==================== pb_debounce_array
### Clock network drawn from the DEF, pb_debounce_array

The bar under the picture is 20 um long.
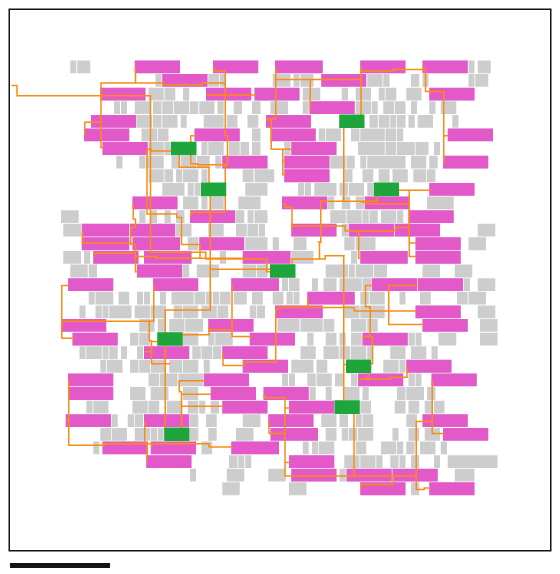
===== config.mk =====
export PLATFORM = sky130hd
export DESIGN_NAME = pb_debounce_array
export DESIGN_NICKNAME = d
export VERILOG_FILES = /design/src/rtl/pb_debounce_array.sv
export SDC_FILE = /design/constraint.sdc
export NUM_CORES = 1
export LEC_CHECK = 0
export CAP_MARGIN = 20
export CORE_MARGIN = 10
export CORE_UTILIZATION = 55
export CTS_BUF_LIST = sky130_fd_sc_hd__clkbuf_4 sky130_fd_sc_hd__clkbuf_8 sky130_fd_sc_hd__clkbuf_16
export DETAILED_ROUTE_END_ITERATION = 6
export GPL_TIMING_DRIVEN = 0
export PLACE_DENSITY = 0.72
export SLEW_MARGIN = 25
export SYNTH_ARGS = -nofsm -noshare
export SYNTH_HDL_FRONTEND = slang
export SYNTH_SLANG_ARGS = --single-unit

===== constraint.sdc =====
create_clock -name clk -period 2.75 [get_ports clk]
set_input_delay 0.55 -clock clk [delete_from_list [all_inputs] [get_ports clk]]
set_output_delay 0.55 -clock clk [all_outputs]
set_load 0.02 [all_outputs]

===== src/rtl/pb_debounce_array.sv =====
// N-channel push-button conditioner: synchroniser, programmable debounce window,
// optional cross-talk lock-out, press/release strobes, long-press flag, sticky events.
module pb_debounce_array #(
  parameter int N             = 4,
  parameter int CNT_W         = 16,
  parameter int STABLE_CYCLES = 50000,
  parameter int HOLD_CYCLES   = 0,
  parameter bit EXCLUSIVE     = 1'b1
) (
  input  logic         clk,
  input  logic         rst_n,
  input  logic [N-1:0] pb_n,
  input  logic [N-1:0] evt_clr,
  output logic [N-1:0] pb_n_fltrd,
  output logic [N-1:0] press_pulse,
  output logic [N-1:0] release_pulse,
  output logic [N-1:0] held,
  output logic [N-1:0] evt_sticky
);

  localparam logic [CNT_W-1:0] STABLE_LAST = CNT_W'(STABLE_CYCLES - 1);
  localparam logic [CNT_W-1:0] HOLD_LAST   = (HOLD_CYCLES > 0) ? CNT_W'(HOLD_CYCLES - 1) : '0;

  function automatic logic [CNT_W-1:0] sat_inc(input logic [CNT_W-1:0] v,
                                               input logic [CNT_W-1:0] lim);
    return (v >= lim) ? v : v + CNT_W'(1);
  endfunction

  logic [N-1:0]     r_sync_p0;
  logic [N-1:0]     r_sync_p1;
  logic [N-1:0]     r_fltrd_n;
  logic [N-1:0]     r_press;
  logic [N-1:0]     r_release;
  logic [N-1:0]     r_held;
  logic [N-1:0]     r_sticky;
  logic [CNT_W-1:0] r_dbc_cnt  [N];
  logic [CNT_W-1:0] r_hold_cnt [N];

  logic [N-1:0] w_s;
  logic [N-1:0] w_req_press;
  logic [N-1:0] w_req_rel;
  logic [N-1:0] w_lowest;
  logic [N-1:0] w_grant;
  logic         w_any_pressed;

  assign w_s = r_sync_p1;

  always_comb begin
    w_req_press = '0;
    w_req_rel   = '0;
    for (int i = 0; i < N; i++) begin
      w_req_press[i] = r_fltrd_n[i] & ~w_s[i] & (r_dbc_cnt[i] == STABLE_LAST);
      w_req_rel[i]   = ~r_fltrd_n[i] & w_s[i] & (r_dbc_cnt[i] == STABLE_LAST);
    end
  end

  // Lock-out: isolate the lowest requesting channel, and only while nobody is pressed.
  assign w_any_pressed = ~&r_fltrd_n;
  assign w_lowest      = w_req_press & (~w_req_press + N'(1));

  always_comb begin
    w_grant = w_req_press;
    if (EXCLUSIVE) begin
      w_grant = w_any_pressed ? '0 : w_lowest;
    end
  end

  // Stage p0/p1: synchroniser; then debounce, grant and hold state
  always_ff @(posedge clk or negedge rst_n) begin
    if (!rst_n) begin
      r_sync_p0 <= '1;
      r_sync_p1 <= '1;
      r_fltrd_n <= '1;
      r_press   <= '0;
      r_release <= '0;
      r_held    <= '0;
      r_sticky  <= '0;
      for (int i = 0; i < N; i++) begin
        r_dbc_cnt[i]  <= '0;
        r_hold_cnt[i] <= '0;
      end
    end else begin
      r_sync_p0 <= pb_n;
      r_sync_p1 <= r_sync_p0;
      r_press   <= w_grant;
      r_release <= w_req_rel;
      for (int i = 0; i < N; i++) begin
        // A denied press also lands here, forcing a fresh full window.
        if (w_s[i] == r_fltrd_n[i] || r_dbc_cnt[i] == STABLE_LAST) begin
          r_dbc_cnt[i] <= '0;
        end else begin
          r_dbc_cnt[i] <= r_dbc_cnt[i] + CNT_W'(1);
        end

        if (w_req_rel[i]) begin
          r_fltrd_n[i]  <= 1'b1;
          r_held[i]     <= 1'b0;
          r_hold_cnt[i] <= '0;
        end else if (w_grant[i]) begin
          r_fltrd_n[i]  <= 1'b0;
          r_hold_cnt[i] <= '0;
        end else if (!r_fltrd_n[i] && (HOLD_CYCLES > 0)) begin
          if (r_hold_cnt[i] == HOLD_LAST) begin
            r_held[i] <= 1'b1;
          end
          r_hold_cnt[i] <= sat_inc(r_hold_cnt[i], HOLD_LAST);
        end

        if (w_grant[i]) begin
          r_sticky[i] <= 1'b1;
        end else if (evt_clr[i]) begin
          r_sticky[i] <= 1'b0;
        end
      end
    end
  end

  assign pb_n_fltrd    = r_fltrd_n;
  assign press_pulse   = r_press;
  assign release_pulse = r_release;
  assign held          = r_held;
  assign evt_sticky    = r_sticky;

endmodule


==> summary.rpt <==
OUTCOME
------------------------------------------------------------------
Result of the run                                     complete, no violations

CELLS AND AREA
------------------------------------------------------------------
Diodes inserted                                                  0
Final layout net count                                         473

YOSYS
------------------------------------------------------------------
Total number of yosys warnings                                   0
Multiplexer share of the synthesized area                       0%
Area of the mapped netlist                            0.00425 mm^2

WORST SETUP PATH
------------------------------------------------------------------
Beginning of the worst register-to-register path      r_dbc_cnt[26]
Startpoint type of the worst setup path                       flop

DIE
------------------------------------------------------------------
Die Y-Extent                                                108 um
Area of the placeable core                            0.00761 mm^2
Row Count                                                       32

DETAILED ROUTING
------------------------------------------------------------------
Total iterations of the first detailed-routing run               4
Top routing layer in use                                      met4

PLACEMENT
------------------------------------------------------------------
RD Place Congestion                                          0.823

FINAL TIMING
------------------------------------------------------------------
Number of slew-limit violations in the final report              0
Final period demand of the worst path                      2.17 ns

POWER AND IR DROP
------------------------------------------------------------------
Largest vdd supply drop                                 0.000231 V

Notes on 'Clock network drawn from the DEF' of pb_debounce_array above:
[clock drivers] green | count: 9
[clock wires] orange | length: 1050 um
[flip-flops] magenta | count: 88
routed clock nets	10
clk_skew: 0.00959 ns
Insertion Delay late pin: 0.35 ns
Clk power: 0.818 mW

==> metrics by stage <==
step	util, %	cells	power (mW)	setup slack, ns
floorplan	-	414	1.42	0.781
global placement	61.0	541	1.47	-1.94
detailed placement	61.4	542	1.47	0.585
CTS	63.7	557	2.29	0.579
global route	63.7	557	2.36	0.440
finish	63.7	557	2.26	0.581
==> power by group through the flow <==
stage,clock network [mW],registers [mW],logic [mW]
after global routing,0.892,1.34,0.127
final,0.818,1.34,0.110
after global placement,0,1.36,0.106
after detailed placement,0,1.36,0.113
after floorplan,0,1.36,0.0585
after CTS,0.840,1.34,0.113
==> final cells by class <==
cell class                 count  area [um^2]
buffer                        15          100
clock buffer                  12          159
clock inverter                 3         17.5
fill                         646         2760
inverter                      24         90.1
multi-input combinational    287         1860
sequential                    88         2220
tap                          102          128
timing repair buffer          26          279
==> flip-flops by register name (all words and copies together), names as in the netlist <==
| register | count |
|---|---|
| r_dbc_cnt | 64 |
| evt_sticky | 4 |
| pb_n_fltrd | 4 |
| press_pulse | 4 |
| r_sync_p0 | 4 |
| r_sync_p1 | 4 |
| release_pulse | 4 |

==================== mul_div_sequencer_flat
### Sequential cells grouped by signal name, mul_div_sequencer_flat

Other sequential cells in the stronger grey, the rest of the logic in the fainter grey.
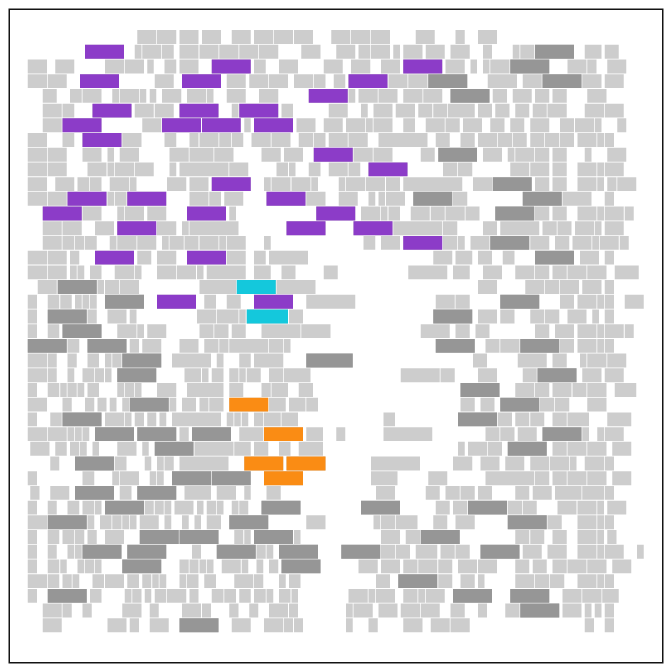
### Routing congestion, mul_div_sequencer_flat

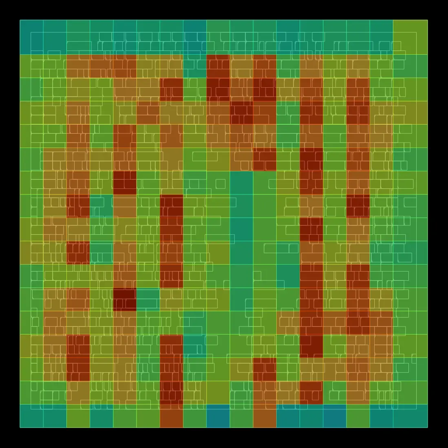
$ cat config.mk
export PLATFORM = sky130hd
export DESIGN_NAME = mul_div_sequencer_flat
export DESIGN_NICKNAME = d
export VERILOG_FILES = /design/src/rtl/mul_div_sequencer_pkg.sv /design/src/rtl/mul_div_sequencer_if.sv /design/src/rtl/mul_div_sequencer_mdu_step.sv /design/src/rtl/mul_div_sequencer.sv /design/src/flat_wrapper.sv
export SDC_FILE = /design/constraint.sdc
export NUM_CORES = 1
export LEC_CHECK = 0
export CORE_MARGIN = 3
export CORE_UTILIZATION = 44
export DETAILED_ROUTE_END_ITERATION = 12
export PLACE_DENSITY = 0.82
export SYNTH_ARGS = -nofsm -noshare
export SYNTH_HDL_FRONTEND = slang
export SYNTH_SLANG_ARGS = --single-unit
$ cat constraint.sdc
create_clock -name clk -period 1.8 [get_ports clk]
set_clock_uncertainty 0.05 [all_clocks]
set_input_delay 0.27 -clock clk [delete_from_list [all_inputs] [get_ports clk]]
set_output_delay 0.27 -clock clk [all_outputs]
set_load 0.02 [all_outputs]
$ cat src/rtl/mul_div_sequencer_pkg.sv
// Shared definitions for the multiply/divide sequencer: ALU op codes and
// sequencer state encodings.
package mul_div_sequencer_pkg;

  localparam int unsigned ALU_OP_W = 4;

  // ALU op select codes understood by the shared datapath ALU
  localparam logic [ALU_OP_W-1:0] ALU_AND = 4'b0000;
  localparam logic [ALU_OP_W-1:0] ALU_OR  = 4'b0001;
  localparam logic [ALU_OP_W-1:0] ALU_ADD = 4'b0010;
  localparam logic [ALU_OP_W-1:0] ALU_SUB = 4'b0110;
  localparam logic [ALU_OP_W-1:0] ALU_SLT = 4'b0111;
  localparam logic [ALU_OP_W-1:0] ALU_NOR = 4'b1100;

  typedef enum logic [1:0] {
    ST_IDLE = 2'd0,
    ST_CALC = 2'd1,
    ST_DONE = 2'd2
  } mdu_state_e;

endpackage

$ cat src/rtl/mul_div_sequencer_if.sv
// Bundle between the multiply/divide sequencer and its environment:
// start/operand request, shared-ALU operands and result, and HI/LO result.
//   slave  : the sequencer side
//   master : controller + ALU side
interface mul_div_sequencer_if #(
  parameter int unsigned N = 32
);
  logic                                       start;
  logic                                       is_div;
  logic [N-1:0]                               opa;
  logic [N-1:0]                               opb;
  logic [mul_div_sequencer_pkg::ALU_OP_W-1:0] alu_op;
  logic [N-1:0]                               alu_a;
  logic [N-1:0]                               alu_b;
  logic [N-1:0]                               alu_result;
  logic                                       alu_cout;
  logic                                       busy;
  logic                                       done;
  logic [N-1:0]                               hi;
  logic [N-1:0]                               lo;

  modport slave (
    input  start, is_div, opa, opb, alu_result, alu_cout,
    output alu_op, alu_a, alu_b, busy, done, hi, lo
  );

  modport master (
    output start, is_div, opa, opb, alu_result, alu_cout,
    input  alu_op, alu_a, alu_b, busy, done, hi, lo
  );
endinterface

$ cat src/rtl/mul_div_sequencer_mdu_step.sv
// One multiply or restoring-divide iteration: ALU operand selection and the
// next {hi, lo} computed from the shared ALU's result and carry/borrow.
// Purely combinational.
//   is_div     : 0 = shift-add multiply, 1 = restoring divide
//   hi, lo     : current accumulator / remainder and multiplier / quotient
//   operand    : multiplicand or divisor latched at start
//   alu_result, alu_cout : shared ALU outputs for the operands driven here
//   alu_*_c    : ALU op select and operands
//   hi_nxt_c, lo_nxt_c : values to register at the end of the iteration
module mdu_step
  import mul_div_sequencer_pkg::*;
#(
  parameter int unsigned N = 32
) (
  input  logic                is_div,
  input  logic [N-1:0]        hi,
  input  logic [N-1:0]        lo,
  input  logic [N-1:0]        operand,
  input  logic [N-1:0]        alu_result,
  input  logic                alu_cout,
  output logic [ALU_OP_W-1:0] alu_op_c,
  output logic [N-1:0]        alu_a_c,
  output logic [N-1:0]        alu_b_c,
  output logic [N-1:0]        hi_nxt_c,
  output logic [N-1:0]        lo_nxt_c
);

  // Partial remainder after shifting in the next dividend bit (low N bits)
  logic [N-1:0] t;
  assign t = {hi[N-2:0], lo[N-1]};

  always_comb begin
    alu_op_c = ALU_ADD;
    alu_a_c  = hi;
    alu_b_c  = '0;
    hi_nxt_c = hi;
    lo_nxt_c = lo;
    if (is_div) begin
      alu_op_c = ALU_SUB;
      alu_a_c  = t;
      alu_b_c  = operand;
      // A set shifted-out top bit means the true partial remainder is >= 2^N,
      // so the subtraction always fits regardless of the ALU borrow.
      if (hi[N-1] || !alu_cout) begin
        hi_nxt_c = alu_result;
        lo_nxt_c = {lo[N-2:0], 1'b1};
      end else begin
        hi_nxt_c = t;
        lo_nxt_c = {lo[N-2:0], 1'b0};
      end
    end else begin
      alu_b_c = lo[0] ? operand : '0;
      {hi_nxt_c, lo_nxt_c} = {alu_cout, alu_result, lo[N-1:1]};
    end
  end

endmodule

$ cat src/rtl/mul_div_sequencer.sv
// Multi-cycle unsigned MULTU/DIVU sequencer. Drives the shared ALU for N
// iterations and produces HI/LO.
//   clk, reset : rising-edge clock, synchronous active-high reset
//   bus        : start/is_div/opa/opb request, ALU op/operands out,
//                ALU result/carry in, busy/done status, hi/lo results
module mul_div_sequencer
  import mul_div_sequencer_pkg::*;
#(
  parameter int unsigned N  = 32,
  parameter int unsigned CW = $clog2(N)
) (
  input  logic              clk,
  input  logic              reset,
  mul_div_sequencer_if.slave bus
);

  mdu_state_e    state;
  logic [CW-1:0] counter;
  logic          is_div_q;
  logic [N-1:0]  opb_q;
  logic [N-1:0]  hi_q;
  logic [N-1:0]  lo_q;
  logic          busy_q;
  logic          done_q;

  logic [ALU_OP_W-1:0] step_op_c;
  logic [N-1:0]        step_a_c;
  logic [N-1:0]        step_b_c;
  logic [N-1:0]        hi_nxt_c;
  logic [N-1:0]        lo_nxt_c;

  mdu_step #(.N(N)) u_step (
    .is_div     (is_div_q),
    .hi         (hi_q),
    .lo         (lo_q),
    .operand    (opb_q),
    .alu_result (bus.alu_result),
    .alu_cout   (bus.alu_cout),
    .alu_op_c   (step_op_c),
    .alu_a_c    (step_a_c),
    .alu_b_c    (step_b_c),
    .hi_nxt_c   (hi_nxt_c),
    .lo_nxt_c   (lo_nxt_c)
  );

  // Sequencer FSM, iteration counter and result registers
  always_ff @(posedge clk) begin
    if (reset) begin
      state    <= ST_IDLE;
      counter  <= '0;
      is_div_q <= 1'b0;
      opb_q    <= '0;
      hi_q     <= '0;
      lo_q     <= '0;
      busy_q   <= 1'b0;
      done_q   <= 1'b0;
    end else begin
      case (state)
        ST_IDLE: begin
          done_q <= 1'b0;
          if (bus.start) begin
            state    <= ST_CALC;
            busy_q   <= 1'b1;
            is_div_q <= bus.is_div;
            opb_q    <= bus.opb;
            hi_q     <= '0;
            lo_q     <= bus.opa;
            counter  <= '0;
          end
        end
        ST_CALC: begin
          hi_q <= hi_nxt_c;
          lo_q <= lo_nxt_c;
          if (counter == CW'(N - 1)) begin
            state   <= ST_DONE;
            counter <= '0;
            busy_q  <= 1'b0;
            done_q  <= 1'b1;
          end else begin
            counter <= counter + CW'(1);
          end
        end
        ST_DONE: begin
          done_q <= 1'b0;
          state  <= ST_IDLE;
        end
        default: begin
          state  <= ST_IDLE;
          busy_q <= 1'b0;
          done_q <= 1'b0;
        end
      endcase
    end
  end

  // ALU is only driven while iterating; otherwise it sees a benign add of zeros.
  // These decode registered state only, so there is no input-to-output path.
  assign bus.alu_op = (state == ST_CALC) ? step_op_c : ALU_ADD;
  assign bus.alu_a  = (state == ST_CALC) ? step_a_c  : '0;
  assign bus.alu_b  = (state == ST_CALC) ? step_b_c  : '0;
  assign bus.busy   = busy_q;
  assign bus.done   = done_q;
  assign bus.hi     = hi_q;
  assign bus.lo     = lo_q;

endmodule

$ cat src/flat_wrapper.sv
// flat-port wrapper written by rule: the top's interface ports become plain ports
module mul_div_sequencer_flat import mul_div_sequencer_pkg::*;
#(
  parameter int unsigned N  = 32,
  parameter int unsigned CW = $clog2(N)
)
  (clk, reset, bus_start, bus_is_div, bus_opa, bus_opb, bus_alu_result, bus_alu_cout, bus_alu_op, bus_alu_a, bus_alu_b, bus_busy, bus_done, bus_hi, bus_lo);
  mul_div_sequencer_if #(.N(N)) bus_i ();
  input  logic clk;
  input  logic reset;
  input wire logic [$bits(bus_i.start)-1:0] bus_start;
  input wire logic [$bits(bus_i.is_div)-1:0] bus_is_div;
  input wire logic [$bits(bus_i.opa)-1:0] bus_opa;
  input wire logic [$bits(bus_i.opb)-1:0] bus_opb;
  input wire logic [$bits(bus_i.alu_result)-1:0] bus_alu_result;
  input wire logic [$bits(bus_i.alu_cout)-1:0] bus_alu_cout;
  output wire logic [$bits(bus_i.alu_op)-1:0] bus_alu_op;
  output wire logic [$bits(bus_i.alu_a)-1:0] bus_alu_a;
  output wire logic [$bits(bus_i.alu_b)-1:0] bus_alu_b;
  output wire logic [$bits(bus_i.busy)-1:0] bus_busy;
  output wire logic [$bits(bus_i.done)-1:0] bus_done;
  output wire logic [$bits(bus_i.hi)-1:0] bus_hi;
  output wire logic [$bits(bus_i.lo)-1:0] bus_lo;
  assign bus_i.start = bus_start;
  assign bus_i.is_div = bus_is_div;
  assign bus_i.opa = bus_opa;
  assign bus_i.opb = bus_opb;
  assign bus_i.alu_result = bus_alu_result;
  assign bus_i.alu_cout = bus_alu_cout;
  assign bus_alu_op = bus_i.alu_op;
  assign bus_alu_a = bus_i.alu_a;
  assign bus_alu_b = bus_i.alu_b;
  assign bus_busy = bus_i.busy;
  assign bus_done = bus_i.done;
  assign bus_hi = bus_i.hi;
  assign bus_lo = bus_i.lo;
  mul_div_sequencer #(.N(N), .CW(CW)) u_core (.clk(clk), .reset(reset), .bus(bus_i));
endmodule
==> summary.rpt <==
OUTCOME
----------------------------------------------------------------------------
Result of the run                                               complete, no violations

CLOCKING
----------------------------------------------------------------------------
Insertion Delay late pin                                             0.34 ns
Clock Root Buffer                                               sky130_fd_sc_hd__clkbuf_16
Hold-fix buffer count after cts                                            0
Setup repair bufs after CTS                                                0

YOSYS
----------------------------------------------------------------------------
Share of synthesized registers carrying an async set or reset             0%
YS chip area                                                    0.00578 mm^2
Synthesized netlist cell count                                           663
Cell total in the yosys stat output                                      663
Seq/Total Area, Yosys                                                  36.7%

POWER AND IR DROP
----------------------------------------------------------------------------
Internal portion of total power                                      4.63 mW
Power density of the placed cells                                773 mW/mm^2
Switching Fraction                                                     30.0%

GLOBAL ROUTE
----------------------------------------------------------------------------
Maximum number of pins on one net before global-route repair              37
Antenna violations before repair                                           0
Total grt overflow                                                         0

WORST SETUP PATH
----------------------------------------------------------------------------
Startpoint type of the worst setup path                                 flop
Highest cell delay on the worst timing path                          0.32 ns
Data arrival, critical path                                          1.48 ns
Crit path cell chain                                            nand2b_4, nor2_2, buf_12, and2_1, buf_4

DETAILED ROUTING
----------------------------------------------------------------------------
Ratio of routed vias to standard cells                                  5.59
Starting DRT DRC Count                                                   482
Routed wire length per instance                                      17.4 um

FINAL TIMING
----------------------------------------------------------------------------
Setup repair after global routing missed its margin                     true

## Picture notes: 'Sequential cells grouped by signal name' of mul_div_sequencer_flat
netlist name	colour	flops
`u_core.counter`	orange	5
`u_core.bus.lo`	purple	32
`u_core.state`	cyan	2
not coloured	67
sequential-cell power consumption: 2.74 mW
final core area utilization: 67.2%
area taken by flip-flops and latches: 0.00213 mm^2

## Picture notes: 'Routing congestion' of mul_div_sequencer_flat
routing usage on met1: 27.9%
GRT met2 Usage: 41.4%

[cell families (layout without fill, tap and decap cells)]
kind of cell	Yosys count	in the layout	synth area share (%)
flip-flops	106	106	36.7
multiplexers	63	63	10.9
other	2	3	0.130
AND/OR/NAND/NOR	279	279	26.0
adder cells (fa/ha/maj)	2	2	0.433
buffers and inverters	67	289	5.63
AND-OR/OR-AND	142	142	19.8
XOR/XNOR	2	2	0.303
[worst min path at each step]
stage                          start          endpoint  slack (ns)
floorplan                 bus_opb[0]   u_core.opb_q[0]        0.36
global placement    u_core.opb_q[11]  u_core.opb_q[11]        0.39
detailed placement  u_core.opb_q[11]  u_core.opb_q[11]        0.40
CTS                 u_core.opb_q[20]  u_core.opb_q[20]        0.41
global route             bus_opb[27]  u_core.opb_q[27]        0.42
finish              u_core.opb_q[15]  u_core.opb_q[15]        0.41
[cell type report]
type	count	area, um^2	share of cell area [%]
multi-input combinational	491	3370	39.4
timing repair buffer	273	2530	29.6
sequential	106	2130	24.9
clock buffer	12	256	3.00
tap	172	215	2.52
clock inverter	4	48.8	0.571

==================== data_mem_access_unit
### Sequential cells grouped by signal name, data_mem_access_unit

Other sequential cells in the stronger grey, the rest of the logic in the fainter grey.
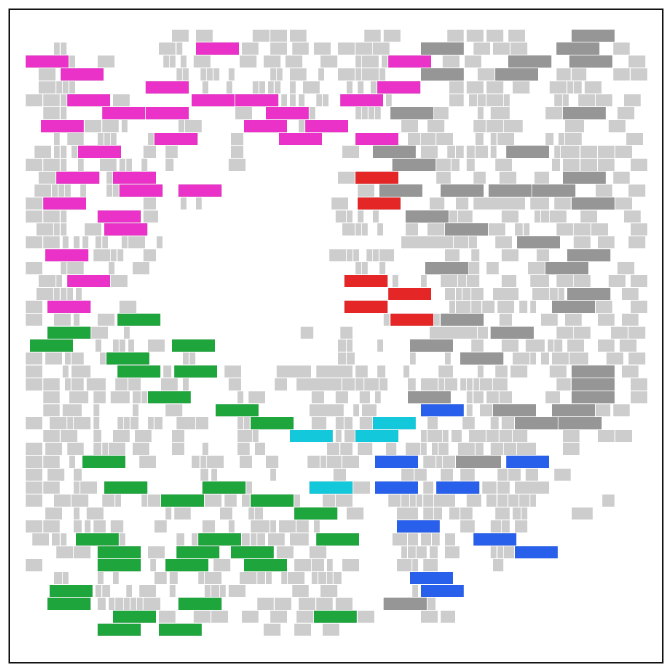
### Routing congestion, data_mem_access_unit

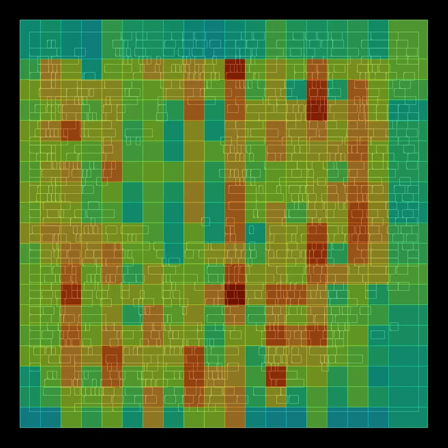
### Pin placement, data_mem_access_unit

Pins as bars across the die edge, other pins in grey.
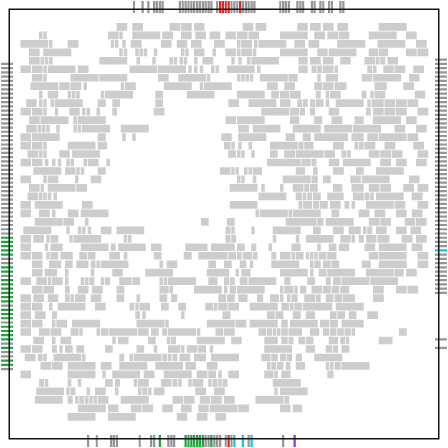
## src/rtl/mem_access_pkg.sv

```systemverilog
// -----------------------------------------------------------------------------
// mem_access_pkg
// Shared definitions for the data-memory access unit and its load extender:
//   - access-width codes produced by the decode stage (store and load variants)
//   - FSM state encoding
//   - timeout counter width
//   - helpers that classify an access width and build byte-lane enables
// -----------------------------------------------------------------------------
package mem_access_pkg;

    // Access-width codes as delivered on aluSelect.
    localparam logic [5:0] W_SB  = 6'b010000;
    localparam logic [5:0] W_SH  = 6'b010001;
    localparam logic [5:0] W_SW  = 6'b010010;
    localparam logic [5:0] W_LB  = 6'b001000;
    localparam logic [5:0] W_LH  = 6'b001001;
    localparam logic [5:0] W_LW  = 6'b001010;
    localparam logic [5:0] W_LBU = 6'b001100;
    localparam logic [5:0] W_LHU = 6'b001101;

    // Width of the WAIT-state timeout counter (supports limits up to 1023).
    localparam int TO_CNT_W = 10;

    typedef enum logic [1:0] {
        IDLE = 2'd0,
        WAIT = 2'd1,
        DONE = 2'd2
    } state_e;

    typedef enum logic [1:0] {
        SIZE_BYTE = 2'd0,
        SIZE_HALF = 2'd1,
        SIZE_WORD = 2'd2
    } size_e;

    // Unknown codes fall through to a full-word access.
    function automatic size_e access_size(input logic [5:0] code);
        size_e size;
        case (code)
            W_SB, W_LB, W_LBU: size = SIZE_BYTE;
            W_SH, W_LH, W_LHU: size = SIZE_HALF;
            default:           size = SIZE_WORD;
        endcase
        return size;
    endfunction

    function automatic logic is_aligned(input size_e size, input logic [1:0] offset);
        logic ok;
        case (size)
            SIZE_BYTE: ok = 1'b1;
            SIZE_HALF: ok = ~offset[0];
            default:   ok = (offset == 2'b00);
        endcase
        return ok;
    endfunction

    function automatic logic [3:0] lane_enables(input size_e size, input logic [1:0] offset);
        logic [3:0] be;
        case (size)
            SIZE_BYTE: be = 4'b0001 << offset;
            SIZE_HALF: be = 4'b0011 << offset;
            default:   be = 4'b1111;
        endcase
        return be;
    endfunction

endpackage

```

## src/rtl/load_extender.sv

```systemverilog
// -----------------------------------------------------------------------------
// load_extender
// Combinational load alignment: shifts the addressed byte/halfword of a memory
// word down to bit 0 and sign- or zero-extends it according to the width code.
// Ports:
//   raw    in  32  word as read from memory
//   offset in   2  byte offset within the word (address[1:0])
//   width  in   6  access-width code
//   value  out 32  extended load result
// -----------------------------------------------------------------------------
module load_extender
    import mem_access_pkg::*;
(
    input  logic [31:0] raw,
    input  logic [1:0]  offset,
    input  logic [5:0]  width,
    output logic [31:0] value
);

    logic [31:0] shifted;

    assign shifted = raw >> {offset, 3'b000};

    always_comb begin
        value = shifted;
        case (width)
            W_LB:    value = {{24{shifted[7]}}, shifted[7:0]};
            W_LBU:   value = {24'h000000, shifted[7:0]};
            W_LH:    value = {{16{shifted[15]}}, shifted[15:0]};
            W_LHU:   value = {16'h0000, shifted[15:0]};
            default: value = shifted;
        endcase
    end

endmodule

```

## src/rtl/data_mem_access_unit.sv

```systemverilog
// -----------------------------------------------------------------------------
// data_mem_access_unit
// Memory-stage controller between the store converter and a word-addressed,
// variable-latency data memory. Lane-aligns stores with byte enables, issues
// a level req/ack handshake, stalls the pipeline while the access is in
// flight, and returns extended load data. Misaligned requests and accesses
// that exceed TIMEOUT_CYCLES in WAIT are reported by one-cycle pulses.
// Ports:
//   clk, resetN                 clock, asynchronous active-low reset
//   memRead, memWrite           request strobes (write wins if both set)
//   aluSelect, address          width code and byte address
//   storeData                   store value in the low bits
//   stall                       hold upstream pipeline
//   loadData, loadValid         extended load result and its valid pulse
//   misaligned, busError        rejection / timeout pulses
//   memReq, memWe, memAddr,
//   memByteEn, memWData         memory command (held stable during WAIT)
//   memRData, memAck            memory read word and completion strobe
// -----------------------------------------------------------------------------
module data_mem_access_unit
    import mem_access_pkg::*;
#(
    parameter int TIMEOUT_CYCLES = 255
)
(
    input  logic        clk,
    input  logic        resetN,
    input  logic        memRead,
    input  logic        memWrite,
    input  logic [5:0]  aluSelect,
    input  logic [31:0] address,
    input  logic [31:0] storeData,
    output logic        stall,
    output logic [31:0] loadData,
    output logic        loadValid,
    output logic        misaligned,
    output logic        busError,
    output logic        memReq,
    output logic        memWe,
    output logic [31:0] memAddr,
    output logic [3:0]  memByteEn,
    output logic [31:0] memWData,
    input  logic [31:0] memRData,
    input  logic        memAck
);

    localparam logic [TO_CNT_W-1:0] TIMEOUT_LIM = TO_CNT_W'(TIMEOUT_CYCLES);

    state_e              state_reg;
    logic                cmd_we_reg;
    logic [3:0]          cmd_be_reg;
    logic [31:0]         cmd_addr_reg;
    logic [31:0]         cmd_wdata_reg;
    logic [5:0]          cmd_width_reg;
    logic [1:0]          cmd_off_reg;
    logic [TO_CNT_W-1:0] count_reg;
    logic [31:0]         load_data_reg;
    logic                load_valid_reg;
    logic                misaligned_reg;
    logic                bus_error_reg;

    logic                req;
    size_e               req_size;
    logic                req_aligned;
    logic [3:0]          req_be;
    logic [31:0]         req_wdata;
    logic [TO_CNT_W-1:0] count_next;
    logic [31:0]         extended;

    assign req         = memRead | memWrite;
    assign req_size    = access_size(aluSelect);
    assign req_aligned = is_aligned(req_size, address[1:0]);
    assign req_be      = lane_enables(req_size, address[1:0]);
    assign req_wdata   = storeData << {address[1:0], 3'b000};
    assign count_next  = count_reg + 1'b1;

    load_extender u_load_extender (
        .raw    (memRData),
        .offset (cmd_off_reg),
        .width  (cmd_width_reg),
        .value  (extended)
    );

    always_ff @(posedge clk or negedge resetN) begin
        if (!resetN) begin
            state_reg      <= IDLE;
            cmd_we_reg     <= 1'b0;
            cmd_be_reg     <= '0;
            cmd_addr_reg   <= '0;
            cmd_wdata_reg  <= '0;
            cmd_width_reg  <= '0;
            cmd_off_reg    <= '0;
            count_reg      <= '0;
            load_data_reg  <= '0;
            load_valid_reg <= 1'b0;
            misaligned_reg <= 1'b0;
            bus_error_reg  <= 1'b0;
        end else begin
            // Status outputs are single-cycle pulses unless re-armed below.
            load_valid_reg <= 1'b0;
            misaligned_reg <= 1'b0;
            bus_error_reg  <= 1'b0;
            case (state_reg)
                IDLE: begin
                    if (req) begin
                        if (!req_aligned) begin
                            misaligned_reg <= 1'b1;
                        end else begin
                            cmd_we_reg    <= memWrite;
                            cmd_be_reg    <= req_be;
                            cmd_addr_reg  <= {address[31:2], 2'b00};
                            cmd_wdata_reg <= req_wdata;
                            cmd_width_reg <= aluSelect;
                            cmd_off_reg   <= address[1:0];
                            count_reg     <= '0;
                            state_reg     <= WAIT;
                        end
                    end
                end
                WAIT: begin
                    // Ack is checked first so it wins over a coinciding timeout.
                    if (memAck) begin
                        state_reg <= DONE;
                        if (!cmd_we_reg) begin
                            load_data_reg  <= extended;
                            load_valid_reg <= 1'b1;
                        end
                    end else if (count_next == TIMEOUT_LIM) begin
                        state_reg     <= IDLE;
                        bus_error_reg <= 1'b1;
                        load_data_reg <= '0;
                    end else begin
                        count_reg <= count_next;
                    end
                end
                DONE: begin
                    state_reg <= IDLE;
                end
                default: begin
                    state_reg <= IDLE;
                end
            endcase
        end
    end

    // Stall covers the request cycle combinationally so the pipeline holds
    // before the FSM has registered the command; gated by reset so it drops
    // immediately when the unit is reset.
    assign stall = resetN & (((state_reg == IDLE) & req) | (state_reg == WAIT));

    assign memReq     = (state_reg == WAIT);
    assign memWe      = cmd_we_reg;
    assign memAddr    = cmd_addr_reg;
    assign memByteEn  = cmd_be_reg;
    assign memWData   = cmd_wdata_reg;
    assign loadData   = load_data_reg;
    assign loadValid  = load_valid_reg;
    assign misaligned = misaligned_reg;
    assign busError   = bus_error_reg;

endmodule

```

## config.mk

```make
export PLATFORM = sky130hd
export DESIGN_NAME = data_mem_access_unit
export DESIGN_NICKNAME = d
export VERILOG_FILES = /design/src/rtl/mem_access_pkg.sv /design/src/rtl/load_extender.sv /design/src/rtl/data_mem_access_unit.sv
export SDC_FILE = /design/constraint.sdc
export NUM_CORES = 1
export LEC_CHECK = 0
export CELL_PAD_IN_SITES_DETAIL_PLACEMENT = 0
export CELL_PAD_IN_SITES_GLOBAL_PLACEMENT = 1
export CORE_MARGIN = 3
export CORE_UTILIZATION = 34
export CTS_BUF_LIST = sky130_fd_sc_hd__clkbuf_4
export CTS_CLUSTER_SIZE = 10
export DETAILED_ROUTE_END_ITERATION = 8
export GPL_TIMING_DRIVEN = 1
export PLACE_DENSITY = 0.82
export SETUP_SLACK_MARGIN = 0.4
export SYNTH_ARGS = -nofsm -noshare
export SYNTH_HDL_FRONTEND = slang
export SYNTH_SLANG_ARGS = --single-unit
export TNS_END_PERCENT = 5
```

## constraint.sdc

```tcl
create_clock -name clk -period 2.9 [get_ports clk]
set_clock_uncertainty 0.1 [all_clocks]
set_input_delay 0.58 -clock clk [delete_from_list [all_inputs] [get_ports clk]]
set_output_delay 0.58 -clock clk [all_outputs]
set_load 0.005 [all_outputs]
```

==> summary.rpt <==
WORST SETUP PATH
----------------------------------------------------------------------
Register-to-register setup slack                               0.43 ns
Kind of capture point of the worst setup path                     flop
Class of the most critical setup path                       reg -> reg
Largest fanout on the critical path                                 24
Stages on the worst setup path                                       8
Capture instance of the worst register-to-register path   loadData[11]
End point of the critical path                            loadData[11]
Slowest stage cell on the critical path                   sky130_fd_sc_hd__nor2_2

DIE
----------------------------------------------------------------------
Effective utilization at floorplan                               35.0%
Area of the placeable core                                 0.0168 mm^2

PLACEMENT
----------------------------------------------------------------------
Setup slack after placement                                   0.147 ns

YOSYS
----------------------------------------------------------------------
Xor and xnor fraction of the mapped netlist area                0.448%
Area of the mapped netlist                                0.00586 mm^2
Synth top cells by count                                  sky130_fd_sc_hd__nand2_1, sky130_fd_sc_hd__dfrtp_1, sky130_fd_sc_hd__o21ai_0
Largest area contributor in the netlist                   sky130_fd_sc_hd__dfrtp_1
Aoi/oai-family share of the synthesized area                     16.1%
Top_reg_cell synth                                        sky130_fd_sc_hd__dfrtp_1
Synthesized netlist cell count                                     614
Total number of yosys warnings                                       0

DETAILED ROUTING
----------------------------------------------------------------------
Total detailed-routing wirelength                             17400 um
Total iterations of the first detailed-routing run                   4

WORST HOLD PATH
----------------------------------------------------------------------
Worst hold-check path type                                 in -> async

GLOBAL ROUTE
----------------------------------------------------------------------
Wire length of the first global-routing pass                  27400 um

CELLS AND AREA
----------------------------------------------------------------------
Non-filler cells in the finished layout                           1066
Most frequent cells in the layout                         sky130_fd_sc_hd__clkdlybuf4s50_1, sky130_fd_sc_hd__nand2_1, sky130_fd_sc_hd__dfrtp_1
Design area                                               0.00865 mm^2

OUTCOME
----------------------------------------------------------------------
Result of the run                                         complete, no violations

FINAL TIMING
----------------------------------------------------------------------
Final worst hold slack                                       0.0471 ns
Final period demand of the worst path                          2.47 ns
Number of slew-limit violations in the final report                  0
Maximum clock frequency                                      0.404 GHz

RUN
----------------------------------------------------------------------
Max-cap violations                                                   0

POWER AND IR DROP
----------------------------------------------------------------------
Static Leakage                                                 3.86 nW

CLOCKING
----------------------------------------------------------------------
Clock Root Buffer                                         sky130_fd_sc_hd__clkbuf_4

Notes on 'Sequential cells grouped by signal name' of data_mem_access_unit above:
netlist name	colour	flops
`memAddr`	magenta	30
`cmd_width_reg`	red	6
`memByteEn`	cyan	4
`count_reg`	blue	10
`memWData`	green	32
not coloured	40
final core area utilization: 51.6%
register share of the cell area: 35.3%
sequential-cell power consumption: 2.91 mW
area taken by flip-flops and latches: 0.00305 mm^2

Notes on 'Routing congestion' of data_mem_access_unit above:
met3 usage: 6.68%
routing usage on met1: 23.2%
GRT met2 Usage: 29.8%
overall global routing resource usage: 18.4%

Notes on 'Pin placement' of data_mem_access_unit above:
port	colour	pins	direction	edge
`misaligned`	purple	1	output	bottom
`memByteEn`	cyan	4	output	3 bottom, 1 right
`storeData`	green	32	input	23 left, 9 bottom
`aluSelect`	red	6	input	5 top, 1 bottom
all pins by edge	73 left, 58 right, 48 top, 34 bottom
number of buffer cells added on primary ports: 210
Die Y-Extent: 137 um

==> power breakdown <==
| group | internal, mW | total, mW | switching (mW) |
|---|---|---|---|
| registers | 2.40 | 2.91 | 0.508 |
| clock network | 0.521 | 1.21 | 0.689 |
| logic | 1.96 | 3.32 | 1.36 |
| total | 4.89 | 7.44 | 2.56 |
==> area by class of cell <==
type                    count  area, um^2
repair buffers            244        2390
clock buffers              18         135
clock inverters            13         146
well taps                 220         275
fillers                  1532        8110
multi-input cells         441        2620
diodes                      1        2.50
inverters                   7        26.3
flip-flops and latches    122        3050
==> repair_timing <==
| item | CTS | global route |
|---|---|---|
| hold buffers | 0 | 0 |
| setup buffers | 6 | 0 |
| pin swaps | 2 | 0 |
| resized | 5 | 1 |
| gates cloned | 0 | 0 |
| endpoints found under the setup margin | 2 | 10 |
==> layer usage <==
| metal | global-route usage, % | routed length (um) |
|---|---|---|
| met4 | 5.04 | 218 |
| met5 | 0 | 0 |
| met1 | 23.2 | 7430 |
| met3 | 6.68 | 1490 |
| met2 | 29.8 | 8270 |

==================== tqvp_bus_initiator
### Pin placement, tqvp_bus_initiator

Pins as bars across the die edge, other pins in grey.
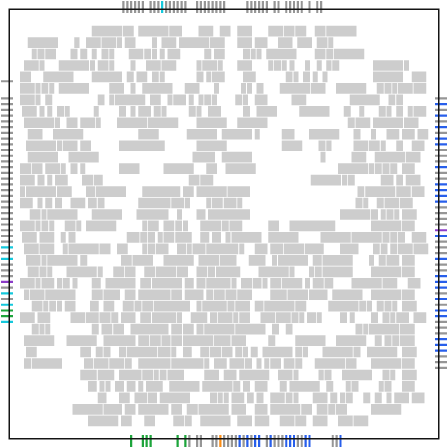
### Clock network drawn from the DEF, tqvp_bus_initiator

The bar under the picture is 20 um long.
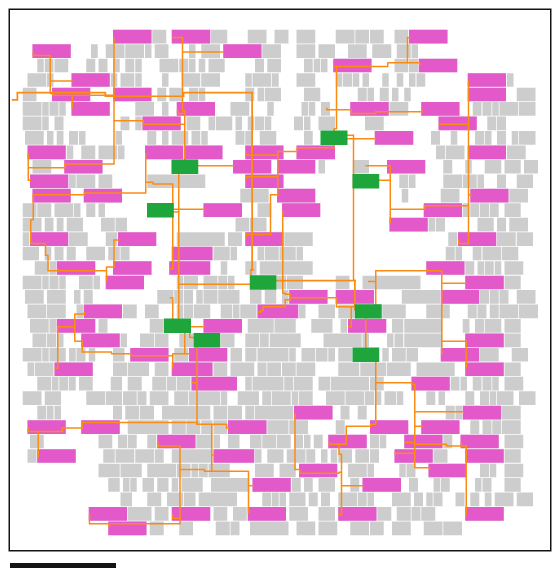
===== config.mk =====
export PLATFORM = sky130hd
export DESIGN_NAME = tqvp_bus_initiator
export DESIGN_NICKNAME = d
export VERILOG_FILES = /design/src/rtl/tqvp_bus_pkg.sv /design/src/rtl/tqvp_edge_capture.sv /design/src/rtl/tqvp_bus_initiator.sv
export SDC_FILE = /design/constraint.sdc
export NUM_CORES = 1
export LEC_CHECK = 0
export CAP_MARGIN = 10
export CORE_MARGIN = 2
export CORE_UTILIZATION = 39
export CTS_BUF_LIST = sky130_fd_sc_hd__clkbuf_8
export CTS_CLUSTER_DIAMETER = 30
export DETAILED_ROUTE_END_ITERATION = 8
export PLACE_DENSITY = 0.8
export SLEW_MARGIN = 20
export SYNTH_ARGS = -nofsm -noshare
export SYNTH_HDL_FRONTEND = slang
export SYNTH_SLANG_ARGS = --single-unit

===== constraint.sdc =====
create_clock -name clk -period 2.1 [get_ports clk]
set_clock_uncertainty 0.2 [all_clocks]
set_input_delay 0.42 -clock clk [delete_from_list [all_inputs] [get_ports clk]]
set_output_delay 0.42 -clock clk [all_outputs]
set_load 0.05 [all_outputs]

===== src/rtl/tqvp_bus_pkg.sv =====
// Shared encodings for the TinyQV peripheral bus initiator: transfer sizes and FSM states.
package tqvp_bus_pkg;

  // Transfer size as driven on data_write_n / data_read_n; 11 means no access.
  localparam logic [1:0] Size8b      = 2'b00;
  localparam logic [1:0] Size16b     = 2'b01;
  localparam logic [1:0] Size32b     = 2'b10;
  localparam logic [1:0] SizeIllegal = 2'b11;
  localparam logic [1:0] SizeIdle    = 2'b11;

  // Initiator FSM states.
  localparam logic [1:0] StIdle  = 2'b00;
  localparam logic [1:0] StWrite = 2'b01;
  localparam logic [1:0] StRead  = 2'b10;
  localparam logic [1:0] StResp  = 2'b11;

  // Byte-lane mask used to zero-extend read data to the transfer size.
  function automatic logic [31:0] size_mask(input logic [1:0] size);
    case (size)
      Size8b:  return 32'h0000_00ff;
      Size16b: return 32'h0000_ffff;
      Size32b: return 32'hffff_ffff;
      default: return 32'h0000_0000;
    endcase
  endfunction

endpackage


===== src/rtl/tqvp_edge_capture.sv =====
// Rising-edge detector with a sticky pending flag; a new edge wins over a clear.
module tqvp_edge_capture (
  input  logic clk,
  input  logic rst,
  input  logic irq,
  input  logic clear,
  output logic pending
);

  logic irq_prev_q;
  logic pending_q, pending_d;

  // Next pending value: set on 0->1, else clear on request, else hold.
  always_comb begin
    pending_d = pending_q;
    if (irq && !irq_prev_q) begin
      pending_d = 1'b1;
    end else if (clear) begin
      pending_d = 1'b0;
    end
  end

  // History and pending registers, synchronous reset.
  always_ff @(posedge clk) begin
    if (rst) begin
      irq_prev_q <= 1'b0;
      pending_q  <= 1'b0;
    end else begin
      irq_prev_q <= irq;
      pending_q  <= pending_d;
    end
  end

  assign pending = pending_q;

endmodule


===== src/rtl/tqvp_bus_initiator.sv =====
// Command/response front end that runs single bus cycles against a TinyQV peripheral.
module tqvp_bus_initiator
  import tqvp_bus_pkg::*;
#(
  parameter int unsigned TIMEOUT = 16
) (
  input  logic        clk,
  input  logic        rst,
  input  logic        cmd_valid,
  output logic        cmd_ready,
  input  logic        cmd_write,
  input  logic [1:0]  cmd_size,
  input  logic [5:0]  cmd_addr,
  input  logic [31:0] cmd_wdata,
  output logic        rsp_valid,
  input  logic        rsp_ready,
  output logic [31:0] rsp_rdata,
  output logic        rsp_err,
  output logic [5:0]  bus_address,
  output logic [31:0] bus_wdata,
  output logic [1:0]  bus_write_n,
  output logic [1:0]  bus_read_n,
  input  logic [31:0] bus_rdata,
  input  logic        bus_ready,
  input  logic        bus_irq,
  input  logic        irq_clear,
  output logic        irq_pending,
  output logic [7:0]  err_count
);

  localparam logic [7:0] LastReadCycle = 8'(TIMEOUT - 1);

  logic [1:0]  state_q, state_d;
  logic [7:0]  cnt_q, cnt_d;
  logic [5:0]  addr_q, addr_d;
  logic [31:0] wdata_q, wdata_d;
  logic [1:0]  size_q, size_d;
  logic [31:0] rdata_q, rdata_d;
  logic        err_q, err_d;
  logic [7:0]  err_cnt_q, err_cnt_d;

  // Next-state, command latching and response capture.
  always_comb begin
    state_d   = state_q;
    cnt_d     = cnt_q;
    addr_d    = addr_q;
    wdata_d   = wdata_q;
    size_d    = size_q;
    rdata_d   = rdata_q;
    err_d     = err_q;
    err_cnt_d = err_cnt_q;
    case (state_q)
      StIdle: begin
        if (cmd_valid) begin
          addr_d  = cmd_addr;
          wdata_d = cmd_wdata;
          size_d  = cmd_size;
          rdata_d = '0;
          err_d   = 1'b0;
          cnt_d   = '0;
          if (cmd_size == SizeIllegal) begin
            state_d = StResp;
            err_d   = 1'b1;
          end else if (cmd_write) begin
            state_d = StWrite;
          end else begin
            state_d = StRead;
          end
        end
      end
      StWrite: begin
        state_d = StResp;
      end
      StRead: begin
        if (bus_ready) begin
          rdata_d = bus_rdata & size_mask(size_q);
          state_d = StResp;
        end else if (cnt_q == LastReadCycle) begin
          err_d   = 1'b1;
          state_d = StResp;
        end else begin
          cnt_d = cnt_q + 8'd1;
        end
      end
      StResp: begin
        if (rsp_ready) begin
          state_d = StIdle;
        end
      end
      default: state_d = StIdle;
    endcase
    // Count each error response once, on the transition into RESP.
    if (state_q != StResp && state_d == StResp && err_d && err_cnt_q != 8'hff) begin
      err_cnt_d = err_cnt_q + 8'd1;
    end
  end

  // State registers; reset aborts any transaction in flight.
  always_ff @(posedge clk) begin
    if (rst) begin
      state_q   <= StIdle;
      cnt_q     <= '0;
      addr_q    <= '0;
      wdata_q   <= '0;
      size_q    <= SizeIdle;
      rdata_q   <= '0;
      err_q     <= 1'b0;
      err_cnt_q <= '0;
    end else begin
      state_q   <= state_d;
      cnt_q     <= cnt_d;
      addr_q    <= addr_d;
      wdata_q   <= wdata_d;
      size_q    <= size_d;
      rdata_q   <= rdata_d;
      err_q     <= err_d;
      err_cnt_q <= err_cnt_d;
    end
  end

  // Strobes decoded from state only, so read and write can never overlap.
  always_comb begin
    cmd_ready   = (state_q == StIdle);
    rsp_valid   = (state_q == StResp);
    bus_write_n = (state_q == StWrite) ? size_q : SizeIdle;
    bus_read_n  = (state_q == StRead) ? size_q : SizeIdle;
  end

  assign rsp_rdata   = rdata_q;
  assign rsp_err     = err_q;
  assign bus_address = addr_q;
  assign bus_wdata   = wdata_q;
  assign err_count   = err_cnt_q;

  tqvp_edge_capture u_irq_capture (
    .clk     (clk),
    .rst     (rst),
    .irq     (bus_irq),
    .clear   (irq_clear),
    .pending (irq_pending)
  );

endmodule


==> summary.rpt <==
CLOCKING
--------------------------------------------------------------------------
Number of buffers created by CTS                                         9
Number of clock sinks                                                   93

DETAILED ROUTING
--------------------------------------------------------------------------
Ratio of routed vias to standard cells                                4.98
Starting DRT DRC Count                                                 121
Vias after detailed routing                                           3861

CELLS AND AREA
--------------------------------------------------------------------------
Largest contributor to cell area by class                          buffers
Synth-to-layout area growth                                          62.9%
Area taken by flip-flops and latches                          0.00187 mm^2
Most common cell after layout, fill and taps aside            sky130_fd_sc_hd__nand2_1
Ratio of cells with drive above 1 in the final layout                21.7%
Buffering overhead                                                   31.5%

POWER AND IR DROP
--------------------------------------------------------------------------
Total net switching power                                          1.34 mW
Relative contribution of combinational cells to total power          26.4%

YOSYS
--------------------------------------------------------------------------
Main logic family                                             simple AND/OR/NAND/NOR gates
Most used standard cell by instance count after synthesis     sky130_fd_sc_hd__nand2_1
FF+latch count, synth                                                   93
Post-synthesis net count                                               543
Xor and xnor fraction of the mapped netlist area                     1.42%

FINAL TIMING
--------------------------------------------------------------------------
Ratio of final minimum period to clock period                         100%
PnR worst setup slack                                          -0.00683 ns
Finish-stage setup viols                                                 2
Number of slew-limit violations in the final report                      0
Final period demand of the worst path                              2.11 ns

PLACEMENT
--------------------------------------------------------------------------
Placed inst area                                              0.00563 mm^2

OUTCOME
--------------------------------------------------------------------------
Violated checks                                               setup timing
Result of the run                                             finished, violations left

GLOBAL ROUTE
--------------------------------------------------------------------------
Wire length of the first global-routing pass                      16600 um
Vias in the first global route                                        3668

WORST HOLD PATH
--------------------------------------------------------------------------
Beginning of the worst hold path                               cmd_size[1]
Endpoint of the worst hold-timing path                           size_q[1]

DIE
--------------------------------------------------------------------------
I/O pin count                                                          166

## Picture notes: 'Pin placement' of tqvp_bus_initiator
port	colour	pins	direction	edge
`err_count`	green	8	output	6 bottom, 2 left
`cmd_ready`	orange	1	output	bottom
`bus_address`	cyan	6	output	5 left, 1 top
`cmd_size`	purple	2	input	1 right, 1 left
`rsp_rdata`	blue	32	output	21 right, 11 bottom
all pins by edge	48 right, 41 left, 40 top, 37 bottom
Die X-Extent: 102 um
number of buffer cells added on primary ports: 165
Die Y-Extent: 102 um

## Picture notes: 'Clock network drawn from the DEF' of tqvp_bus_initiator
[clock wires] orange | length: 1060 um
[clock drivers] green | count: 9
[flip-flops] magenta | count: 93
routed clock nets	10
flops lie	spread over the die
clock group share of total power: 29.8%
Clk power: 1.28 mW
Insertion Delay late pin: 0.35 ns

## per-layer routing
metal	vias to the layer above	share of wire (%)
met5	-	0
met3	12	6.1
met2	123	51
li1	1914	-
met4	0	0.84
met1	1812	42
## worst max-delay path by stage
stage,start,to,slack [ns],cells past startpoint
3_3_place_gp,cmd_valid,err_count[4],-0.41,6
2_1_floorplan,cmd_valid,err_count[4],-0.04,7
5_1_grt,cnt_q[1],err_count[4],-0.13,7
6_report,cnt_q[1],err_count[1],-0.007,7
3_5_place_dp,cmd_valid,err_count[6],-0.45,6
4_1_cts,cnt_q[1],err_count[1],-0.01,7
## timing repair
item / CTS / global route
gates cloned: 1 / 0
pin swaps: 15 / 10
setup endpoints to repair: 47 / 27
gates resized: 55 / 20
buffers inserted: 3 / 8
## per-stage QoR
stage / hold slack (ns) / worst slack (ns) / instances / utilization (%)
final: 0.217 / -0.00683 / 775 / 65.4
after global routing: 0.223 / -0.126 / 775 / 65.4
after CTS: 0.221 / -0.0141 / 767 / 63.7
after detailed placement: 0.245 / -0.446 / 749 / 60.9
after global placement: 0.239 / -0.411 / 749 / 60.9
after floorplan: 0.267 / -0.0444 / 459 / -

==================== ob_cmd_sched
### Met4 routing, ob_cmd_sched

Cells faint in the background.
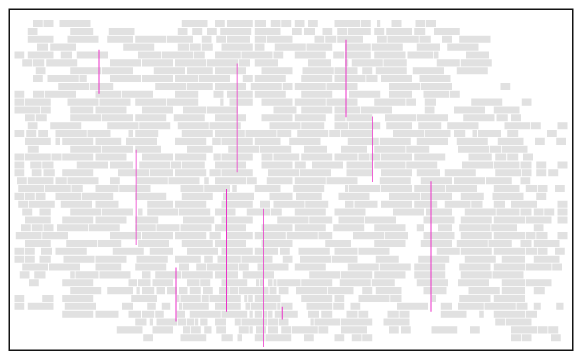
[src/rtl/ob_cmd_sched.sv]
// Order-book command scheduler: ingress FIFO feeding a one-in-flight issue/response FSM.
// Optional issue watchdog enabled by defining OB_CMD_TIMEOUT_EN.
module ob_cmd_sched #(
  parameter int unsigned CMD_W       = 64,
  parameter int unsigned FIFO_N      = 4,
  parameter int unsigned TIMEOUT_CYC = 255
) (
  input  logic                         clk,
  input  logic                         rst_n,
  input  logic                         ingress_vld,
  input  logic [CMD_W-1:0]             ingress_cmd,
  output logic                         ingress_consume,
  output logic                         eng_req,
  output logic [CMD_W-1:0]             eng_cmd,
  input  logic                         eng_ack,
  input  logic                         eng_err,
  output logic                         egress_vld,
  output logic [1:0]                   egress_status,
  input  logic                         egress_rdy,
  output logic [$clog2(FIFO_N+1)-1:0]  fifo_cnt,
  output logic                         busy
);

  localparam int unsigned CntW = $clog2(FIFO_N + 1);
  localparam int unsigned PtrW = $clog2(FIFO_N);

  localparam logic [1:0] StatOk  = 2'b00;
  localparam logic [1:0] StatErr = 2'b01;
`ifdef OB_CMD_TIMEOUT_EN
  localparam logic [1:0] StatTmo = 2'b10;
`endif

  typedef enum logic [1:0] {
    StIdle  = 2'b00,
    StIssue = 2'b01,
    StResp  = 2'b10
  } state_e;

  state_e            state_q, state_d;
  logic [PtrW-1:0]   wr_ptr_q, wr_ptr_d;
  logic [PtrW-1:0]   rd_ptr_q, rd_ptr_d;
  logic [CntW-1:0]   cnt_q, cnt_d;
  logic [CMD_W-1:0]  cmd_q, cmd_d;
  logic [1:0]        status_q, status_d;
  logic              eng_req_q, eng_req_d;
  logic              egress_vld_q, egress_vld_d;
  logic [CMD_W-1:0]  mem_q [FIFO_N];

  logic not_full;
  logic push;
  logic pop;

  // Space is judged from the registered count only, so a same-cycle pop never frees a slot.
  assign not_full = (cnt_q != CntW'(FIFO_N));
  assign push     = ingress_vld & not_full;
  assign pop      = (state_q == StIdle) && (cnt_q != '0);

`ifdef OB_CMD_TIMEOUT_EN
  localparam int unsigned TmoW = $clog2(TIMEOUT_CYC + 1);
  logic [TmoW-1:0] tmo_q, tmo_d;
  logic            tmo_hit;

  // Fires on the cycle whose missing ack would bring the count to TIMEOUT_CYC.
  assign tmo_hit = (tmo_q == TmoW'(TIMEOUT_CYC - 1));

  always_comb begin
    tmo_d = tmo_q;
    if (pop) begin
      tmo_d = '0;
    end else if (state_q == StIssue && !eng_ack) begin
      tmo_d = tmo_q + TmoW'(1);
    end
  end

  always_ff @(posedge clk or negedge rst_n) begin
    if (!rst_n) begin
      tmo_q <= '0;
    end else begin
      tmo_q <= tmo_d;
    end
  end
`endif

  always_comb begin
    state_d      = state_q;
    cmd_d        = cmd_q;
    status_d     = status_q;
    eng_req_d    = eng_req_q;
    egress_vld_d = egress_vld_q;
    wr_ptr_d     = wr_ptr_q;
    rd_ptr_d     = rd_ptr_q;
    cnt_d        = cnt_q;

    unique case (state_q)
      StIdle: begin
        if (pop) begin
          cmd_d     = mem_q[rd_ptr_q];
          rd_ptr_d  = rd_ptr_q + PtrW'(1);
          eng_req_d = 1'b1;
          state_d   = StIssue;
        end
      end
      StIssue: begin
        if (eng_ack) begin
          status_d     = eng_err ? StatErr : StatOk;
          eng_req_d    = 1'b0;
          egress_vld_d = 1'b1;
          state_d      = StResp;
        end
`ifdef OB_CMD_TIMEOUT_EN
        else if (tmo_hit) begin
          status_d     = StatTmo;
          eng_req_d    = 1'b0;
          egress_vld_d = 1'b1;
          state_d      = StResp;
        end
`endif
      end
      StResp: begin
        if (egress_rdy) begin
          egress_vld_d = 1'b0;
          state_d      = StIdle;
        end
      end
      default: begin
        eng_req_d    = 1'b0;
        egress_vld_d = 1'b0;
        state_d      = StIdle;
      end
    endcase

    if (push) begin
      wr_ptr_d = wr_ptr_q + PtrW'(1);
    end
    if (push && !pop) begin
      cnt_d = cnt_q + CntW'(1);
    end else if (pop && !push) begin
      cnt_d = cnt_q - CntW'(1);
    end
  end

  always_ff @(posedge clk or negedge rst_n) begin
    if (!rst_n) begin
      state_q      <= StIdle;
      wr_ptr_q     <= '0;
      rd_ptr_q     <= '0;
      cnt_q        <= '0;
      cmd_q        <= '0;
      status_q     <= StatOk;
      eng_req_q    <= 1'b0;
      egress_vld_q <= 1'b0;
    end else begin
      state_q      <= state_d;
      wr_ptr_q     <= wr_ptr_d;
      rd_ptr_q     <= rd_ptr_d;
      cnt_q        <= cnt_d;
      cmd_q        <= cmd_d;
      status_q     <= status_d;
      eng_req_q    <= eng_req_d;
      egress_vld_q <= egress_vld_d;
    end
  end

  // Storage needs no reset: only slots below the count are ever read.
  always_ff @(posedge clk) begin
    if (push) begin
      mem_q[wr_ptr_q] <= ingress_cmd;
    end
  end

  assign ingress_consume = rst_n & not_full;
  assign eng_req         = eng_req_q;
  assign eng_cmd         = cmd_q;
  assign egress_vld      = egress_vld_q;
  assign egress_status   = status_q;
  assign fifo_cnt        = cnt_q;
  assign busy            = (state_q != StIdle) || (cnt_q != '0);

endmodule

[config.mk]
export PLATFORM = sky130hd
export DESIGN_NAME = ob_cmd_sched
export DESIGN_NICKNAME = d
export VERILOG_FILES = /design/src/rtl/ob_cmd_sched.sv
export SDC_FILE = /design/constraint.sdc
export NUM_CORES = 1
export LEC_CHECK = 0
export CAP_MARGIN = 30
export CORE_ASPECT_RATIO = 0.6
export CORE_UTILIZATION = 55
export CTS_CLUSTER_DIAMETER = 60
export DETAILED_ROUTE_END_ITERATION = 7
export PLACE_DENSITY_LB_ADDON = 0.3
export SYNTH_ARGS = -nofsm -noshare
export SYNTH_HDL_FRONTEND = slang
export SYNTH_SLANG_ARGS = --single-unit
export TNS_END_PERCENT = 20
[constraint.sdc]
create_clock -name clk -period 3.5 [get_ports clk]
set_input_delay 0.875 -clock clk [delete_from_list [all_inputs] [get_ports clk]]
set_output_delay 0.875 -clock clk [all_outputs]
set_load 0.05 [all_outputs]
==> summary.rpt <==
GLOBAL ROUTE
------------------------------------------------------------------------
Busiest metal layer after global routing                            met2
GRT met2 Usage                                                     33.0%
Met3 usage                                                         4.33%
Overall global routing resource usage                              21.1%

POWER AND IR DROP
------------------------------------------------------------------------
Power density of the placed cells                            982 mW/mm^2

CELLS AND AREA
------------------------------------------------------------------------
Most common cell after layout, fill and taps aside          sky130_fd_sc_hd__edfxtp_1
Synth-to-layout area growth                                        22.2%
Most frequent cells in the layout                           sky130_fd_sc_hd__edfxtp_1, sky130_fd_sc_hd__clkdlybuf4s50_1, sky130_fd_sc_hd__dfrtp_1
Area taken by flip-flops and latches                        0.00960 mm^2
Final core area utilization                                        69.9%

RUN
------------------------------------------------------------------------
Tally of OpenROAD warnings                                            29

YOSYS
------------------------------------------------------------------------
Xor and xnor fraction of the mapped netlist area                  0.429%
Most used standard cell by instance count after synthesis   sky130_fd_sc_hd__edfxtp_1
Synth top cells by count                                    sky130_fd_sc_hd__edfxtp_1, sky130_fd_sc_hd__dfrtp_1, sky130_fd_sc_hd__mux2_2
YS chip area                                                 0.0122 mm^2
Area of the mapped netlist                                   0.0122 mm^2
Synthesized netlist cell count                                       528
Area fraction in and, or, nand and nor cells                      0.705%

CLOCKING
------------------------------------------------------------------------
Number of cells upsized or downsized after cts                         0
Clock Root Buffer                                           sky130_fd_sc_hd__clkbuf_16
Number of clock sinks                                                332
Maximum clock insertion buffer count                                   3
Insertion Delay late pin                                         0.55 ns
Setup repair bufs after CTS                                            0
Hold-fix buffer count after cts                                        0

DIE
------------------------------------------------------------------------
Die X-Extent                                                      195 um
Area of the placeable core                                   0.0214 mm^2

FINAL TIMING
------------------------------------------------------------------------
Number of slew-limit violations in the final report                    0
Final Hold Viols                                                       0
Worst Max-Slew Pin Slew                                         0.986 ns
Finish-stage setup viols                                               0
Worst slew margin                                                  34.3%
Final period demand of the worst path                            3.18 ns

DETAILED ROUTING
------------------------------------------------------------------------
Routed wire length per instance                                  23.5 um
Top routing layer in use                                            met4
Antenna-violating nets left                                            0
DR DRC count                                                           0
Total iterations of the first detailed-routing run                     5
Met2 wirelength from detailed routing                           11100 um

WORST SETUP PATH
------------------------------------------------------------------------
Highest cell delay on the worst timing path                      0.70 ns
Delay-heaviest family, CP                                   buffers and inverters

PLACEMENT
------------------------------------------------------------------------
HPWL after detailed placement                                   13800 um
RD Place Congestion                                                0.765

OUTCOME
------------------------------------------------------------------------
Result of the run                                           complete, no violations

Notes on 'Met4 routing' of ob_cmd_sched above:
longest straight run	47.6 um
nets with wire on the layer	6
vias after detailed routing: 5677
total detailed-routing wirelength: 23300 um

## final cells by class
cell class | count | area share, %
Multi-Input combinational cell | 169 | 16.6
Sequential cell | 332 | 64.1
Inverter | 4 | 0.100
Timing Repair Buffer | 151 | 10.3
Tap cell | 279 | 2.33
Clock inverter | 17 | 0.987
Clock buffer | 37 | 5.46
Antenna cell | 2 | 0.0334
## worst paths after layout
| check | startpoint | to | slack, ns |
|---|---|---|---|
| min in group clk | eng_cmd[35] | eng_cmd[35] | 0.50 |
| max reg2reg | fifo_cnt[0] | eng_cmd[34] | 1.21 |
| min reg2reg | eng_cmd[35] | eng_cmd[35] | 0.50 |
| max | fifo_cnt[0] | busy | 0.32 |
| max in group asynchronous | rst_n | rd_ptr_q[1] | 2.01 |
| min | rst_n | eng_cmd[27] | 0.44 |
## state kept, by name, indices dropped and copies added (netlist names)
register / count
egress_status: 1
egress_vld: 1
eng_cmd: 64
eng_req: 1
fifo_cnt: 3
mem_q: 256
rd_ptr_q: 2
state_q: 2
wr_ptr_q: 2
## power by group
| group | switching [mW] | internal, mW |
|---|---|---|
| clock | 1.37 | 1.80 |
| sequential | 0.680 | 5.41 |
| combinational | 3.03 | 2.40 |
| total | 5.08 | 9.61 |

==================== fir_round_decim
`config.mk`:
```
export PLATFORM = sky130hd
export DESIGN_NAME = fir_round_decim
export DESIGN_NICKNAME = d
export VERILOG_FILES = /design/src/rtl/fir_pkg.sv /design/src/rtl/axis_reg_slice.sv /design/src/rtl/fir_round_decim.sv
export SDC_FILE = /design/constraint.sdc
export NUM_CORES = 1
export LEC_CHECK = 0
export ABC_AREA = 1
export CORE_ASPECT_RATIO = 0.8
export CORE_MARGIN = 10
export CORE_UTILIZATION = 35
export CTS_CLUSTER_SIZE = 24
export DETAILED_ROUTE_END_ITERATION = 10
export PLACE_DENSITY = 0.64
export SETUP_SLACK_MARGIN = 0.05
export SKIP_LAST_GASP = 1
export SLEW_MARGIN = 20
export SYNTH_ARGS = -nofsm -noshare
export SYNTH_HDL_FRONTEND = slang
export SYNTH_SLANG_ARGS = --single-unit
```
`constraint.sdc`:
```
create_clock -name clk_i -period 1.9 [get_ports clk_i]
set_clock_uncertainty 0.2 [all_clocks]
set_input_delay 0.285 -clock clk_i [delete_from_list [all_inputs] [get_ports clk_i]]
set_output_delay 0.285 -clock clk_i [all_outputs]
set_load 0.05 [all_outputs]
```
`src/rtl/fir_pkg.sv`:
```
// fir_pkg: widths and round/saturate arithmetic shared by the FIR output path.
package fir_pkg;
    localparam int SAXI_DATA_WIDTH = 32;
    localparam int MAXI_DATA_WIDTH = 16;
    localparam int S_KEEP_WIDTH = SAXI_DATA_WIDTH / 8;
    localparam int M_KEEP_WIDTH = MAXI_DATA_WIDTH / 8;
    localparam int RND_W = SAXI_DATA_WIDTH + 1;
    typedef logic signed [RND_W-1:0] rnd_t;
    typedef struct packed {
        logic sat;
        logic [MAXI_DATA_WIDTH-1:0] dout;
    } sat_t;
    localparam logic [MAXI_DATA_WIDTH-1:0] OUT_MAX = {1'b0, {(MAXI_DATA_WIDTH-1){1'b1}}};
    localparam logic [MAXI_DATA_WIDTH-1:0] OUT_MIN = {1'b1, {(MAXI_DATA_WIDTH-1){1'b0}}};
    localparam rnd_t SMAX = rnd_t'(OUT_MAX);
    localparam rnd_t SMIN = -SMAX - rnd_t'(1);

    // One extra bit of headroom keeps the half-LSB add from overflowing.
    function automatic rnd_t round_shift(input logic [SAXI_DATA_WIDTH-1:0] din, input int shift);
        rnd_t t;
        t = rnd_t'({din[SAXI_DATA_WIDTH-1], din}) + (rnd_t'(1) <<< (shift - 1));
        return t >>> shift;
    endfunction

    function automatic sat_t saturate(input rnd_t r);
        sat_t s;
        s.sat = r > SMAX || r < SMIN;
        s.dout = r > SMAX ? OUT_MAX : r < SMIN ? OUT_MIN : r[MAXI_DATA_WIDTH-1:0];
        return s;
    endfunction

    function automatic sat_t round_sat(input logic [SAXI_DATA_WIDTH-1:0] din, input int shift);
        return saturate(round_shift(din, shift));
    endfunction
endpackage

```
`src/rtl/axis_reg_slice.sv`:
```
// axis_reg_slice: one-deep valid/ready register that accepts whenever empty or draining.
module axis_reg_slice #(
    parameter int W = 1
) (
    input  logic         clk_i,
    input  logic         rst_i,
    input  logic         s_valid,
    output logic         s_ready,
    input  logic [W-1:0] s_data,
    output logic         m_valid,
    input  logic         m_ready,
    output logic [W-1:0] m_data
);
    assign s_ready = !m_valid || m_ready;

    always_ff @(posedge clk_i) begin
        if (rst_i) begin
            m_valid <= 1'b0;
            m_data <= '0;
        end else if (s_ready) begin
            m_valid <= s_valid;
            if (s_valid) m_data <= s_data;
        end
    end
endmodule

```
`src/rtl/fir_round_decim.sv`:
```
// fir_round_decim: rounds 32-bit FIR results to 16 bits, saturates and decimates over AXI-Stream.
module fir_round_decim
    import fir_pkg::*;
#(
    parameter int SHIFT = 15,
    parameter int DECIM_W = 8
) (
    input  logic                       clk_i,
    input  logic                       rst_i,
    input  logic [SAXI_DATA_WIDTH-1:0] s_axis_rnd_tdata_i,
    input  logic [S_KEEP_WIDTH-1:0]    s_axis_rnd_tkeep_i,
    input  logic                       s_axis_rnd_tlast_i,
    input  logic                       s_axis_rnd_tvalid_i,
    output logic                       s_axis_rnd_tready_o,
    output logic [MAXI_DATA_WIDTH-1:0] m_axis_rnd_tdata_o,
    output logic [M_KEEP_WIDTH-1:0]    m_axis_rnd_tkeep_o,
    output logic                       m_axis_rnd_tlast_o,
    output logic                       m_axis_rnd_tvalid_o,
    input  logic                       m_axis_rnd_tready_i,
    input  logic [DECIM_W-1:0]         decim_ratio_i,
    input  logic                       sat_clr_i,
    output logic                       sat_flag_o
);
    logic [DECIM_W-1:0] cnt, r_lat, r_eff;
    logic s1_ready, s1_valid, s1_last, s2_ready, accept, keep, unused;
    rnd_t s1_r;
    sat_t s2_in;

    assign unused = ^s_axis_rnd_tkeep_i;
    assign r_eff = decim_ratio_i == '0 ? DECIM_W'(1) : decim_ratio_i;
    assign s_axis_rnd_tready_o = !rst_i && s1_ready;
    assign accept = s_axis_rnd_tvalid_i && s_axis_rnd_tready_o;
    assign keep = s_axis_rnd_tlast_i || cnt == '0;
    assign s2_in = saturate(s1_r);
    assign m_axis_rnd_tkeep_o = {M_KEEP_WIDTH{m_axis_rnd_tvalid_o}};

    // Dropped beats are still consumed; they simply never enter S1.
    axis_reg_slice #(.W(RND_W + 1)) u_s1 (
        .clk_i   (clk_i),
        .rst_i   (rst_i),
        .s_valid (s_axis_rnd_tvalid_i && keep),
        .s_ready (s1_ready),
        .s_data  ({s_axis_rnd_tlast_i, round_shift(s_axis_rnd_tdata_i, SHIFT)}),
        .m_valid (s1_valid),
        .m_ready (s2_ready),
        .m_data  ({s1_last, s1_r})
    );

    axis_reg_slice #(.W(MAXI_DATA_WIDTH + 1)) u_s2 (
        .clk_i   (clk_i),
        .rst_i   (rst_i),
        .s_valid (s1_valid),
        .s_ready (s2_ready),
        .s_data  ({s1_last, s2_in.dout}),
        .m_valid (m_axis_rnd_tvalid_o),
        .m_ready (m_axis_rnd_tready_i),
        .m_data  ({m_axis_rnd_tlast_o, m_axis_rnd_tdata_o})
    );

    always_ff @(posedge clk_i) begin
        if (rst_i) begin
            cnt <= '0;
            r_lat <= DECIM_W'(1);
            sat_flag_o <= 1'b0;
        end else begin
            if (accept) begin
                if (cnt == '0) r_lat <= r_eff;
                cnt <= s_axis_rnd_tlast_i ? '0
                     : cnt == '0 ? (r_eff == DECIM_W'(1) ? '0 : DECIM_W'(1))
                     : cnt == r_lat - DECIM_W'(1) ? '0 : cnt + DECIM_W'(1);
            end
            if (s1_valid && s2_ready && s2_in.sat) sat_flag_o <= 1'b1;
            else if (sat_clr_i) sat_flag_o <= 1'b0;
        end
    end
endmodule

```
### Routing congestion, fir_round_decim

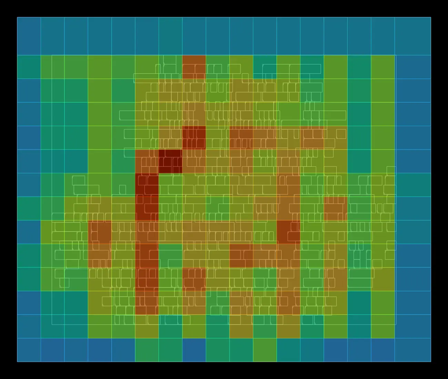
routing usage on met1: 16.9%
final core area utilization: 51.8%
met3 usage: 3.02%
busiest metal layer after global routing: met2
overall global routing resource usage: 12.8%

### Signal wires by layer, fir_round_decim

The bar under the picture is 20 um long.
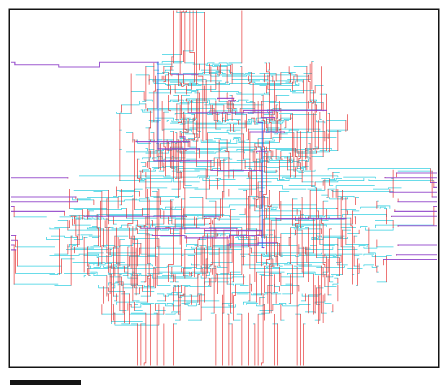
layer	colour	wire length
metal 1	cyan	3870 um
metal 2	red	3630 um
metal 3	purple	525 um
metal 4	blue	59.8 um
routed wire length per instance: 13.4 um
total detailed-routing wirelength: 8090 um
vias after detailed routing: 2906

==> summary.rpt <==
GLOBAL ROUTE
----------------------------------------------------------------------------
GRT met2 Usage                                                         20.2%
Total grt overflow                                                         0
Antenna violations before repair                                           0
Wire length of the first global-routing pass                        12900 um

OUTCOME
----------------------------------------------------------------------------
Result of the run                                               finished, violations left
Violated checks                                                 setup timing

DIE
----------------------------------------------------------------------------
Area of the chip                                                 0.0122 mm^2
Die X-Extent                                                          121 um
Die Y-Extent                                                          101 um
I/O pin count                                                             72

POWER AND IR DROP
----------------------------------------------------------------------------
Power dissipated in combinational cells                             0.711 mW
Sequential-cell power consumption                                    1.27 mW
Largest vdd supply drop                                           0.000284 V
Relative contribution of combinational cells to total power            26.3%
Power density of the placed cells                                656 mW/mm^2
Clk power                                                           0.719 mW

CELLS AND AREA
----------------------------------------------------------------------------
Buffering overhead                                                     24.0%
Ratio of cells with drive above 1 in the final layout                  29.3%
Most frequent cells in the layout                               sky130_fd_sc_hd__nand2_1, sky130_fd_sc_hd__buf_4, sky130_fd_sc_hd__dfxtp_1
Area taken by flip-flops and latches                            0.00111 mm^2
Diodes inserted                                                            0
Share of the final layout cell area in multi-input gates               39.8%

WORST HOLD PATH
----------------------------------------------------------------------------
Worst hold-check path type                                         in -> reg

YOSYS
----------------------------------------------------------------------------
Area fraction in and, or, nand and nor cells                           28.1%
Unique cell types                                                         39
Main logic family                                               simple AND/OR/NAND/NOR gates
Xor and xnor fraction of the mapped netlist area                       6.61%
Share of synthesized registers carrying an async set or reset             0%
Post-synthesis net count                                                 444
FF+latch count, synth                                                     55
Seq/Total Area, Yosys                                                  38.5%
Avg Cell Area, Syn                                                 7.32 um^2
Cell total in the yosys stat output                                      390

DETAILED ROUTING
----------------------------------------------------------------------------
Top routing layer in use                                                met4
Starting DRT DRC Count                                                   136
DR DRC count                                                               0
Antenna-violating nets left                                                0

WORST SETUP PATH
----------------------------------------------------------------------------
Class of the most critical setup path                             reg -> reg
Required time of the critical path                                   1.92 ns

PLACEMENT
----------------------------------------------------------------------------
HPWL after detailed placement                                        6060 um
Number of buffer cells added on primary ports                             53

FINAL TIMING
----------------------------------------------------------------------------
PnR worst setup slack                                            -0.00969 ns
Finish-stage setup viols                                                   2

CLOCKING
----------------------------------------------------------------------------
Number of levels in the clock H-tree                                       2

==> metrics by stage <==
step	power, mW	instances	setup slack [ns]
CTS	2.67	593	0.0332
detailed placement	1.93	584	-0.334
global placement	1.92	584	-0.254
floorplan	1.65	390	0.0765
global route	2.84	603	-0.113
finish	2.70	603	-0.00969
==> worst paths after layout <==
kind / end / slack (ns) / start / cells past startpoint
min reg2reg: u_s2.m_data[1] / 0.27 / u_s2.m_data[1] / 2
max: cnt[6] / -0.01 / r_lat[1] / 11
max reg2reg: cnt[6] / -0.01 / r_lat[1] / 11
min: u_s1.m_data[1] / 0.26 / s_axis_rnd_tdata_i[16] / 4
==> registers in the layout, indices dropped and copies added, names as in the netlist <==
| name | flops |
|---|---|
| sat_flag_o | 1 |
| u_s1.m_data | 19 |
| cnt | 8 |
| r_lat | 8 |
| u_s2.m_valid | 1 |
| u_s1.m_valid | 1 |
| u_s2.m_data | 17 |
==> worst max-delay path: cells and delay by family (launching register included) <==
family	cells	cell delay, ns
buffers and inverters	2	0.26
and+or+nand+nor	9	1.02
DFF	1	0.34

==================== sr_ff_test_driver
<file path="src/rtl/sr_ff_test_driver.sv">
// Purpose: drives S/R of an SR flip-flop from a fixed 6-step vector table, checks Q/Qbar against a reference.
// Latency: (SETTLE_CYCLES+2) cycles per step; 6*(SETTLE_CYCLES+2)*NUM_PASSES + 1 cycles from start-accept to o_Done.
// Backpressure: none; i_Start is accepted only in IDLE and ignored while a run is busy or finishing.
module sr_ff_test_driver #(
  parameter int SETTLE_CYCLES = 1,   // 1..15
  parameter int NUM_PASSES    = 1,   // 1..255
  parameter int ERR_W         = 8
) (
  input  logic             i_Clk,
  input  logic             i_Rst_L,
  input  logic             i_Start,
  output logic             o_S,
  output logic             o_R,
  input  logic             i_Q,
  input  logic             i_Qbar,
  output logic             o_Busy,
  output logic             o_Done,
  output logic             o_Pass,
  output logic [ERR_W-1:0] o_Err_Count,
  output logic [2:0]       o_Fail_Step
);

  typedef enum logic [2:0] {
    IDLE   = 3'd0,
    DRIVE  = 3'd1,
    SETTLE = 3'd2,
    CHECK  = 3'd3,
    FINISH = 3'd4
  } state_t;

  localparam logic [2:0]       NO_FAIL   = 3'd7;
  localparam logic [2:0]       LAST_STEP = 3'd5;
  localparam logic [7:0]       LAST_PASS = 8'(NUM_PASSES - 1);
  localparam logic [3:0]       SETTLE_LD = 4'(SETTLE_CYCLES);
  localparam logic [ERR_W-1:0] ERR_MAX   = {ERR_W{1'b1}};

  state_t           state, state_nxt;
  logic [3:0]       settle_cnt;
  logic [2:0]       step;
  logic [7:0]       pass_idx;
  logic             tbl_s, tbl_r, tbl_q, tbl_chk;
  logic             mismatch;
  logic             last_step, last_pass;
  logic [ERR_W-1:0] err_nxt;

  // Vector table: S/R drive per step, expected Q, and whether the step is checked.
  // Step 5 drives both S and R, so Q is undefined afterwards; each pass restarts at step 0 to recover.
  always_comb begin
    tbl_s   = 1'b0;
    tbl_r   = 1'b0;
    tbl_q   = 1'b0;
    tbl_chk = 1'b0;
    case (step)
      3'd0: begin tbl_s = 1'b0; tbl_r = 1'b1; tbl_q = 1'b0; tbl_chk = 1'b1; end
      3'd1: begin tbl_s = 1'b0; tbl_r = 1'b0; tbl_q = 1'b0; tbl_chk = 1'b1; end
      3'd2: begin tbl_s = 1'b1; tbl_r = 1'b0; tbl_q = 1'b1; tbl_chk = 1'b1; end
      3'd3: begin tbl_s = 1'b0; tbl_r = 1'b0; tbl_q = 1'b1; tbl_chk = 1'b1; end
      3'd4: begin tbl_s = 1'b0; tbl_r = 1'b1; tbl_q = 1'b0; tbl_chk = 1'b1; end
      3'd5: begin tbl_s = 1'b1; tbl_r = 1'b1; tbl_q = 1'b0; tbl_chk = 1'b0; end
      default: ;
    endcase
  end

  // Wrong Q and non-complementary Qbar in the same step count as a single error.
  always_comb begin
    mismatch  = tbl_chk && ((i_Q != tbl_q) || (i_Qbar == i_Q));
    last_step = (step == LAST_STEP);
    last_pass = (pass_idx == LAST_PASS);
    err_nxt   = o_Err_Count;
    if (state == CHECK && mismatch && o_Err_Count != ERR_MAX) begin
      err_nxt = o_Err_Count + 1'b1;
    end
  end

  // State register.
  always_ff @(posedge i_Clk or negedge i_Rst_L) begin
    if (!i_Rst_L) state <= IDLE;
    else          state <= state_nxt;
  end

  // Next-state logic.
  always_comb begin
    state_nxt = state;
    case (state)
      IDLE:    if (i_Start) state_nxt = DRIVE;
      DRIVE:   state_nxt = SETTLE;
      SETTLE:  if (settle_cnt <= 4'd1) state_nxt = CHECK;
      CHECK:   state_nxt = (last_step && last_pass) ? FINISH : DRIVE;
      FINISH:  state_nxt = IDLE;
      default: state_nxt = IDLE;
    endcase
  end

  // Registered drive, step/pass sequencing, error bookkeeping and result outputs.
  always_ff @(posedge i_Clk or negedge i_Rst_L) begin
    if (!i_Rst_L) begin
      o_S         <= 1'b0;
      o_R         <= 1'b0;
      o_Busy      <= 1'b0;
      o_Done      <= 1'b0;
      o_Pass      <= 1'b0;
      o_Err_Count <= '0;
      o_Fail_Step <= NO_FAIL;
      settle_cnt  <= 4'd0;
      step        <= 3'd0;
      pass_idx    <= 8'd0;
    end else begin
      o_Done <= 1'b0;
      case (state)
        IDLE: begin
          o_S <= 1'b0;
          o_R <= 1'b0;
          if (i_Start) begin
            o_Busy      <= 1'b1;
            o_Pass      <= 1'b0;
            o_Err_Count <= '0;
            o_Fail_Step <= NO_FAIL;
            step        <= 3'd0;
            pass_idx    <= 8'd0;
          end
        end
        DRIVE: begin
          o_S        <= tbl_s;
          o_R        <= tbl_r;
          settle_cnt <= SETTLE_LD;
        end
        SETTLE: begin
          settle_cnt <= settle_cnt - 4'd1;
        end
        CHECK: begin
          o_Err_Count <= err_nxt;
          if (mismatch && o_Fail_Step == NO_FAIL) o_Fail_Step <= step;
          if (!last_step) begin
            step <= step + 3'd1;
          end else if (!last_pass) begin
            step     <= 3'd0;
            pass_idx <= pass_idx + 8'd1;
          end else begin
            // Leaving for FINISH: release the flip-flop and publish the result.
            o_S    <= 1'b0;
            o_R    <= 1'b0;
            o_Busy <= 1'b0;
            o_Done <= 1'b1;
            o_Pass <= (err_nxt == '0);
          end
        end
        FINISH: begin
          o_S <= 1'b0;
          o_R <= 1'b0;
        end
        default: ;
      endcase
    end
  end

endmodule

</file>
<file path="config.mk">
export PLATFORM = sky130hd
export DESIGN_NAME = sr_ff_test_driver
export DESIGN_NICKNAME = d
export VERILOG_FILES = /design/src/rtl/sr_ff_test_driver.sv
export SDC_FILE = /design/constraint.sdc
export NUM_CORES = 1
export LEC_CHECK = 0
export CELL_PAD_IN_SITES_DETAIL_PLACEMENT = 1
export CELL_PAD_IN_SITES_GLOBAL_PLACEMENT = 2
export CORE_UTILIZATION = 38
export CTS_CLUSTER_DIAMETER = 150
export DETAILED_ROUTE_END_ITERATION = 10
export HOLD_SLACK_MARGIN = 0.08
export PLACE_DENSITY_LB_ADDON = 0.08
export SYNTH_ARGS = -nofsm -noshare
export SYNTH_HDL_FRONTEND = slang
export SYNTH_SLANG_ARGS = --single-unit
export TNS_END_PERCENT = 5
</file>
<file path="constraint.sdc">
create_clock -name i_Clk -period 6.6 [get_ports i_Clk]
set_input_delay 1.32 -clock i_Clk [delete_from_list [all_inputs] [get_ports i_Clk]]
set_output_delay 1.32 -clock i_Clk [all_outputs]
set_load 0.01 [all_outputs]
</file>
### Routing congestion, sr_ff_test_driver

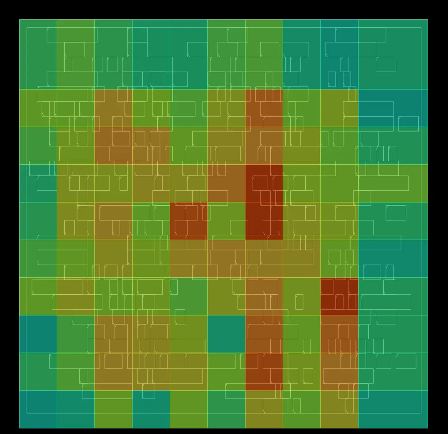
routing usage on met1: 25.1%
final core area utilization: 46.1%
GRT met2 Usage: 32.2%

### Pin placement, sr_ff_test_driver

Pins as bars across the die edge, other pins in grey.
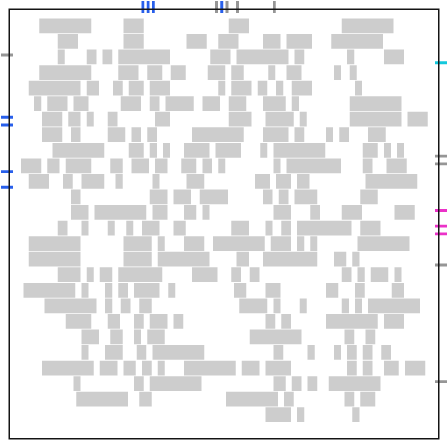
port	colour	pins	direction	edge
`o_Err_Count`	blue	8	output	4 left, 4 top
`o_Fail_Step`	magenta	3	output	right
`o_Done`	cyan	1	output	right
all pins by edge	8 top, 8 right, 5 left
Die X-Extent: 74.9 um
number of buffer cells added on primary ports: 20
Die Y-Extent: 74.9 um

-- synthesized netlist by cell type (all sizes together), types with 5 or more instances --
cell type | instances | area [um^2]
dfrtp | 31 | 776
nor2 | 19 | 71.3
nand2 | 18 | 67.6
a21oi | 13 | 65.1
inv | 13 | 48.8
o21ai | 13 | 65.1
nor3 | 12 | 65.1
nand3 | 8 | 40.0
ha | 6 | 75.1
buf | 5 | 40.0
nand4 | 5 | 46.3
-- routing by layer --
metal | vias up | wire, um | track usage (%)
met5 | - | 0 | 0
met4 | 0 | 72 | 5.66
met3 | 8 | 134 | 4.15
met2 | 28 | 2370 | 32.2
met1 | 855 | 2370 | 25.1
li1 | 817 | - | -
-- final timing paths --
path,from,to,slack (ns),depth (start not counted)
max,i_Start,pass_idx[7],3.32,7
max in group asynchronous,i_Rst_L,o_Fail_Step[1],4.80,2
min,o_Busy,o_Busy,0.51,2
max reg2reg,state[0],o_Err_Count[7],3.72,6
min in group asynchronous,i_Rst_L,settle_cnt[3],1.44,2
min reg2reg,o_Busy,o_Busy,0.51,2
-- report_power, final --
part | internal, mW | switching [mW]
clock | 0.0839 | 0.0810
sequential | 0.256 | 0.0770
combinational | 0.153 | 0.184
total | 0.493 | 0.342
==> summary.rpt <==
FINAL TIMING
------------------------------------------------------------------------------------------------------
Worst Max-Slew Pin Slew                                                                       0.783 ns
Finish-stage setup viols                                                                             0
Number of slew-limit violations in the final report                                                  0

PLACEMENT
------------------------------------------------------------------------------------------------------
HPWL after detailed placement                                                                  3570 um
RD Place Congestion                                                                              0.742

WORST SETUP PATH
------------------------------------------------------------------------------------------------------
Required time of the critical path                                                             6.82 ns
Kind of capture point of the worst setup path                                                     flop
Data arrival, critical path                                                                    3.50 ns

CLOCKING
------------------------------------------------------------------------------------------------------
Insertion Delay late pin                                                                       0.29 ns
Clock transition at the register clock pins on the worst setup and hold paths after CTS        0.08 ns
Clock tree from TritonCTS                                                                         done

CELLS AND AREA
------------------------------------------------------------------------------------------------------
Non-clock buffer total of the final layout                                                          21
Most common cell after layout, fill and taps aside                                        sky130_fd_sc_hd__dfrtp_1
Non-clk invs                                                                                        13
Seq Cell Count                                                                                      34
Filler Cell Count                                                                                  612

POWER AND IR DROP
------------------------------------------------------------------------------------------------------
Power Total                                                                                   0.835 mW

DIE
------------------------------------------------------------------------------------------------------
I/O pin count                                                                                       21

YOSYS
------------------------------------------------------------------------------------------------------
Multiplexer share of the synthesized area                                                        4.22%
Adders+Majority by Area                                                                          4.28%
Post-synthesis net count                                                                           228
Unique cell types                                                                                   56
Top_reg_cell synth                                                                        sky130_fd_sc_hd__dfrtp_1
Aoi/oai-family share of the synthesized area                                                     16.6%
Area fraction in and, or, nand and nor cells                                                     24.3%

DETAILED ROUTING
------------------------------------------------------------------------------------------------------
Ratio of routed vias to standard cells                                                            5.56
DR DRC count                                                                                         0

OUTCOME
------------------------------------------------------------------------------------------------------
Result of the run                                                                         complete, no violations


==================== gpio_bus_responder_flat
==> config.mk <==
export PLATFORM = sky130hd
export DESIGN_NAME = gpio_bus_responder_flat
export DESIGN_NICKNAME = d
export VERILOG_FILES = /design/src/rtl/gpio_bus_responder_if.sv /design/src/rtl/gpio_bus_responder.sv /design/src/flat_wrapper.sv
export SDC_FILE = /design/constraint.sdc
export NUM_CORES = 1
export LEC_CHECK = 0
export CAP_MARGIN = 5
export CORE_UTILIZATION = 28
export CTS_CLUSTER_SIZE = 14
export DETAILED_ROUTE_END_ITERATION = 6
export GPL_TIMING_DRIVEN = 1
export RECOVER_POWER = 100
export SYNTH_ARGS = -nofsm -noshare
export SYNTH_HDL_FRONTEND = slang
export SYNTH_SLANG_ARGS = --single-unit
export TNS_END_PERCENT = 50
==> constraint.sdc <==
create_clock -name CLK -period 1.6 [get_ports CLK]
set_input_delay 0.24 -clock CLK [delete_from_list [all_inputs] [get_ports CLK]]
set_output_delay 0.24 -clock CLK [all_outputs]
set_load 0.01 [all_outputs]
==> src/rtl/gpio_bus_responder_if.sv <==
// ============================================================================
// Module : gpio_bus_responder_if
// Brief  : CPU data-bus handshake between the memory stage and the GPIO block.
// Rev    : 1.0
// ============================================================================
`default_nettype none

interface gpio_bus_responder_if;
    logic [31:0] bus_addr;
    logic        bus_wr_en;
    logic        bus_rd_en;
    logic [31:0] bus_wdata;
    logic [31:0] bus_rdata;
    logic        bus_rvalid;

    modport master (
        output bus_addr, bus_wr_en, bus_rd_en, bus_wdata,
        input  bus_rdata, bus_rvalid
    );

    modport slave (
        input  bus_addr, bus_wr_en, bus_rd_en, bus_wdata,
        output bus_rdata, bus_rvalid
    );
endinterface

`default_nettype wire

==> src/rtl/gpio_bus_responder.sv <==
// ============================================================================
// Module : gpio_bus_responder
// Brief  : Memory-mapped GPIO responder with edge interrupts. Optional per-pin
//          input debounce is enabled by defining GPIO_DEBOUNCE_EN.
// Rev    : 1.0
// ============================================================================
`default_nettype none

module gpio_bus_responder #(
    parameter int          IO_W        = 20,
    parameter logic [31:0] BASE_ADDR   = 32'h0000_8000,
    parameter int          SYNC_STAGES = 2
) (
    input  wire logic            CLK,
    input  wire logic            RST,
    gpio_bus_responder_if.slave  bus,
    input  wire logic [IO_W-1:0] io_in,
    output logic      [IO_W-1:0] io_out,
    output logic      [IO_W-1:0] io_oe,
    output logic                 irq
);

    localparam logic [2:0] c_OFF_DOUT   = 3'd0;
    localparam logic [2:0] c_OFF_DIR    = 3'd1;
    localparam logic [2:0] c_OFF_DIN    = 3'd2;
    localparam logic [2:0] c_OFF_IRQEN  = 3'd3;
    localparam logic [2:0] c_OFF_IRQST  = 3'd4;
    localparam logic [2:0] c_OFF_EDGE   = 3'd5;

    logic [SYNC_STAGES-1:0][IO_W-1:0] r_sync;
    logic [IO_W-1:0] r_dout, r_dir, r_irq_en, r_irq_stat, r_edge_sel, r_prev;
    logic [IO_W-1:0] w_sync, w_din, w_edge, w_w1c;
    logic [31:0]     r_rdata, w_rd_mux;
    logic            r_rvalid, r_irq;
    logic            w_hit, w_wr, w_rd;
    logic [2:0]      w_off;
    logic            w_unused_bits;

    assign w_hit = (bus.bus_addr[31:5] == BASE_ADDR[31:5]);
    assign w_wr  = w_hit & bus.bus_wr_en;
    assign w_rd  = w_hit & bus.bus_rd_en;
    assign w_off = bus.bus_addr[4:2];
    assign w_unused_bits = ^{bus.bus_addr[1:0], bus.bus_wdata};

    // Index 0 is the first flop after the pin; the last stage feeds DIN.
    always_ff @(posedge CLK) begin
        if (RST) begin
            r_sync <= '0;
        end else begin
            r_sync <= {r_sync[SYNC_STAGES-2:0], io_in};
        end
    end

    assign w_sync = r_sync[SYNC_STAGES-1];

`ifdef GPIO_DEBOUNCE_EN
    localparam int DEBOUNCE_CYC = 1000;

    for (genvar gi = 0; gi < IO_W; gi++) begin : g_debounce
        logic [15:0] r_cnt;
        logic        r_bit;

        // DIN follows the synchronized pin only after it has disagreed for
        // DEBOUNCE_CYC consecutive cycles; any agreement restarts the count.
        always_ff @(posedge CLK) begin
            if (RST) begin
                r_cnt <= '0;
                r_bit <= 1'b0;
            end else if (w_sync[gi] != r_bit) begin
                if (r_cnt == 16'(DEBOUNCE_CYC - 1)) begin
                    r_bit <= w_sync[gi];
                    r_cnt <= '0;
                end else begin
                    r_cnt <= r_cnt + 16'd1;
                end
            end else begin
                r_cnt <= '0;
            end
        end

        assign w_din[gi] = r_bit;
    end
`else
    assign w_din = w_sync;
`endif

    assign w_edge = ( r_edge_sel & r_prev & ~w_din)
                  | (~r_edge_sel & ~r_prev & w_din);

    assign w_w1c = (w_wr && (w_off == c_OFF_IRQST)) ? bus.bus_wdata[IO_W-1:0] : '0;

    always_comb begin
        w_rd_mux = '0;
        case (w_off)
            c_OFF_DOUT:  w_rd_mux = 32'(r_dout);
            c_OFF_DIR:   w_rd_mux = 32'(r_dir);
            c_OFF_DIN:   w_rd_mux = 32'(w_din);
            c_OFF_IRQEN: w_rd_mux = 32'(r_irq_en);
            c_OFF_IRQST: w_rd_mux = 32'(r_irq_stat);
            c_OFF_EDGE:  w_rd_mux = 32'(r_edge_sel);
            default:     w_rd_mux = '0;
        endcase
    end

    // Status set is OR-ed in after the clear so a coincident edge wins.
    always_ff @(posedge CLK) begin
        if (RST) begin
            r_dout     <= '0;
            r_dir      <= '0;
            r_irq_en   <= '0;
            r_irq_stat <= '0;
            r_edge_sel <= '0;
            r_prev     <= '0;
            r_irq      <= 1'b0;
            r_rvalid   <= 1'b0;
            r_rdata    <= '0;
        end else begin
            r_prev     <= w_din;
            r_irq_stat <= (r_irq_stat & ~w_w1c) | w_edge;
            r_irq      <= |(r_irq_stat & r_irq_en);
            r_rvalid   <= w_rd;
            r_rdata    <= w_rd ? w_rd_mux : 32'd0;
            if (w_wr) begin
                case (w_off)
                    c_OFF_DOUT:  r_dout     <= bus.bus_wdata[IO_W-1:0];
                    c_OFF_DIR:   r_dir      <= bus.bus_wdata[IO_W-1:0];
                    c_OFF_IRQEN: r_irq_en   <= bus.bus_wdata[IO_W-1:0];
                    c_OFF_EDGE:  r_edge_sel <= bus.bus_wdata[IO_W-1:0];
                    default:     ;
                endcase
            end
        end
    end

    assign io_out         = r_dout;
    assign io_oe          = r_dir;
    assign irq            = r_irq;
    assign bus.bus_rdata  = r_rdata;
    assign bus.bus_rvalid = r_rvalid;

endmodule

`default_nettype wire

==> src/flat_wrapper.sv <==
// flat-port wrapper written by rule: the top's interface ports become plain ports
module gpio_bus_responder_flat 
#(
    parameter int          IO_W        = 20,
    parameter logic [31:0] BASE_ADDR   = 32'h0000_8000,
    parameter int          SYNC_STAGES = 2
)
  (CLK, RST, io_in, io_out, io_oe, irq, bus_bus_addr, bus_bus_wr_en, bus_bus_rd_en, bus_bus_wdata, bus_bus_rdata, bus_bus_rvalid);
  gpio_bus_responder_if bus_i ();
  input  wire logic CLK;
  input  wire logic RST;
  input  wire logic [IO_W-1:0] io_in;
  output logic      [IO_W-1:0] io_out;
  output logic      [IO_W-1:0] io_oe;
  output logic irq;
  input wire logic [$bits(bus_i.bus_addr)-1:0] bus_bus_addr;
  input wire logic [$bits(bus_i.bus_wr_en)-1:0] bus_bus_wr_en;
  input wire logic [$bits(bus_i.bus_rd_en)-1:0] bus_bus_rd_en;
  input wire logic [$bits(bus_i.bus_wdata)-1:0] bus_bus_wdata;
  output wire logic [$bits(bus_i.bus_rdata)-1:0] bus_bus_rdata;
  output wire logic [$bits(bus_i.bus_rvalid)-1:0] bus_bus_rvalid;
  assign bus_i.bus_addr = bus_bus_addr;
  assign bus_i.bus_wr_en = bus_bus_wr_en;
  assign bus_i.bus_rd_en = bus_bus_rd_en;
  assign bus_i.bus_wdata = bus_bus_wdata;
  assign bus_bus_rdata = bus_i.bus_rdata;
  assign bus_bus_rvalid = bus_i.bus_rvalid;
  gpio_bus_responder #(.IO_W(IO_W), .BASE_ADDR(BASE_ADDR), .SYNC_STAGES(SYNC_STAGES)) u_core (.CLK(CLK), .RST(RST), .bus(bus_i), .io_in(io_in), .io_out(io_out), .io_oe(io_oe), .irq(irq));
endmodule
### Routing congestion, gpio_bus_responder_flat

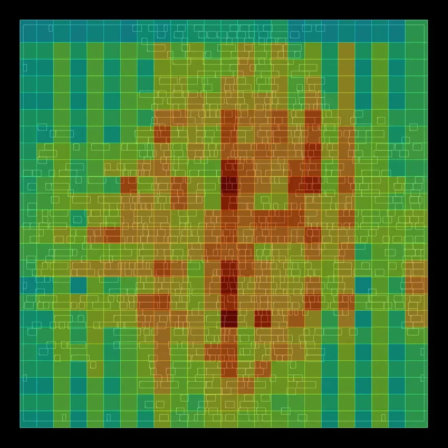
met3 usage: 3.46%
routing usage on met1: 21.4%
busiest metal layer after global routing: met2
final core area utilization: 38.6%
GRT met2 Usage: 25.8%

### Met4 routing, gpio_bus_responder_flat

Cells faint in the background.
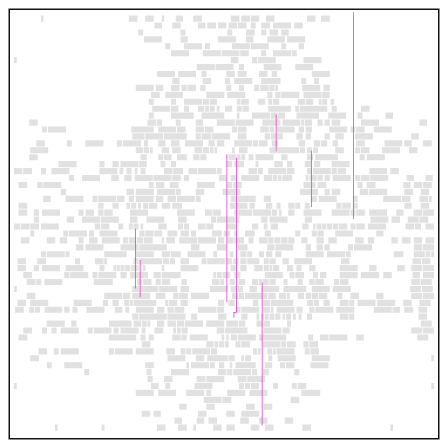
nets with wire on the layer	6
longest straight run	80.9 um
main direction	vertical
share of all routed wire	1.5%
wire length on this layer	331 um
total detailed-routing wirelength: 22200 um
vias after detailed routing: 6020

### Clock network drawn from the DEF, gpio_bus_responder_flat

The bar under the picture is 50 um long.
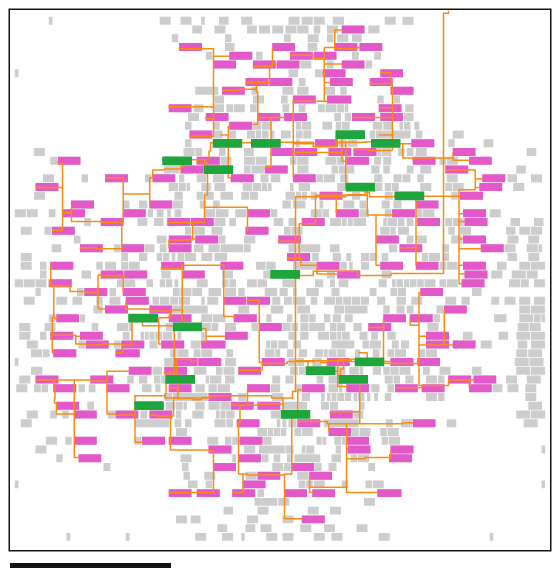
[flip-flops] magenta | count: 182
[clock drivers] green | count: 17
[clock wires] orange | length: 2210 um
routed clock nets	18
clk_skew: 0.00570 ns
clock group share of total power: 46.3%
Clk power: 4.63 mW
Insertion Delay late pin: 0.42 ns

==> summary.rpt <==
DIE
----------------------------------------------------------------------------
Count of inserted tapcells                                               341
Effective utilization at floorplan                                     28.6%
Die Y-Extent                                                          168 um
Area of the placeable core                                       0.0270 mm^2

CLOCKING
----------------------------------------------------------------------------
Number of buffers created by CTS                                          17

GLOBAL ROUTE
----------------------------------------------------------------------------
Vias in the first global route                                          5854
Maximum number of pins on one net before global-route repair              55

YOSYS
----------------------------------------------------------------------------
Most used standard cell by instance count after synthesis       sky130_fd_sc_hd__dfxtp_1
Area of the mapped netlist                                      0.00771 mm^2
Unique cell types                                                         41
Share of synthesized registers carrying an async set or reset             0%
FF+latch count, synth                                                    182
Synthesized netlist cell count                                           756

OUTCOME
----------------------------------------------------------------------------
Result of the run                                               complete, no violations

POWER AND IR DROP
----------------------------------------------------------------------------
Power density of the placed cells                                962 mW/mm^2
Power Total                                                          10.0 mW

CELLS AND AREA
----------------------------------------------------------------------------
Final layout net count                                                  1005
Area taken by flip-flops and latches                            0.00365 mm^2
Share of the final layout cell area in multi-input gates               35.7%

WORST SETUP PATH
----------------------------------------------------------------------------
Crit path cell chain                                            clkdlybuf4s50_1, buf_4, nor2b_4, and2_4, buf_4, a222oi_1, nor2_2
Slowest stage cell on the critical path                         sky130_fd_sc_hd__clkdlybuf4s50_1
Delay-heaviest family, CP                                       buffers and inverters
Class of the most critical setup path                              in -> reg

PLACEMENT
----------------------------------------------------------------------------
Number of buffer cells added on primary ports                            135

FINAL TIMING
----------------------------------------------------------------------------
Final period demand of the worst path                                1.57 ns
Worst slew margin                                                      37.9%
Worst Max-Slew Pin Slew                                             0.932 ns
Final Hold Viols                                                           0

DETAILED ROUTING
----------------------------------------------------------------------------
Detailed route wirelength on metal3                                  1210 um
Met2 wirelength from detailed routing                               10200 um

RUN
----------------------------------------------------------------------------
Max-cap violations                                                         0

## registers in the layout (all words and copies together), names as in the netlist
name / count
u_core.bus.bus_rvalid: 1
u_core.irq: 1
u_core.r_edge_sel: 20
u_core.io_oe: 20
u_core.r_irq_en: 20
u_core.io_out: 20
u_core.r_sync: 20
u_core.r_prev: 20
u_core.w_din: 20
u_core.r_irq_stat: 20
u_core.bus.bus_rdata: 20
## kinds of logic after synthesis
group | after synthesis | synth area share, %
buffers and inverters | 85 | 5.53
multiplexers | 102 | 13.7
AND/OR/NAND/NOR | 276 | 22.5
other | 1 | 0.0486
flip-flops | 182 | 47.3
AND-OR/OR-AND | 110 | 10.9
## power by group
part	switching, mW	internal, mW	total (mW)
registers	0.0609	4.62	4.68
clock network	1.77	2.86	4.63
logic	0.317	0.388	0.705
## final timing paths
kind / startpoint / end / slack, ns / cells after the start
worst max-delay path: bus_bus_addr[3] / u_core.bus.bus_rdata[19] / 0.03 / 7
worst min-delay path: io_in[16] / u_core.r_sync[16] / 0.36 / 2
worst max register to register: u_core.r_irq_stat[5] / u_core.irq / 0.11 / 4
worst min register to register: u_core.r_sync[16] / u_core.w_din[16] / 0.44 / 1

==================== instr_encoder_flat
--- src/rtl/instr_encoder_if.sv ---
// Request and instruction-memory write bundle for instr_encoder.
// master = requester / memory side, slave = the encoder itself.
interface instr_encoder_if #(
  parameter int unsigned ADDR_W = 10
);
  logic              in_valid;
  logic              in_ready;
  logic [5:0]        in_mnem;
  logic [4:0]        in_rs;
  logic [4:0]        in_rt;
  logic [4:0]        in_rd;
  logic [4:0]        in_shamt;
  logic [25:0]       in_imm;
  logic              im_we;
  logic [ADDR_W-1:0] im_addr;
  logic [31:0]       im_wdata;
  logic [ADDR_W:0]   count;
  logic              full;
  logic              err;

  modport master (
    output in_valid, in_mnem, in_rs, in_rt, in_rd, in_shamt, in_imm,
    input  in_ready, im_we, im_addr, im_wdata, count, full, err
  );

  modport slave (
    input  in_valid, in_mnem, in_rs, in_rt, in_rd, in_shamt, in_imm,
    output in_ready, im_we, im_addr, im_wdata, count, full, err
  );
endinterface

--- src/rtl/instr_encoder.sv ---
// Packs a mnemonic index plus operand fields into a 32-bit MIPS word and
// writes consecutive words into instruction memory behind a fill pointer.
module instr_encoder #(
  parameter int unsigned ADDR_W      = 10,
  parameter int unsigned BASE_ADDR   = 0,
  parameter int unsigned STOP_ON_ERR = 1
) (
  input  logic            clk,
  input  logic            rst,
  input  logic            clr,
  instr_encoder_if.slave  bus
);
  localparam int unsigned DEPTH = 2 ** ADDR_W;
  localparam logic [ADDR_W-1:0] P_BASE = ADDR_W'(BASE_ADDR);
  localparam logic [ADDR_W-1:0] P_LAST = ADDR_W'(DEPTH - 1);

  typedef enum logic [1:0] {FILL, FULL, HALT} state_t;

  state_t            r_state;
  logic [ADDR_W-1:0] r_ptr;
  logic [ADDR_W-1:0] r_addr;
  logic [ADDR_W:0]   r_count;
  logic [31:0]       r_wdata;
  logic              r_we;
  logic              r_full;
  logic              r_err;

  logic        w_accept;
  logic        w_legal;
  logic        w_itype;
  logic        w_jtype;
  logic [5:0]  w_op;
  logic [5:0]  w_func;
  logic [4:0]  w_rs;
  logic [4:0]  w_rt;
  logic [4:0]  w_rd;
  logic [4:0]  w_sh;
  logic [31:0] w_word;

  assign bus.in_ready = (r_state == FILL) & ~rst & ~clr;
  assign w_accept     = bus.in_valid & bus.in_ready;

  // Unused fields are zeroed per instruction rather than passed through.
  always_comb begin
    w_legal = 1'b1;
    w_itype = 1'b0;
    w_jtype = 1'b0;
    w_op    = '0;
    w_func  = '0;
    w_rs    = bus.in_rs;
    w_rt    = bus.in_rt;
    w_rd    = bus.in_rd;
    w_sh    = '0;
    unique case (bus.in_mnem)
      6'd0:  w_func = 6'h21;
      6'd1:  w_func = 6'h23;
      6'd2:  w_func = 6'h2A;
      6'd3:  w_func = 6'h24;
      6'd4:  w_func = 6'h27;
      6'd5:  w_func = 6'h25;
      6'd6:  w_func = 6'h26;
      6'd7:  begin w_func = 6'h00; w_rs = '0; w_sh = bus.in_shamt; end
      6'd8:  begin w_func = 6'h02; w_rs = '0; w_sh = bus.in_shamt; end
      6'd9:  w_func = 6'h2B;
      6'd10: begin w_func = 6'h09; w_rt = '0; end
      6'd11: begin w_func = 6'h08; w_rt = '0; w_rd = '0; end
      6'd12: w_func = 6'h04;
      6'd13: begin w_func = 6'h03; w_rs = '0; w_sh = bus.in_shamt; end
      6'd14: w_func = 6'h07;
      6'd15: w_func = 6'h06;
      6'd16: begin w_itype = 1'b1; w_op = 6'h09; end
      6'd17: begin w_itype = 1'b1; w_op = 6'h04; end
      6'd18: begin w_itype = 1'b1; w_op = 6'h05; end
      6'd19: begin w_itype = 1'b1; w_op = 6'h23; end
      6'd20: begin w_itype = 1'b1; w_op = 6'h2B; end
      6'd21: begin w_itype = 1'b1; w_op = 6'h0F; w_rs = '0; end
      6'd22: begin w_itype = 1'b1; w_op = 6'h0A; end
      6'd23: begin w_itype = 1'b1; w_op = 6'h0B; end
      6'd24: begin w_itype = 1'b1; w_op = 6'h01; w_rt = 5'd1; end
      6'd25: begin w_itype = 1'b1; w_op = 6'h01; w_rt = '0; end
      6'd26: begin w_itype = 1'b1; w_op = 6'h07; w_rt = '0; end
      6'd27: begin w_itype = 1'b1; w_op = 6'h06; w_rt = '0; end
      6'd28: begin w_itype = 1'b1; w_op = 6'h20; end
      6'd29: begin w_itype = 1'b1; w_op = 6'h24; end
      6'd30: begin w_itype = 1'b1; w_op = 6'h28; end
      6'd31: begin w_itype = 1'b1; w_op = 6'h0C; end
      6'd32: begin w_itype = 1'b1; w_op = 6'h0D; end
      6'd33: begin w_itype = 1'b1; w_op = 6'h0E; end
      6'd34: begin w_jtype = 1'b1; w_op = 6'h02; end
      6'd35: begin w_jtype = 1'b1; w_op = 6'h03; end
      default: w_legal = 1'b0;
    endcase
    if (w_jtype)
      w_word = {w_op, bus.in_imm};
    else if (w_itype)
      w_word = {w_op, w_rs, w_rt, bus.in_imm[15:0]};
    else
      w_word = {6'd0, w_rs, w_rt, w_rd, w_sh, w_func};
  end

  always_ff @(posedge clk) begin
    if (rst || clr) begin
      r_state <= FILL;
      r_ptr   <= P_BASE;
      r_addr  <= P_BASE;
      r_count <= '0;
      r_wdata <= '0;
      r_we    <= 1'b0;
      r_full  <= 1'b0;
      r_err   <= 1'b0;
    end else begin
      r_we <= 1'b0;
      if (w_accept) begin
        if (w_legal) begin
          r_we    <= 1'b1;
          r_addr  <= r_ptr;
          r_wdata <= w_word;
          r_count <= r_count + (ADDR_W+1)'(1);
          // Pointer parks on the last word instead of wrapping.
          if (r_ptr == P_LAST) begin
            r_state <= FULL;
            r_full  <= 1'b1;
          end else begin
            r_ptr <= r_ptr + ADDR_W'(1);
          end
        end else begin
          r_err <= 1'b1;
          if (STOP_ON_ERR != 0)
            r_state <= HALT;
        end
      end
    end
  end

  assign bus.im_we    = r_we;
  assign bus.im_addr  = r_addr;
  assign bus.im_wdata = r_wdata;
  assign bus.count    = r_count;
  assign bus.full     = r_full;
  assign bus.err      = r_err;
endmodule
--- src/flat_wrapper.sv ---
// flat-port wrapper written by rule: the top's interface ports become plain ports
module instr_encoder_flat 
#(
  parameter int unsigned ADDR_W      = 10,
  parameter int unsigned BASE_ADDR   = 0,
  parameter int unsigned STOP_ON_ERR = 1
)
  (clk, rst, clr, bus_in_valid, bus_in_mnem, bus_in_rs, bus_in_rt, bus_in_rd, bus_in_shamt, bus_in_imm, bus_in_ready, bus_im_we, bus_im_addr, bus_im_wdata, bus_count, bus_full, bus_err);
  instr_encoder_if #(.ADDR_W(ADDR_W)) bus_i ();
  input  logic clk;
  input  logic rst;
  input  logic clr;
  input wire logic [$bits(bus_i.in_valid)-1:0] bus_in_valid;
  input wire logic [$bits(bus_i.in_mnem)-1:0] bus_in_mnem;
  input wire logic [$bits(bus_i.in_rs)-1:0] bus_in_rs;
  input wire logic [$bits(bus_i.in_rt)-1:0] bus_in_rt;
  input wire logic [$bits(bus_i.in_rd)-1:0] bus_in_rd;
  input wire logic [$bits(bus_i.in_shamt)-1:0] bus_in_shamt;
  input wire logic [$bits(bus_i.in_imm)-1:0] bus_in_imm;
  output wire logic [$bits(bus_i.in_ready)-1:0] bus_in_ready;
  output wire logic [$bits(bus_i.im_we)-1:0] bus_im_we;
  output wire logic [$bits(bus_i.im_addr)-1:0] bus_im_addr;
  output wire logic [$bits(bus_i.im_wdata)-1:0] bus_im_wdata;
  output wire logic [$bits(bus_i.count)-1:0] bus_count;
  output wire logic [$bits(bus_i.full)-1:0] bus_full;
  output wire logic [$bits(bus_i.err)-1:0] bus_err;
  assign bus_i.in_valid = bus_in_valid;
  assign bus_i.in_mnem = bus_in_mnem;
  assign bus_i.in_rs = bus_in_rs;
  assign bus_i.in_rt = bus_in_rt;
  assign bus_i.in_rd = bus_in_rd;
  assign bus_i.in_shamt = bus_in_shamt;
  assign bus_i.in_imm = bus_in_imm;
  assign bus_in_ready = bus_i.in_ready;
  assign bus_im_we = bus_i.im_we;
  assign bus_im_addr = bus_i.im_addr;
  assign bus_im_wdata = bus_i.im_wdata;
  assign bus_count = bus_i.count;
  assign bus_full = bus_i.full;
  assign bus_err = bus_i.err;
  instr_encoder #(.ADDR_W(ADDR_W), .BASE_ADDR(BASE_ADDR), .STOP_ON_ERR(STOP_ON_ERR)) u_core (.clk(clk), .rst(rst), .clr(clr), .bus(bus_i));
endmodule
--- config.mk ---
export PLATFORM = sky130hd
export DESIGN_NAME = instr_encoder_flat
export DESIGN_NICKNAME = d
export VERILOG_FILES = /design/src/rtl/instr_encoder_if.sv /design/src/rtl/instr_encoder.sv /design/src/flat_wrapper.sv
export SDC_FILE = /design/constraint.sdc
export NUM_CORES = 1
export LEC_CHECK = 0
export CAP_MARGIN = 40
export CELL_PAD_IN_SITES_DETAIL_PLACEMENT = 1
export CELL_PAD_IN_SITES_GLOBAL_PLACEMENT = 1
export CORE_ASPECT_RATIO = 0.5
export CORE_UTILIZATION = 32
export DETAILED_ROUTE_END_ITERATION = 10
export HOLD_SLACK_MARGIN = 0.08
export PLACE_DENSITY = 0.88
export SYNTH_ARGS = -nofsm -noshare
export SYNTH_HDL_FRONTEND = slang
export SYNTH_SLANG_ARGS = --single-unit
--- constraint.sdc ---
create_clock -name clk -period 2.1 [get_ports clk]
set_input_delay 0.42 -clock clk [delete_from_list [all_inputs] [get_ports clk]]
set_output_delay 0.42 -clock clk [all_outputs]
set_load 0.1 [all_outputs]
### Sequential cells grouped by signal name, instr_encoder_flat

Other sequential cells in the stronger grey, the rest of the logic in the fainter grey.
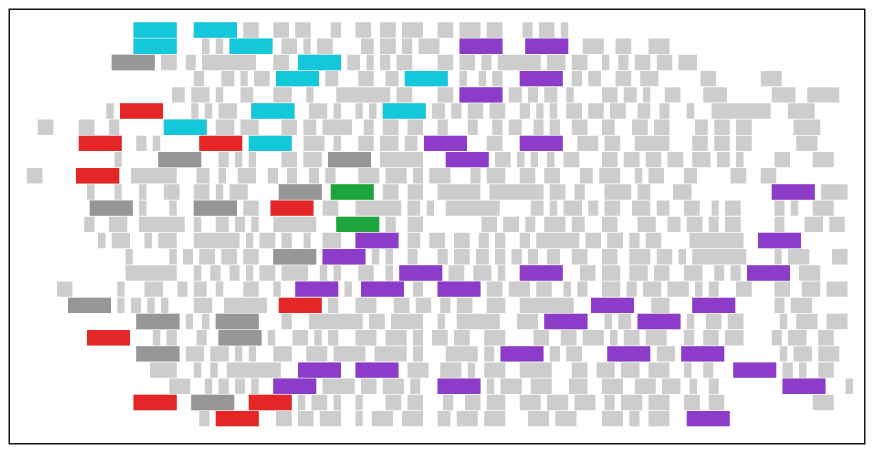
netlist name	colour	flops
`u_core.bus.count`	cyan	11
`u_core.r_state`	green	2
`u_core.bus.im_addr`	red	10
`u_core.bus.im_wdata`	purple	31
not coloured	13
sequential-cell power consumption: 1.29 mW
area taken by flip-flops and latches: 0.00134 mm^2
register share of the cell area: 25.7%
final core area utilization: 54.6%

==> summary.rpt <==
YOSYS
------------------------------------------------------------------------------------------------------
Cell total in the yosys stat output                                                                394
Share of synthesized registers carrying an async set or reset                                       0%
Avg Cell Area, Syn                                                                           8.13 um^2
Adders+Majority by Area                                                                         0.782%
Top cell area share                                                                              41.9%
Top_reg_cell synth                                                                        sky130_fd_sc_hd__dfxtp_1
Post-synthesis net count                                                                           452
Biggest area cells                                                                        sky130_fd_sc_hd__dfxtp_1, sky130_fd_sc_hd__a221oi_1, sky130_fd_sc_hd__nor2_1, sky130_fd_sc_hd__o21ai_0, sky130_fd_sc_hd__nand2_1
Unique cell types                                                                                   52
FF+latch count, synth                                                                               67

RUN
------------------------------------------------------------------------------------------------------
Tally of OpenROAD warnings                                                                          27
Max-cap violations                                                                                   0

WORST SETUP PATH
------------------------------------------------------------------------------------------------------
Delay-heaviest family, CP                                                                 buffers and inverters
Highest cell delay on the worst timing path                                                    0.47 ns
Startpoint type of the worst setup path                                                   primary input
Crit path top cell by count                                                               sky130_fd_sc_hd__buf_4

DIE
------------------------------------------------------------------------------------------------------
Area of the chip                                                                           0.0104 mm^2
Area of the placeable core                                                                0.00957 mm^2
Row Count                                                                                           25

FINAL TIMING
------------------------------------------------------------------------------------------------------
Final worst hold slack                                                                        0.473 ns
Final Hold Viols                                                                                     0
Total negative slack for setup checks                                                             0 ns
Maximum clock frequency                                                                      0.485 GHz

DETAILED ROUTING
------------------------------------------------------------------------------------------------------
Antenna-violating nets left                                                                          0
Total detailed-routing wirelength                                                             14300 um
Ratio of routed vias to standard cells                                                            5.49
DR DRC count                                                                                         0

POWER AND IR DROP
------------------------------------------------------------------------------------------------------
Power Total                                                                                    3.30 mW
Largest vdd supply drop                                                                     0.000410 V
Static Leakage                                                                                 2.08 nW

OUTCOME
------------------------------------------------------------------------------------------------------
Result of the run                                                                         complete, no violations

PLACEMENT
------------------------------------------------------------------------------------------------------
Number of buffer cells added on primary ports                                                      111
Placed inst area                                                                          0.00482 mm^2

CLOCKING
------------------------------------------------------------------------------------------------------
Maximum clock insertion buffer count                                                                 2
Clock transition at the register clock pins on the worst setup and hold paths after CTS        0.06 ns
Number of buffers created by CTS                                                                     9
Number of clock sinks                                                                               67

CELLS AND AREA
------------------------------------------------------------------------------------------------------
Most common cell after layout, fill and taps aside                                        sky130_fd_sc_hd__buf_4
Clock distribution area overhead in the final layout                                             5.48%
Flip-flop count of the largest register, all copies and words added                                 31
Most frequent cells in the layout                                                         sky130_fd_sc_hd__buf_4, sky130_fd_sc_hd__dfxtp_1, sky130_fd_sc_hd__clkdlybuf4s50_1
Area occupied by multi-input gates                                                        0.00184 mm^2

GLOBAL ROUTE
------------------------------------------------------------------------------------------------------
Vias in the first global route                                                                    4033

### Clock network drawn from the DEF, instr_encoder_flat

The bar under the picture is 50 um long.
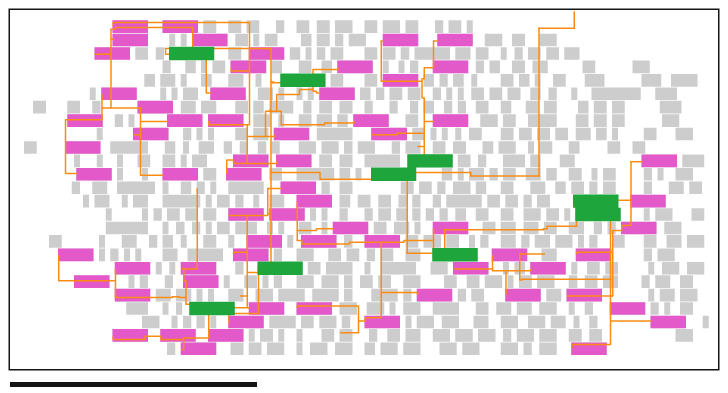
[clock wires] orange | length: 997 um
[flip-flops] magenta | count: 67
[clock drivers] green | count: 9
routed clock nets	10
clk_skew: 0.0160 ns
Clk power: 1.47 mW
clock group share of total power: 44.4%
Insertion Delay late pin: 0.34 ns

-- layer usage --
layer	vias up	GRT usage, %	wire, um
li1	1732	-	-
met1	1915	30.9	5800
met2	123	49.6	7420
met3	34	6.04	597
met4	0	14.3	484
met5	-	0	0
-- cells in the mapped netlist (all sizes together) (4+ instances only) --
cell and count:
nor2 51, nand2b 10, dfxtp 67, nor2b 4, clkbuf 18, xnor2 9
nand2 43, a221oi 22, buf 13, o21ai 38, a31oi 5, nand3 9
nor3 11, xor2 7, inv 5, nand4 5, a21oi 29, nor4 6
-- how the worst max path moves through the flow --
stage / depth (start not counted) / slack [ns] / endpoint / start
2_1_floorplan: 7 / -0.54 / u_core.bus.count[10] / clr
3_3_place_gp: 6 / -0.37 / u_core.bus.im_wdata[23] / bus_in_mnem[5]
3_5_place_dp: 8 / -0.50 / u_core.bus.im_wdata[21] / bus_in_mnem[2]
4_1_cts: 7 / 0.009 / u_core.bus.im_wdata[21] / bus_in_mnem[2]
5_1_grt: 6 / -0.03 / u_core.bus.im_wdata[3] / bus_in_mnem[1]
6_report: 8 / 0.04 / u_core.bus.im_wdata[26] / bus_in_mnem[4]

==================== cpu_mem_arbiter
### Sequential cells grouped by signal name, cpu_mem_arbiter

Other sequential cells in the stronger grey, the rest of the logic in the fainter grey.
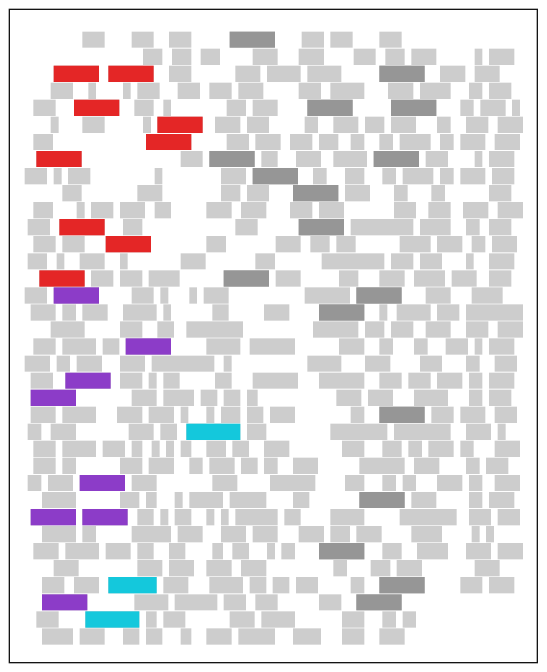
File: config.mk
export PLATFORM = sky130hd
export DESIGN_NAME = cpu_mem_arbiter
export DESIGN_NICKNAME = d
export VERILOG_FILES = /design/src/rtl/cpu_mem_arbiter.sv
export SDC_FILE = /design/constraint.sdc
export NUM_CORES = 1
export LEC_CHECK = 0
export CAP_MARGIN = 20
export CELL_PAD_IN_SITES_DETAIL_PLACEMENT = 1
export CELL_PAD_IN_SITES_GLOBAL_PLACEMENT = 1
export CORE_ASPECT_RATIO = 1.25
export CORE_MARGIN = 2
export CORE_UTILIZATION = 23
export CTS_BUF_LIST = sky130_fd_sc_hd__clkbuf_4
export CTS_CLUSTER_DIAMETER = 200
export DETAILED_ROUTE_END_ITERATION = 12
export GPL_TIMING_DRIVEN = 0
export PLACE_DENSITY = 0.77
export SETUP_SLACK_MARGIN = 0.4
export SYNTH_ARGS = -nofsm -noshare
export SYNTH_HDL_FRONTEND = slang
export SYNTH_SLANG_ARGS = --single-unit
File: constraint.sdc
create_clock -name clk -period 1.9 [get_ports clk]
set_clock_uncertainty 0.05 [all_clocks]
set_input_delay 0.285 -clock clk [delete_from_list [all_inputs] [get_ports clk]]
set_output_delay 0.285 -clock clk [all_outputs]
set_load 0.02 [all_outputs]
File: src/rtl/cpu_mem_arbiter.sv
// Memory arbiter between the cpu core and a host port: cpu pass-through while running,
// host byte reads/writes while the cpu is halted. Optional MEMARB_AUTOINC_EN adds an auto-incrementing host address.
module cpu_mem_arbiter #(
  parameter int addr_width = 9
) (
  input  logic                  clk,
  input  logic                  reset,
  input  logic [addr_width-1:0] cpu_mem_raddr,
  input  logic [addr_width-1:0] cpu_mem_waddr,
  input  logic                  cpu_mem_write,
  input  logic [7:0]            cpu_mem_data_in,
  output logic                  cpu_halt,
  input  logic                  cpu_halted,
  output logic                  cpu_reset,
  output logic [addr_width-1:0] cpu_start_address,
  output logic [addr_width-1:0] mem_raddr,
  output logic [addr_width-1:0] mem_waddr,
  output logic                  mem_write,
  output logic [7:0]            mem_data_in,
  input  logic [7:0]            mem_data_out,
  input  logic                  host_req,
  input  logic                  host_we,
  input  logic [addr_width-1:0] host_addr,
  input  logic                  host_addr_ld,
  input  logic [7:0]            host_wdata,
  output logic [7:0]            host_rdata,
  output logic                  host_ack,
  input  logic                  host_run,
  input  logic [addr_width-1:0] host_run_addr,
  output logic                  host_owned,
  output logic [2:0]            dbg_state
);

  // Handshake: host_req is a level held until the one-cycle host_ack pulse;
  // host_we/host_addr/host_wdata are sampled with host_req in HOLD, and the
  // host must drop host_req the cycle after host_ack.
  localparam logic [2:0] S_RUN     = 3'd0;
  localparam logic [2:0] S_HALTREQ = 3'd1;
  localparam logic [2:0] S_HOLD    = 3'd2;
  localparam logic [2:0] S_WR      = 3'd3;
  localparam logic [2:0] S_RD0     = 3'd4;
  localparam logic [2:0] S_RD1     = 3'd5;
  localparam logic [2:0] S_RD2     = 3'd6;
  localparam logic [2:0] S_RESTART = 3'd7;

  logic [2:0]            state_q, state_d;
  logic [addr_width-1:0] haddr_q, haddr_d;
  logic [7:0]            hwdata_q, hwdata_d;
  logic [7:0]            rdata_q, rdata_d;
  logic [addr_width-1:0] start_q, start_d;
  logic [addr_width-1:0] acc_addr;
  logic                  pass;
  logic                  owned;

`ifdef MEMARB_AUTOINC_EN
  logic [addr_width-1:0] ptr_q, ptr_d;

  assign acc_addr = host_addr_ld ? host_addr : ptr_q;

  always_comb begin
    ptr_d = ptr_q;
    if (host_ack) ptr_d = haddr_q + 1'b1;
  end

  always_ff @(posedge clk) begin
    if (reset) ptr_q <= '0;
    else       ptr_q <= ptr_d;
  end
`else
  logic unused_addr_ld;

  assign unused_addr_ld = host_addr_ld;
  assign acc_addr       = host_addr;
`endif

  always_comb begin
    state_d  = state_q;
    haddr_d  = haddr_q;
    hwdata_d = hwdata_q;
    rdata_d  = rdata_q;
    start_d  = start_q;
    case (state_q)
      S_RUN:     if (host_req) state_d = S_HALTREQ;
      S_HALTREQ: if (cpu_halted) state_d = S_HOLD;
      S_HOLD: begin
        // An access request wins over a run request in the same cycle.
        if (host_req) begin
          haddr_d  = acc_addr;
          hwdata_d = host_wdata;
          state_d  = host_we ? S_WR : S_RD0;
        end else if (host_run) begin
          start_d = host_run_addr;
          state_d = S_RESTART;
        end
      end
      S_WR:      state_d = S_HOLD;
      S_RD0:     state_d = S_RD1;
      S_RD1:     state_d = S_RD2;
      S_RD2: begin
        rdata_d = mem_data_out;
        state_d = S_HOLD;
      end
      S_RESTART: state_d = S_RUN;
      default:   state_d = S_RUN;
    endcase
  end

  always_ff @(posedge clk) begin
    if (reset) begin
      state_q  <= S_RUN;
      haddr_q  <= '0;
      hwdata_q <= '0;
      rdata_q  <= '0;
      start_q  <= '0;
    end else begin
      state_q  <= state_d;
      haddr_q  <= haddr_d;
      hwdata_q <= hwdata_d;
      rdata_q  <= rdata_d;
      start_q  <= start_d;
    end
  end

  // HALTREQ keeps the cpu connected so a write already in flight still lands.
  assign pass  = (state_q == S_RUN) || (state_q == S_HALTREQ);
  assign owned = (state_q == S_HOLD) || (state_q == S_WR) || (state_q == S_RD0) ||
                 (state_q == S_RD1) || (state_q == S_RD2);

  assign mem_raddr   = pass ? cpu_mem_raddr   : haddr_q;
  assign mem_waddr   = pass ? cpu_mem_waddr   : haddr_q;
  assign mem_data_in = pass ? cpu_mem_data_in : hwdata_q;
  assign mem_write   = pass ? cpu_mem_write   : ((state_q == S_WR) && !reset);

  // A reset abandons the access in flight, so the pulse is suppressed.
  assign host_ack   = ((state_q == S_WR) || (state_q == S_RD2)) && !reset;
  assign host_rdata = (state_q == S_RD2) ? mem_data_out : rdata_q;
  assign host_owned = owned;

  assign cpu_halt          = owned || (state_q == S_HALTREQ);
  assign cpu_reset         = reset || (state_q == S_RESTART);
  assign cpu_start_address = start_q;
  assign dbg_state         = state_q;

endmodule

==> summary.rpt <==
OUTCOME
------------------------------------------------------------------------------------------------------
Result of the run                                                                         finished, violations left
Violated checks                                                                           setup timing

DETAILED ROUTING
------------------------------------------------------------------------------------------------------
Total detailed-routing wirelength                                                              8510 um
Starting DRT DRC Count                                                                              37

PLACEMENT
------------------------------------------------------------------------------------------------------
HPWL after detailed placement                                                                  4980 um
RD Place Congestion                                                                              0.796
Placed inst area                                                                          0.00335 mm^2

WORST SETUP PATH
------------------------------------------------------------------------------------------------------
Data arrival, critical path                                                                    1.72 ns
End point of the critical path                                                               mem_write
CP Launch Point                                                                           dbg_state[2]
Startpoint type of the worst setup path                                                           flop
Highest cell delay on the worst timing path                                                    0.37 ns
Stages on the worst setup path                                                                       6
Capture instance of the worst register-to-register path                                   dbg_state[0]
Required time of the critical path                                                             1.56 ns

WORST HOLD PATH
------------------------------------------------------------------------------------------------------
Cell depth of the worst min-delay path                                                               2
Endpoint of the worst hold-timing path                                                     hwdata_q[7]
Worst hold-check path type                                                                  reg -> reg

GLOBAL ROUTE
------------------------------------------------------------------------------------------------------
Overall global routing resource usage                                                            18.1%
GRT met2 Usage                                                                                   34.6%
Vias in the first global route                                                                    2532
Busiest metal layer after global routing                                                          met2
Met3 usage                                                                                       4.92%
Antenna violations before repair                                                                     0

RUN
------------------------------------------------------------------------------------------------------
Tally of OpenROAD warnings                                                                          31

CELLS AND AREA
------------------------------------------------------------------------------------------------------
Diodes inserted                                                                                      0
Non-filler cells in the finished layout                                                            498

POWER AND IR DROP
------------------------------------------------------------------------------------------------------
Clk power                                                                                     0.427 mW
Static Leakage                                                                                 2.12 nW
Relative contribution of combinational cells to total power                                      30.5%
Largest vdd supply drop                                                                     0.000252 V

YOSYS
------------------------------------------------------------------------------------------------------
Flip-flops with a built-in enable                                                                    0
Largest area contributor in the netlist                                                   sky130_fd_sc_hd__dfxtp_1
Top_reg_cell synth                                                                        sky130_fd_sc_hd__dfxtp_1
Avg Cell Area, Syn                                                                           7.90 um^2
Cell total in the yosys stat output                                                                233
Top cell area share                                                                              40.2%
Biggest area cells                                                                        sky130_fd_sc_hd__dfxtp_1, sky130_fd_sc_hd__nand2_1, sky130_fd_sc_hd__mux2_2, sky130_fd_sc_hd__a21oi_1, sky130_fd_sc_hd__mux2i_1

DIE
------------------------------------------------------------------------------------------------------
Effective utilization at floorplan                                                               23.6%
I/O pin count                                                                                      119

CLOCKING
------------------------------------------------------------------------------------------------------
Number of cells upsized or downsized after cts                                                     348
Clock transition at the register clock pins on the worst setup and hold paths after CTS        0.12 ns

FINAL TIMING
------------------------------------------------------------------------------------------------------
PnR worst setup slack                                                                        -0.156 ns
Finish-stage setup viols                                                                            36
Setup repair after global routing missed its margin                                               true

Notes on 'Sequential cells grouped by signal name' of cpu_mem_arbiter above:
netlist name	colour	flops
`cpu_start_address`	red	9
`rdata_q`	purple	8
`dbg_state`	cyan	3
final core area utilization: 58.5%
register share of the cell area: 16.4%

[per-stage QoR]
step	hold WS, ns	total power, mW	setup slack [ns]
after detailed placement	0.396	1.20	-0.584
after global routing	0.407	1.82	-0.221
final	0.423	1.74	-0.156
after CTS	0.410	1.72	-0.182
after floorplan	0.371	0.957	0.201
after global placement	0.391	1.19	-0.555
[area by class of cell]
class                           count  area, um^2  share of cell area, %
Buffer                             14         208                   4.56
Clock buffer                        5        37.5                  0.823
Clock inverter                      3        17.5                  0.384
Inverter                            3        18.8                  0.412
Multi-Input combinational cell    181        1690                   37.2
Sequential cell                    37         749                   16.4
Tap cell                           95         119                   2.61
Timing Repair Buffer              160        1710                   37.6
[cells by family (layout without fill, tap and decap cells)]
| logic type | after synthesis | in the layout | synth area share, % |
|---|---|---|---|
| AND-OR/OR-AND | 29 | 29 | 9.65 |
| XOR/XNOR | 1 | 1 | 0.476 |
| adder cells (fa/ha/maj) | 2 | 2 | 1.36 |
| buffers and inverters | 17 | 185 | 4.42 |
| flip-flops | 37 | 37 | 40.2 |
| multiplexers | 25 | 25 | 14.7 |
| AND/OR/NAND/NOR | 122 | 124 | 29.2 |

==================== bip_control_flat
### Clock network drawn from the DEF, bip_control_flat

The bar under the picture is 20 um long.
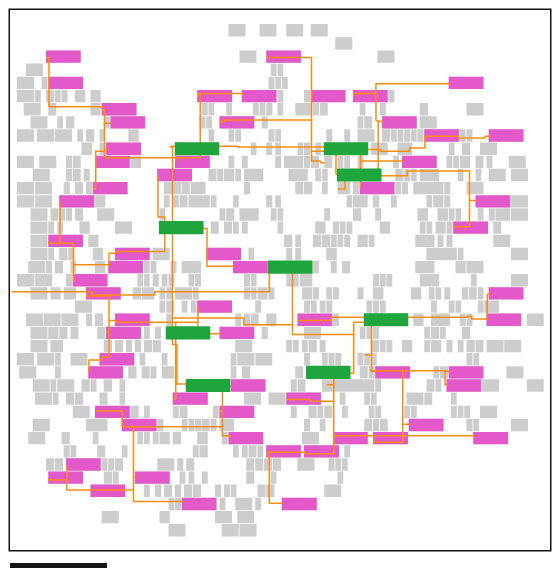
### Routing congestion, bip_control_flat

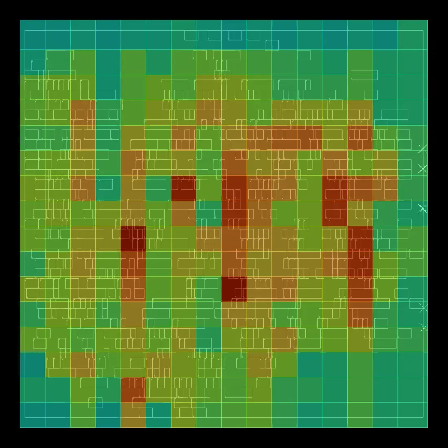
--- src/rtl/bip_mem_if.sv ---
// Program/data memory bus between the BIP sequencer and its memories.
// Master is the sequencer; slave is the memory side.
interface bip_mem_if #(
  parameter int NB_BITS = 16,
  parameter int NB_ADDR = 11
);
  logic [NB_BITS-1:0] i_instr;
  logic [NB_ADDR-1:0] o_pc_addr;
  logic [NB_ADDR-1:0] o_data_addr;
  logic               o_rd_ram;
  logic               o_wr_ram;

  modport master (
    input  i_instr,
    output o_pc_addr, o_data_addr,
    output o_rd_ram, o_wr_ram
  );

  modport slave (
    output i_instr,
    input  o_pc_addr, o_data_addr,
    input  o_rd_ram, o_wr_ram
  );
endinterface

--- src/rtl/bip_control.sv ---
// BIP accumulator processor sequencer: PC, fetch/decode/exec FSM,
// datapath strobes, halt/busy status and execution cycle counter.
module bip_control #(
  parameter int NB_BITS   = 16,
  parameter int NB_ADDR   = 11,
  parameter int NB_OPCODE = NB_BITS - NB_ADDR,
  parameter int NB_CNT    = 32
) (
  input  logic              i_clk,
  input  logic              i_rst,
  input  logic              i_start,
  bip_mem_if.master         mem,
  output logic [1:0]        o_sel_a,
  output logic              o_sel_b,
  output logic              o_wr_acc,
  output logic              o_op_code,
  output logic              o_busy,
  output logic              o_halt,
  output logic [NB_CNT-1:0] o_cycle_count
);

  localparam logic [2:0] S_IDLE   = 3'd0;
  localparam logic [2:0] S_FETCH  = 3'd1;
  localparam logic [2:0] S_DECODE = 3'd2;
  localparam logic [2:0] S_EXEC   = 3'd3;
  localparam logic [2:0] S_HALT   = 3'd4;

  localparam logic [NB_OPCODE-1:0] OP_HLT  = NB_OPCODE'(0);
  localparam logic [NB_OPCODE-1:0] OP_STO  = NB_OPCODE'(1);
  localparam logic [NB_OPCODE-1:0] OP_LD   = NB_OPCODE'(2);
  localparam logic [NB_OPCODE-1:0] OP_LDI  = NB_OPCODE'(3);
  localparam logic [NB_OPCODE-1:0] OP_ADD  = NB_OPCODE'(4);
  localparam logic [NB_OPCODE-1:0] OP_ADDI = NB_OPCODE'(5);
  localparam logic [NB_OPCODE-1:0] OP_SUB  = NB_OPCODE'(6);
  localparam logic [NB_OPCODE-1:0] OP_SUBI = NB_OPCODE'(7);

  logic [2:0]           state;
  logic [NB_ADDR-1:0]   pc;
  logic [NB_BITS-1:0]   ir;
  logic [NB_CNT-1:0]    cnt;
  logic [NB_OPCODE-1:0] ir_op;
  logic [NB_OPCODE-1:0] in_op;
  logic                 is_dec;
  logic                 is_exe;

  assign ir_op  = ir[NB_BITS-1:NB_ADDR];
  assign in_op  = mem.i_instr[NB_BITS-1:NB_ADDR];
  assign is_dec = (state == S_DECODE);
  assign is_exe = (state == S_EXEC);

  assign o_busy        = (state == S_FETCH) || is_dec || is_exe;
  assign o_halt        = (state == S_HALT);
  assign o_cycle_count = cnt;
  assign mem.o_pc_addr = pc;

  always_ff @(posedge i_clk) begin
    if (i_rst) begin
      state <= S_IDLE;
      pc    <= '0;
      ir    <= '0;
      cnt   <= '0;
    end else begin
      if (o_busy && cnt != '1)
        cnt <= cnt + 1'b1;
      case (state)
        S_IDLE:   if (i_start) state <= S_FETCH;
        S_FETCH:  state <= S_DECODE;
        S_DECODE: begin
          ir    <= mem.i_instr;
          state <= S_EXEC;
        end
        S_EXEC: begin
          if (ir_op == OP_HLT) begin
            state <= S_HALT;
          end else begin
            pc    <= pc + 1'b1;
            state <= S_FETCH;
          end
        end
        S_HALT:   state <= S_HALT;
        default:  state <= S_IDLE;
      endcase
    end
  end

  always_comb begin
    o_sel_a         = 2'b00;
    o_sel_b         = 1'b0;
    o_wr_acc        = 1'b0;
    o_op_code       = 1'b0;
    mem.o_rd_ram    = 1'b0;
    mem.o_wr_ram    = 1'b0;
    mem.o_data_addr = ir[NB_ADDR-1:0];
    unique case (1'b1)
      is_dec: begin
        mem.o_data_addr = mem.i_instr[NB_ADDR-1:0];
        mem.o_rd_ram    = (in_op == OP_LD) ||
                          (in_op == OP_ADD) ||
                          (in_op == OP_SUB);
      end
      is_exe: begin
        case (ir_op)
          OP_STO:  mem.o_wr_ram = 1'b1;
          OP_LD:   o_wr_acc = 1'b1;
          OP_LDI: begin
            o_wr_acc = 1'b1;
            o_sel_a  = 2'b01;
          end
          OP_ADD: begin
            o_wr_acc  = 1'b1;
            o_sel_a   = 2'b10;
            o_op_code = 1'b1;
          end
          OP_ADDI: begin
            o_wr_acc  = 1'b1;
            o_sel_a   = 2'b10;
            o_sel_b   = 1'b1;
            o_op_code = 1'b1;
          end
          OP_SUB: begin
            o_wr_acc = 1'b1;
            o_sel_a  = 2'b10;
          end
          OP_SUBI: begin
            o_wr_acc = 1'b1;
            o_sel_a  = 2'b10;
            o_sel_b  = 1'b1;
          end
          default: ;
        endcase
      end
      default: ;
    endcase
  end

endmodule

--- src/flat_wrapper.sv ---
// flat-port wrapper written by rule: the top's interface ports become plain ports
module bip_control_flat 
#(
  parameter int NB_BITS   = 16,
  parameter int NB_ADDR   = 11,
  parameter int NB_OPCODE = NB_BITS - NB_ADDR,
  parameter int NB_CNT    = 32
)
  (i_clk, i_rst, i_start, o_sel_a, o_sel_b, o_wr_acc, o_op_code, o_busy, o_halt, o_cycle_count, mem_i_instr, mem_o_pc_addr, mem_o_data_addr, mem_o_rd_ram, mem_o_wr_ram);
  bip_mem_if #(.NB_BITS(NB_BITS), .NB_ADDR(NB_ADDR)) mem_i ();
  input  logic i_clk;
  input  logic i_rst;
  input  logic i_start;
  output logic [1:0] o_sel_a;
  output logic o_sel_b;
  output logic o_wr_acc;
  output logic o_op_code;
  output logic o_busy;
  output logic o_halt;
  output logic [NB_CNT-1:0] o_cycle_count;
  input wire logic [$bits(mem_i.i_instr)-1:0] mem_i_instr;
  output wire logic [$bits(mem_i.o_pc_addr)-1:0] mem_o_pc_addr;
  output wire logic [$bits(mem_i.o_data_addr)-1:0] mem_o_data_addr;
  output wire logic [$bits(mem_i.o_rd_ram)-1:0] mem_o_rd_ram;
  output wire logic [$bits(mem_i.o_wr_ram)-1:0] mem_o_wr_ram;
  assign mem_i.i_instr = mem_i_instr;
  assign mem_o_pc_addr = mem_i.o_pc_addr;
  assign mem_o_data_addr = mem_i.o_data_addr;
  assign mem_o_rd_ram = mem_i.o_rd_ram;
  assign mem_o_wr_ram = mem_i.o_wr_ram;
  bip_control #(.NB_BITS(NB_BITS), .NB_ADDR(NB_ADDR), .NB_OPCODE(NB_OPCODE), .NB_CNT(NB_CNT)) u_core (.i_clk(i_clk), .i_rst(i_rst), .i_start(i_start), .mem(mem_i), .o_sel_a(o_sel_a), .o_sel_b(o_sel_b), .o_wr_acc(o_wr_acc), .o_op_code(o_op_code), .o_busy(o_busy), .o_halt(o_halt), .o_cycle_count(o_cycle_count));
endmodule
--- config.mk ---
export PLATFORM = sky130hd
export DESIGN_NAME = bip_control_flat
export DESIGN_NICKNAME = d
export VERILOG_FILES = /design/src/rtl/bip_mem_if.sv /design/src/rtl/bip_control.sv /design/src/flat_wrapper.sv
export SDC_FILE = /design/constraint.sdc
export NUM_CORES = 1
export LEC_CHECK = 0
export ABC_AREA = 1
export CAP_MARGIN = 20
export CELL_PAD_IN_SITES_DETAIL_PLACEMENT = 0
export CELL_PAD_IN_SITES_GLOBAL_PLACEMENT = 2
export CORE_UTILIZATION = 29
export CTS_BUF_LIST = sky130_fd_sc_hd__clkbuf_16
export DETAILED_ROUTE_END_ITERATION = 8
export PLACE_DENSITY = 0.91
export SLEW_MARGIN = 20
export SYNTH_ARGS = -nofsm -noshare
export SYNTH_HDL_FRONTEND = slang
export SYNTH_SLANG_ARGS = --single-unit
--- constraint.sdc ---
create_clock -name i_clk -period 3.2 [get_ports i_clk]
set_clock_uncertainty 0.05 [all_clocks]
set_input_delay 0.32 -clock i_clk [delete_from_list [all_inputs] [get_ports i_clk]]
set_output_delay 0.32 -clock i_clk [all_outputs]
set_load 0.01 [all_outputs]
==> summary.rpt <==
OUTCOME
----------------------------------------------------------------------------------
Result of the run                                                     finished, violations left
Violated checks                                                                DRC

RUN
----------------------------------------------------------------------------------
Tally of OpenROAD warnings                                                      26

DIE
----------------------------------------------------------------------------------
Die Y-Extent                                                                112 um
Area of the placeable core                                             0.0116 mm^2
Row Count                                                                       39

GLOBAL ROUTE
----------------------------------------------------------------------------------
Maximum number of pins on one net before global-route repair                    35
Total grt overflow                                                               0
Wire length of the first global-routing pass                              16300 um
Antenna violations before repair                                                 0

CLOCKING
----------------------------------------------------------------------------------
Setup repair bufs after CTS                                                      0
Maximum clock insertion buffer count                                             2
Number of clock sinks                                                           62

YOSYS
----------------------------------------------------------------------------------
FF+latch count, synth                                                           62
Share of synthesized registers carrying an async set or reset                   0%
Biggest area cells                                                    sky130_fd_sc_hd__dfxtp_1, sky130_fd_sc_hd__nand2_1, sky130_fd_sc_hd__nor2_1, sky130_fd_sc_hd__inv_1, sky130_fd_sc_hd__a21oi_1
Unique cell types                                                               31

DETAILED ROUTING
----------------------------------------------------------------------------------
Total iterations of the first detailed-routing run                               7
Met2 wirelength from detailed routing                                      4260 um
DR DRC count                                                                     8
Ratio of routed vias to standard cells                                        4.60

WORST SETUP PATH
----------------------------------------------------------------------------------
Beginning of the worst register-to-register path                      u_core.o_cycle_count[1]
Register-to-register setup slack                                           1.16 ns
Data arrival, critical path                                                2.47 ns
End point of the critical path                                        mem_o_rd_ram
Stages on the worst setup path                                                   7
Class of the most critical setup path                                   reg -> out
Slowest stage cell on the critical path                               sky130_fd_sc_hd__clkdlybuf4s50_1

FINAL TIMING
----------------------------------------------------------------------------------
Worst slew margin                                                            63.0%

CELLS AND AREA
----------------------------------------------------------------------------------
Filler Cell Count                                                             1242
Flip-flop count of the largest register, all copies and words added             32
Synth-to-layout area growth                                                  34.0%

POWER AND IR DROP
----------------------------------------------------------------------------------
Static Leakage                                                             1.86 nW

WORST HOLD PATH
----------------------------------------------------------------------------------
Endpoint of the worst hold-timing path                                u_core.ir[14]

PLACEMENT
----------------------------------------------------------------------------------
HPWL after detailed placement                                              7030 um

## Picture notes: 'Clock network drawn from the DEF' of bip_control_flat
[clock drivers] green | count: 9
[flip-flops] magenta | count: 62
[clock wires] orange | length: 949 um
routed clock nets	10
flops lie	spread over the die
Clk power: 0.931 mW
Insertion Delay late pin: 0.33 ns
clock group share of total power: 44.8%

## Picture notes: 'Routing congestion' of bip_control_flat
GRT met2 Usage: 26.0%
final core area utilization: 40.4%
met3 usage: 4.30%

-- cell type report --
type | instances | area share [%]
Clock buffer | 9 | 4.82
Clock inverter | 6 | 1.15
Inverter | 69 | 5.54
Multi-Input combinational cell | 386 | 40.3
Sequential cell | 62 | 26.6
Tap cell | 143 | 3.83
Timing Repair Buffer | 84 | 17.8
-- cells by family after synthesis --
group | count (synthesis) | synth area share [%]
compound gates | 63 | 9.62
flops | 62 | 35.6
fa+ha+maj | 2 | 0.718
simple gates | 319 | 43.1
xor+xnor | 2 | 0.503
buf+inv | 82 | 10.4
-- worst register-to-register path: cells and delay by family (launching register included) --
kind | cells | cell delay (ns)
flops | 1 | 0.41
fa+ha+maj | 1 | 0.25
simple gates | 9 | 1.22
-- through the flow --
step	utilization (%)	total power, mW	setup slack, ns	cells	cell area, um^2
after floorplan	-	1.02	1.50	530	3490
after global placement	38.0	1.16	0.725	744	4390
after detailed placement	38.0	1.16	0.694	744	4390
after CTS	40.4	2.11	0.328	759	4670
after global routing	40.4	2.18	0.155	759	4670
final	40.4	2.08	0.358	759	4670
-- report_power, final --
group	internal, mW	switching, mW
Clock	0.588	0.343
Combinational	0.155	0.159
Sequential	0.810	0.0216

==================== mem_burst_master
### Clock network drawn from the DEF, mem_burst_master

The bar under the picture is 20 um long.
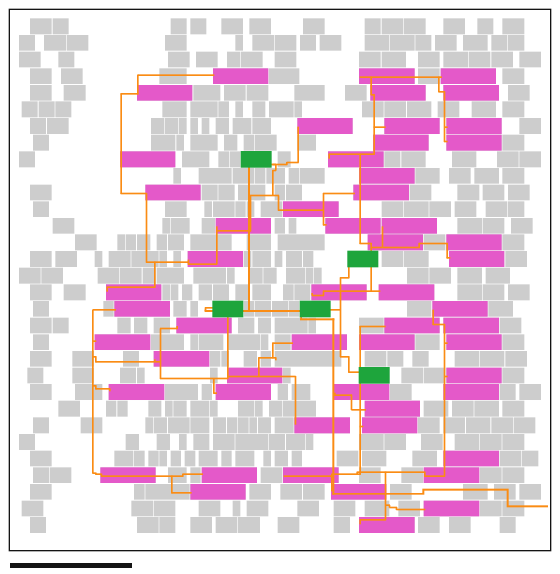
### Routing congestion, mem_burst_master

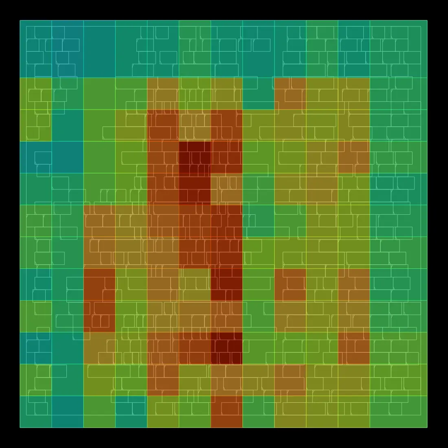
===== config.mk =====
export PLATFORM = sky130hd
export DESIGN_NAME = mem_burst_master
export DESIGN_NICKNAME = d
export VERILOG_FILES = /design/src/rtl/mem_burst_master.sv
export SDC_FILE = /design/constraint.sdc
export NUM_CORES = 1
export LEC_CHECK = 0
export CAP_MARGIN = 20
export CORE_UTILIZATION = 43
export CTS_CLUSTER_DIAMETER = 80
export DETAILED_ROUTE_END_ITERATION = 6
export GPL_TIMING_DRIVEN = 0
export PLACE_DENSITY = 0.86
export SETUP_SLACK_MARGIN = 0.15
export SLEW_MARGIN = 10
export SYNTH_ARGS = -nofsm -noshare
export SYNTH_HDL_FRONTEND = slang
export SYNTH_SLANG_ARGS = --single-unit

===== constraint.sdc =====
create_clock -name clk -period 3 [get_ports clk]
set_clock_uncertainty 0.05 [all_clocks]
set_input_delay 0.45 -clock clk [delete_from_list [all_inputs] [get_ports clk]]
set_output_delay 0.45 -clock clk [all_outputs]
set_load 0.02 [all_outputs]

===== src/rtl/mem_burst_master.sv =====
`default_nettype none
// ============================================================================
// Module      : mem_burst_master
// Description : Burst initiator for a single-port data memory. Executes
//               write bursts (stream in -> memory) and read bursts
//               (memory -> registered stream out) of 0..2**ADDR_W words.
// Revision    : 1.0 - initial release
// ============================================================================
module mem_burst_master #(
  parameter int ADDR_W = 9,
  parameter int DATA_W = 32
) (
  input  logic              clk,
  input  logic              rst_n,
  // command channel
  input  logic              i_cmd_valid,
  output logic              o_cmd_ready,
  input  logic              i_cmd_write,
  input  logic [ADDR_W-1:0] i_cmd_addr,
  input  logic [ADDR_W:0]   i_cmd_len,
  // write stream
  input  logic              i_wr_valid,
  output logic              o_wr_ready,
  input  logic [DATA_W-1:0] i_wr_data,
  // read stream
  output logic              o_rd_valid,
  input  logic              i_rd_ready,
  output logic [DATA_W-1:0] o_rd_data,
  // status
  output logic              o_busy,
  output logic              o_done,
  // memory port
  output logic [ADDR_W-1:0] o_mem_addr,
  output logic              o_mem_we,
  output logic [DATA_W-1:0] o_mem_wdata,
  input  logic [DATA_W-1:0] i_mem_rdata
);

  typedef enum logic [1:0] {
    S_IDLE  = 2'd0,
    S_READ  = 2'd1,
    S_WRITE = 2'd2,
    S_DONE  = 2'd3
  } state_t;

  localparam logic [ADDR_W:0] c_LEN_ZERO = '0;
  localparam logic [ADDR_W:0] c_LEN_ONE  = {{ADDR_W{1'b0}}, 1'b1};

  state_t              r_state;
  logic [ADDR_W-1:0]   r_cur_addr;
  logic [ADDR_W:0]     r_remain;
  logic                r_rd_valid;
  logic [DATA_W-1:0]   r_rd_data;
  logic                r_done;

  logic                w_wr_hs;
  logic                w_rd_slot;

  // Handshake qualifiers: a write word lands this cycle, or the read output
  // register is free to take a new word (empty or being consumed).
  assign w_wr_hs   = (r_state == S_WRITE) && i_wr_valid;
  assign w_rd_slot = !r_rd_valid || i_rd_ready;

  // Burst sequencer: command capture, address/count stepping, read register.
  always_ff @(posedge clk or negedge rst_n) begin
    if (!rst_n) begin
      r_state    <= S_IDLE;
      r_cur_addr <= '0;
      r_remain   <= '0;
      r_rd_valid <= 1'b0;
      r_rd_data  <= '0;
      r_done     <= 1'b0;
    end else begin
      r_done <= 1'b0;
      case (r_state)
        S_IDLE: begin
          if (i_cmd_valid) begin
            r_cur_addr <= i_cmd_addr;
            r_remain   <= i_cmd_len;
            if (i_cmd_len == c_LEN_ZERO) begin
              r_state <= S_DONE;
              r_done  <= 1'b1;
            end else if (i_cmd_write) begin
              r_state <= S_WRITE;
            end else begin
              r_state <= S_READ;
            end
          end
        end
        S_WRITE: begin
          if (w_wr_hs) begin
            r_cur_addr <= r_cur_addr + 1'b1;
            r_remain   <= r_remain - 1'b1;
            if (r_remain == c_LEN_ONE) begin
              r_state <= S_DONE;
              r_done  <= 1'b1;
            end
          end
        end
        S_READ: begin
          if (w_rd_slot) begin
            if (r_remain != c_LEN_ZERO) begin
              // Memory is async-read, so mem_rdata already reflects cur_addr.
              r_rd_data  <= i_mem_rdata;
              r_rd_valid <= 1'b1;
              r_cur_addr <= r_cur_addr + 1'b1;
              r_remain   <= r_remain - 1'b1;
            end else begin
              // Final word has been consumed; close out the burst.
              r_rd_valid <= 1'b0;
              r_state    <= S_DONE;
              r_done     <= 1'b1;
            end
          end
        end
        S_DONE: begin
          r_state <= S_IDLE;
        end
        default: begin
          r_state <= S_IDLE;
        end
      endcase
    end
  end

  // Port decodes: only WRITE may touch memory; commands only taken in IDLE.
  always_comb begin
    o_cmd_ready = (r_state == S_IDLE);
    o_busy      = (r_state != S_IDLE);
    o_wr_ready  = (r_state == S_WRITE);
    o_mem_we    = w_wr_hs;
    o_mem_wdata = i_wr_data;
    o_mem_addr  = r_cur_addr;
    o_rd_valid  = r_rd_valid;
    o_rd_data   = r_rd_data;
    o_done      = r_done;
  end

endmodule
`default_nettype wire

==> summary.rpt <==
OUTCOME
------------------------------------------------------------------------------------------------------
Result of the run                                                                         complete, no violations

CELLS AND AREA
------------------------------------------------------------------------------------------------------
Largest contributor to cell area by class                                                      buffers
Non-clk invs                                                                                        16
Most common cell after layout, fill and taps aside                                        sky130_fd_sc_hd__clkdlybuf4s50_1
Register share of the cell area                                                                  28.7%

WORST SETUP PATH
------------------------------------------------------------------------------------------------------
Largest fanout on the critical path                                                                  5
Capture instance of the worst register-to-register path                                   o_mem_addr[7]
Kind of capture point of the worst setup path                                             primary output
Slowest stage cell on the critical path                                                   sky130_fd_sc_hd__clkdlybuf4s50_1

YOSYS
------------------------------------------------------------------------------------------------------
Top_reg_cell synth                                                                        sky130_fd_sc_hd__dfrtp_1
Unique cell types                                                                                   46
Main logic family                                                                         AND-OR/OR-AND gates
Area of the mapped netlist                                                                0.00321 mm^2

FINAL TIMING
------------------------------------------------------------------------------------------------------
Number of slew-limit violations in the final report                                                  0
Maximum clock frequency                                                                      0.412 GHz

CLOCKING
------------------------------------------------------------------------------------------------------
Setup repair bufs after CTS                                                                          0
Clock transition at the register clock pins on the worst setup and hold paths after CTS        0.10 ns
Clock Root Buffer                                                                         sky130_fd_sc_hd__clkbuf_8

RUN
------------------------------------------------------------------------------------------------------
Max-cap violations                                                                                   0

GLOBAL ROUTE
------------------------------------------------------------------------------------------------------
Wire length of the first global-routing pass                                                  12600 um
Antenna violations before repair                                                                     0

DIE
------------------------------------------------------------------------------------------------------
Effective utilization at floorplan                                                               44.4%

POWER AND IR DROP
------------------------------------------------------------------------------------------------------
Static Leakage                                                                                 2.02 nW
Switching Fraction                                                                               42.5%

## Picture notes: 'Clock network drawn from the DEF' of mem_burst_master
[clock wires] orange | length: 652 um
[clock drivers] green | count: 5
[flip-flops] magenta | count: 55
routed clock nets	6
clock group share of total power: 9.2%
Clk power: 0.482 mW
Insertion Delay late pin: 0.31 ns

## Picture notes: 'Routing congestion' of mem_burst_master
GRT met2 Usage: 37.1%
final core area utilization: 66.6%
busiest metal layer after global routing: met2

synth_stat cells, drive strengths merged (3+ instances only):
master	n	share of area, %
dfrtp	55	43
buf	44	10
mux2	34	12
inv	16	1.9
nor4	13	3.0
nand3	12	1.9
nand2	11	1.3
a221oi	9	4.0
o31ai	9	2.1
ha	8	3.1
nor2	7	0.82
nor3	7	1.1
o21ai	7	1.1
clkbuf	6	0.70
nor2b	6	1.6
a21o	4	0.94
a2bb2oi	4	1.1
mux2i	4	1.2
a221o	3	0.94
a31o	3	0.82
or2	3	0.59
through the flow:
step	total power [mW]	std cells	setup WS, ns	util (%)	hold slack, ns
after detailed placement	4.76	527	0.523	65.1	0.437
final	5.24	534	0.572	66.6	0.0878
after global placement	4.64	526	-0.285	64.9	0.436
after CTS	5.25	534	0.556	66.6	0.100
after global routing	5.58	534	0.469	66.6	0.132
after floorplan	3.57	292	0.846	-	0.104
metal layers:
| layer | up-vias | track usage [%] | wire (um) |
|---|---|---|---|
| met1 | 1387 | 25.1 | 3280 |
| met2 | 157 | 37.1 | 4210 |
| met5 | - | 0 | 0 |
| met4 | 0 | 6.01 | 103 |
| li1 | 1316 | - | - |
| met3 | 9 | 4.20 | 746 |

==================== mema_row_loader
<file path="src/rtl/mema_pkg.sv">
// Shared definitions for the memA row loader and memA-side logic.
package mema_pkg;

  typedef enum logic [1:0] {
    IDLE  = 2'd0,
    LOAD  = 2'd1,
    WRITE = 2'd2,
    DRAIN = 2'd3
  } mema_state_t;

  // Elements carried by one input word.
  function automatic int mema_epw(input int in_w, input int bits_ab);
    return in_w / bits_ab;
  endfunction

  // Input words needed to assemble one full row.
  function automatic int mema_wpr(input int dim, input int bits_ab, input int in_w);
    return (dim * bits_ab) / in_w;
  endfunction

endpackage

</file>
<file path="src/rtl/mema_row_pack.sv">
// Word counter and row buffer: packs WPR input words into one row, word 0 in the low bits.
module mema_row_pack #(
  parameter int IN_W = 32,
  parameter int WPR  = 2
) (
  input  logic                      clk,
  input  logic [IN_W-1:0]           in_data,
  input  logic                      accept,
  input  logic                      clear,
  output logic [WPR-1:0][IN_W-1:0]  row,
  output logic                      row_full
);
  localparam int WC_W = (WPR > 1) ? $clog2(WPR) : 1;

  logic [WC_W-1:0]           wcnt;
  logic [WPR-1:0][IN_W-1:0]  buf_q;

  // row includes the word being accepted this cycle so the top can register it directly.
  always_comb begin
    row = buf_q;
    if (accept) row[wcnt] = in_data;
  end

  assign row_full = accept && (wcnt == WC_W'(WPR-1));

  always_ff @(posedge clk) begin
    if (clear) begin
      wcnt  <= '0;
      buf_q <= '0;
    end else if (accept) begin
      buf_q <= row;
      wcnt  <= row_full ? '0 : wcnt + WC_W'(1);
    end
  end

endmodule

</file>
<file path="src/rtl/mema_row_loader.sv">
// Packs a word stream into DIM-element rows, writes them into memA, then drains the bank.
// Optional MEMA_LOADER_PERF_EN adds the stall_cnt counter/port.
module mema_row_loader
  import mema_pkg::*;
#(
  parameter int BITS_AB   = 8,
  parameter int DIM       = 8,
  parameter int IN_W      = 32,
  parameter int DRAIN_LEN = 3*DIM-1
) (
  input  logic                             clk,
  input  logic                             rst,
  input  logic                             start,
  input  logic [IN_W-1:0]                  in_data,
  input  logic                             in_valid,
  output logic                             in_ready,
  output logic [DIM-1:0][BITS_AB-1:0]      Ain,
  output logic [$clog2(DIM)-1:0]           Arow,
  output logic                             WrEn,
  output logic                             en,
  output logic                             busy,
  output logic                             done
`ifdef MEMA_LOADER_PERF_EN
  ,
  output logic [15:0]                      stall_cnt
`endif
);
  localparam int WPR  = mema_wpr(DIM, BITS_AB, IN_W);
  localparam int RW   = $clog2(DIM);
  localparam int DC_W = $clog2(DRAIN_LEN+1);

  mema_state_t              state;
  logic [RW-1:0]            row_cnt;
  logic [DC_W-1:0]          drain_cnt;
  logic [WPR-1:0][IN_W-1:0] row;
  logic                     row_full;
  logic                     accept;
  logic                     start_idle;

  assign accept     = in_valid && in_ready;
  assign start_idle = (state == IDLE) && start;

  // A fresh start also flushes any partial row left behind.
  mema_row_pack #(.IN_W(IN_W), .WPR(WPR)) u_pack (
    .clk      (clk),
    .in_data  (in_data),
    .accept   (accept),
    .clear    (rst || start_idle),
    .row      (row),
    .row_full (row_full)
  );

  always_ff @(posedge clk) begin
    if (rst) begin
      state     <= IDLE;
      row_cnt   <= '0;
      drain_cnt <= '0;
      Ain       <= '0;
      Arow      <= '0;
      WrEn      <= 1'b0;
      en        <= 1'b0;
      in_ready  <= 1'b0;
      busy      <= 1'b0;
      done      <= 1'b0;
    end else begin
      WrEn <= 1'b0;
      done <= 1'b0;
      case (state)
        IDLE: if (start) begin
          state    <= LOAD;
          in_ready <= 1'b1;
          busy     <= 1'b1;
          row_cnt  <= '0;
        end
        LOAD: if (row_full) begin
          state    <= WRITE;
          in_ready <= 1'b0;
          WrEn     <= 1'b1;
          Ain      <= row;
          Arow     <= row_cnt;
        end
        WRITE: begin
          if (row_cnt == RW'(DIM-1)) begin
            row_cnt   <= '0;
            state     <= DRAIN;
            en        <= 1'b1;
            drain_cnt <= '0;
          end else begin
            row_cnt  <= row_cnt + RW'(1);
            state    <= LOAD;
            in_ready <= 1'b1;
          end
        end
        DRAIN: begin
          if (drain_cnt == DC_W'(DRAIN_LEN-1)) begin
            state <= IDLE;
            en    <= 1'b0;
            busy  <= 1'b0;
            done  <= 1'b1;
          end else begin
            drain_cnt <= drain_cnt + DC_W'(1);
          end
        end
        default: state <= IDLE;
      endcase
    end
  end

`ifdef MEMA_LOADER_PERF_EN
  always_ff @(posedge clk) begin
    if (rst || start_idle)
      stall_cnt <= '0;
    else if (state == LOAD && !in_valid && stall_cnt != 16'hFFFF)
      stall_cnt <= stall_cnt + 16'd1;
  end
`endif

endmodule
</file>
<file path="config.mk">
export PLATFORM = sky130hd
export DESIGN_NAME = mema_row_loader
export DESIGN_NICKNAME = d
export VERILOG_FILES = /design/src/rtl/mema_pkg.sv /design/src/rtl/mema_row_pack.sv /design/src/rtl/mema_row_loader.sv
export SDC_FILE = /design/constraint.sdc
export NUM_CORES = 1
export LEC_CHECK = 0
export CORE_UTILIZATION = 40
export DETAILED_ROUTE_END_ITERATION = 6
export HOLD_SLACK_MARGIN = 0.12
export PLACE_DENSITY = 0.66
export SLEW_MARGIN = 20
export SYNTH_ARGS = -nofsm -noshare
export SYNTH_HDL_FRONTEND = slang
export SYNTH_HIERARCHICAL = 1
export SYNTH_SLANG_ARGS = --single-unit
</file>
<file path="constraint.sdc">
create_clock -name clk -period 2.5 [get_ports clk]
set_input_delay 0.5 -clock clk [delete_from_list [all_inputs] [get_ports clk]]
set_output_delay 0.5 -clock clk [all_outputs]
set_load 0.01 [all_outputs]
</file>
==> summary.rpt <==
DIE
------------------------------------------------------------------------
Effective utilization at floorplan                                 41.1%
Die X-Extent                                                      130 um

POWER AND IR DROP
------------------------------------------------------------------------
Largest vdd supply drop                                       0.000411 V
Static Leakage                                                   3.10 nW

YOSYS
------------------------------------------------------------------------
FF+latch count, synth                                                147
Biggest area cells                                          sky130_fd_sc_hd__dfxtp_1, sky130_fd_sc_hd__mux2i_1, sky130_fd_sc_hd__nand2b_1, sky130_fd_sc_hd__nand2_1, sky130_fd_sc_hd__mux2_4
Synthesized netlist cell count                                       688
Area of the mapped netlist                                  0.00655 mm^2
Most used standard cell by instance count after synthesis   sky130_fd_sc_hd__dfxtp_1

CLOCKING
------------------------------------------------------------------------
Clock Root Buffer                                           sky130_fd_sc_hd__clkbuf_16
Number of levels in the clock H-tree                                   4

CELLS AND AREA
------------------------------------------------------------------------
Register share of the cell area                                    35.2%
Seq Cell Count                                                       147
Area taken by flip-flops and latches                        0.00294 mm^2
Diodes inserted                                                        0
Ratio of cells with drive above 1 in the final layout              14.2%
Regs by FF count                                            Ain x64, u_pack/buf_q x64, drain_cnt x5
Most frequent cells in the layout                           sky130_fd_sc_hd__dfxtp_1, sky130_fd_sc_hd__nand2_1, sky130_fd_sc_hd__clkdlybuf4s50_1
Non-filler cells in the finished layout                             1007
Area occupied by multi-input gates                          0.00333 mm^2
Non-clock buffer total of the final layout                           123

WORST SETUP PATH
------------------------------------------------------------------------
R2R depth                                                              7
Register-to-register setup slack                                 0.68 ns
Highest cell delay on the worst timing path                      0.45 ns
Critical path buffer and inverter count                                3

DETAILED ROUTING
------------------------------------------------------------------------
Antenna-violating nets left                                            0
Ratio of routed vias to standard cells                              4.92
Total iterations of the first detailed-routing run                     4

FINAL TIMING
------------------------------------------------------------------------
Clk_skew                                                      0.00539 ns
Finish-stage setup viols                                               0

GLOBAL ROUTE
------------------------------------------------------------------------
Antenna violations before repair                                       0

OUTCOME
------------------------------------------------------------------------
Result of the run                                           complete, no violations

PLACEMENT
------------------------------------------------------------------------
Number of buffer cells added on primary ports                        107
Setup slack after placement                                     0.145 ns

logic make-up after synthesis:
logic type	synth area share, %
AND/OR/NAND/NOR	19.9
adder cells (fa/ha/maj)	0.764
multiplexers	22.4
buffers and inverters	4.45
AND-OR/OR-AND	7.56
flip-flops	44.9
power groups by stage:
stage | Clock [mW] | Sequential, mW | Combinational, mW
floorplan | 0 | 2.42 | 0.203
global placement | 0 | 2.42 | 0.314
detailed placement | 0 | 2.43 | 0.319
CTS | 2.31 | 2.37 | 0.321
global route | 2.41 | 2.38 | 0.342
finish | 2.25 | 2.37 | 0.319
routing by layer:
layer | vias up | wire length (um)
met1 | 2342 | 6940
met3 | 21 | 697
met2 | 106 | 6820
li1 | 2485 | -
met5 | - | 0
met4 | 0 | 228
worst min-delay path by stage:
stage          slack, ns               end  cells after the start
2_1_floorplan       0.44  u_pack/buf_q[57]                      2
3_3_place_gp        0.45           Ain[33]                      2
3_5_place_dp        0.45           Arow[0]                      2
4_1_cts             0.40      drain_cnt[0]                      3
5_1_grt             0.44      drain_cnt[0]                      3
6_report            0.42      drain_cnt[0]                      3
### Met4 routing, mema_row_loader

Cells faint in the background.
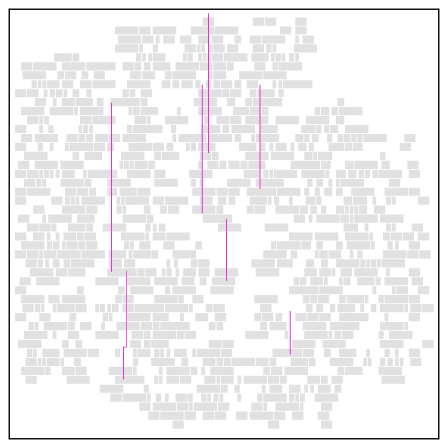
share of all routed wire	1.6%
nets with wire on the layer	3
vias after detailed routing: 4954
total detailed-routing wirelength: 14700 um

### Routing congestion, mema_row_loader

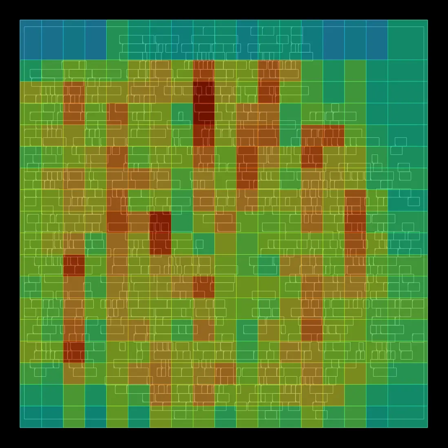
GRT met2 Usage: 30.4%
overall global routing resource usage: 18.5%
met3 usage: 4.72%
routed wire length per instance: 14.6 um


==================== pipe_adder_arb8
### Met4 routing, pipe_adder_arb8

Cells faint in the background.
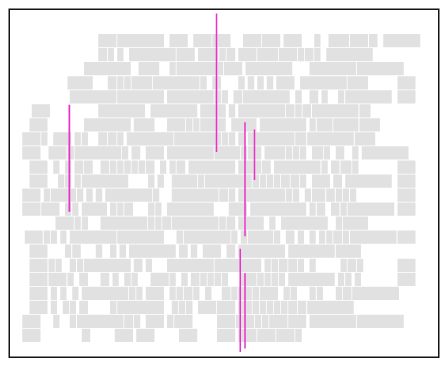
### Routing congestion, pipe_adder_arb8

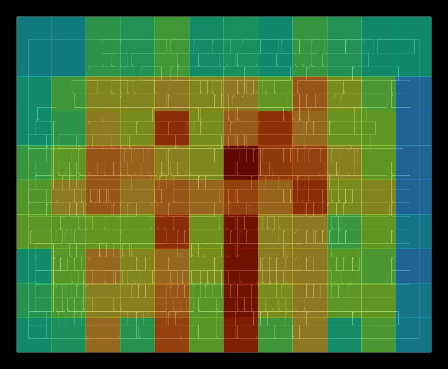
`src/rtl/pipe_adder_arb8.sv`:
```
`timescale 1ns/1ps
// pipe_adder_arb8: round-robin arbiter that runs each requester's 8-bit add as two nibble
// passes through one shared pipelined 4-bit adder. Define ARB_STATS_EN for per-requester grant counters.
module pipe_adder_arb8 #(
    parameter int LATENCY = 2
) (
    input  logic       clk,
    input  logic       rst,
    input  logic       req0,
    input  logic [7:0] a0,
    input  logic [7:0] b0,
    input  logic       cin0,
    input  logic       req1,
    input  logic [7:0] a1,
    input  logic [7:0] b1,
    input  logic       cin1,
    output logic       ack0,
    output logic       ack1,
    output logic       rsp_valid0,
    output logic       rsp_valid1,
    output logic [7:0] rsp_sum,
    output logic       rsp_cout,
    output logic       busy,
    output logic [3:0] add_a,
    output logic [3:0] add_b,
    output logic       add_cin,
    input  logic [3:0] add_s,
    input  logic       add_cout,
`ifdef ARB_STATS_EN
    output logic [7:0] gnt_cnt0,
    output logic [7:0] gnt_cnt1,
`endif
    output logic [2:0] dbg_state
);

    // Handshake: a requester holds req high with stable operands until its one-cycle ack.
    // Operands are latched at the grant edge, so they are free to change once ack is seen.
    // rsp_valid0/1 is a one-cycle pulse with no backpressure; rsp_sum/rsp_cout hold until the next result.

    typedef enum logic [2:0] {
        S_IDLE    = 3'd0,
        S_LO      = 3'd1,
        S_WAIT_LO = 3'd2,
        S_HI      = 3'd3,
        S_WAIT_HI = 3'd4,
        S_DONE    = 3'd5
    } state_t;

    localparam logic [3:0] CNT_LOAD = 4'(LATENCY - 1);

    state_t     r_state;
    logic       r_rr_ptr;
    logic       r_gnt_id;
    logic [7:0] r_op_a;
    logic [7:0] r_op_b;
    logic       r_op_cin;
    logic [3:0] r_cnt;
    logic [3:0] r_sum_lo;
    logic [3:0] r_sum_hi;
    logic       r_c_mid;
    logic       r_c_fin;

    logic       w_any_req;
    logic       w_pick;

    assign w_any_req = req0 | req1;
    // r_rr_ptr names the requester that wins the next tie.
    assign w_pick    = (req0 && req1) ? r_rr_ptr : req1;
    assign dbg_state = r_state;

    always_ff @(posedge clk or negedge rst) begin
        if (!rst) begin
            r_state    <= S_IDLE;
            r_rr_ptr   <= 1'b0;
            r_gnt_id   <= 1'b0;
            r_op_a     <= '0;
            r_op_b     <= '0;
            r_op_cin   <= 1'b0;
            r_cnt      <= '0;
            r_sum_lo   <= '0;
            r_sum_hi   <= '0;
            r_c_mid    <= 1'b0;
            r_c_fin    <= 1'b0;
            ack0       <= 1'b0;
            ack1       <= 1'b0;
            rsp_valid0 <= 1'b0;
            rsp_valid1 <= 1'b0;
            rsp_sum    <= '0;
            rsp_cout   <= 1'b0;
            busy       <= 1'b0;
            add_a      <= '0;
            add_b      <= '0;
            add_cin    <= 1'b0;
        end else begin
            ack0       <= 1'b0;
            ack1       <= 1'b0;
            rsp_valid0 <= 1'b0;
            rsp_valid1 <= 1'b0;
            busy       <= (r_state != S_IDLE);
            case (r_state)
                S_IDLE: begin
                    if (w_any_req) begin
                        r_gnt_id <= w_pick;
                        r_rr_ptr <= ~w_pick;
                        r_op_a   <= w_pick ? a1 : a0;
                        r_op_b   <= w_pick ? b1 : b0;
                        r_op_cin <= w_pick ? cin1 : cin0;
                        r_state  <= S_LO;
                    end
                end
                S_LO: begin
                    ack0    <= ~r_gnt_id;
                    ack1    <= r_gnt_id;
                    add_a   <= r_op_a[3:0];
                    add_b   <= r_op_b[3:0];
                    add_cin <= r_op_cin;
                    r_cnt   <= CNT_LOAD;
                    r_state <= S_WAIT_LO;
                end
                S_WAIT_LO: begin
                    if (r_cnt == 4'd0) begin
                        r_sum_lo <= add_s;
                        r_c_mid  <= add_cout;
                        r_state  <= S_HI;
                    end else begin
                        r_cnt <= r_cnt - 4'd1;
                    end
                end
                S_HI: begin
                    add_a   <= r_op_a[7:4];
                    add_b   <= r_op_b[7:4];
                    add_cin <= r_c_mid;
                    r_cnt   <= CNT_LOAD;
                    r_state <= S_WAIT_HI;
                end
                S_WAIT_HI: begin
                    if (r_cnt == 4'd0) begin
                        r_sum_hi <= add_s;
                        r_c_fin  <= add_cout;
                        r_state  <= S_DONE;
                    end else begin
                        r_cnt <= r_cnt - 4'd1;
                    end
                end
                S_DONE: begin
                    rsp_sum    <= {r_sum_hi, r_sum_lo};
                    rsp_cout   <= r_c_fin;
                    rsp_valid0 <= ~r_gnt_id;
                    rsp_valid1 <= r_gnt_id;
                    r_state    <= S_IDLE;
                end
                default: begin
                    r_state <= S_IDLE;
                end
            endcase
        end
    end

`ifdef ARB_STATS_EN
    // Counters advance on the same edge that raises the matching ack, and stick at 8'hFF.
    always_ff @(posedge clk or negedge rst) begin
        if (!rst) begin
            gnt_cnt0 <= '0;
            gnt_cnt1 <= '0;
        end else if (r_state == S_LO) begin
            if (!r_gnt_id && gnt_cnt0 != 8'hFF) gnt_cnt0 <= gnt_cnt0 + 8'd1;
            if (r_gnt_id && gnt_cnt1 != 8'hFF) gnt_cnt1 <= gnt_cnt1 + 8'd1;
        end
    end
`endif

endmodule

```
`config.mk`:
```
export PLATFORM = sky130hd
export DESIGN_NAME = pipe_adder_arb8
export DESIGN_NICKNAME = d
export VERILOG_FILES = /design/src/rtl/pipe_adder_arb8.sv
export SDC_FILE = /design/constraint.sdc
export NUM_CORES = 1
export LEC_CHECK = 0
export ABC_AREA = 1
export CORE_ASPECT_RATIO = 0.8
export CORE_MARGIN = 2
export CORE_UTILIZATION = 52
export CTS_BUF_LIST = sky130_fd_sc_hd__clkbuf_8 sky130_fd_sc_hd__clkbuf_16
export CTS_CLUSTER_SIZE = 25
export DETAILED_ROUTE_END_ITERATION = 10
export PLACE_DENSITY = 0.9
export SLEW_MARGIN = 20
export SYNTH_ARGS = -nofsm -noshare
export SYNTH_HDL_FRONTEND = slang
export SYNTH_SLANG_ARGS = --single-unit
```
`constraint.sdc`:
```
create_clock -name clk -period 2.35 [get_ports clk]
set_input_delay 0.47 -clock clk [delete_from_list [all_inputs] [get_ports clk]]
set_output_delay 0.47 -clock clk [all_outputs]
set_load 0.005 [all_outputs]
```
==> summary.rpt <==
DETAILED ROUTING
---------------------------------------------------------------------------
Total iterations of the first detailed-routing run                        4
Met2 wirelength from detailed routing                               2990 um
Starting DRT DRC Count                                                  191
Antenna-violating nets left                                               0

GLOBAL ROUTE
---------------------------------------------------------------------------
Busiest metal layer after global routing                               met2
Total grt overflow                                                        0
Antenna violations before repair                                          0
Met3 usage                                                            6.48%
Maximum number of pins on one net before global-route repair             60

WORST SETUP PATH
---------------------------------------------------------------------------
Highest cell delay on the worst timing path                         0.55 ns
Register-to-register setup slack                                    0.69 ns
Required time of the critical path                                  1.88 ns

PLACEMENT
---------------------------------------------------------------------------
HPWL after detailed placement                                       4110 um
Cell count after placement                                              429

CELLS AND AREA
---------------------------------------------------------------------------
Diodes inserted                                                           0
Most common cell after layout, fill and taps aside             sky130_fd_sc_hd__nand2_1
Final layout net count                                                  424

CLOCKING
---------------------------------------------------------------------------
Clock Root Buffer                                              sky130_fd_sc_hd__clkbuf_8
Insertion Delay late pin                                            0.33 ns
Number of levels in the clock H-tree                                      3
Setup repair bufs after CTS                                               0

YOSYS
---------------------------------------------------------------------------
Area of the mapped netlist                                     0.00259 mm^2
Top cell area share                                                   57.0%
Flip-flops with a built-in enable                                         0
Seq/Total Area, Yosys                                                 57.0%
Most used standard cell by instance count after synthesis      sky130_fd_sc_hd__nand2_1
Synth top cells by count                                       sky130_fd_sc_hd__nand2_1, sky130_fd_sc_hd__dfrtp_1, sky130_fd_sc_hd__inv_1
Top_reg_cell synth                                             sky130_fd_sc_hd__dfrtp_1

POWER AND IR DROP
---------------------------------------------------------------------------
Sequential-cell power consumption                                   1.79 mW
Power dissipated in combinational cells                             1.64 mW
Total net switching power                                           1.50 mW
Clock group share of total power                                      20.6%

FINAL TIMING
---------------------------------------------------------------------------
Worst slew margin                                                     62.4%
Maximum clock frequency                                           0.549 GHz
Clk_skew                                                         0.00481 ns
Total negative slack for setup checks                                  0 ns
Ratio of final minimum period to clock period                         77.5%
Final Hold Viols                                                          0

OUTCOME
---------------------------------------------------------------------------
Result of the run                                              complete, no violations

DIE
---------------------------------------------------------------------------
Area of the placeable core                                     0.00468 mm^2

RUN
---------------------------------------------------------------------------
Tally of OpenROAD warnings                                               26

## Picture notes: 'Met4 routing' of pipe_adder_arb8
nets with wire on the layer	5
main direction	vertical
wire length on this layer	112 um
longest straight run	26.5 um
share of all routed wire	1.9%
total detailed-routing wirelength: 5850 um
vias after detailed routing: 2252

## Picture notes: 'Routing congestion' of pipe_adder_arb8
routing usage on met1: 26.9%
GRT met2 Usage: 38.9%

==> cell families (layout without fill, tap and decap cells) <==
group | after synthesis | count (layout) | share of synthesized area [%]
adders and majority gates | 1 | 1 | 0.483
and+or+nand+nor | 157 | 157 | 24.5
AOI/OAI and AO/OA | 33 | 33 | 6.52
muxes | 9 | 9 | 3.91
DFF | 59 | 59 | 57.0
xor gates and xnor gates | 1 | 1 | 0.338
buffers and inverters | 47 | 124 | 7.29
==> stage by stage <==
stage / hold WS, ns / setup slack [ns] / power (mW) / area, um^2
after floorplan: 0.174 / 1.03 / 2.66 / 2590
after global placement: 0.458 / 0.611 / 3.30 / 3330
after detailed placement: 0.472 / 0.525 / 3.43 / 3330
after CTS: 0.138 / 0.515 / 4.33 / 3520
after global routing: 0.152 / 0.497 / 4.61 / 3520
final: 0.122 / 0.529 / 4.31 / 3520
==> state kept, by name, summed over array words and instances, names as in the netlist, 3 cells and up <==
register,flops
dbg_state,3
add_b,4
r_sum_hi,4
r_cnt,4
add_a,4
r_op_a,8
rsp_sum,8
r_op_b,8
r_sum_lo,4

==================== pwm_demodulator
### Clock network drawn from the DEF, pwm_demodulator

The bar under the picture is 20 um long.
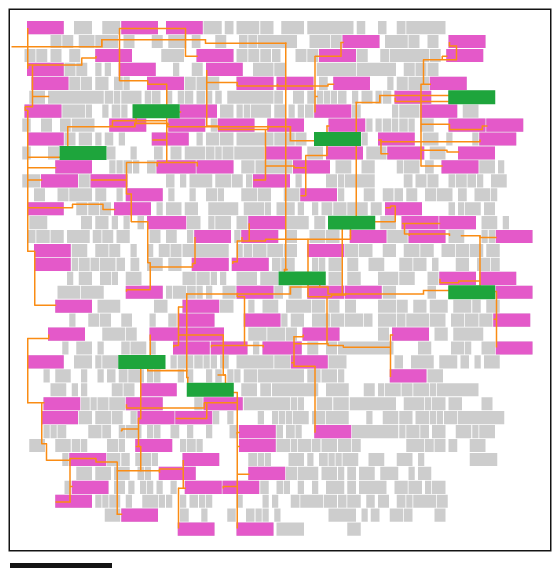
### Pin placement, pwm_demodulator

Pins as bars across the die edge, other pins in grey.
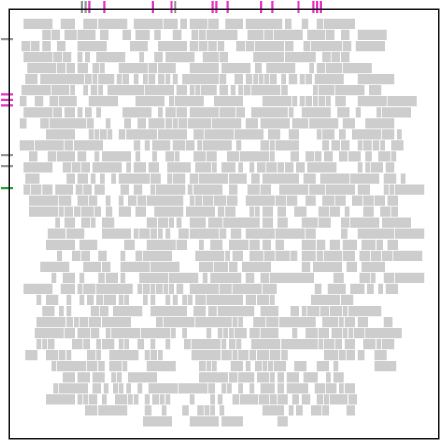
--- src/rtl/pwm_pkg.sv ---
// Shared types and constants for the PWM receive path.
// Sample format helpers used by the demodulator.
package pwm_pkg;

   localparam int SAMPLE_W  = 16;
   localparam int DIV_STEPS = 16;

   localparam logic signed [SAMPLE_W-1:0] SAMPLE_MAX = 16'sh7FFF;
   localparam logic signed [SAMPLE_W-1:0] SAMPLE_MIN = 16'sh8000;

   typedef enum logic [1:0] {
      IDLE,
      MEAS_HIGH,
      MEAS_LOW
   } state_t;

   // Offset-binary duty to two's complement: flip the MSB.
   function automatic logic signed [SAMPLE_W-1:0] duty_to_sample(
      input logic [SAMPLE_W-1:0] duty
   );
      return {~duty[SAMPLE_W-1], duty[SAMPLE_W-2:0]};
   endfunction

endpackage

--- src/rtl/pwm_duty_divider.sv ---
// Sequential restoring divider: quot = floor(num * 2^16 / den), num < den.
// Loads on start, iterates 16 cycles, holds done for one cycle.
module pwm_duty_divider
   import pwm_pkg::*;
#(
   parameter int CNT_W = 16
) (
   input  logic                clk,
   input  logic                reset,
   input  logic                start,
   input  logic [CNT_W-1:0]    num,
   input  logic [CNT_W-1:0]    den,
   output logic                busy,
   output logic                done,
   output logic [SAMPLE_W-1:0] quot
);

   localparam logic [4:0] LAST = 5'(DIV_STEPS);

   logic                busy_r;
   logic [4:0]          step;
   logic [CNT_W:0]      rem;
   logic [CNT_W-1:0]    den_r;
   logic [SAMPLE_W-1:0] q;

   logic [CNT_W:0] shifted;
   logic [CNT_W:0] diff;
   logic           ge;

   // The low 16 dividend bits are zero, so only the remainder is carried.
   always_comb begin
      shifted = rem << 1;
      diff    = shifted - {1'b0, den_r};
      ge      = shifted >= {1'b0, den_r};
   end

   always_ff @(posedge clk) begin
      if (reset) begin
         busy_r <= 1'b0;
         step   <= '0;
         rem    <= '0;
         den_r  <= '0;
         q      <= '0;
      end else if (start && !busy_r) begin
         busy_r <= 1'b1;
         step   <= '0;
         rem    <= {1'b0, num};
         den_r  <= den;
         q      <= '0;
      end else if (busy_r) begin
         if (step == LAST) begin
            busy_r <= 1'b0;
         end else begin
            rem  <= ge ? diff : shifted;
            q    <= {q[SAMPLE_W-2:0], ge};
            step <= step + 5'd1;
         end
      end
   end

   always_comb begin
      busy = busy_r;
      done = busy_r && (step == LAST);
      quot = q;
   end

endmodule

--- src/rtl/pwm_demodulator.sv ---
// PWM receive path: synchronize, time each carrier cycle, divide to a duty,
// and emit it as a signed sample; stuck inputs give saturated samples.
module pwm_demodulator
   import pwm_pkg::*;
#(
   parameter int CNT_W   = 16,
   parameter int TIMEOUT = 65535
) (
   input  logic                       clk,
   input  logic                       reset,
   input  logic                       pwm_in,
   input  logic                       enable,
   output logic signed [SAMPLE_W-1:0] sample,
   output logic                       sample_valid,
   output logic                       timeout,
   output logic                       overrun
);

   localparam logic [CNT_W-1:0] TO_LIM  = CNT_W'(TIMEOUT);
   localparam logic [CNT_W-1:0] CNT_MAX = '1;

   function automatic logic [CNT_W-1:0] sat_inc(input logic [CNT_W-1:0] v);
      return (v == CNT_MAX) ? v : v + CNT_W'(1);
   endfunction

   logic sync1;
   logic sync2;
   logic prev;
   logic rise;
   logic fall;

   state_t state;
   state_t state_nxt;

   logic [CNT_W-1:0] hi_cnt;
   logic [CNT_W-1:0] per_cnt;
   logic             timed_out;
   logic             load;
   logic             snap;
   logic             to_hit;
   logic signed [SAMPLE_W-1:0] to_sat;

   logic                div_busy;
   logic                div_done;
   logic [SAMPLE_W-1:0] div_quot;

   logic                       ovr_r;
   logic                       to_pend;
   logic signed [SAMPLE_W-1:0] to_val;
   logic signed [SAMPLE_W-1:0] held;

   always_ff @(posedge clk) begin
      if (reset) begin
         sync1 <= 1'b0;
         sync2 <= 1'b0;
         prev  <= 1'b0;
      end else begin
         sync1 <= pwm_in;
         sync2 <= sync1;
         prev  <= sync2;
      end
   end

   always_comb begin
      rise = sync2 & ~prev;
      fall = ~sync2 & prev;
   end

   always_ff @(posedge clk) begin
      if (reset) state <= IDLE;
      else       state <= state_nxt;
   end

   always_comb begin
      timed_out = per_cnt >= TO_LIM;
      state_nxt = state;
      if (!enable) begin
         state_nxt = IDLE;
      end else begin
         unique case (state)
            IDLE: begin
               if (rise) state_nxt = MEAS_HIGH;
            end
            MEAS_HIGH: begin
               if (fall)           state_nxt = MEAS_LOW;
               else if (timed_out) state_nxt = IDLE;
            end
            MEAS_LOW: begin
               if (rise)           state_nxt = MEAS_HIGH;
               else if (timed_out) state_nxt = IDLE;
            end
            default: state_nxt = IDLE;
         endcase
      end
   end

   always_comb begin
      snap   = enable && (state == MEAS_LOW) && rise;
      to_hit = enable && timed_out &&
               (((state == MEAS_HIGH) && !fall) ||
                ((state == MEAS_LOW) && !rise));
      to_sat = (state == MEAS_HIGH) ? SAMPLE_MAX : SAMPLE_MIN;
      load   = (state_nxt == MEAS_HIGH) && (state != MEAS_HIGH);
   end

   // The falling-edge cycle already belongs to the low phase.
   always_ff @(posedge clk) begin
      if (reset) begin
         hi_cnt  <= '0;
         per_cnt <= '0;
      end else if (load) begin
         hi_cnt  <= CNT_W'(1);
         per_cnt <= CNT_W'(1);
      end else if (state == MEAS_HIGH) begin
         per_cnt <= sat_inc(per_cnt);
         if (!fall) hi_cnt <= sat_inc(hi_cnt);
      end else if (state == MEAS_LOW) begin
         per_cnt <= sat_inc(per_cnt);
      end
   end

   pwm_duty_divider #(
      .CNT_W (CNT_W)
   ) u_div (
      .clk   (clk),
      .reset (reset),
      .start (snap),
      .num   (hi_cnt),
      .den   (per_cnt),
      .busy  (div_busy),
      .done  (div_done),
      .quot  (div_quot)
   );

   // A pending timeout waits one cycle if the divider finishes alongside it.
   always_ff @(posedge clk) begin
      if (reset) begin
         ovr_r   <= 1'b0;
         to_pend <= 1'b0;
         to_val  <= '0;
      end else begin
         ovr_r <= snap && div_busy;
         if (to_hit) begin
            to_pend <= 1'b1;
            to_val  <= to_sat;
         end else if (to_pend && !div_done) begin
            to_pend <= 1'b0;
         end
      end
   end

   always_ff @(posedge clk) begin
      if (reset)             held <= '0;
      else if (sample_valid) held <= sample;
   end

   always_comb begin
      sample_valid = div_done | to_pend;
      timeout      = to_pend & ~div_done;
      overrun      = ovr_r;
      if (div_done)     sample = duty_to_sample(div_quot);
      else if (to_pend) sample = to_val;
      else              sample = held;
   end

endmodule

--- config.mk ---
export PLATFORM = sky130hd
export DESIGN_NAME = pwm_demodulator
export DESIGN_NICKNAME = d
export VERILOG_FILES = /design/src/rtl/pwm_pkg.sv /design/src/rtl/pwm_duty_divider.sv /design/src/rtl/pwm_demodulator.sv
export SDC_FILE = /design/constraint.sdc
export NUM_CORES = 1
export LEC_CHECK = 0
export CORE_MARGIN = 2
export CORE_UTILIZATION = 55
export CTS_BUF_LIST = sky130_fd_sc_hd__clkbuf_16
export DETAILED_ROUTE_END_ITERATION = 8
export PLACE_DENSITY_LB_ADDON = 0.15
export SLEW_MARGIN = 20
export SYNTH_ARGS = -nofsm -noshare
export SYNTH_HDL_FRONTEND = slang
export SYNTH_SLANG_ARGS = --single-unit
--- constraint.sdc ---
create_clock -name clk -period 2.5 [get_ports clk]
set_clock_uncertainty 0.05 [all_clocks]
set_input_delay 0.5 -clock clk [delete_from_list [all_inputs] [get_ports clk]]
set_output_delay 0.5 -clock clk [all_outputs]
set_load 0.005 [all_outputs]
==> summary.rpt <==
OUTCOME
------------------------------------------------------------------------------------------------------
Result of the run                                                                         complete, no violations

YOSYS
------------------------------------------------------------------------------------------------------
Flip-flops with a built-in enable                                                                    0
Seq/Total Area, Yosys                                                                            39.3%
Total number of yosys warnings                                                                       0
Share of synthesized registers carrying an async set or reset                                       0%
Unique cell types                                                                                   63
Area of the mapped netlist                                                                0.00566 mm^2
Main logic family                                                                         simple AND/OR/NAND/NOR gates
Cell total in the yosys stat output                                                                688
Post-synthesis net count                                                                           717

CELLS AND AREA
------------------------------------------------------------------------------------------------------
Area occupied by multi-input gates                                                        0.00353 mm^2
Final layout net count                                                                             763
Design area                                                                               0.00693 mm^2
Ratio of cells with drive above 1 in the final layout                                            18.4%
Final core area utilization                                                                      68.3%
Filler Cell Count                                                                                  811

DIE
------------------------------------------------------------------------------------------------------
Effective utilization at floorplan                                                               55.8%

POWER AND IR DROP
------------------------------------------------------------------------------------------------------
Power Total                                                                                    3.35 mW
Relative contribution of combinational cells to total power                                       2.1%
Switching Fraction                                                                               20.5%
Largest vdd supply drop                                                                     0.000569 V
Power dissipated in combinational cells                                                      0.0690 mW

GLOBAL ROUTE
------------------------------------------------------------------------------------------------------
Wire length of the first global-routing pass                                                  21600 um
Antenna violations before repair                                                                     0

WORST SETUP PATH
------------------------------------------------------------------------------------------------------
Data arrival, critical path                                                                    1.91 ns
Beginning of the worst register-to-register path                                          u_div.den_r[3]
Required time of the critical path                                                             1.95 ns
Register-to-register setup slack                                                               0.06 ns
Capture instance of the worst register-to-register path                                   u_div.rem[9]

WORST HOLD PATH
------------------------------------------------------------------------------------------------------
Beginning of the worst hold path                                                                 sync1

FINAL TIMING
------------------------------------------------------------------------------------------------------
Worst Max-Slew Pin Slew                                                                       0.575 ns
Final Hold Viols                                                                                     0

CLOCKING
------------------------------------------------------------------------------------------------------
Clock tree from TritonCTS                                                                         done
Clock transition at the register clock pins on the worst setup and hold paths after CTS        0.07 ns
Number of buffers created by CTS                                                                     9

RUN
------------------------------------------------------------------------------------------------------
Max-cap violations                                                                                   0
Tally of OpenROAD warnings                                                                          32

## Picture notes: 'Clock network drawn from the DEF' of pwm_demodulator
[clock drivers] green | count: 9
[flip-flops] magenta | count: 111
[clock wires] orange | length: 1250 um
routed clock nets	10
flops lie	spread over the die
Clk power: 1.51 mW
Insertion Delay late pin: 0.35 ns
clock group share of total power: 45.0%

## Picture notes: 'Pin placement' of pwm_demodulator
port	colour	pins	direction	edge
`sample`	magenta	16	output	13 top, 3 left
`reset`	green	1	input	left
number of buffer cells added on primary ports: 22
Die Y-Extent: 105 um
Die X-Extent: 105 um

-- layer usage --
metal  vias to the layer above  wire [um]  share of wire (%)  global-route usage [%]
li1                       2485          -                  -                       -
met1                      2410       6390                 46                    33.3
met2                       135       6690                 48                    37.9
met3                        27        670                4.8                    5.38
met4                         0        225                1.6                    6.19
met5                         -          0                  0                       0
-- worst max-delay path: cells and delay by family, from the launching register on --
family	cells	cell delay, ns
buffers and inverters	4	0.56
and+or+nand+nor	4	0.48
DFF	1	0.33
adders and majority gates	1	0.14
AOI/OAI and AO/OA	1	0.05
-- layout make-up --
type                    count  share of cell area, %
flip-flops and latches    111                   32.2
repair buffers             69                   8.20
inverters                  31                   1.70
multi-input cells         512                   51.0
well taps                 136                   2.46
clock buffers               9                   3.25
clock inverters             7                   1.26
-- how the worst max path moves through the flow --
stage | from | endpoint | slack [ns]
6_report | u_div.step[1] | sample[0] | 0.04
5_1_grt | u_div.step[1] | sample[0] | -0.05
4_1_cts | u_div.step[1] | sample[15] | -0.07
3_5_place_dp | u_div.den_r[8] | u_div.rem[3] | 0.03
3_3_place_gp | u_div.den_r[8] | u_div.rem[5] | 0.08
2_1_floorplan | u_div.den_r[1] | u_div.rem[12] | 0.08

==================== uart_rx_word
### Met4 routing, uart_rx_word

Cells faint in the background.
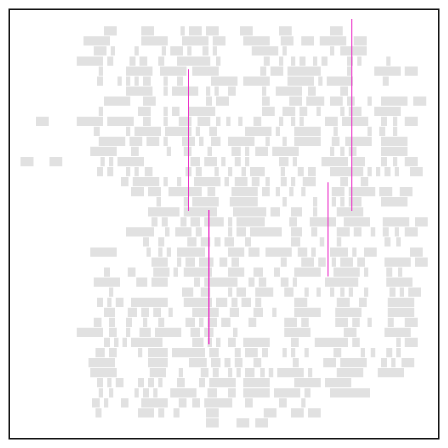
### Routing congestion, uart_rx_word

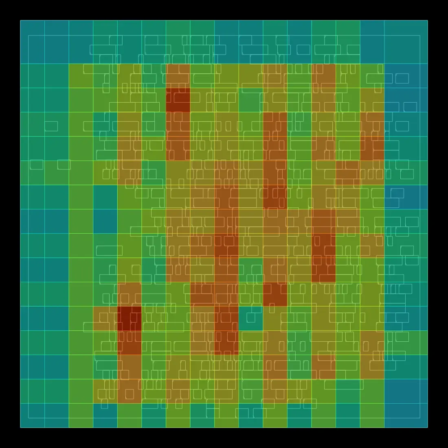
--- config.mk ---
export PLATFORM = sky130hd
export DESIGN_NAME = uart_rx_word
export DESIGN_NICKNAME = d
export VERILOG_FILES = /design/src/rtl/uart_rx_word.sv
export SDC_FILE = /design/constraint.sdc
export NUM_CORES = 1
export LEC_CHECK = 0
export CAP_MARGIN = 20
export CELL_PAD_IN_SITES_DETAIL_PLACEMENT = 1
export CELL_PAD_IN_SITES_GLOBAL_PLACEMENT = 2
export CORE_MARGIN = 2
export CORE_UTILIZATION = 30
export CTS_CLUSTER_SIZE = 20
export DETAILED_ROUTE_END_ITERATION = 8
export GPL_TIMING_DRIVEN = 0
export MAX_ROUTING_LAYER = met4
export PLACE_DENSITY = 0.83
export SLEW_MARGIN = 20
export SYNTH_ARGS = -nofsm -noshare
export SYNTH_HDL_FRONTEND = slang
export SYNTH_SLANG_ARGS = --single-unit
export TNS_END_PERCENT = 50
--- constraint.sdc ---
create_clock -name clk -period 2 [get_ports clk]
set_input_delay 0.2 -clock clk [delete_from_list [all_inputs] [get_ports clk]]
set_output_delay 0.2 -clock clk [all_outputs]
set_load 0.02 [all_outputs]
--- src/rtl/uart_rx_word.sv ---
// UART receive front end: synchronizes rx_pin, deserializes one start/DATA_BITS/stop
// frame LSB first and presents the word in a valid/ready holding register.
module uart_rx_word #(
    parameter int unsigned CLK_FRE   = 50,
    parameter int unsigned BAUD_RATE = 115200,
    parameter int unsigned DATA_BITS = 32
) (
    input  logic                 clk,
    input  logic                 rst,
    input  logic                 rx_pin,
    input  logic                 rx_en,
    input  logic                 rx_ready,
    output logic [DATA_BITS-1:0] rx_data,
    output logic                 rx_valid,
    output logic                 rx_busy,
    output logic                 frame_err,
    output logic                 overrun
);

    localparam int unsigned CYCLE = CLK_FRE * 1000000 / BAUD_RATE;
    localparam int unsigned HALF  = CYCLE / 2;
    localparam int unsigned CNT_W = (CYCLE > 1) ? $clog2(CYCLE) : 1;
    localparam int unsigned IDX_W = (DATA_BITS > 1) ? $clog2(DATA_BITS) : 1;

    typedef enum logic [1:0] {
        IDLE  = 2'd0,
        START = 2'd1,
        DATA  = 2'd2,
        STOP  = 2'd3
    } state_t;

    state_t               state_q;
    logic                 rx_meta_q;
    logic                 rx_s_q;
    logic [CNT_W-1:0]     cnt_q;
    logic [IDX_W-1:0]     idx_q;
    logic [DATA_BITS-1:0] shift_q;
    logic [DATA_BITS-1:0] data_q;
    logic                 valid_q;
    logic                 busy_q;
    logic                 frame_err_q;
    logic                 overrun_q;

    wire cnt_half_w = (cnt_q == CNT_W'(HALF - 1));
    wire cnt_full_w = (cnt_q == CNT_W'(CYCLE - 1));

    // Two-flop synchronizer; idles high so reset cannot fake a start bit.
    always_ff @(posedge clk) begin
        if (rst) begin
            rx_meta_q <= 1'b1;
            rx_s_q    <= 1'b1;
        end else begin
            rx_meta_q <= rx_pin;
            rx_s_q    <= rx_meta_q;
        end
    end

    always_ff @(posedge clk) begin
        if (rst) begin
            state_q     <= IDLE;
            cnt_q       <= '0;
            idx_q       <= '0;
            shift_q     <= '0;
            data_q      <= '0;
            valid_q     <= 1'b0;
            busy_q      <= 1'b0;
            frame_err_q <= 1'b0;
            overrun_q   <= 1'b0;
        end else begin
            frame_err_q <= 1'b0;
            overrun_q   <= 1'b0;
            // A consumer pop; a word completing this cycle overrides it below.
            if (valid_q && rx_ready) begin
                valid_q <= 1'b0;
            end
            case (state_q)
                IDLE: begin
                    if (rx_en && !rx_s_q) begin
                        state_q <= START;
                        busy_q  <= 1'b1;
                        cnt_q   <= '0;
                    end
                end
                START: begin
                    if (cnt_half_w) begin
                        cnt_q <= '0;
                        idx_q <= '0;
                        if (!rx_s_q) begin
                            state_q <= DATA;
                        end else begin
                            state_q <= IDLE;
                            busy_q  <= 1'b0;
                        end
                    end else begin
                        cnt_q <= cnt_q + CNT_W'(1);
                    end
                end
                DATA: begin
                    if (cnt_full_w) begin
                        cnt_q          <= '0;
                        shift_q[idx_q] <= rx_s_q;
                        if (idx_q == IDX_W'(DATA_BITS - 1)) begin
                            state_q <= STOP;
                        end else begin
                            idx_q <= idx_q + IDX_W'(1);
                        end
                    end else begin
                        cnt_q <= cnt_q + CNT_W'(1);
                    end
                end
                STOP: begin
                    if (cnt_full_w) begin
                        cnt_q   <= '0;
                        state_q <= IDLE;
                        busy_q  <= 1'b0;
                        if (!rx_s_q) begin
                            frame_err_q <= 1'b1;
                        end else if (!valid_q || rx_ready) begin
                            data_q  <= shift_q;
                            valid_q <= 1'b1;
                        end else begin
                            overrun_q <= 1'b1;
                        end
                    end else begin
                        cnt_q <= cnt_q + CNT_W'(1);
                    end
                end
                default: begin
                    state_q <= IDLE;
                    busy_q  <= 1'b0;
                end
            endcase
        end
    end

    assign rx_data   = data_q;
    assign rx_valid  = valid_q;
    assign rx_busy   = busy_q;
    assign frame_err = frame_err_q;
    assign overrun   = overrun_q;

endmodule

==> summary.rpt <==
YOSYS
---------------------------------------------------------------------------
Flip-flops with a built-in enable                                         0
Area of the mapped netlist                                     0.00375 mm^2
Synthesized netlist cell count                                          441
Unique cell types                                                        38
Seq/Total Area, Yosys                                                 45.9%
Top_reg_cell synth                                             sky130_fd_sc_hd__dfxtp_1
Avg Cell Area, Syn                                                8.50 um^2

CLOCKING
---------------------------------------------------------------------------
Setup repair bufs after CTS                                               7
Number of levels in the clock H-tree                                      3

DIE
---------------------------------------------------------------------------
Die Y-Extent                                                         116 um
Die X-Extent                                                         116 um
Area of the chip                                                0.0134 mm^2
Effective utilization at floorplan                                    31.0%

PLACEMENT
---------------------------------------------------------------------------
RD Place Congestion                                                   0.792
Cell count after placement                                              650
Number of buffer cells added on primary ports                            40

WORST HOLD PATH
---------------------------------------------------------------------------
Worst hold-check path type                                        in -> reg
Endpoint of the worst hold-timing path                            rx_meta_q
Beginning of the worst hold path                                     rx_pin

FINAL TIMING
---------------------------------------------------------------------------
Final period demand of the worst path                               2.00 ns
Maximum clock frequency                                           0.499 GHz
Final Hold Viols                                                          0
Ratio of final minimum period to clock period                          100%
PnR worst setup slack                                           -0.00282 ns
Finish-stage setup viols                                                  1

WORST SETUP PATH
---------------------------------------------------------------------------
Beginning of the worst register-to-register path                   idx_q[0]
Class of the most critical setup path                            reg -> reg
CP Launch Point                                                    idx_q[0]
R2R depth                                                                 7

DETAILED ROUTING
---------------------------------------------------------------------------
Ratio of routed vias to standard cells                                 4.74
DR DRC count                                                              0

OUTCOME
---------------------------------------------------------------------------
Result of the run                                              finished, violations left
Violated checks                                                setup timing

POWER AND IR DROP
---------------------------------------------------------------------------
Largest vdd supply drop                                          0.000412 V
Proportion of power drawn by flip-flops and latches                   47.9%
Sequential-cell power consumption                                   1.73 mW
Static Leakage                                                      1.85 nW

CELLS AND AREA
---------------------------------------------------------------------------
Filler Cell Count                                                      1454
Final layout net count                                                  514
Ratio of cells with drive above 1 in the final layout                 12.7%
Area occupied by multi-input gates                             0.00198 mm^2
Area taken by flip-flops and latches                           0.00173 mm^2

GLOBAL ROUTE
---------------------------------------------------------------------------
Maximum number of pins on one net before global-route repair             14

Notes on 'Met4 routing' of uart_rx_word above:
wire length on this layer	151 um
longest straight run	51.7 um
share of all routed wire	1.5%
vias after detailed routing: 3190
total detailed-routing wirelength: 10000 um

Notes on 'Routing congestion' of uart_rx_word above:
routing usage on met1: 18.6%
GRT met2 Usage: 27.5%
busiest metal layer after global routing: met2

==> layer usage <==
layer  track usage (%)  part of all wire [%]
met1              18.6                    46
met2              27.5                    50
met3              3.40                   3.0
met4              5.56                   1.5
met5                 -                     0
==> critical path: stages, from the launching register on <==
cell	delay, ns
sky130_fd_sc_hd__dfxtp_4	0.37
sky130_fd_sc_hd__ha_4	0.16
sky130_fd_sc_hd__inv_2	0.06
sky130_fd_sc_hd__nor2_1	0.04
sky130_fd_sc_hd__ha_2	0.20
sky130_fd_sc_hd__or4_4	0.54
sky130_fd_sc_hd__or3_4	0.35
sky130_fd_sc_hd__a211oi_2	0.19
==> sequential cells by signal, summed over array words and instances (netlist names), named ones only <==
register and flops:
cnt_q 9, frame_err 1, idx_q 5, overrun 1
rx_busy 1, rx_data 32, rx_meta_q 1, rx_s_q 1
rx_valid 1, shift_q 32, state_q 1
==> cell type report <==
| type | instances | area share [%] |
|---|---|---|
| clock buffer | 13 | 5.54 |
| multi-input combinational | 318 | 40.6 |
| tap | 168 | 4.31 |
| timing repair buffer | 52 | 10.1 |
| inverter | 10 | 0.770 |
| buffer | 24 | 2.44 |
| sequential | 86 | 35.5 |
| clock inverter | 2 | 0.795 |

==================== uart_imem_loader
[config.mk]
export PLATFORM = sky130hd
export DESIGN_NAME = uart_imem_loader
export DESIGN_NICKNAME = d
export VERILOG_FILES = /design/src/rtl/loader_pkg.sv /design/src/rtl/uart_rx.sv /design/src/rtl/uart_imem_loader.sv
export SDC_FILE = /design/constraint.sdc
export NUM_CORES = 1
export LEC_CHECK = 0
export CAP_MARGIN = 5
export CORE_MARGIN = 2
export CORE_UTILIZATION = 30
export CTS_BUF_LIST = sky130_fd_sc_hd__clkbuf_4 sky130_fd_sc_hd__clkbuf_8
export DETAILED_ROUTE_END_ITERATION = 10
export GPL_ROUTABILITY_DRIVEN = 0
export REMOVE_ABC_BUFFERS = 1
export SLEW_MARGIN = 20
export SYNTH_ARGS = -nofsm -noshare
export SYNTH_HDL_FRONTEND = slang
export SYNTH_SLANG_ARGS = --single-unit
[constraint.sdc]
create_clock -name CLK -period 1.9 [get_ports CLK]
set_clock_uncertainty 0.1 [all_clocks]
set_input_delay 0.475 -clock CLK [delete_from_list [all_inputs] [get_ports CLK]]
set_output_delay 0.475 -clock CLK [all_outputs]
set_load 0.01 [all_outputs]
[src/rtl/loader_pkg.sv]
// Shared types and constants for the UART instruction-memory loader.
// Optional feature: LOADER_CHECKSUM_EN adds a trailing XOR checksum byte (CSUM state).
package loader_pkg;

    localparam int unsigned DEFAULT_CLKS_PER_BIT = 434;
    localparam logic [7:0]  SYNC_BYTE            = 8'hA5;

    // Loader frame sequencer states
    typedef enum logic [2:0] {
        S_IDLE,
        S_LEN,
        S_DATA,
        S_WRITE,
`ifdef LOADER_CHECKSUM_EN
        S_CSUM,
`endif
        S_FIN,
        S_FAIL
    } state_t;

    // UART receiver bit-timing states
    typedef enum logic [1:0] {
        RX_IDLE,
        RX_START,
        RX_DATA,
        RX_STOP
    } rx_state_t;

endpackage

[src/rtl/uart_rx.sv]
// 8N1 UART receiver: 2-flop synchronizer, mid-bit sampling, framing-error flag.
module uart_rx
    import loader_pkg::*;
#(
    parameter int unsigned CLKS_PER_BIT = DEFAULT_CLKS_PER_BIT
) (
    input  logic       clk,
    input  logic       rst_n,
    input  logic       rx,
    output logic       rx_valid,
    output logic [7:0] rx_data,
    output logic       rx_ferr
);

    localparam int unsigned   CW      = $clog2(CLKS_PER_BIT + 1);
    localparam logic [CW-1:0] FULL_M1 = CW'(CLKS_PER_BIT - 1);
    localparam logic [CW-1:0] HALF_M1 = CW'(CLKS_PER_BIT / 2 - 1);

    logic [1:0]    sync_q;
    logic          rx_s;
    logic          rx_prev_q;

    rx_state_t     state_q, state_d;
    logic [CW-1:0] cnt_q, cnt_d;
    logic [2:0]    bit_q, bit_d;
    logic [7:0]    shift_q, shift_d;
    logic          valid_q, valid_d;
    logic [7:0]    data_q, data_d;
    logic          ferr_q, ferr_d;

    assign rx_s     = sync_q[1];
    assign rx_valid = valid_q;
    assign rx_data  = data_q;
    assign rx_ferr  = ferr_q;

    // Metastability synchronizer and previous-sample register for edge detect
    always_ff @(posedge clk or negedge rst_n) begin
        if (!rst_n) begin
            sync_q    <= 2'b11;
            rx_prev_q <= 1'b1;
        end else begin
            sync_q    <= {sync_q[0], rx};
            rx_prev_q <= rx_s;
        end
    end

    // Receiver state register
    always_ff @(posedge clk or negedge rst_n) begin
        if (!rst_n) begin
            state_q <= RX_IDLE;
            cnt_q   <= '0;
            bit_q   <= '0;
            shift_q <= '0;
            valid_q <= 1'b0;
            data_q  <= '0;
            ferr_q  <= 1'b0;
        end else begin
            state_q <= state_d;
            cnt_q   <= cnt_d;
            bit_q   <= bit_d;
            shift_q <= shift_d;
            valid_q <= valid_d;
            data_q  <= data_d;
            ferr_q  <= ferr_d;
        end
    end

    // Bit timing: start on falling edge, confirm start at mid-bit, sample data/stop mid-bit
    always_comb begin
        state_d = state_q;
        cnt_d   = cnt_q;
        bit_d   = bit_q;
        shift_d = shift_q;
        valid_d = 1'b0;
        data_d  = data_q;
        ferr_d  = ferr_q;
        unique case (state_q)
            RX_IDLE: begin
                if (rx_prev_q && !rx_s) begin
                    state_d = RX_START;
                    cnt_d   = '0;
                end
            end
            RX_START: begin
                if (cnt_q == HALF_M1) begin
                    cnt_d = '0;
                    if (rx_s) begin
                        state_d = RX_IDLE;
                    end else begin
                        state_d = RX_DATA;
                        bit_d   = '0;
                    end
                end else begin
                    cnt_d = cnt_q + CW'(1);
                end
            end
            RX_DATA: begin
                if (cnt_q == FULL_M1) begin
                    cnt_d   = '0;
                    shift_d = {rx_s, shift_q[7:1]};
                    bit_d   = bit_q + 3'd1;
                    if (bit_q == 3'd7) begin
                        state_d = RX_STOP;
                    end
                end else begin
                    cnt_d = cnt_q + CW'(1);
                end
            end
            RX_STOP: begin
                if (cnt_q == FULL_M1) begin
                    cnt_d   = '0;
                    state_d = RX_IDLE;
                    valid_d = 1'b1;
                    data_d  = shift_q;
                    ferr_d  = !rx_s;
                end else begin
                    cnt_d = cnt_q + CW'(1);
                end
            end
            default: begin
                state_d = RX_IDLE;
            end
        endcase
    end

endmodule

[src/rtl/uart_imem_loader.sv]
// Loads instruction memory from a UART frame (A5, N, N little-endian words) while holding the core.
// Optional feature: LOADER_CHECKSUM_EN expects a trailing XOR-of-data checksum byte.
module uart_imem_loader
    import loader_pkg::*;
#(
    parameter int unsigned CLKS_PER_BIT = DEFAULT_CLKS_PER_BIT,
    parameter int unsigned MEM_WORDS    = 20
) (
    input  logic        CLK,
    input  logic        RST_N,
    input  logic        RX,
    output logic        WE,
    output logic [31:0] A,
    output logic [31:0] WD,
    output logic        CORE_HOLD,
    output logic        DONE,
    output logic        ERR
);

    localparam int unsigned IW = $clog2(MEM_WORDS + 1);

    logic          rx_valid;
    logic [7:0]    rx_data;
    logic          rx_ferr;

    state_t        state_q, state_d;
    logic [IW-1:0] n_q, n_d;
    logic [IW-1:0] idx_q, idx_d;
    logic [1:0]    bcnt_q, bcnt_d;
    logic [31:0]   word_q, word_d;
    logic          we_q, we_d;
    logic [31:0]   a_q, a_d;
    logic [31:0]   wd_q, wd_d;
    logic          hold_q, hold_d;
    logic          done_q, done_d;
    logic          err_q, err_d;
`ifdef LOADER_CHECKSUM_EN
    logic [7:0]    csum_q, csum_d;
`endif

    assign WE        = we_q;
    assign A         = a_q;
    assign WD        = wd_q;
    assign CORE_HOLD = hold_q;
    assign DONE      = done_q;
    assign ERR       = err_q;

    uart_rx #(
        .CLKS_PER_BIT(CLKS_PER_BIT)
    ) u_rx (
        .clk      (CLK),
        .rst_n    (RST_N),
        .rx       (RX),
        .rx_valid (rx_valid),
        .rx_data  (rx_data),
        .rx_ferr  (rx_ferr)
    );

    // Loader state and output registers
    always_ff @(posedge CLK or negedge RST_N) begin
        if (!RST_N) begin
            state_q <= S_IDLE;
            n_q     <= '0;
            idx_q   <= '0;
            bcnt_q  <= '0;
            word_q  <= '0;
            we_q    <= 1'b0;
            a_q     <= '0;
            wd_q    <= '0;
            hold_q  <= 1'b0;
            done_q  <= 1'b0;
            err_q   <= 1'b0;
`ifdef LOADER_CHECKSUM_EN
            csum_q  <= '0;
`endif
        end else begin
            state_q <= state_d;
            n_q     <= n_d;
            idx_q   <= idx_d;
            bcnt_q  <= bcnt_d;
            word_q  <= word_d;
            we_q    <= we_d;
            a_q     <= a_d;
            wd_q    <= wd_d;
            hold_q  <= hold_d;
            done_q  <= done_d;
            err_q   <= err_d;
`ifdef LOADER_CHECKSUM_EN
            csum_q  <= csum_d;
`endif
        end
    end

    // Frame sequencing; WE/A/WD are loaded on entry to WRITE so the strobe aligns with that state
    always_comb begin
        state_d = state_q;
        n_d     = n_q;
        idx_d   = idx_q;
        bcnt_d  = bcnt_q;
        word_d  = word_q;
        we_d    = 1'b0;
        a_d     = a_q;
        wd_d    = wd_q;
        hold_d  = hold_q;
        done_d  = done_q;
        err_d   = err_q;
`ifdef LOADER_CHECKSUM_EN
        csum_d  = csum_q;
`endif
        unique case (state_q)
            S_IDLE: begin
                if (rx_valid && !rx_ferr && (rx_data == SYNC_BYTE)) begin
                    state_d = S_LEN;
                    hold_d  = 1'b1;
                    done_d  = 1'b0;
                    err_d   = 1'b0;
                end
            end
            S_LEN: begin
                if (rx_valid) begin
                    if (!rx_ferr && (rx_data != 8'd0) && (32'(rx_data) <= MEM_WORDS)) begin
                        state_d = S_DATA;
                        n_d     = IW'(rx_data);
                        idx_d   = '0;
                        bcnt_d  = '0;
`ifdef LOADER_CHECKSUM_EN
                        csum_d  = '0;
`endif
                    end else begin
                        state_d = S_FAIL;
                        err_d   = 1'b1;
                    end
                end
            end
            S_DATA: begin
                if (rx_valid) begin
                    if (rx_ferr) begin
                        state_d = S_FAIL;
                        err_d   = 1'b1;
                    end else begin
                        word_d = {rx_data, word_q[31:8]};
                        bcnt_d = bcnt_q + 2'd1;
`ifdef LOADER_CHECKSUM_EN
                        csum_d = csum_q ^ rx_data;
`endif
                        if (bcnt_q == 2'd3) begin
                            state_d = S_WRITE;
                            we_d    = 1'b1;
                            a_d     = 32'({idx_q, 2'b00});
                            wd_d    = word_d;
                        end
                    end
                end
            end
            S_WRITE: begin
                idx_d = idx_q + IW'(1);
                if ((idx_q + IW'(1)) == n_q) begin
`ifdef LOADER_CHECKSUM_EN
                    state_d = S_CSUM;
`else
                    state_d = S_FIN;
                    done_d  = 1'b1;
`endif
                end else begin
                    state_d = S_DATA;
                end
            end
`ifdef LOADER_CHECKSUM_EN
            S_CSUM: begin
                if (rx_valid) begin
                    if (!rx_ferr && (rx_data == csum_q)) begin
                        state_d = S_FIN;
                        done_d  = 1'b1;
                    end else begin
                        state_d = S_FAIL;
                        err_d   = 1'b1;
                    end
                end
            end
`endif
            S_FIN: begin
                hold_d  = 1'b0;
                state_d = S_IDLE;
            end
            S_FAIL: begin
                state_d = S_IDLE;
            end
            default: begin
                state_d = S_IDLE;
            end
        endcase
    end

endmodule

### Sequential cells grouped by signal name, uart_imem_loader

Other sequential cells in the stronger grey, the rest of the logic in the fainter grey.
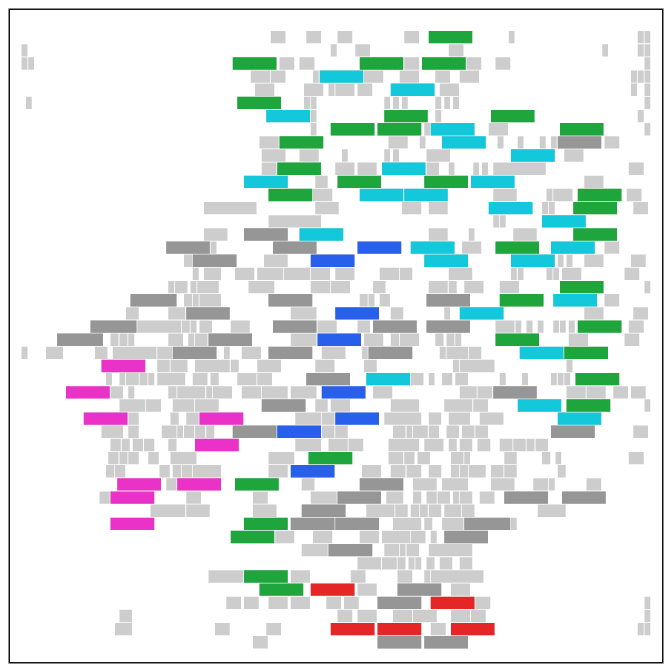
netlist name	colour	flops
`u_rx.rx_data`	blue	8
`u_rx.cnt_q`	magenta	9
`WD`	green	32
`A`	red	5
`word_q`	cyan	24
sequential-cell power consumption: 2.63 mW
register share of the cell area: 43.6%
final core area utilization: 39.8%

### Clock network drawn from the DEF, uart_imem_loader

The bar under the picture is 50 um long.
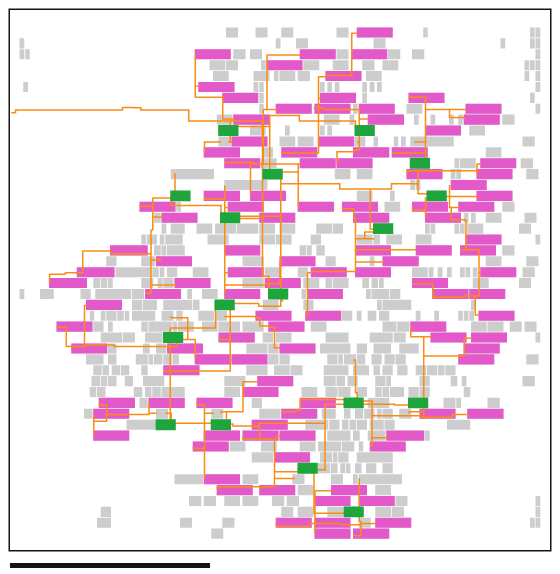
[flip-flops] magenta | count: 115
[clock wires] orange | length: 1510 um
[clock drivers] green | count: 17
routed clock nets	18
Insertion Delay late pin: 0.44 ns
Clk power: 2.52 mW

path summary, 6_finish.rpt:
check,cells after the start,to,start,slack [ns]
worst max-delay path,6,state_q[2],idx_q[1],-0.05
worst min-delay path,0,u_rx.sync_q[1],u_rx.sync_q[0],0.26
worst max register to register,6,state_q[2],idx_q[1],-0.05
worst min register to register,0,u_rx.sync_q[1],u_rx.sync_q[0],0.26
max in group asynchronous,3,u_rx.rx_prev_q,RST_N,0.91
min in group asynchronous,3,WD[26],RST_N,0.48
per-stage QoR:
step	setup slack [ns]	TNS [ns]
2_1_floorplan	-0.850	-32.28
3_3_place_gp	-0.122	-0.204
3_5_place_dp	-0.226	-2.37
4_1_cts	-0.0402	-0.0402
5_1_grt	-0.114	-1.93
6_report	-0.0506	-0.116
registers in the layout, summed over array words and instances (netlist names), 2 cells and up, named ones only:
name	count
idx_q	5
u_rx.cnt_q	9
u_rx.shift_q	8
n_q	5
u_rx.bit_q	3
A	5
state_q	3
bcnt_q	2
word_q	24
WD	32
u_rx.sync_q	2
u_rx.rx_data	8
repair_timing:
item	in CTS	in global routing
pin swaps	6	15
resized	53	32
endpoints found under the hold margin	112	0
buffers inserted	4	5
hold buffers	1	0
endpoints found under the setup margin	65	46
gates cloned	1	0
==> summary.rpt <==
DETAILED ROUTING
--------------------------------------------------------------------------
Ratio of routed vias to standard cells                                4.55
Detailed route wirelength on metal3                                 462 um

CLOCKING
--------------------------------------------------------------------------
Clock Root Buffer                                             sky130_fd_sc_hd__clkbuf_8

CELLS AND AREA
--------------------------------------------------------------------------
Share of the final layout cell area in multi-input gates             33.0%
Most frequent cells in the layout                             sky130_fd_sc_hd__dfrtp_1, sky130_fd_sc_hd__nand2_1, sky130_fd_sc_hd__dlygate4sd2_1
CLK BUF                                                                 18
Filler Cell Count                                                     1588

POWER AND IR DROP
--------------------------------------------------------------------------
Switching Fraction                                                   25.8%
Relative contribution of combinational cells to total power          10.2%

RUN
--------------------------------------------------------------------------
Tally of OpenROAD warnings                                              29
Max-cap violations                                                       0

YOSYS
--------------------------------------------------------------------------
Cell total in the yosys stat output                                    421

FINAL TIMING
--------------------------------------------------------------------------
Number of slew-limit violations in the final report                      0
Setup repair after global routing missed its margin                   true
PnR worst setup slack                                           -0.0506 ns
Finish-stage setup viols                                                 4

WORST SETUP PATH
--------------------------------------------------------------------------
Crit path cell chain                                          ha_4, xor2_2, xnor2_1, nand3_1, or4_4, a211oi_2
Required time of the critical path                                 2.16 ns

GLOBAL ROUTE
--------------------------------------------------------------------------
Total grt overflow                                                       0
Routing usage on met1                                                14.9%

WORST HOLD PATH
--------------------------------------------------------------------------
Worst hold-check path type                                      reg -> reg

DIE
--------------------------------------------------------------------------
Area of the chip                                               0.0182 mm^2
Row Count                                                               47
Die X-Extent                                                        135 um

OUTCOME
--------------------------------------------------------------------------
Violated checks                                               setup timing
Result of the run                                             finished, violations left


==================== packet_buffer_write_arbiter_flat
### Sequential cells grouped by signal name, packet_buffer_write_arbiter_flat

Other sequential cells in the stronger grey, the rest of the logic in the fainter grey.
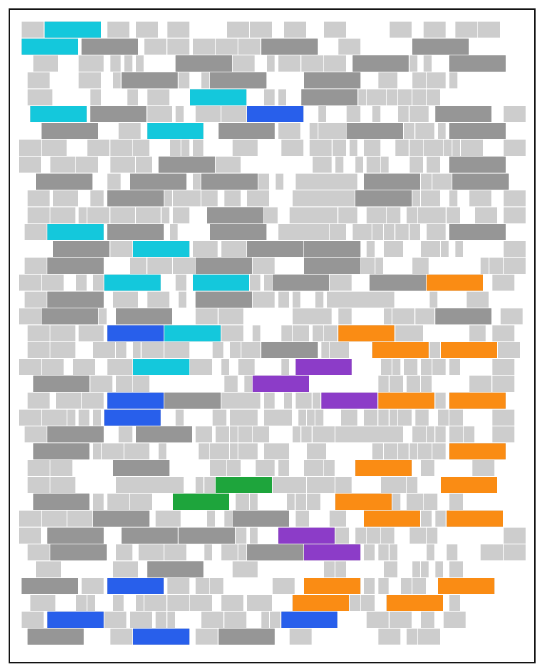
### Signal wires by layer, packet_buffer_write_arbiter_flat

The bar under the picture is 20 um long.
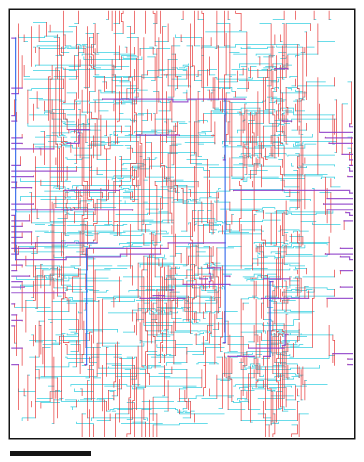
## src/rtl/packet_buffer_write_arbiter_if.sv

```systemverilog
// Bundles the two requester streams, the registered RAM write port and the
// statistics signals of the packet buffer write arbiter.
// The master side is the requesters plus the RAM driver. The slave side is the arbiter.
interface packet_buffer_write_arbiter_if #(
  parameter int AW       = 11,
  parameter int WORD_LEN = 8
);

  logic                valid0;
  logic                valid1;
  logic [AW-1:0]       addr0;
  logic [AW-1:0]       addr1;
  logic [WORD_LEN-1:0] data0;
  logic [WORD_LEN-1:0] data1;
  logic                last0;
  logic                last1;
  logic                ready0;
  logic                ready1;

  logic                ram_we;
  logic [AW-1:0]       ram_waddr;
  logic [WORD_LEN-1:0] ram_win;

  logic                clr_stats;
  logic [15:0]         wr_count0;
  logic [15:0]         wr_count1;
  logic                err_oor;

  modport master (
    output valid0, valid1, addr0, addr1, data0, data1, last0, last1, clr_stats,
    input  ready0, ready1, ram_we, ram_waddr, ram_win, wr_count0, wr_count1, err_oor
  );

  modport slave (
    input  valid0, valid1, addr0, addr1, data0, data1, last0, last1, clr_stats,
    output ready0, ready1, ram_we, ram_waddr, ram_win, wr_count0, wr_count1, err_oor
  );

endinterface

```

## src/rtl/packet_buffer_write_arbiter.sv

```systemverilog
// Shares the packet buffer RAM write port between the UART stream (requester 0)
// and the Ethernet byte stream (requester 1).
// Each requester has a one-word holding register. Arbitration is round-robin,
// and an owner keeps the port for at most MAX_BURST consecutive words or until
// it grants a word marked last. The RAM strobe, address and data are registered.
// An accepted word therefore reaches ram_we two edges after it is accepted.
// Optional macro PB_ARB_FIXED_PRIO_EN: when it is defined, requester 1 always
// wins whenever its hold is full. In that mode burst length and last are
// ignored for preemption.
module packet_buffer_write_arbiter #(
  parameter  int RAM_SIZE  = 1522,
  parameter  int WORD_LEN  = 8,
  parameter  int MAX_BURST = 16,
  localparam int AW        = $clog2(RAM_SIZE)
) (
  input logic                          clk,
  input logic                          rst,
  packet_buffer_write_arbiter_if.slave bus
);

  localparam int BW = $clog2(MAX_BURST) + 1;

  typedef enum logic [1:0] {
    IDLE = 2'd0,
    OWN0 = 2'd1,
    OWN1 = 2'd2
  } state_t;

  state_t              r_state;
  state_t              w_stateNext;
  logic [BW-1:0]       r_burstCnt;
  logic [BW-1:0]       w_burstNext;
  logic                r_rrPtr;
  logic                w_rrNext;

  logic                r_holdFull0;
  logic                r_holdFull1;
  logic [AW-1:0]       r_holdAddr0;
  logic [AW-1:0]       r_holdAddr1;
  logic [WORD_LEN-1:0] r_holdData0;
  logic [WORD_LEN-1:0] r_holdData1;
  logic                r_holdLast0;
  logic                r_holdLast1;

  logic                r_ramWe;
  logic [AW-1:0]       r_ramWaddr;
  logic [WORD_LEN-1:0] r_ramWin;
  logic [15:0]         r_wrCount0;
  logic [15:0]         r_wrCount1;
  logic                r_errOor;

  logic                w_anyFull;
  logic                w_owner;
  logic                w_grant0;
  logic                w_grant1;
  logic                w_ready0;
  logic                w_ready1;
  logic                w_accept0;
  logic                w_accept1;
  logic [AW-1:0]       w_selAddr;
  logic [WORD_LEN-1:0] w_selData;
  logic                w_selLast;
  logic                w_selInRange;
  logic                w_write;

  // Pick the single hold served this cycle, using only registered hold flags and state
  always_comb begin
    w_anyFull = r_holdFull0 | r_holdFull1;
    w_owner   = 1'b0;
`ifdef PB_ARB_FIXED_PRIO_EN
    w_owner = r_holdFull1;
`else
    if (r_state == OWN0 && r_holdFull0) begin
      w_owner = 1'b0;
    end else if (r_state == OWN1 && r_holdFull1) begin
      w_owner = 1'b1;
    end else if (r_holdFull0 && r_holdFull1) begin
      w_owner = r_rrPtr;
    end else begin
      w_owner = r_holdFull1;
    end
`endif
    w_grant0 = w_anyFull && !w_owner;
    w_grant1 = w_anyFull && w_owner;
  end

  // Handshake, and mux of the granted word toward the RAM output register
  always_comb begin
    w_ready0     = !r_holdFull0 || w_grant0;
    w_ready1     = !r_holdFull1 || w_grant1;
    w_accept0    = bus.valid0 && w_ready0;
    w_accept1    = bus.valid1 && w_ready1;
    w_selAddr    = w_owner ? r_holdAddr1 : r_holdAddr0;
    w_selData    = w_owner ? r_holdData1 : r_holdData0;
    w_selLast    = w_owner ? r_holdLast1 : r_holdLast0;
    w_selInRange = (32'(w_selAddr) < 32'(RAM_SIZE));
    w_write      = w_anyFull && w_selInRange;
  end

  // Ownership, burst length and round-robin pointer for the next cycle
  always_comb begin
    state_t        ownerState;
    state_t        otherState;
    logic          otherFull;
    logic [BW-1:0] cntUsed;
    w_stateNext = r_state;
    w_burstNext = r_burstCnt;
    w_rrNext    = r_rrPtr;
    ownerState  = w_owner ? OWN1 : OWN0;
    otherState  = w_owner ? OWN0 : OWN1;
    otherFull   = w_owner ? r_holdFull0 : r_holdFull1;
    cntUsed     = (r_state == ownerState) ? r_burstCnt : '0;
`ifdef PB_ARB_FIXED_PRIO_EN
    w_burstNext = '0;
    w_stateNext = w_anyFull ? ownerState : IDLE;
`else
    if (w_anyFull) begin
      w_rrNext = ~w_owner;
      if (w_selLast || (cntUsed == BW'(MAX_BURST - 1))) begin
        w_stateNext = otherFull ? otherState : IDLE;
        w_burstNext = '0;
      end else begin
        w_stateNext = ownerState;
        w_burstNext = cntUsed + BW'(1);
      end
    end
`endif
  end

  // Arbiter state register
  always_ff @(posedge clk or posedge rst) begin
    if (rst) begin
      r_state    <= IDLE;
      r_burstCnt <= '0;
      r_rrPtr    <= 1'b0;
    end else begin
      r_state    <= w_stateNext;
      r_burstCnt <= w_burstNext;
      r_rrPtr    <= w_rrNext;
    end
  end

  // Hold register of requester 0; a refill in the same cycle as its grant replaces the word
  always_ff @(posedge clk or posedge rst) begin
    if (rst) begin
      r_holdFull0 <= 1'b0;
      r_holdAddr0 <= '0;
      r_holdData0 <= '0;
      r_holdLast0 <= 1'b0;
    end else if (w_accept0) begin
      r_holdFull0 <= 1'b1;
      r_holdAddr0 <= bus.addr0;
      r_holdData0 <= bus.data0;
      r_holdLast0 <= bus.last0;
    end else if (w_grant0) begin
      r_holdFull0 <= 1'b0;
    end
  end

  // Hold register of requester 1; same behaviour as the requester 0 hold
  always_ff @(posedge clk or posedge rst) begin
    if (rst) begin
      r_holdFull1 <= 1'b0;
      r_holdAddr1 <= '0;
      r_holdData1 <= '0;
      r_holdLast1 <= 1'b0;
    end else if (w_accept1) begin
      r_holdFull1 <= 1'b1;
      r_holdAddr1 <= bus.addr1;
      r_holdData1 <= bus.data1;
      r_holdLast1 <= bus.last1;
    end else if (w_grant1) begin
      r_holdFull1 <= 1'b0;
    end
  end

  // Registered RAM write port; address and data keep their last written value
  always_ff @(posedge clk or posedge rst) begin
    if (rst) begin
      r_ramWe    <= 1'b0;
      r_ramWaddr <= '0;
      r_ramWin   <= '0;
    end else begin
      r_ramWe <= w_write;
      if (w_write) begin
        r_ramWaddr <= w_selAddr;
        r_ramWin   <= w_selData;
      end
    end
  end

  // Statistics: saturating write counters and sticky out-of-range flag, clear wins
  always_ff @(posedge clk or posedge rst) begin
    if (rst) begin
      r_wrCount0 <= '0;
      r_wrCount1 <= '0;
      r_errOor   <= 1'b0;
    end else if (bus.clr_stats) begin
      r_wrCount0 <= '0;
      r_wrCount1 <= '0;
      r_errOor   <= 1'b0;
    end else begin
      if (w_write && !w_owner && (r_wrCount0 != 16'hFFFF)) begin
        r_wrCount0 <= r_wrCount0 + 16'd1;
      end
      if (w_write && w_owner && (r_wrCount1 != 16'hFFFF)) begin
        r_wrCount1 <= r_wrCount1 + 16'd1;
      end
      if (w_anyFull && !w_selInRange) begin
        r_errOor <= 1'b1;
      end
    end
  end

  assign bus.ready0    = w_ready0;
  assign bus.ready1    = w_ready1;
  assign bus.ram_we    = r_ramWe;
  assign bus.ram_waddr = r_ramWaddr;
  assign bus.ram_win   = r_ramWin;
  assign bus.wr_count0 = r_wrCount0;
  assign bus.wr_count1 = r_wrCount1;
  assign bus.err_oor   = r_errOor;

endmodule
```

## src/flat_wrapper.sv

```systemverilog
// flat-port wrapper written by rule: the top's interface ports become plain ports
module packet_buffer_write_arbiter_flat 
#(
  parameter  int RAM_SIZE  = 1522,
  parameter  int WORD_LEN  = 8,
  parameter  int MAX_BURST = 16,
  localparam int AW        = $clog2(RAM_SIZE)
)
  (clk, rst, bus_valid0, bus_valid1, bus_addr0, bus_addr1, bus_data0, bus_data1, bus_last0, bus_last1, bus_clr_stats, bus_ready0, bus_ready1, bus_ram_we, bus_ram_waddr, bus_ram_win, bus_wr_count0, bus_wr_count1, bus_err_oor);
  packet_buffer_write_arbiter_if #(.WORD_LEN(WORD_LEN)) bus_i ();
  input logic clk;
  input logic rst;
  input wire logic [$bits(bus_i.valid0)-1:0] bus_valid0;
  input wire logic [$bits(bus_i.valid1)-1:0] bus_valid1;
  input wire logic [$bits(bus_i.addr0)-1:0] bus_addr0;
  input wire logic [$bits(bus_i.addr1)-1:0] bus_addr1;
  input wire logic [$bits(bus_i.data0)-1:0] bus_data0;
  input wire logic [$bits(bus_i.data1)-1:0] bus_data1;
  input wire logic [$bits(bus_i.last0)-1:0] bus_last0;
  input wire logic [$bits(bus_i.last1)-1:0] bus_last1;
  input wire logic [$bits(bus_i.clr_stats)-1:0] bus_clr_stats;
  output wire logic [$bits(bus_i.ready0)-1:0] bus_ready0;
  output wire logic [$bits(bus_i.ready1)-1:0] bus_ready1;
  output wire logic [$bits(bus_i.ram_we)-1:0] bus_ram_we;
  output wire logic [$bits(bus_i.ram_waddr)-1:0] bus_ram_waddr;
  output wire logic [$bits(bus_i.ram_win)-1:0] bus_ram_win;
  output wire logic [$bits(bus_i.wr_count0)-1:0] bus_wr_count0;
  output wire logic [$bits(bus_i.wr_count1)-1:0] bus_wr_count1;
  output wire logic [$bits(bus_i.err_oor)-1:0] bus_err_oor;
  assign bus_i.valid0 = bus_valid0;
  assign bus_i.valid1 = bus_valid1;
  assign bus_i.addr0 = bus_addr0;
  assign bus_i.addr1 = bus_addr1;
  assign bus_i.data0 = bus_data0;
  assign bus_i.data1 = bus_data1;
  assign bus_i.last0 = bus_last0;
  assign bus_i.last1 = bus_last1;
  assign bus_i.clr_stats = bus_clr_stats;
  assign bus_ready0 = bus_i.ready0;
  assign bus_ready1 = bus_i.ready1;
  assign bus_ram_we = bus_i.ram_we;
  assign bus_ram_waddr = bus_i.ram_waddr;
  assign bus_ram_win = bus_i.ram_win;
  assign bus_wr_count0 = bus_i.wr_count0;
  assign bus_wr_count1 = bus_i.wr_count1;
  assign bus_err_oor = bus_i.err_oor;
  packet_buffer_write_arbiter #(.RAM_SIZE(RAM_SIZE), .WORD_LEN(WORD_LEN), .MAX_BURST(MAX_BURST)) u_core (.clk(clk), .rst(rst), .bus(bus_i));
endmodule
```

## config.mk

```make
export PLATFORM = sky130hd
export DESIGN_NAME = packet_buffer_write_arbiter_flat
export DESIGN_NICKNAME = d
export VERILOG_FILES = /design/src/rtl/packet_buffer_write_arbiter_if.sv /design/src/rtl/packet_buffer_write_arbiter.sv /design/src/flat_wrapper.sv
export SDC_FILE = /design/constraint.sdc
export NUM_CORES = 1
export LEC_CHECK = 0
export CAP_MARGIN = 20
export CORE_ASPECT_RATIO = 1.25
export CORE_UTILIZATION = 57
export CTS_BUF_LIST = sky130_fd_sc_hd__clkbuf_4
export DETAILED_ROUTE_END_ITERATION = 10
export PLACE_DENSITY_LB_ADDON = 0.1
export SYNTH_ARGS = -nofsm -noshare
export SYNTH_HDL_FRONTEND = slang
export SYNTH_SLANG_ARGS = --single-unit
```

## constraint.sdc

```tcl
create_clock -name clk -period 10.1 [get_ports clk]
set_clock_uncertainty 0.2 [all_clocks]
set_input_delay 2.525 -clock clk [delete_from_list [all_inputs] [get_ports clk]]
set_output_delay 2.525 -clock clk [all_outputs]
set_load 0.01 [all_outputs]
```

==> summary.rpt <==
CELLS AND AREA
----------------------------------------------------------------------------
Clock distribution area overhead in the final layout                   3.03%
Number of logic gates                                                    307

YOSYS
----------------------------------------------------------------------------
Xor and xnor fraction of the mapped netlist area                       3.07%
Cell total in the yosys stat output                                      438
Share of synthesized registers carrying an async set or reset           100%
Area fraction in and, or, nand and nor cells                           16.4%

DIE
----------------------------------------------------------------------------
I/O pin count                                                            100
Row Count                                                                 37

WORST SETUP PATH
----------------------------------------------------------------------------
Crit path cell chain                                            nor2b_1, a211o_4, inv_1, nand2_1, clkdlybuf4s50_1
Highest cell delay on the worst timing path                          0.55 ns
Register-to-register setup slack                                     7.16 ns
Largest fanout on the critical path                                       32
Stages on the worst setup path                                             5
CP Launch Point                                                 u_core.r_holdFull0
Startpoint type of the worst setup path                                 flop
R2R depth                                                                  5

DETAILED ROUTING
----------------------------------------------------------------------------
DR DRC count                                                               5
Antenna-violating nets left                                                0
Detailed route wirelength on metal3                                   503 um
Met2 wirelength from detailed routing                                4920 um
Starting DRT DRC Count                                                   191
Met1 routed wirelength after detailed routing                        4250 um
Top routing layer in use                                                met4

FINAL TIMING
----------------------------------------------------------------------------
Total negative slack for setup checks                                   0 ns
Setup repair after global routing missed its margin                    false
Final period demand of the worst path                                5.21 ns
Worst Max-Slew Pin Slew                                             0.979 ns
Number of slew-limit violations in the final report                        0

POWER AND IR DROP
----------------------------------------------------------------------------
Static Leakage                                                       2.53 nW

WORST HOLD PATH
----------------------------------------------------------------------------
Endpoint of the worst hold-timing path                          u_core.bus.ram_waddr[10]
Cell depth of the worst min-delay path                                     2

OUTCOME
----------------------------------------------------------------------------
Result of the run                                               finished, violations left
Violated checks                                                          DRC

GLOBAL ROUTE
----------------------------------------------------------------------------
Busiest metal layer after global routing                                met2

About 'Sequential cells grouped by signal name' of packet_buffer_write_arbiter_flat:
netlist name	colour	flops
`u_core.r_holdAddr0`	cyan	11
`u_core.r_state`	green	2
`u_core.r_burstCnt`	purple	5
`u_core.bus.ram_win`	blue	8
`u_core.bus.wr_count0`	orange	16
not coloured	61
sequential-cell power consumption: 0.669 mW
register share of the cell area: 42.4%
area taken by flip-flops and latches: 0.00258 mm^2

About 'Signal wires by layer' of packet_buffer_write_arbiter_flat:
layer	colour	wire length
metal 3	purple	503 um
metal 1	cyan	4250 um
metal 2	red	4920 um
metal 4	blue	161 um
routed wire length per instance: 15.5 um
overall global routing resource usage: 23.8%
total detailed-routing wirelength: 9830 um
vias after detailed routing: 3606

-- stage by stage --
stage          total power [mW]  setup slack, ns  hold WS, ns  cells
2_1_floorplan              1.18             4.67        0.250    438
3_3_place_gp               1.38             5.44        0.264    617
3_5_place_dp               1.41             5.36        0.270    617
4_1_cts                    1.67             4.85        0.301    633
5_1_grt                    1.77             4.71        0.320    634
6_report                   1.65             4.89        0.296    634
-- where the power goes --
part / total [mW] / switching (mW) / internal, mW
sequential: 0.669 / 0.108 / 0.561
clock: 0.260 / 0.133 / 0.127
combinational: 0.724 / 0.366 / 0.359
-- tightest hold or removal path, delay by kind of cell (launching register included) --
family | cells | cell delay [ns]
flip-flops | 1 | 0.37
AND-OR/OR-AND | 1 | 0.06
AND/OR/NAND/NOR | 1 | 0.04
-- registers in the layout, summed over array words and instances, names as in the netlist, 2 cells and up --
| name | flops |
|---|---|
| u_core.r_state | 2 |
| u_core.r_holdData1 | 8 |
| u_core.bus.wr_count0 | 16 |
| u_core.bus.wr_count1 | 16 |
| u_core.r_holdAddr0 | 11 |
| u_core.bus.ram_win | 8 |
| u_core.r_holdAddr1 | 11 |
| u_core.r_holdData0 | 8 |
| u_core.r_burstCnt | 5 |
| u_core.bus.ram_waddr | 11 |

==================== muldiv_seq
### Pin placement, muldiv_seq

Pins as bars across the die edge, other pins in grey.
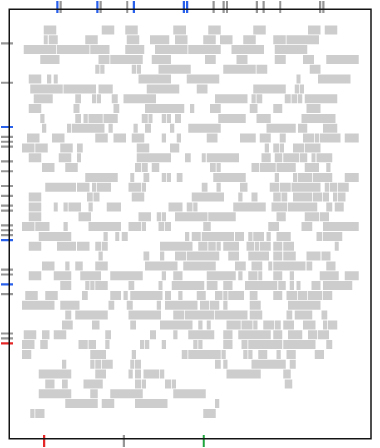
### Sequential cells grouped by signal name, muldiv_seq

Other sequential cells in the stronger grey, the rest of the logic in the fainter grey.
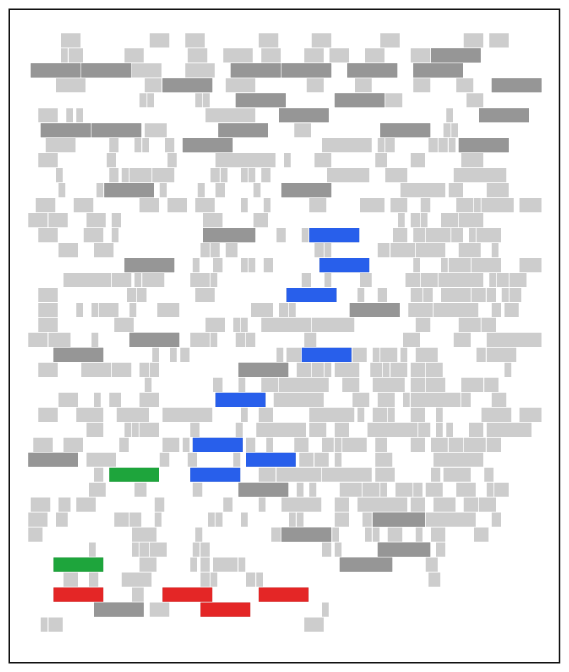
--- src/rtl/muldiv_seq_pkg.sv ---
// rtl/muldiv_seq_pkg.sv - shared codes for the MUL AB / DIV AB sequencer
package muldiv_seq_pkg;

  typedef enum logic [1:0] {
    PSW_NONE     = 2'b00,
    CY_SET       = 2'b01,
    CY_OV_SET    = 2'b10,
    CY_OV_AC_SET = 2'b11
  } psw_e;

  localparam logic OP_MUL = 1'b0;
  localparam logic OP_DIV = 1'b1;

  typedef enum logic [1:0] {
    IDLE = 2'b00,
    RUN  = 2'b01,
    DONE = 2'b10
  } state_e;

endpackage

--- src/rtl/muldiv_step.sv ---
// rtl/muldiv_step.sv - one shift-add (MUL) or restoring trial-subtract (DIV) iteration
module muldiv_step
  import muldiv_seq_pkg::*;
(
  input  logic       op,
  input  logic [7:0] hi,
  input  logic [7:0] lo,
  input  logic [7:0] operand,
  output logic [7:0] hi_next,
  output logic [7:0] lo_next
);

  logic [8:0] sum;
  logic [8:0] trial;
  logic       fits;

  always_comb begin
    sum     = 9'd0;
    trial   = 9'd0;
    fits    = 1'b0;
    hi_next = hi;
    lo_next = lo;
    if (op == OP_MUL) begin
      // lo holds the remaining multiplier bits; the product's low half shifts in from the top
      sum     = {1'b0, hi} + (lo[0] ? {1'b0, operand} : 9'd0);
      hi_next = sum[8:1];
      lo_next = {sum[0], lo[7:1]};
    end else begin
      // 9-bit partial remainder; when it fits the difference is below the divisor, so 8 bits hold it
      trial   = {hi, lo[7]};
      fits    = (trial >= {1'b0, operand});
      hi_next = fits ? (trial[7:0] - operand) : trial[7:0];
      lo_next = {lo[6:0], fits};
    end
  end

endmodule

--- src/rtl/muldiv_seq.sv ---
// rtl/muldiv_seq.sv - multi-cycle sequencer for 8051 MUL AB / DIV AB with PSW flag update
module muldiv_seq
  import muldiv_seq_pkg::*;
#(
  parameter int BITS_PER_CYCLE = 1
) (
  input  logic       clock,
  input  logic       reset,
  input  logic       start,
  input  logic       op,
  input  logic [7:0] acc_in,
  input  logic [7:0] b_in,
  output logic       busy,
  output logic       done,
  output logic [7:0] acc_out,
  output logic [7:0] b_out,
  output logic       carry_out,
  output logic       overflow_out,
  output logic [1:0] psw_set
);

  localparam logic [3:0] STEP = 4'(BITS_PER_CYCLE);

  state_e     state, state_next;
  logic       op_r;
  logic [7:0] operand_r;
  logic [7:0] hi_r, lo_r;
  logic [3:0] count;
  logic [7:0] hi_end, lo_end;
  logic       div_zero;
  logic       last_step;

  assign div_zero  = (op == OP_DIV) && (b_in == 8'h00);
  assign last_step = ((count + STEP) == 4'd8);

  // Unrolled iteration chain: BITS_PER_CYCLE cells evaluated per clock
  for (genvar i = 0; i < BITS_PER_CYCLE; i++) begin : g_step
    logic [7:0] hi_i, lo_i, hi_o, lo_o;
    if (i == 0) begin : g_first
      assign hi_i = hi_r;
      assign lo_i = lo_r;
    end else begin : g_next
      assign hi_i = g_step[i-1].hi_o;
      assign lo_i = g_step[i-1].lo_o;
    end
    muldiv_step u_step (
      .op      (op_r),
      .hi      (hi_i),
      .lo      (lo_i),
      .operand (operand_r),
      .hi_next (hi_o),
      .lo_next (lo_o)
    );
  end

  assign hi_end = g_step[BITS_PER_CYCLE-1].hi_o;
  assign lo_end = g_step[BITS_PER_CYCLE-1].lo_o;

  always_ff @(posedge clock or posedge reset) begin
    if (reset) state <= IDLE;
    else       state <= state_next;
  end

  always_comb begin
    state_next = state;
    unique case (state)
      IDLE:    if (start) state_next = div_zero ? DONE : RUN;
      RUN:     if (last_step) state_next = DONE;
      DONE:    state_next = IDLE;
      default: state_next = IDLE;
    endcase
  end

  always_ff @(posedge clock or posedge reset) begin
    if (reset) begin
      op_r         <= OP_MUL;
      operand_r    <= 8'h00;
      hi_r         <= 8'h00;
      lo_r         <= 8'h00;
      count        <= 4'd0;
      acc_out      <= 8'h00;
      b_out        <= 8'h00;
      overflow_out <= 1'b0;
    end else begin
      case (state)
        IDLE: begin
          if (start) begin
            op_r  <= op;
            count <= 4'd0;
            hi_r  <= 8'h00;
            // MUL shifts the multiplier (B) out of lo; DIV shifts the dividend (A) out of lo
            if (op == OP_MUL) begin
              operand_r <= acc_in;
              lo_r      <= b_in;
            end else begin
              operand_r <= b_in;
              lo_r      <= acc_in;
            end
            if (div_zero) begin
              acc_out      <= acc_in;
              b_out        <= 8'h00;
              overflow_out <= 1'b1;
            end
          end
        end
        RUN: begin
          hi_r  <= hi_end;
          lo_r  <= lo_end;
          count <= count + STEP;
          if (last_step) begin
            acc_out      <= lo_end;
            b_out        <= hi_end;
            overflow_out <= (op_r == OP_MUL) && (hi_end != 8'h00);
          end
        end
        default: ;
      endcase
    end
  end

  assign busy      = (state != IDLE);
  assign done      = (state == DONE);
  assign psw_set   = (state == DONE) ? CY_OV_SET : PSW_NONE;
  assign carry_out = 1'b0;

endmodule

--- config.mk ---
export PLATFORM = sky130hd
export DESIGN_NAME = muldiv_seq
export DESIGN_NICKNAME = d
export VERILOG_FILES = /design/src/rtl/muldiv_seq_pkg.sv /design/src/rtl/muldiv_step.sv /design/src/rtl/muldiv_seq.sv
export SDC_FILE = /design/constraint.sdc
export NUM_CORES = 1
export LEC_CHECK = 0
export CAP_MARGIN = 20
export CELL_PAD_IN_SITES_DETAIL_PLACEMENT = 0
export CELL_PAD_IN_SITES_GLOBAL_PLACEMENT = 2
export CORE_ASPECT_RATIO = 1.2
export CORE_MARGIN = 3
export CORE_UTILIZATION = 31
export DETAILED_ROUTE_END_ITERATION = 7
export GPL_TIMING_DRIVEN = 0
export PLACE_DENSITY_LB_ADDON = 0.05
export SLEW_MARGIN = 5
export SYNTH_ARGS = -nofsm -noshare
export SYNTH_HDL_FRONTEND = slang
export SYNTH_HIERARCHICAL = 1
export SYNTH_SLANG_ARGS = --single-unit
--- constraint.sdc ---
create_clock -name clock -period 2.5 [get_ports clock]
set_input_delay 0.5 -clock clock [delete_from_list [all_inputs] [get_ports clock]]
set_output_delay 0.5 -clock clock [all_outputs]
set_load 0.05 [all_outputs]
==> summary.rpt <==
OUTCOME
---------------------------------------------------------------------------
Result of the run                                              finished, violations left
Violated checks                                                setup timing

GLOBAL ROUTE
---------------------------------------------------------------------------
Busiest metal layer after global routing                               met2
Antenna violations before repair                                          0
Maximum number of pins on one net before global-route repair             38
Wire length of the first global-routing pass                       16500 um

CELLS AND AREA
---------------------------------------------------------------------------
Number of logic gates                                                   278
Design area                                                    0.00467 mm^2
Final layout net count                                                  484
Area occupied by multi-input gates                             0.00224 mm^2
Most common cell after layout, fill and taps aside             sky130_fd_sc_hd__nand2_1

WORST SETUP PATH
---------------------------------------------------------------------------
Required time of the critical path                                  2.67 ns
Largest fanout on the critical path                                       5
Startpoint type of the worst setup path                                flop
Class of the most critical setup path                            reg -> reg

YOSYS
---------------------------------------------------------------------------
Synth top cells by count                                       sky130_fd_sc_hd__nand2_1, sky130_fd_sc_hd__dfrtp_1, sky130_fd_sc_hd__o21ai_0
Top_reg_cell synth                                             sky130_fd_sc_hd__dfrtp_1
Cell total in the yosys stat output                                     361
YS chip area                                                   0.00326 mm^2
Seq/Total Area, Yosys                                                 36.8%

POWER AND IR DROP
---------------------------------------------------------------------------
Total net switching power                                           3.56 mW
Largest vdd supply drop                                          0.000534 V

FINAL TIMING
---------------------------------------------------------------------------
Worst slew margin                                                     40.8%
Clk_skew                                                         0.00858 ns
Finish-stage setup viols                                                 10
Number of slew-limit violations in the final report                       0
Final worst hold slack                                             0.467 ns
Setup repair after global routing missed its margin                    true
PnR worst setup slack                                             -0.460 ns
Final period demand of the worst path                               2.96 ns

DETAILED ROUTING
---------------------------------------------------------------------------
Antenna-violating nets left                                               0
Routed wire length per instance                                     17.8 um
Ratio of routed vias to standard cells                                 5.03

DIE
---------------------------------------------------------------------------
Area of the placeable core                                      0.0102 mm^2

CLOCKING
---------------------------------------------------------------------------
Number of levels in the clock H-tree                                      2

## Picture notes: 'Pin placement' of muldiv_seq
port	colour	pins	direction	edge
`psw_set`	red	2	output	1 bottom, 1 left
`acc_out`	blue	8	output	5 top, 3 left
`reset`	green	1	input	bottom
number of buffer cells added on primary ports: 38
Die X-Extent: 99.7 um

## Picture notes: 'Sequential cells grouped by signal name' of muldiv_seq
netlist name	colour	flops
`operand_r`	blue	8
`count`	red	4
`state`	green	2
not coloured	34
register share of the cell area: 25.8%
area taken by flip-flops and latches: 0.00121 mm^2
sequential-cell power consumption: 1.41 mW
final core area utilization: 46.0%

stage by stage:
step	power (mW)	setup WS (ns)	utilization (%)
finish	7.85	-0.460	46.0
detailed placement	5.35	-0.780	38.1
floorplan	4.17	0.00117	-
CTS	7.42	-0.464	43.9
global route	8.43	-0.598	46.0
global placement	5.33	-0.778	37.9
worst max-delay path by stage:
stage                                 start           end  slack, ns  depth (start not counted)
final                     g_step[0].hi_i[3]  overflow_out      -0.46                         12
after global routing           operand_r[3]  overflow_out      -0.60                         13
after CTS                      operand_r[3]  overflow_out      -0.46                         12
after detailed placement  g_step[0].hi_i[0]  overflow_out      -0.78                         11
after global placement    g_step[0].hi_i[0]  overflow_out      -0.78                         11
after floorplan           g_step[0].hi_i[1]  overflow_out      0.001                         11
sequential cells by signal (all words and copies together) (netlist names):
name and cells:
state 2, acc_out 8, op_r 1, g_step.hi_i 8
b_out 8, count 4, operand_r 8, g_step.lo_i 8
overflow_out 1
worst max-delay path, delay by kind of cell (launching register included):
family / cells / cell delay (ns)
compound gates: 5 / 0.97
flops: 1 / 0.47
simple gates: 3 / 0.68
mux: 1 / 0.22
buf+inv: 2 / 0.24
fa+ha+maj: 1 / 0.25

==================== mul_operand_sequencer
### Pin placement, mul_operand_sequencer

Pins as bars across the die edge, other pins in grey.
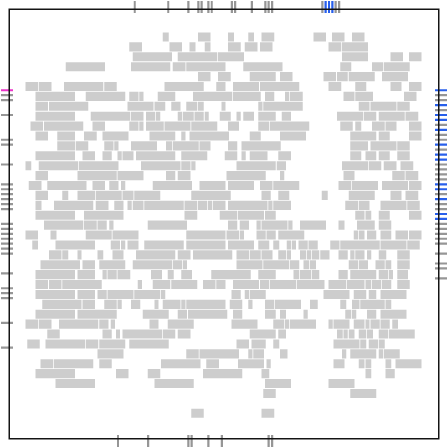
### Signal wires by layer, mul_operand_sequencer

The bar under the picture is 20 um long.
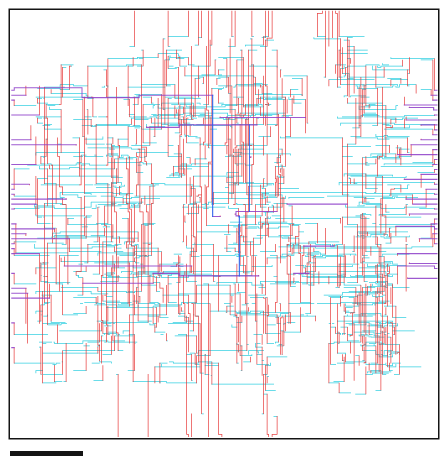
## config.mk

```make
export PLATFORM = sky130hd
export DESIGN_NAME = mul_operand_sequencer
export DESIGN_NICKNAME = d
export VERILOG_FILES = /design/src/rtl/mul_pkg.sv /design/src/rtl/mul_operand_sequencer_fifo.sv /design/src/rtl/mul_operand_sequencer.sv
export SDC_FILE = /design/constraint.sdc
export NUM_CORES = 1
export LEC_CHECK = 0
export CAP_MARGIN = 0
export CORE_MARGIN = 4
export CORE_UTILIZATION = 40
export CTS_BUF_LIST = sky130_fd_sc_hd__clkbuf_8
export DETAILED_ROUTE_END_ITERATION = 10
export PLACE_DENSITY = 0.66
export SKIP_LAST_GASP = 1
export SYNTH_ARGS = -nofsm -noshare
export SYNTH_HDL_FRONTEND = slang
export SYNTH_SLANG_ARGS = --single-unit
```

## constraint.sdc

```tcl
create_clock -name clk -period 2.4 [get_ports clk]
set_clock_uncertainty 0.15 [all_clocks]
set_input_delay 0.48 -clock clk [delete_from_list [all_inputs] [get_ports clk]]
set_output_delay 0.48 -clock clk [all_outputs]
set_load 0.02 [all_outputs]
```

## src/rtl/mul_pkg.sv

```systemverilog
// Shared types and defaults for the multiplier operand sequencer and its FIFO.
package mul_pkg;
  localparam int MUL_W       = 16;
  localparam int MUL_TIMEOUT = 255;

  typedef enum logic [2:0] {
    IDLE,
    START,
    LOAD_A,
    LOAD_B,
    WAIT,
    DRAIN
  } seq_state_t;
endpackage

```

## src/rtl/mul_operand_sequencer_fifo.sv

```systemverilog
// Synchronous operand-pair FIFO: registered storage, first-word-fall-through read port.
module op_fifo #(
  parameter int W     = 32,
  parameter int DEPTH = 2
) (
  input  logic                     clk,
  input  logic                     rst,
  input  logic                     push,
  input  logic                     pop,
  input  logic [W-1:0]             wdata,
  output logic [W-1:0]             rdata,
  output logic                     full,
  output logic                     empty,
  output logic [$clog2(DEPTH):0]   count
);
  localparam int AW = $clog2(DEPTH);
  localparam int CW = AW + 1;
  localparam logic [CW-1:0] FULL_CNT = CW'(DEPTH);

  logic [W-1:0]  mem [DEPTH];
  logic [AW-1:0] wr_ptr;
  logic [AW-1:0] rd_ptr;

  assign rdata = mem[rd_ptr];
  assign full  = (count == FULL_CNT);
  assign empty = (count == '0);

  always_ff @(posedge clk) begin
    if (push) mem[wr_ptr] <= wdata;
  end

  // DEPTH is a power of two, so the pointers wrap by natural overflow.
  always_ff @(posedge clk) begin
    if (rst) begin
      wr_ptr <= '0;
      rd_ptr <= '0;
      count  <= '0;
    end else begin
      if (push) wr_ptr <= wr_ptr + 1'b1;
      if (pop)  rd_ptr <= rd_ptr + 1'b1;
      case ({push, pop})
        2'b10:   count <= count + 1'b1;
        2'b01:   count <= count - 1'b1;
        default: count <= count;
      endcase
    end
  end
endmodule

```

## src/rtl/mul_operand_sequencer.sv

```systemverilog
// Feeds buffered operand pairs to the shift/add multiplier core in its start/A/B load
// order, waits for done (with a watchdog) and returns the product on a valid/ready stream.
module mul_operand_sequencer
  import mul_pkg::*;
#(
  parameter int W       = MUL_W,
  parameter int DEPTH   = 2,
  parameter int TIMEOUT = MUL_TIMEOUT
) (
  input  logic         clk,
  input  logic         rst,
  input  logic         in_valid,
  output logic         in_ready,
  input  logic [W-1:0] in_a,
  input  logic [W-1:0] in_b,
  output logic         mul_start,
  output logic [W-1:0] mul_data,
  input  logic         mul_done,
  input  logic [W-1:0] mul_prod,
  output logic         out_valid,
  input  logic         out_ready,
  output logic [W-1:0] out_prod,
  output logic         out_err
);
  // Handshakes: a transfer occurs on a rising edge where valid && ready; valid never
  // depends on ready, and payload is held stable while valid is high and ready is low.
  localparam int CW   = $clog2(DEPTH) + 1;
  localparam int WD_W = $clog2(TIMEOUT + 1);
  localparam logic [WD_W-1:0] WD_MAX   = WD_W'(TIMEOUT);
  localparam logic [CW-1:0]   FULL_CNT = CW'(DEPTH);

  seq_state_t state;
  seq_state_t next_state;

  logic [W-1:0]    cur_a;
  logic [W-1:0]    cur_b;
  logic [WD_W-1:0] wd;
  logic            wd_expired;
  logic            cap_prod;
  logic            cap_err;

  logic            fifo_push;
  logic            fifo_pop;
  logic            fifo_full;
  logic            fifo_empty;
  logic [CW-1:0]   fifo_count;
  logic [2*W-1:0]  fifo_rdata;

  assign in_ready   = (fifo_count != FULL_CNT);
  assign fifo_push  = in_valid && !fifo_full;
  assign wd_expired = (wd == WD_MAX);

  op_fifo #(
    .W     (2 * W),
    .DEPTH (DEPTH)
  ) u_fifo (
    .clk   (clk),
    .rst   (rst),
    .push  (fifo_push),
    .pop   (fifo_pop),
    .wdata ({in_a, in_b}),
    .rdata (fifo_rdata),
    .full  (fifo_full),
    .empty (fifo_empty),
    .count (fifo_count)
  );

  always_ff @(posedge clk) begin
    if (rst) state <= IDLE;
    else     state <= next_state;
  end

  always_comb begin
    next_state = state;
    fifo_pop   = 1'b0;
    cap_prod   = 1'b0;
    cap_err    = 1'b0;
    mul_start  = 1'b0;
    mul_data   = '0;
    case (state)
      // A pending result or a still-high done from the last run blocks a new start.
      IDLE: begin
        if (!fifo_empty && !out_valid && !mul_done) begin
          next_state = START;
          fifo_pop   = 1'b1;
        end
      end
      START: begin
        mul_start  = 1'b1;
        next_state = LOAD_A;
      end
      LOAD_A: begin
        mul_data   = cur_a;
        next_state = LOAD_B;
      end
      LOAD_B: begin
        mul_data   = cur_b;
        next_state = WAIT;
      end
      WAIT: begin
        if (mul_done) begin
          cap_prod   = 1'b1;
          next_state = DRAIN;
        end else if (wd_expired) begin
          cap_err    = 1'b1;
          next_state = DRAIN;
        end
      end
      DRAIN: begin
        if (!mul_done) next_state = IDLE;
      end
      default: next_state = IDLE;
    endcase
  end

  always_ff @(posedge clk) begin
    if (rst) begin
      cur_a     <= '0;
      cur_b     <= '0;
      wd        <= '0;
      out_valid <= 1'b0;
      out_prod  <= '0;
      out_err   <= 1'b0;
    end else begin
      if (fifo_pop) {cur_a, cur_b} <= fifo_rdata;

      if (state == LOAD_B) wd <= '0;
      else if (state == WAIT && !mul_done && !wd_expired) wd <= wd + 1'b1;

      // Done takes priority over a watchdog expiring in the same cycle.
      if (cap_prod) begin
        out_prod  <= mul_prod;
        out_err   <= 1'b0;
        out_valid <= 1'b1;
      end else if (cap_err) begin
        out_prod  <= '0;
        out_err   <= 1'b1;
        out_valid <= 1'b1;
      end else if (out_valid && out_ready) begin
        out_valid <= 1'b0;
      end
    end
  end
endmodule

```

==> summary.rpt <==
YOSYS
------------------------------------------------------------------------------------------------------
Multiplexer share of the synthesized area                                                        6.67%
Share of synthesized registers carrying an async set or reset                                       0%
Total number of yosys warnings                                                                       0
Cell total in the yosys stat output                                                                363
FF+latch count, synth                                                                              129
Unique cell types                                                                                   36
YS chip area                                                                              0.00480 mm^2

POWER AND IR DROP
------------------------------------------------------------------------------------------------------
Relative contribution of combinational cells to total power                                      22.8%
Proportion of power drawn by flip-flops and latches                                              46.8%
Top contributor to total power                                                               registers
Sequential-cell power consumption                                                              2.94 mW
Total net switching power                                                                      1.82 mW
Power density of the placed cells                                                          997 mW/mm^2

FINAL TIMING
------------------------------------------------------------------------------------------------------
Final worst hold slack                                                                        0.325 ns
Worst Max-Slew Pin Slew                                                                        1.16 ns
Worst slew margin                                                                                22.5%

DETAILED ROUTING
------------------------------------------------------------------------------------------------------
Met2 wirelength from detailed routing                                                          4900 um
Antenna-violating nets left                                                                          0
Top routing layer in use                                                                          met4
DR DRC count                                                                                         0
Vias after detailed routing                                                                       3180

OUTCOME
------------------------------------------------------------------------------------------------------
Result of the run                                                                         complete, no violations

CELLS AND AREA
------------------------------------------------------------------------------------------------------
Diodes inserted                                                                                      0
Design area                                                                               0.00630 mm^2

CLOCKING
------------------------------------------------------------------------------------------------------
Insertion Delay late pin                                                                       0.43 ns
Clock Root Buffer                                                                         sky130_fd_sc_hd__clkbuf_8
Clock transition at the register clock pins on the worst setup and hold paths after CTS        0.07 ns
Number of clock sinks                                                                              129

WORST SETUP PATH
------------------------------------------------------------------------------------------------------
Data arrival, critical path                                                                    1.61 ns
Slowest stage cell on the critical path                                                   sky130_fd_sc_hd__clkdlybuf4s50_1
End point of the critical path                                                                in_ready

About 'Pin placement' of mul_operand_sequencer:
port	colour	pins	direction	edge
`clk`	magenta	1	input	left
`mul_prod`	blue	16	input	13 right, 3 top
Die Y-Extent: 118 um
number of buffer cells added on primary ports: 88

About 'Signal wires by layer' of mul_operand_sequencer:
layer	colour	wire length
metal 1	cyan	4410 um
metal 3	purple	538 um
metal 2	red	4900 um
metal 4	blue	73.4 um
routed wire length per instance: 16.0 um
overall global routing resource usage: 15.0%

## layout make-up
cell class	count	area (um^2)
flip-flops and latches	129	3220
inverters	1	3.75
clock buffers	18	248
well taps	143	179
clock inverters	14	165
multi-input cells	207	1470
repair buffers	108	1010
fillers	962	5260
## cell usage in the layout, fill, tap and decap left out, types with 4 or more instances in the layout
cell type,instances
sky130_fd_sc_hd__clkdlybuf4s50_1,71
sky130_fd_sc_hd__dfxtp_1,64
sky130_fd_sc_hd__edfxtp_1,64
sky130_fd_sc_hd__nor2_1,44
sky130_fd_sc_hd__a211oi_1,34
sky130_fd_sc_hd__a22o_1,32
sky130_fd_sc_hd__mux2i_1,32
sky130_fd_sc_hd__clkbuf_8,18
sky130_fd_sc_hd__clkbuf_2,15
sky130_fd_sc_hd__buf_4,15
sky130_fd_sc_hd__a21oi_1,12
sky130_fd_sc_hd__nand2_1,7
sky130_fd_sc_hd__or3_1,5
sky130_fd_sc_hd__o21ai_0,5
sky130_fd_sc_hd__buf_12,5
sky130_fd_sc_hd__xnor2_1,4
sky130_fd_sc_hd__nand3_1,4
sky130_fd_sc_hd__clkinv_4,4


==> gallery <==
Routing congestion.
Plate I
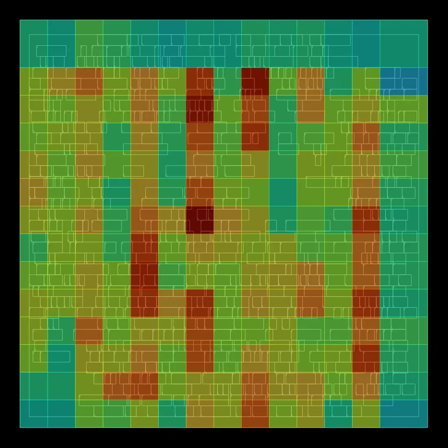
Plate II
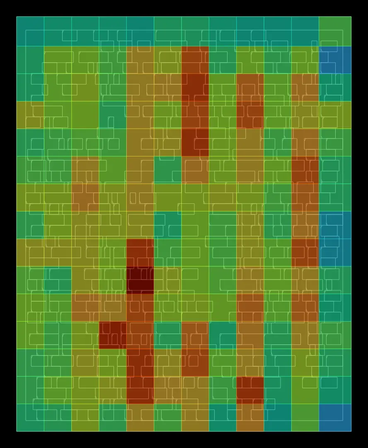
Plate III
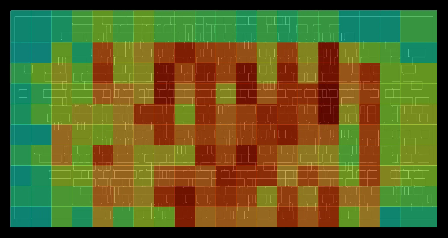
Plate IV
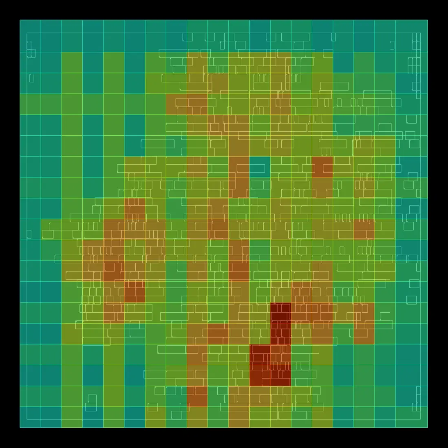
Plate V
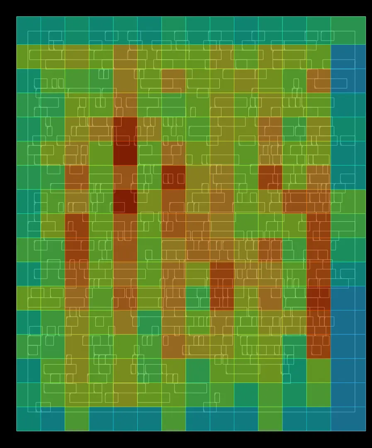
Plate VI
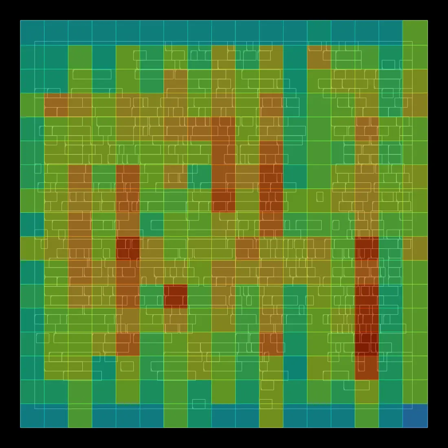
Of these, most wire per cell: Plate III
Of these, highest track usage: Plate III
Plate I: tqvp_bus_initiator
Plate VI: mul_operand_sequencer
Plate IV: uart_imem_loader
Plate III: instr_encoder_flat
Plate V: muldiv_seq
Plate II: cpu_mem_arbiter


==> notes/layouts.md <==
Pictures saved along the way, in no particular order.

Clock network drawn from the DEF.
(a)
The bar under the picture is 20 um long.
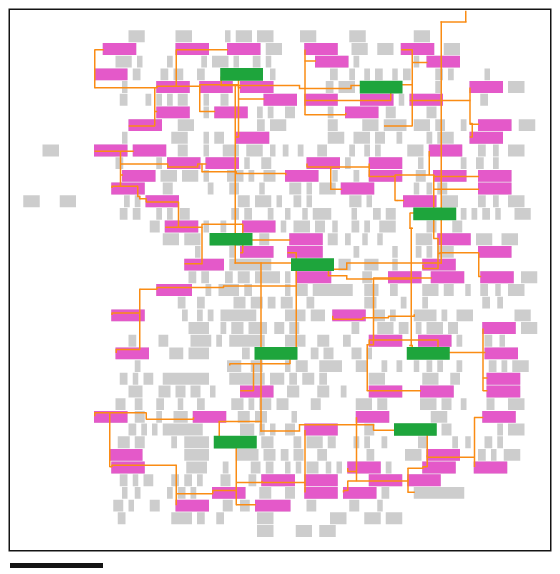
(b)
The bar under the picture is 20 um long.
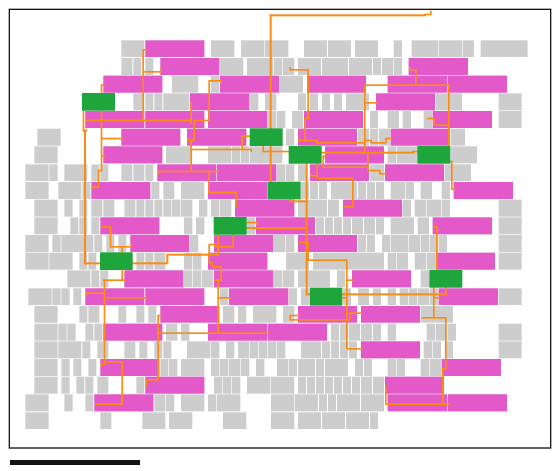
(c)
The bar under the picture is 50 um long.
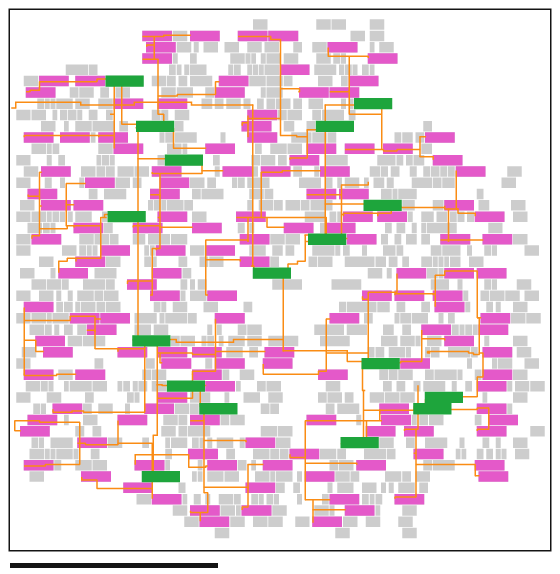
(d)
The bar under the picture is 20 um long.
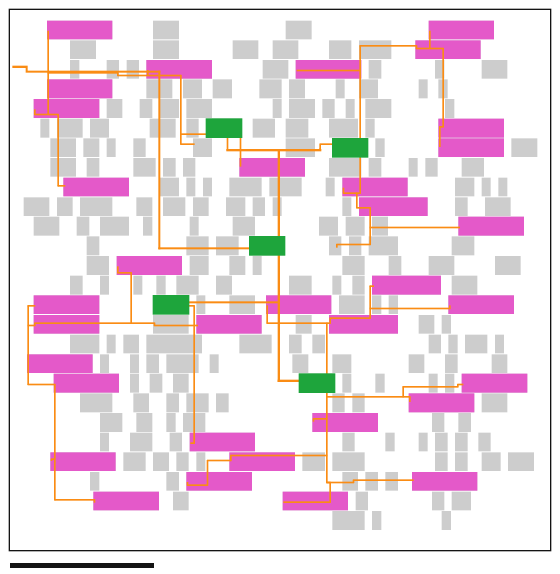
(e)
The bar under the picture is 50 um long.
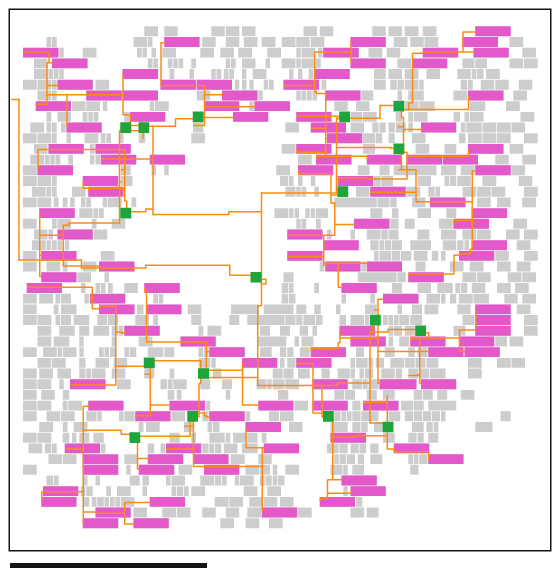
(f)
The bar under the picture is 20 um long.
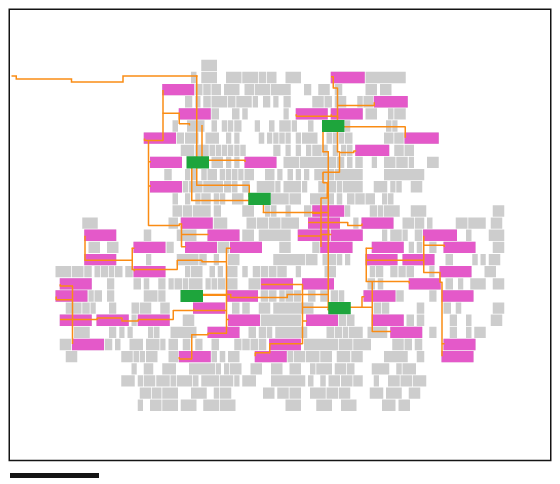
- (f) = fir_round_decim
- (b) = pipe_adder_arb8
- (e) = data_mem_access_unit
- (d) = sr_ff_test_driver
- (a) = uart_rx_word
- (c) = mema_row_loader

Key to (e):
[clock wires] orange | length: 1680 um
[flip-flops] magenta | count: 122
[clock drivers] green | count: 17
flops lie	spread over the die

No activity file was given, so power comes from the tool's default toggle rates.
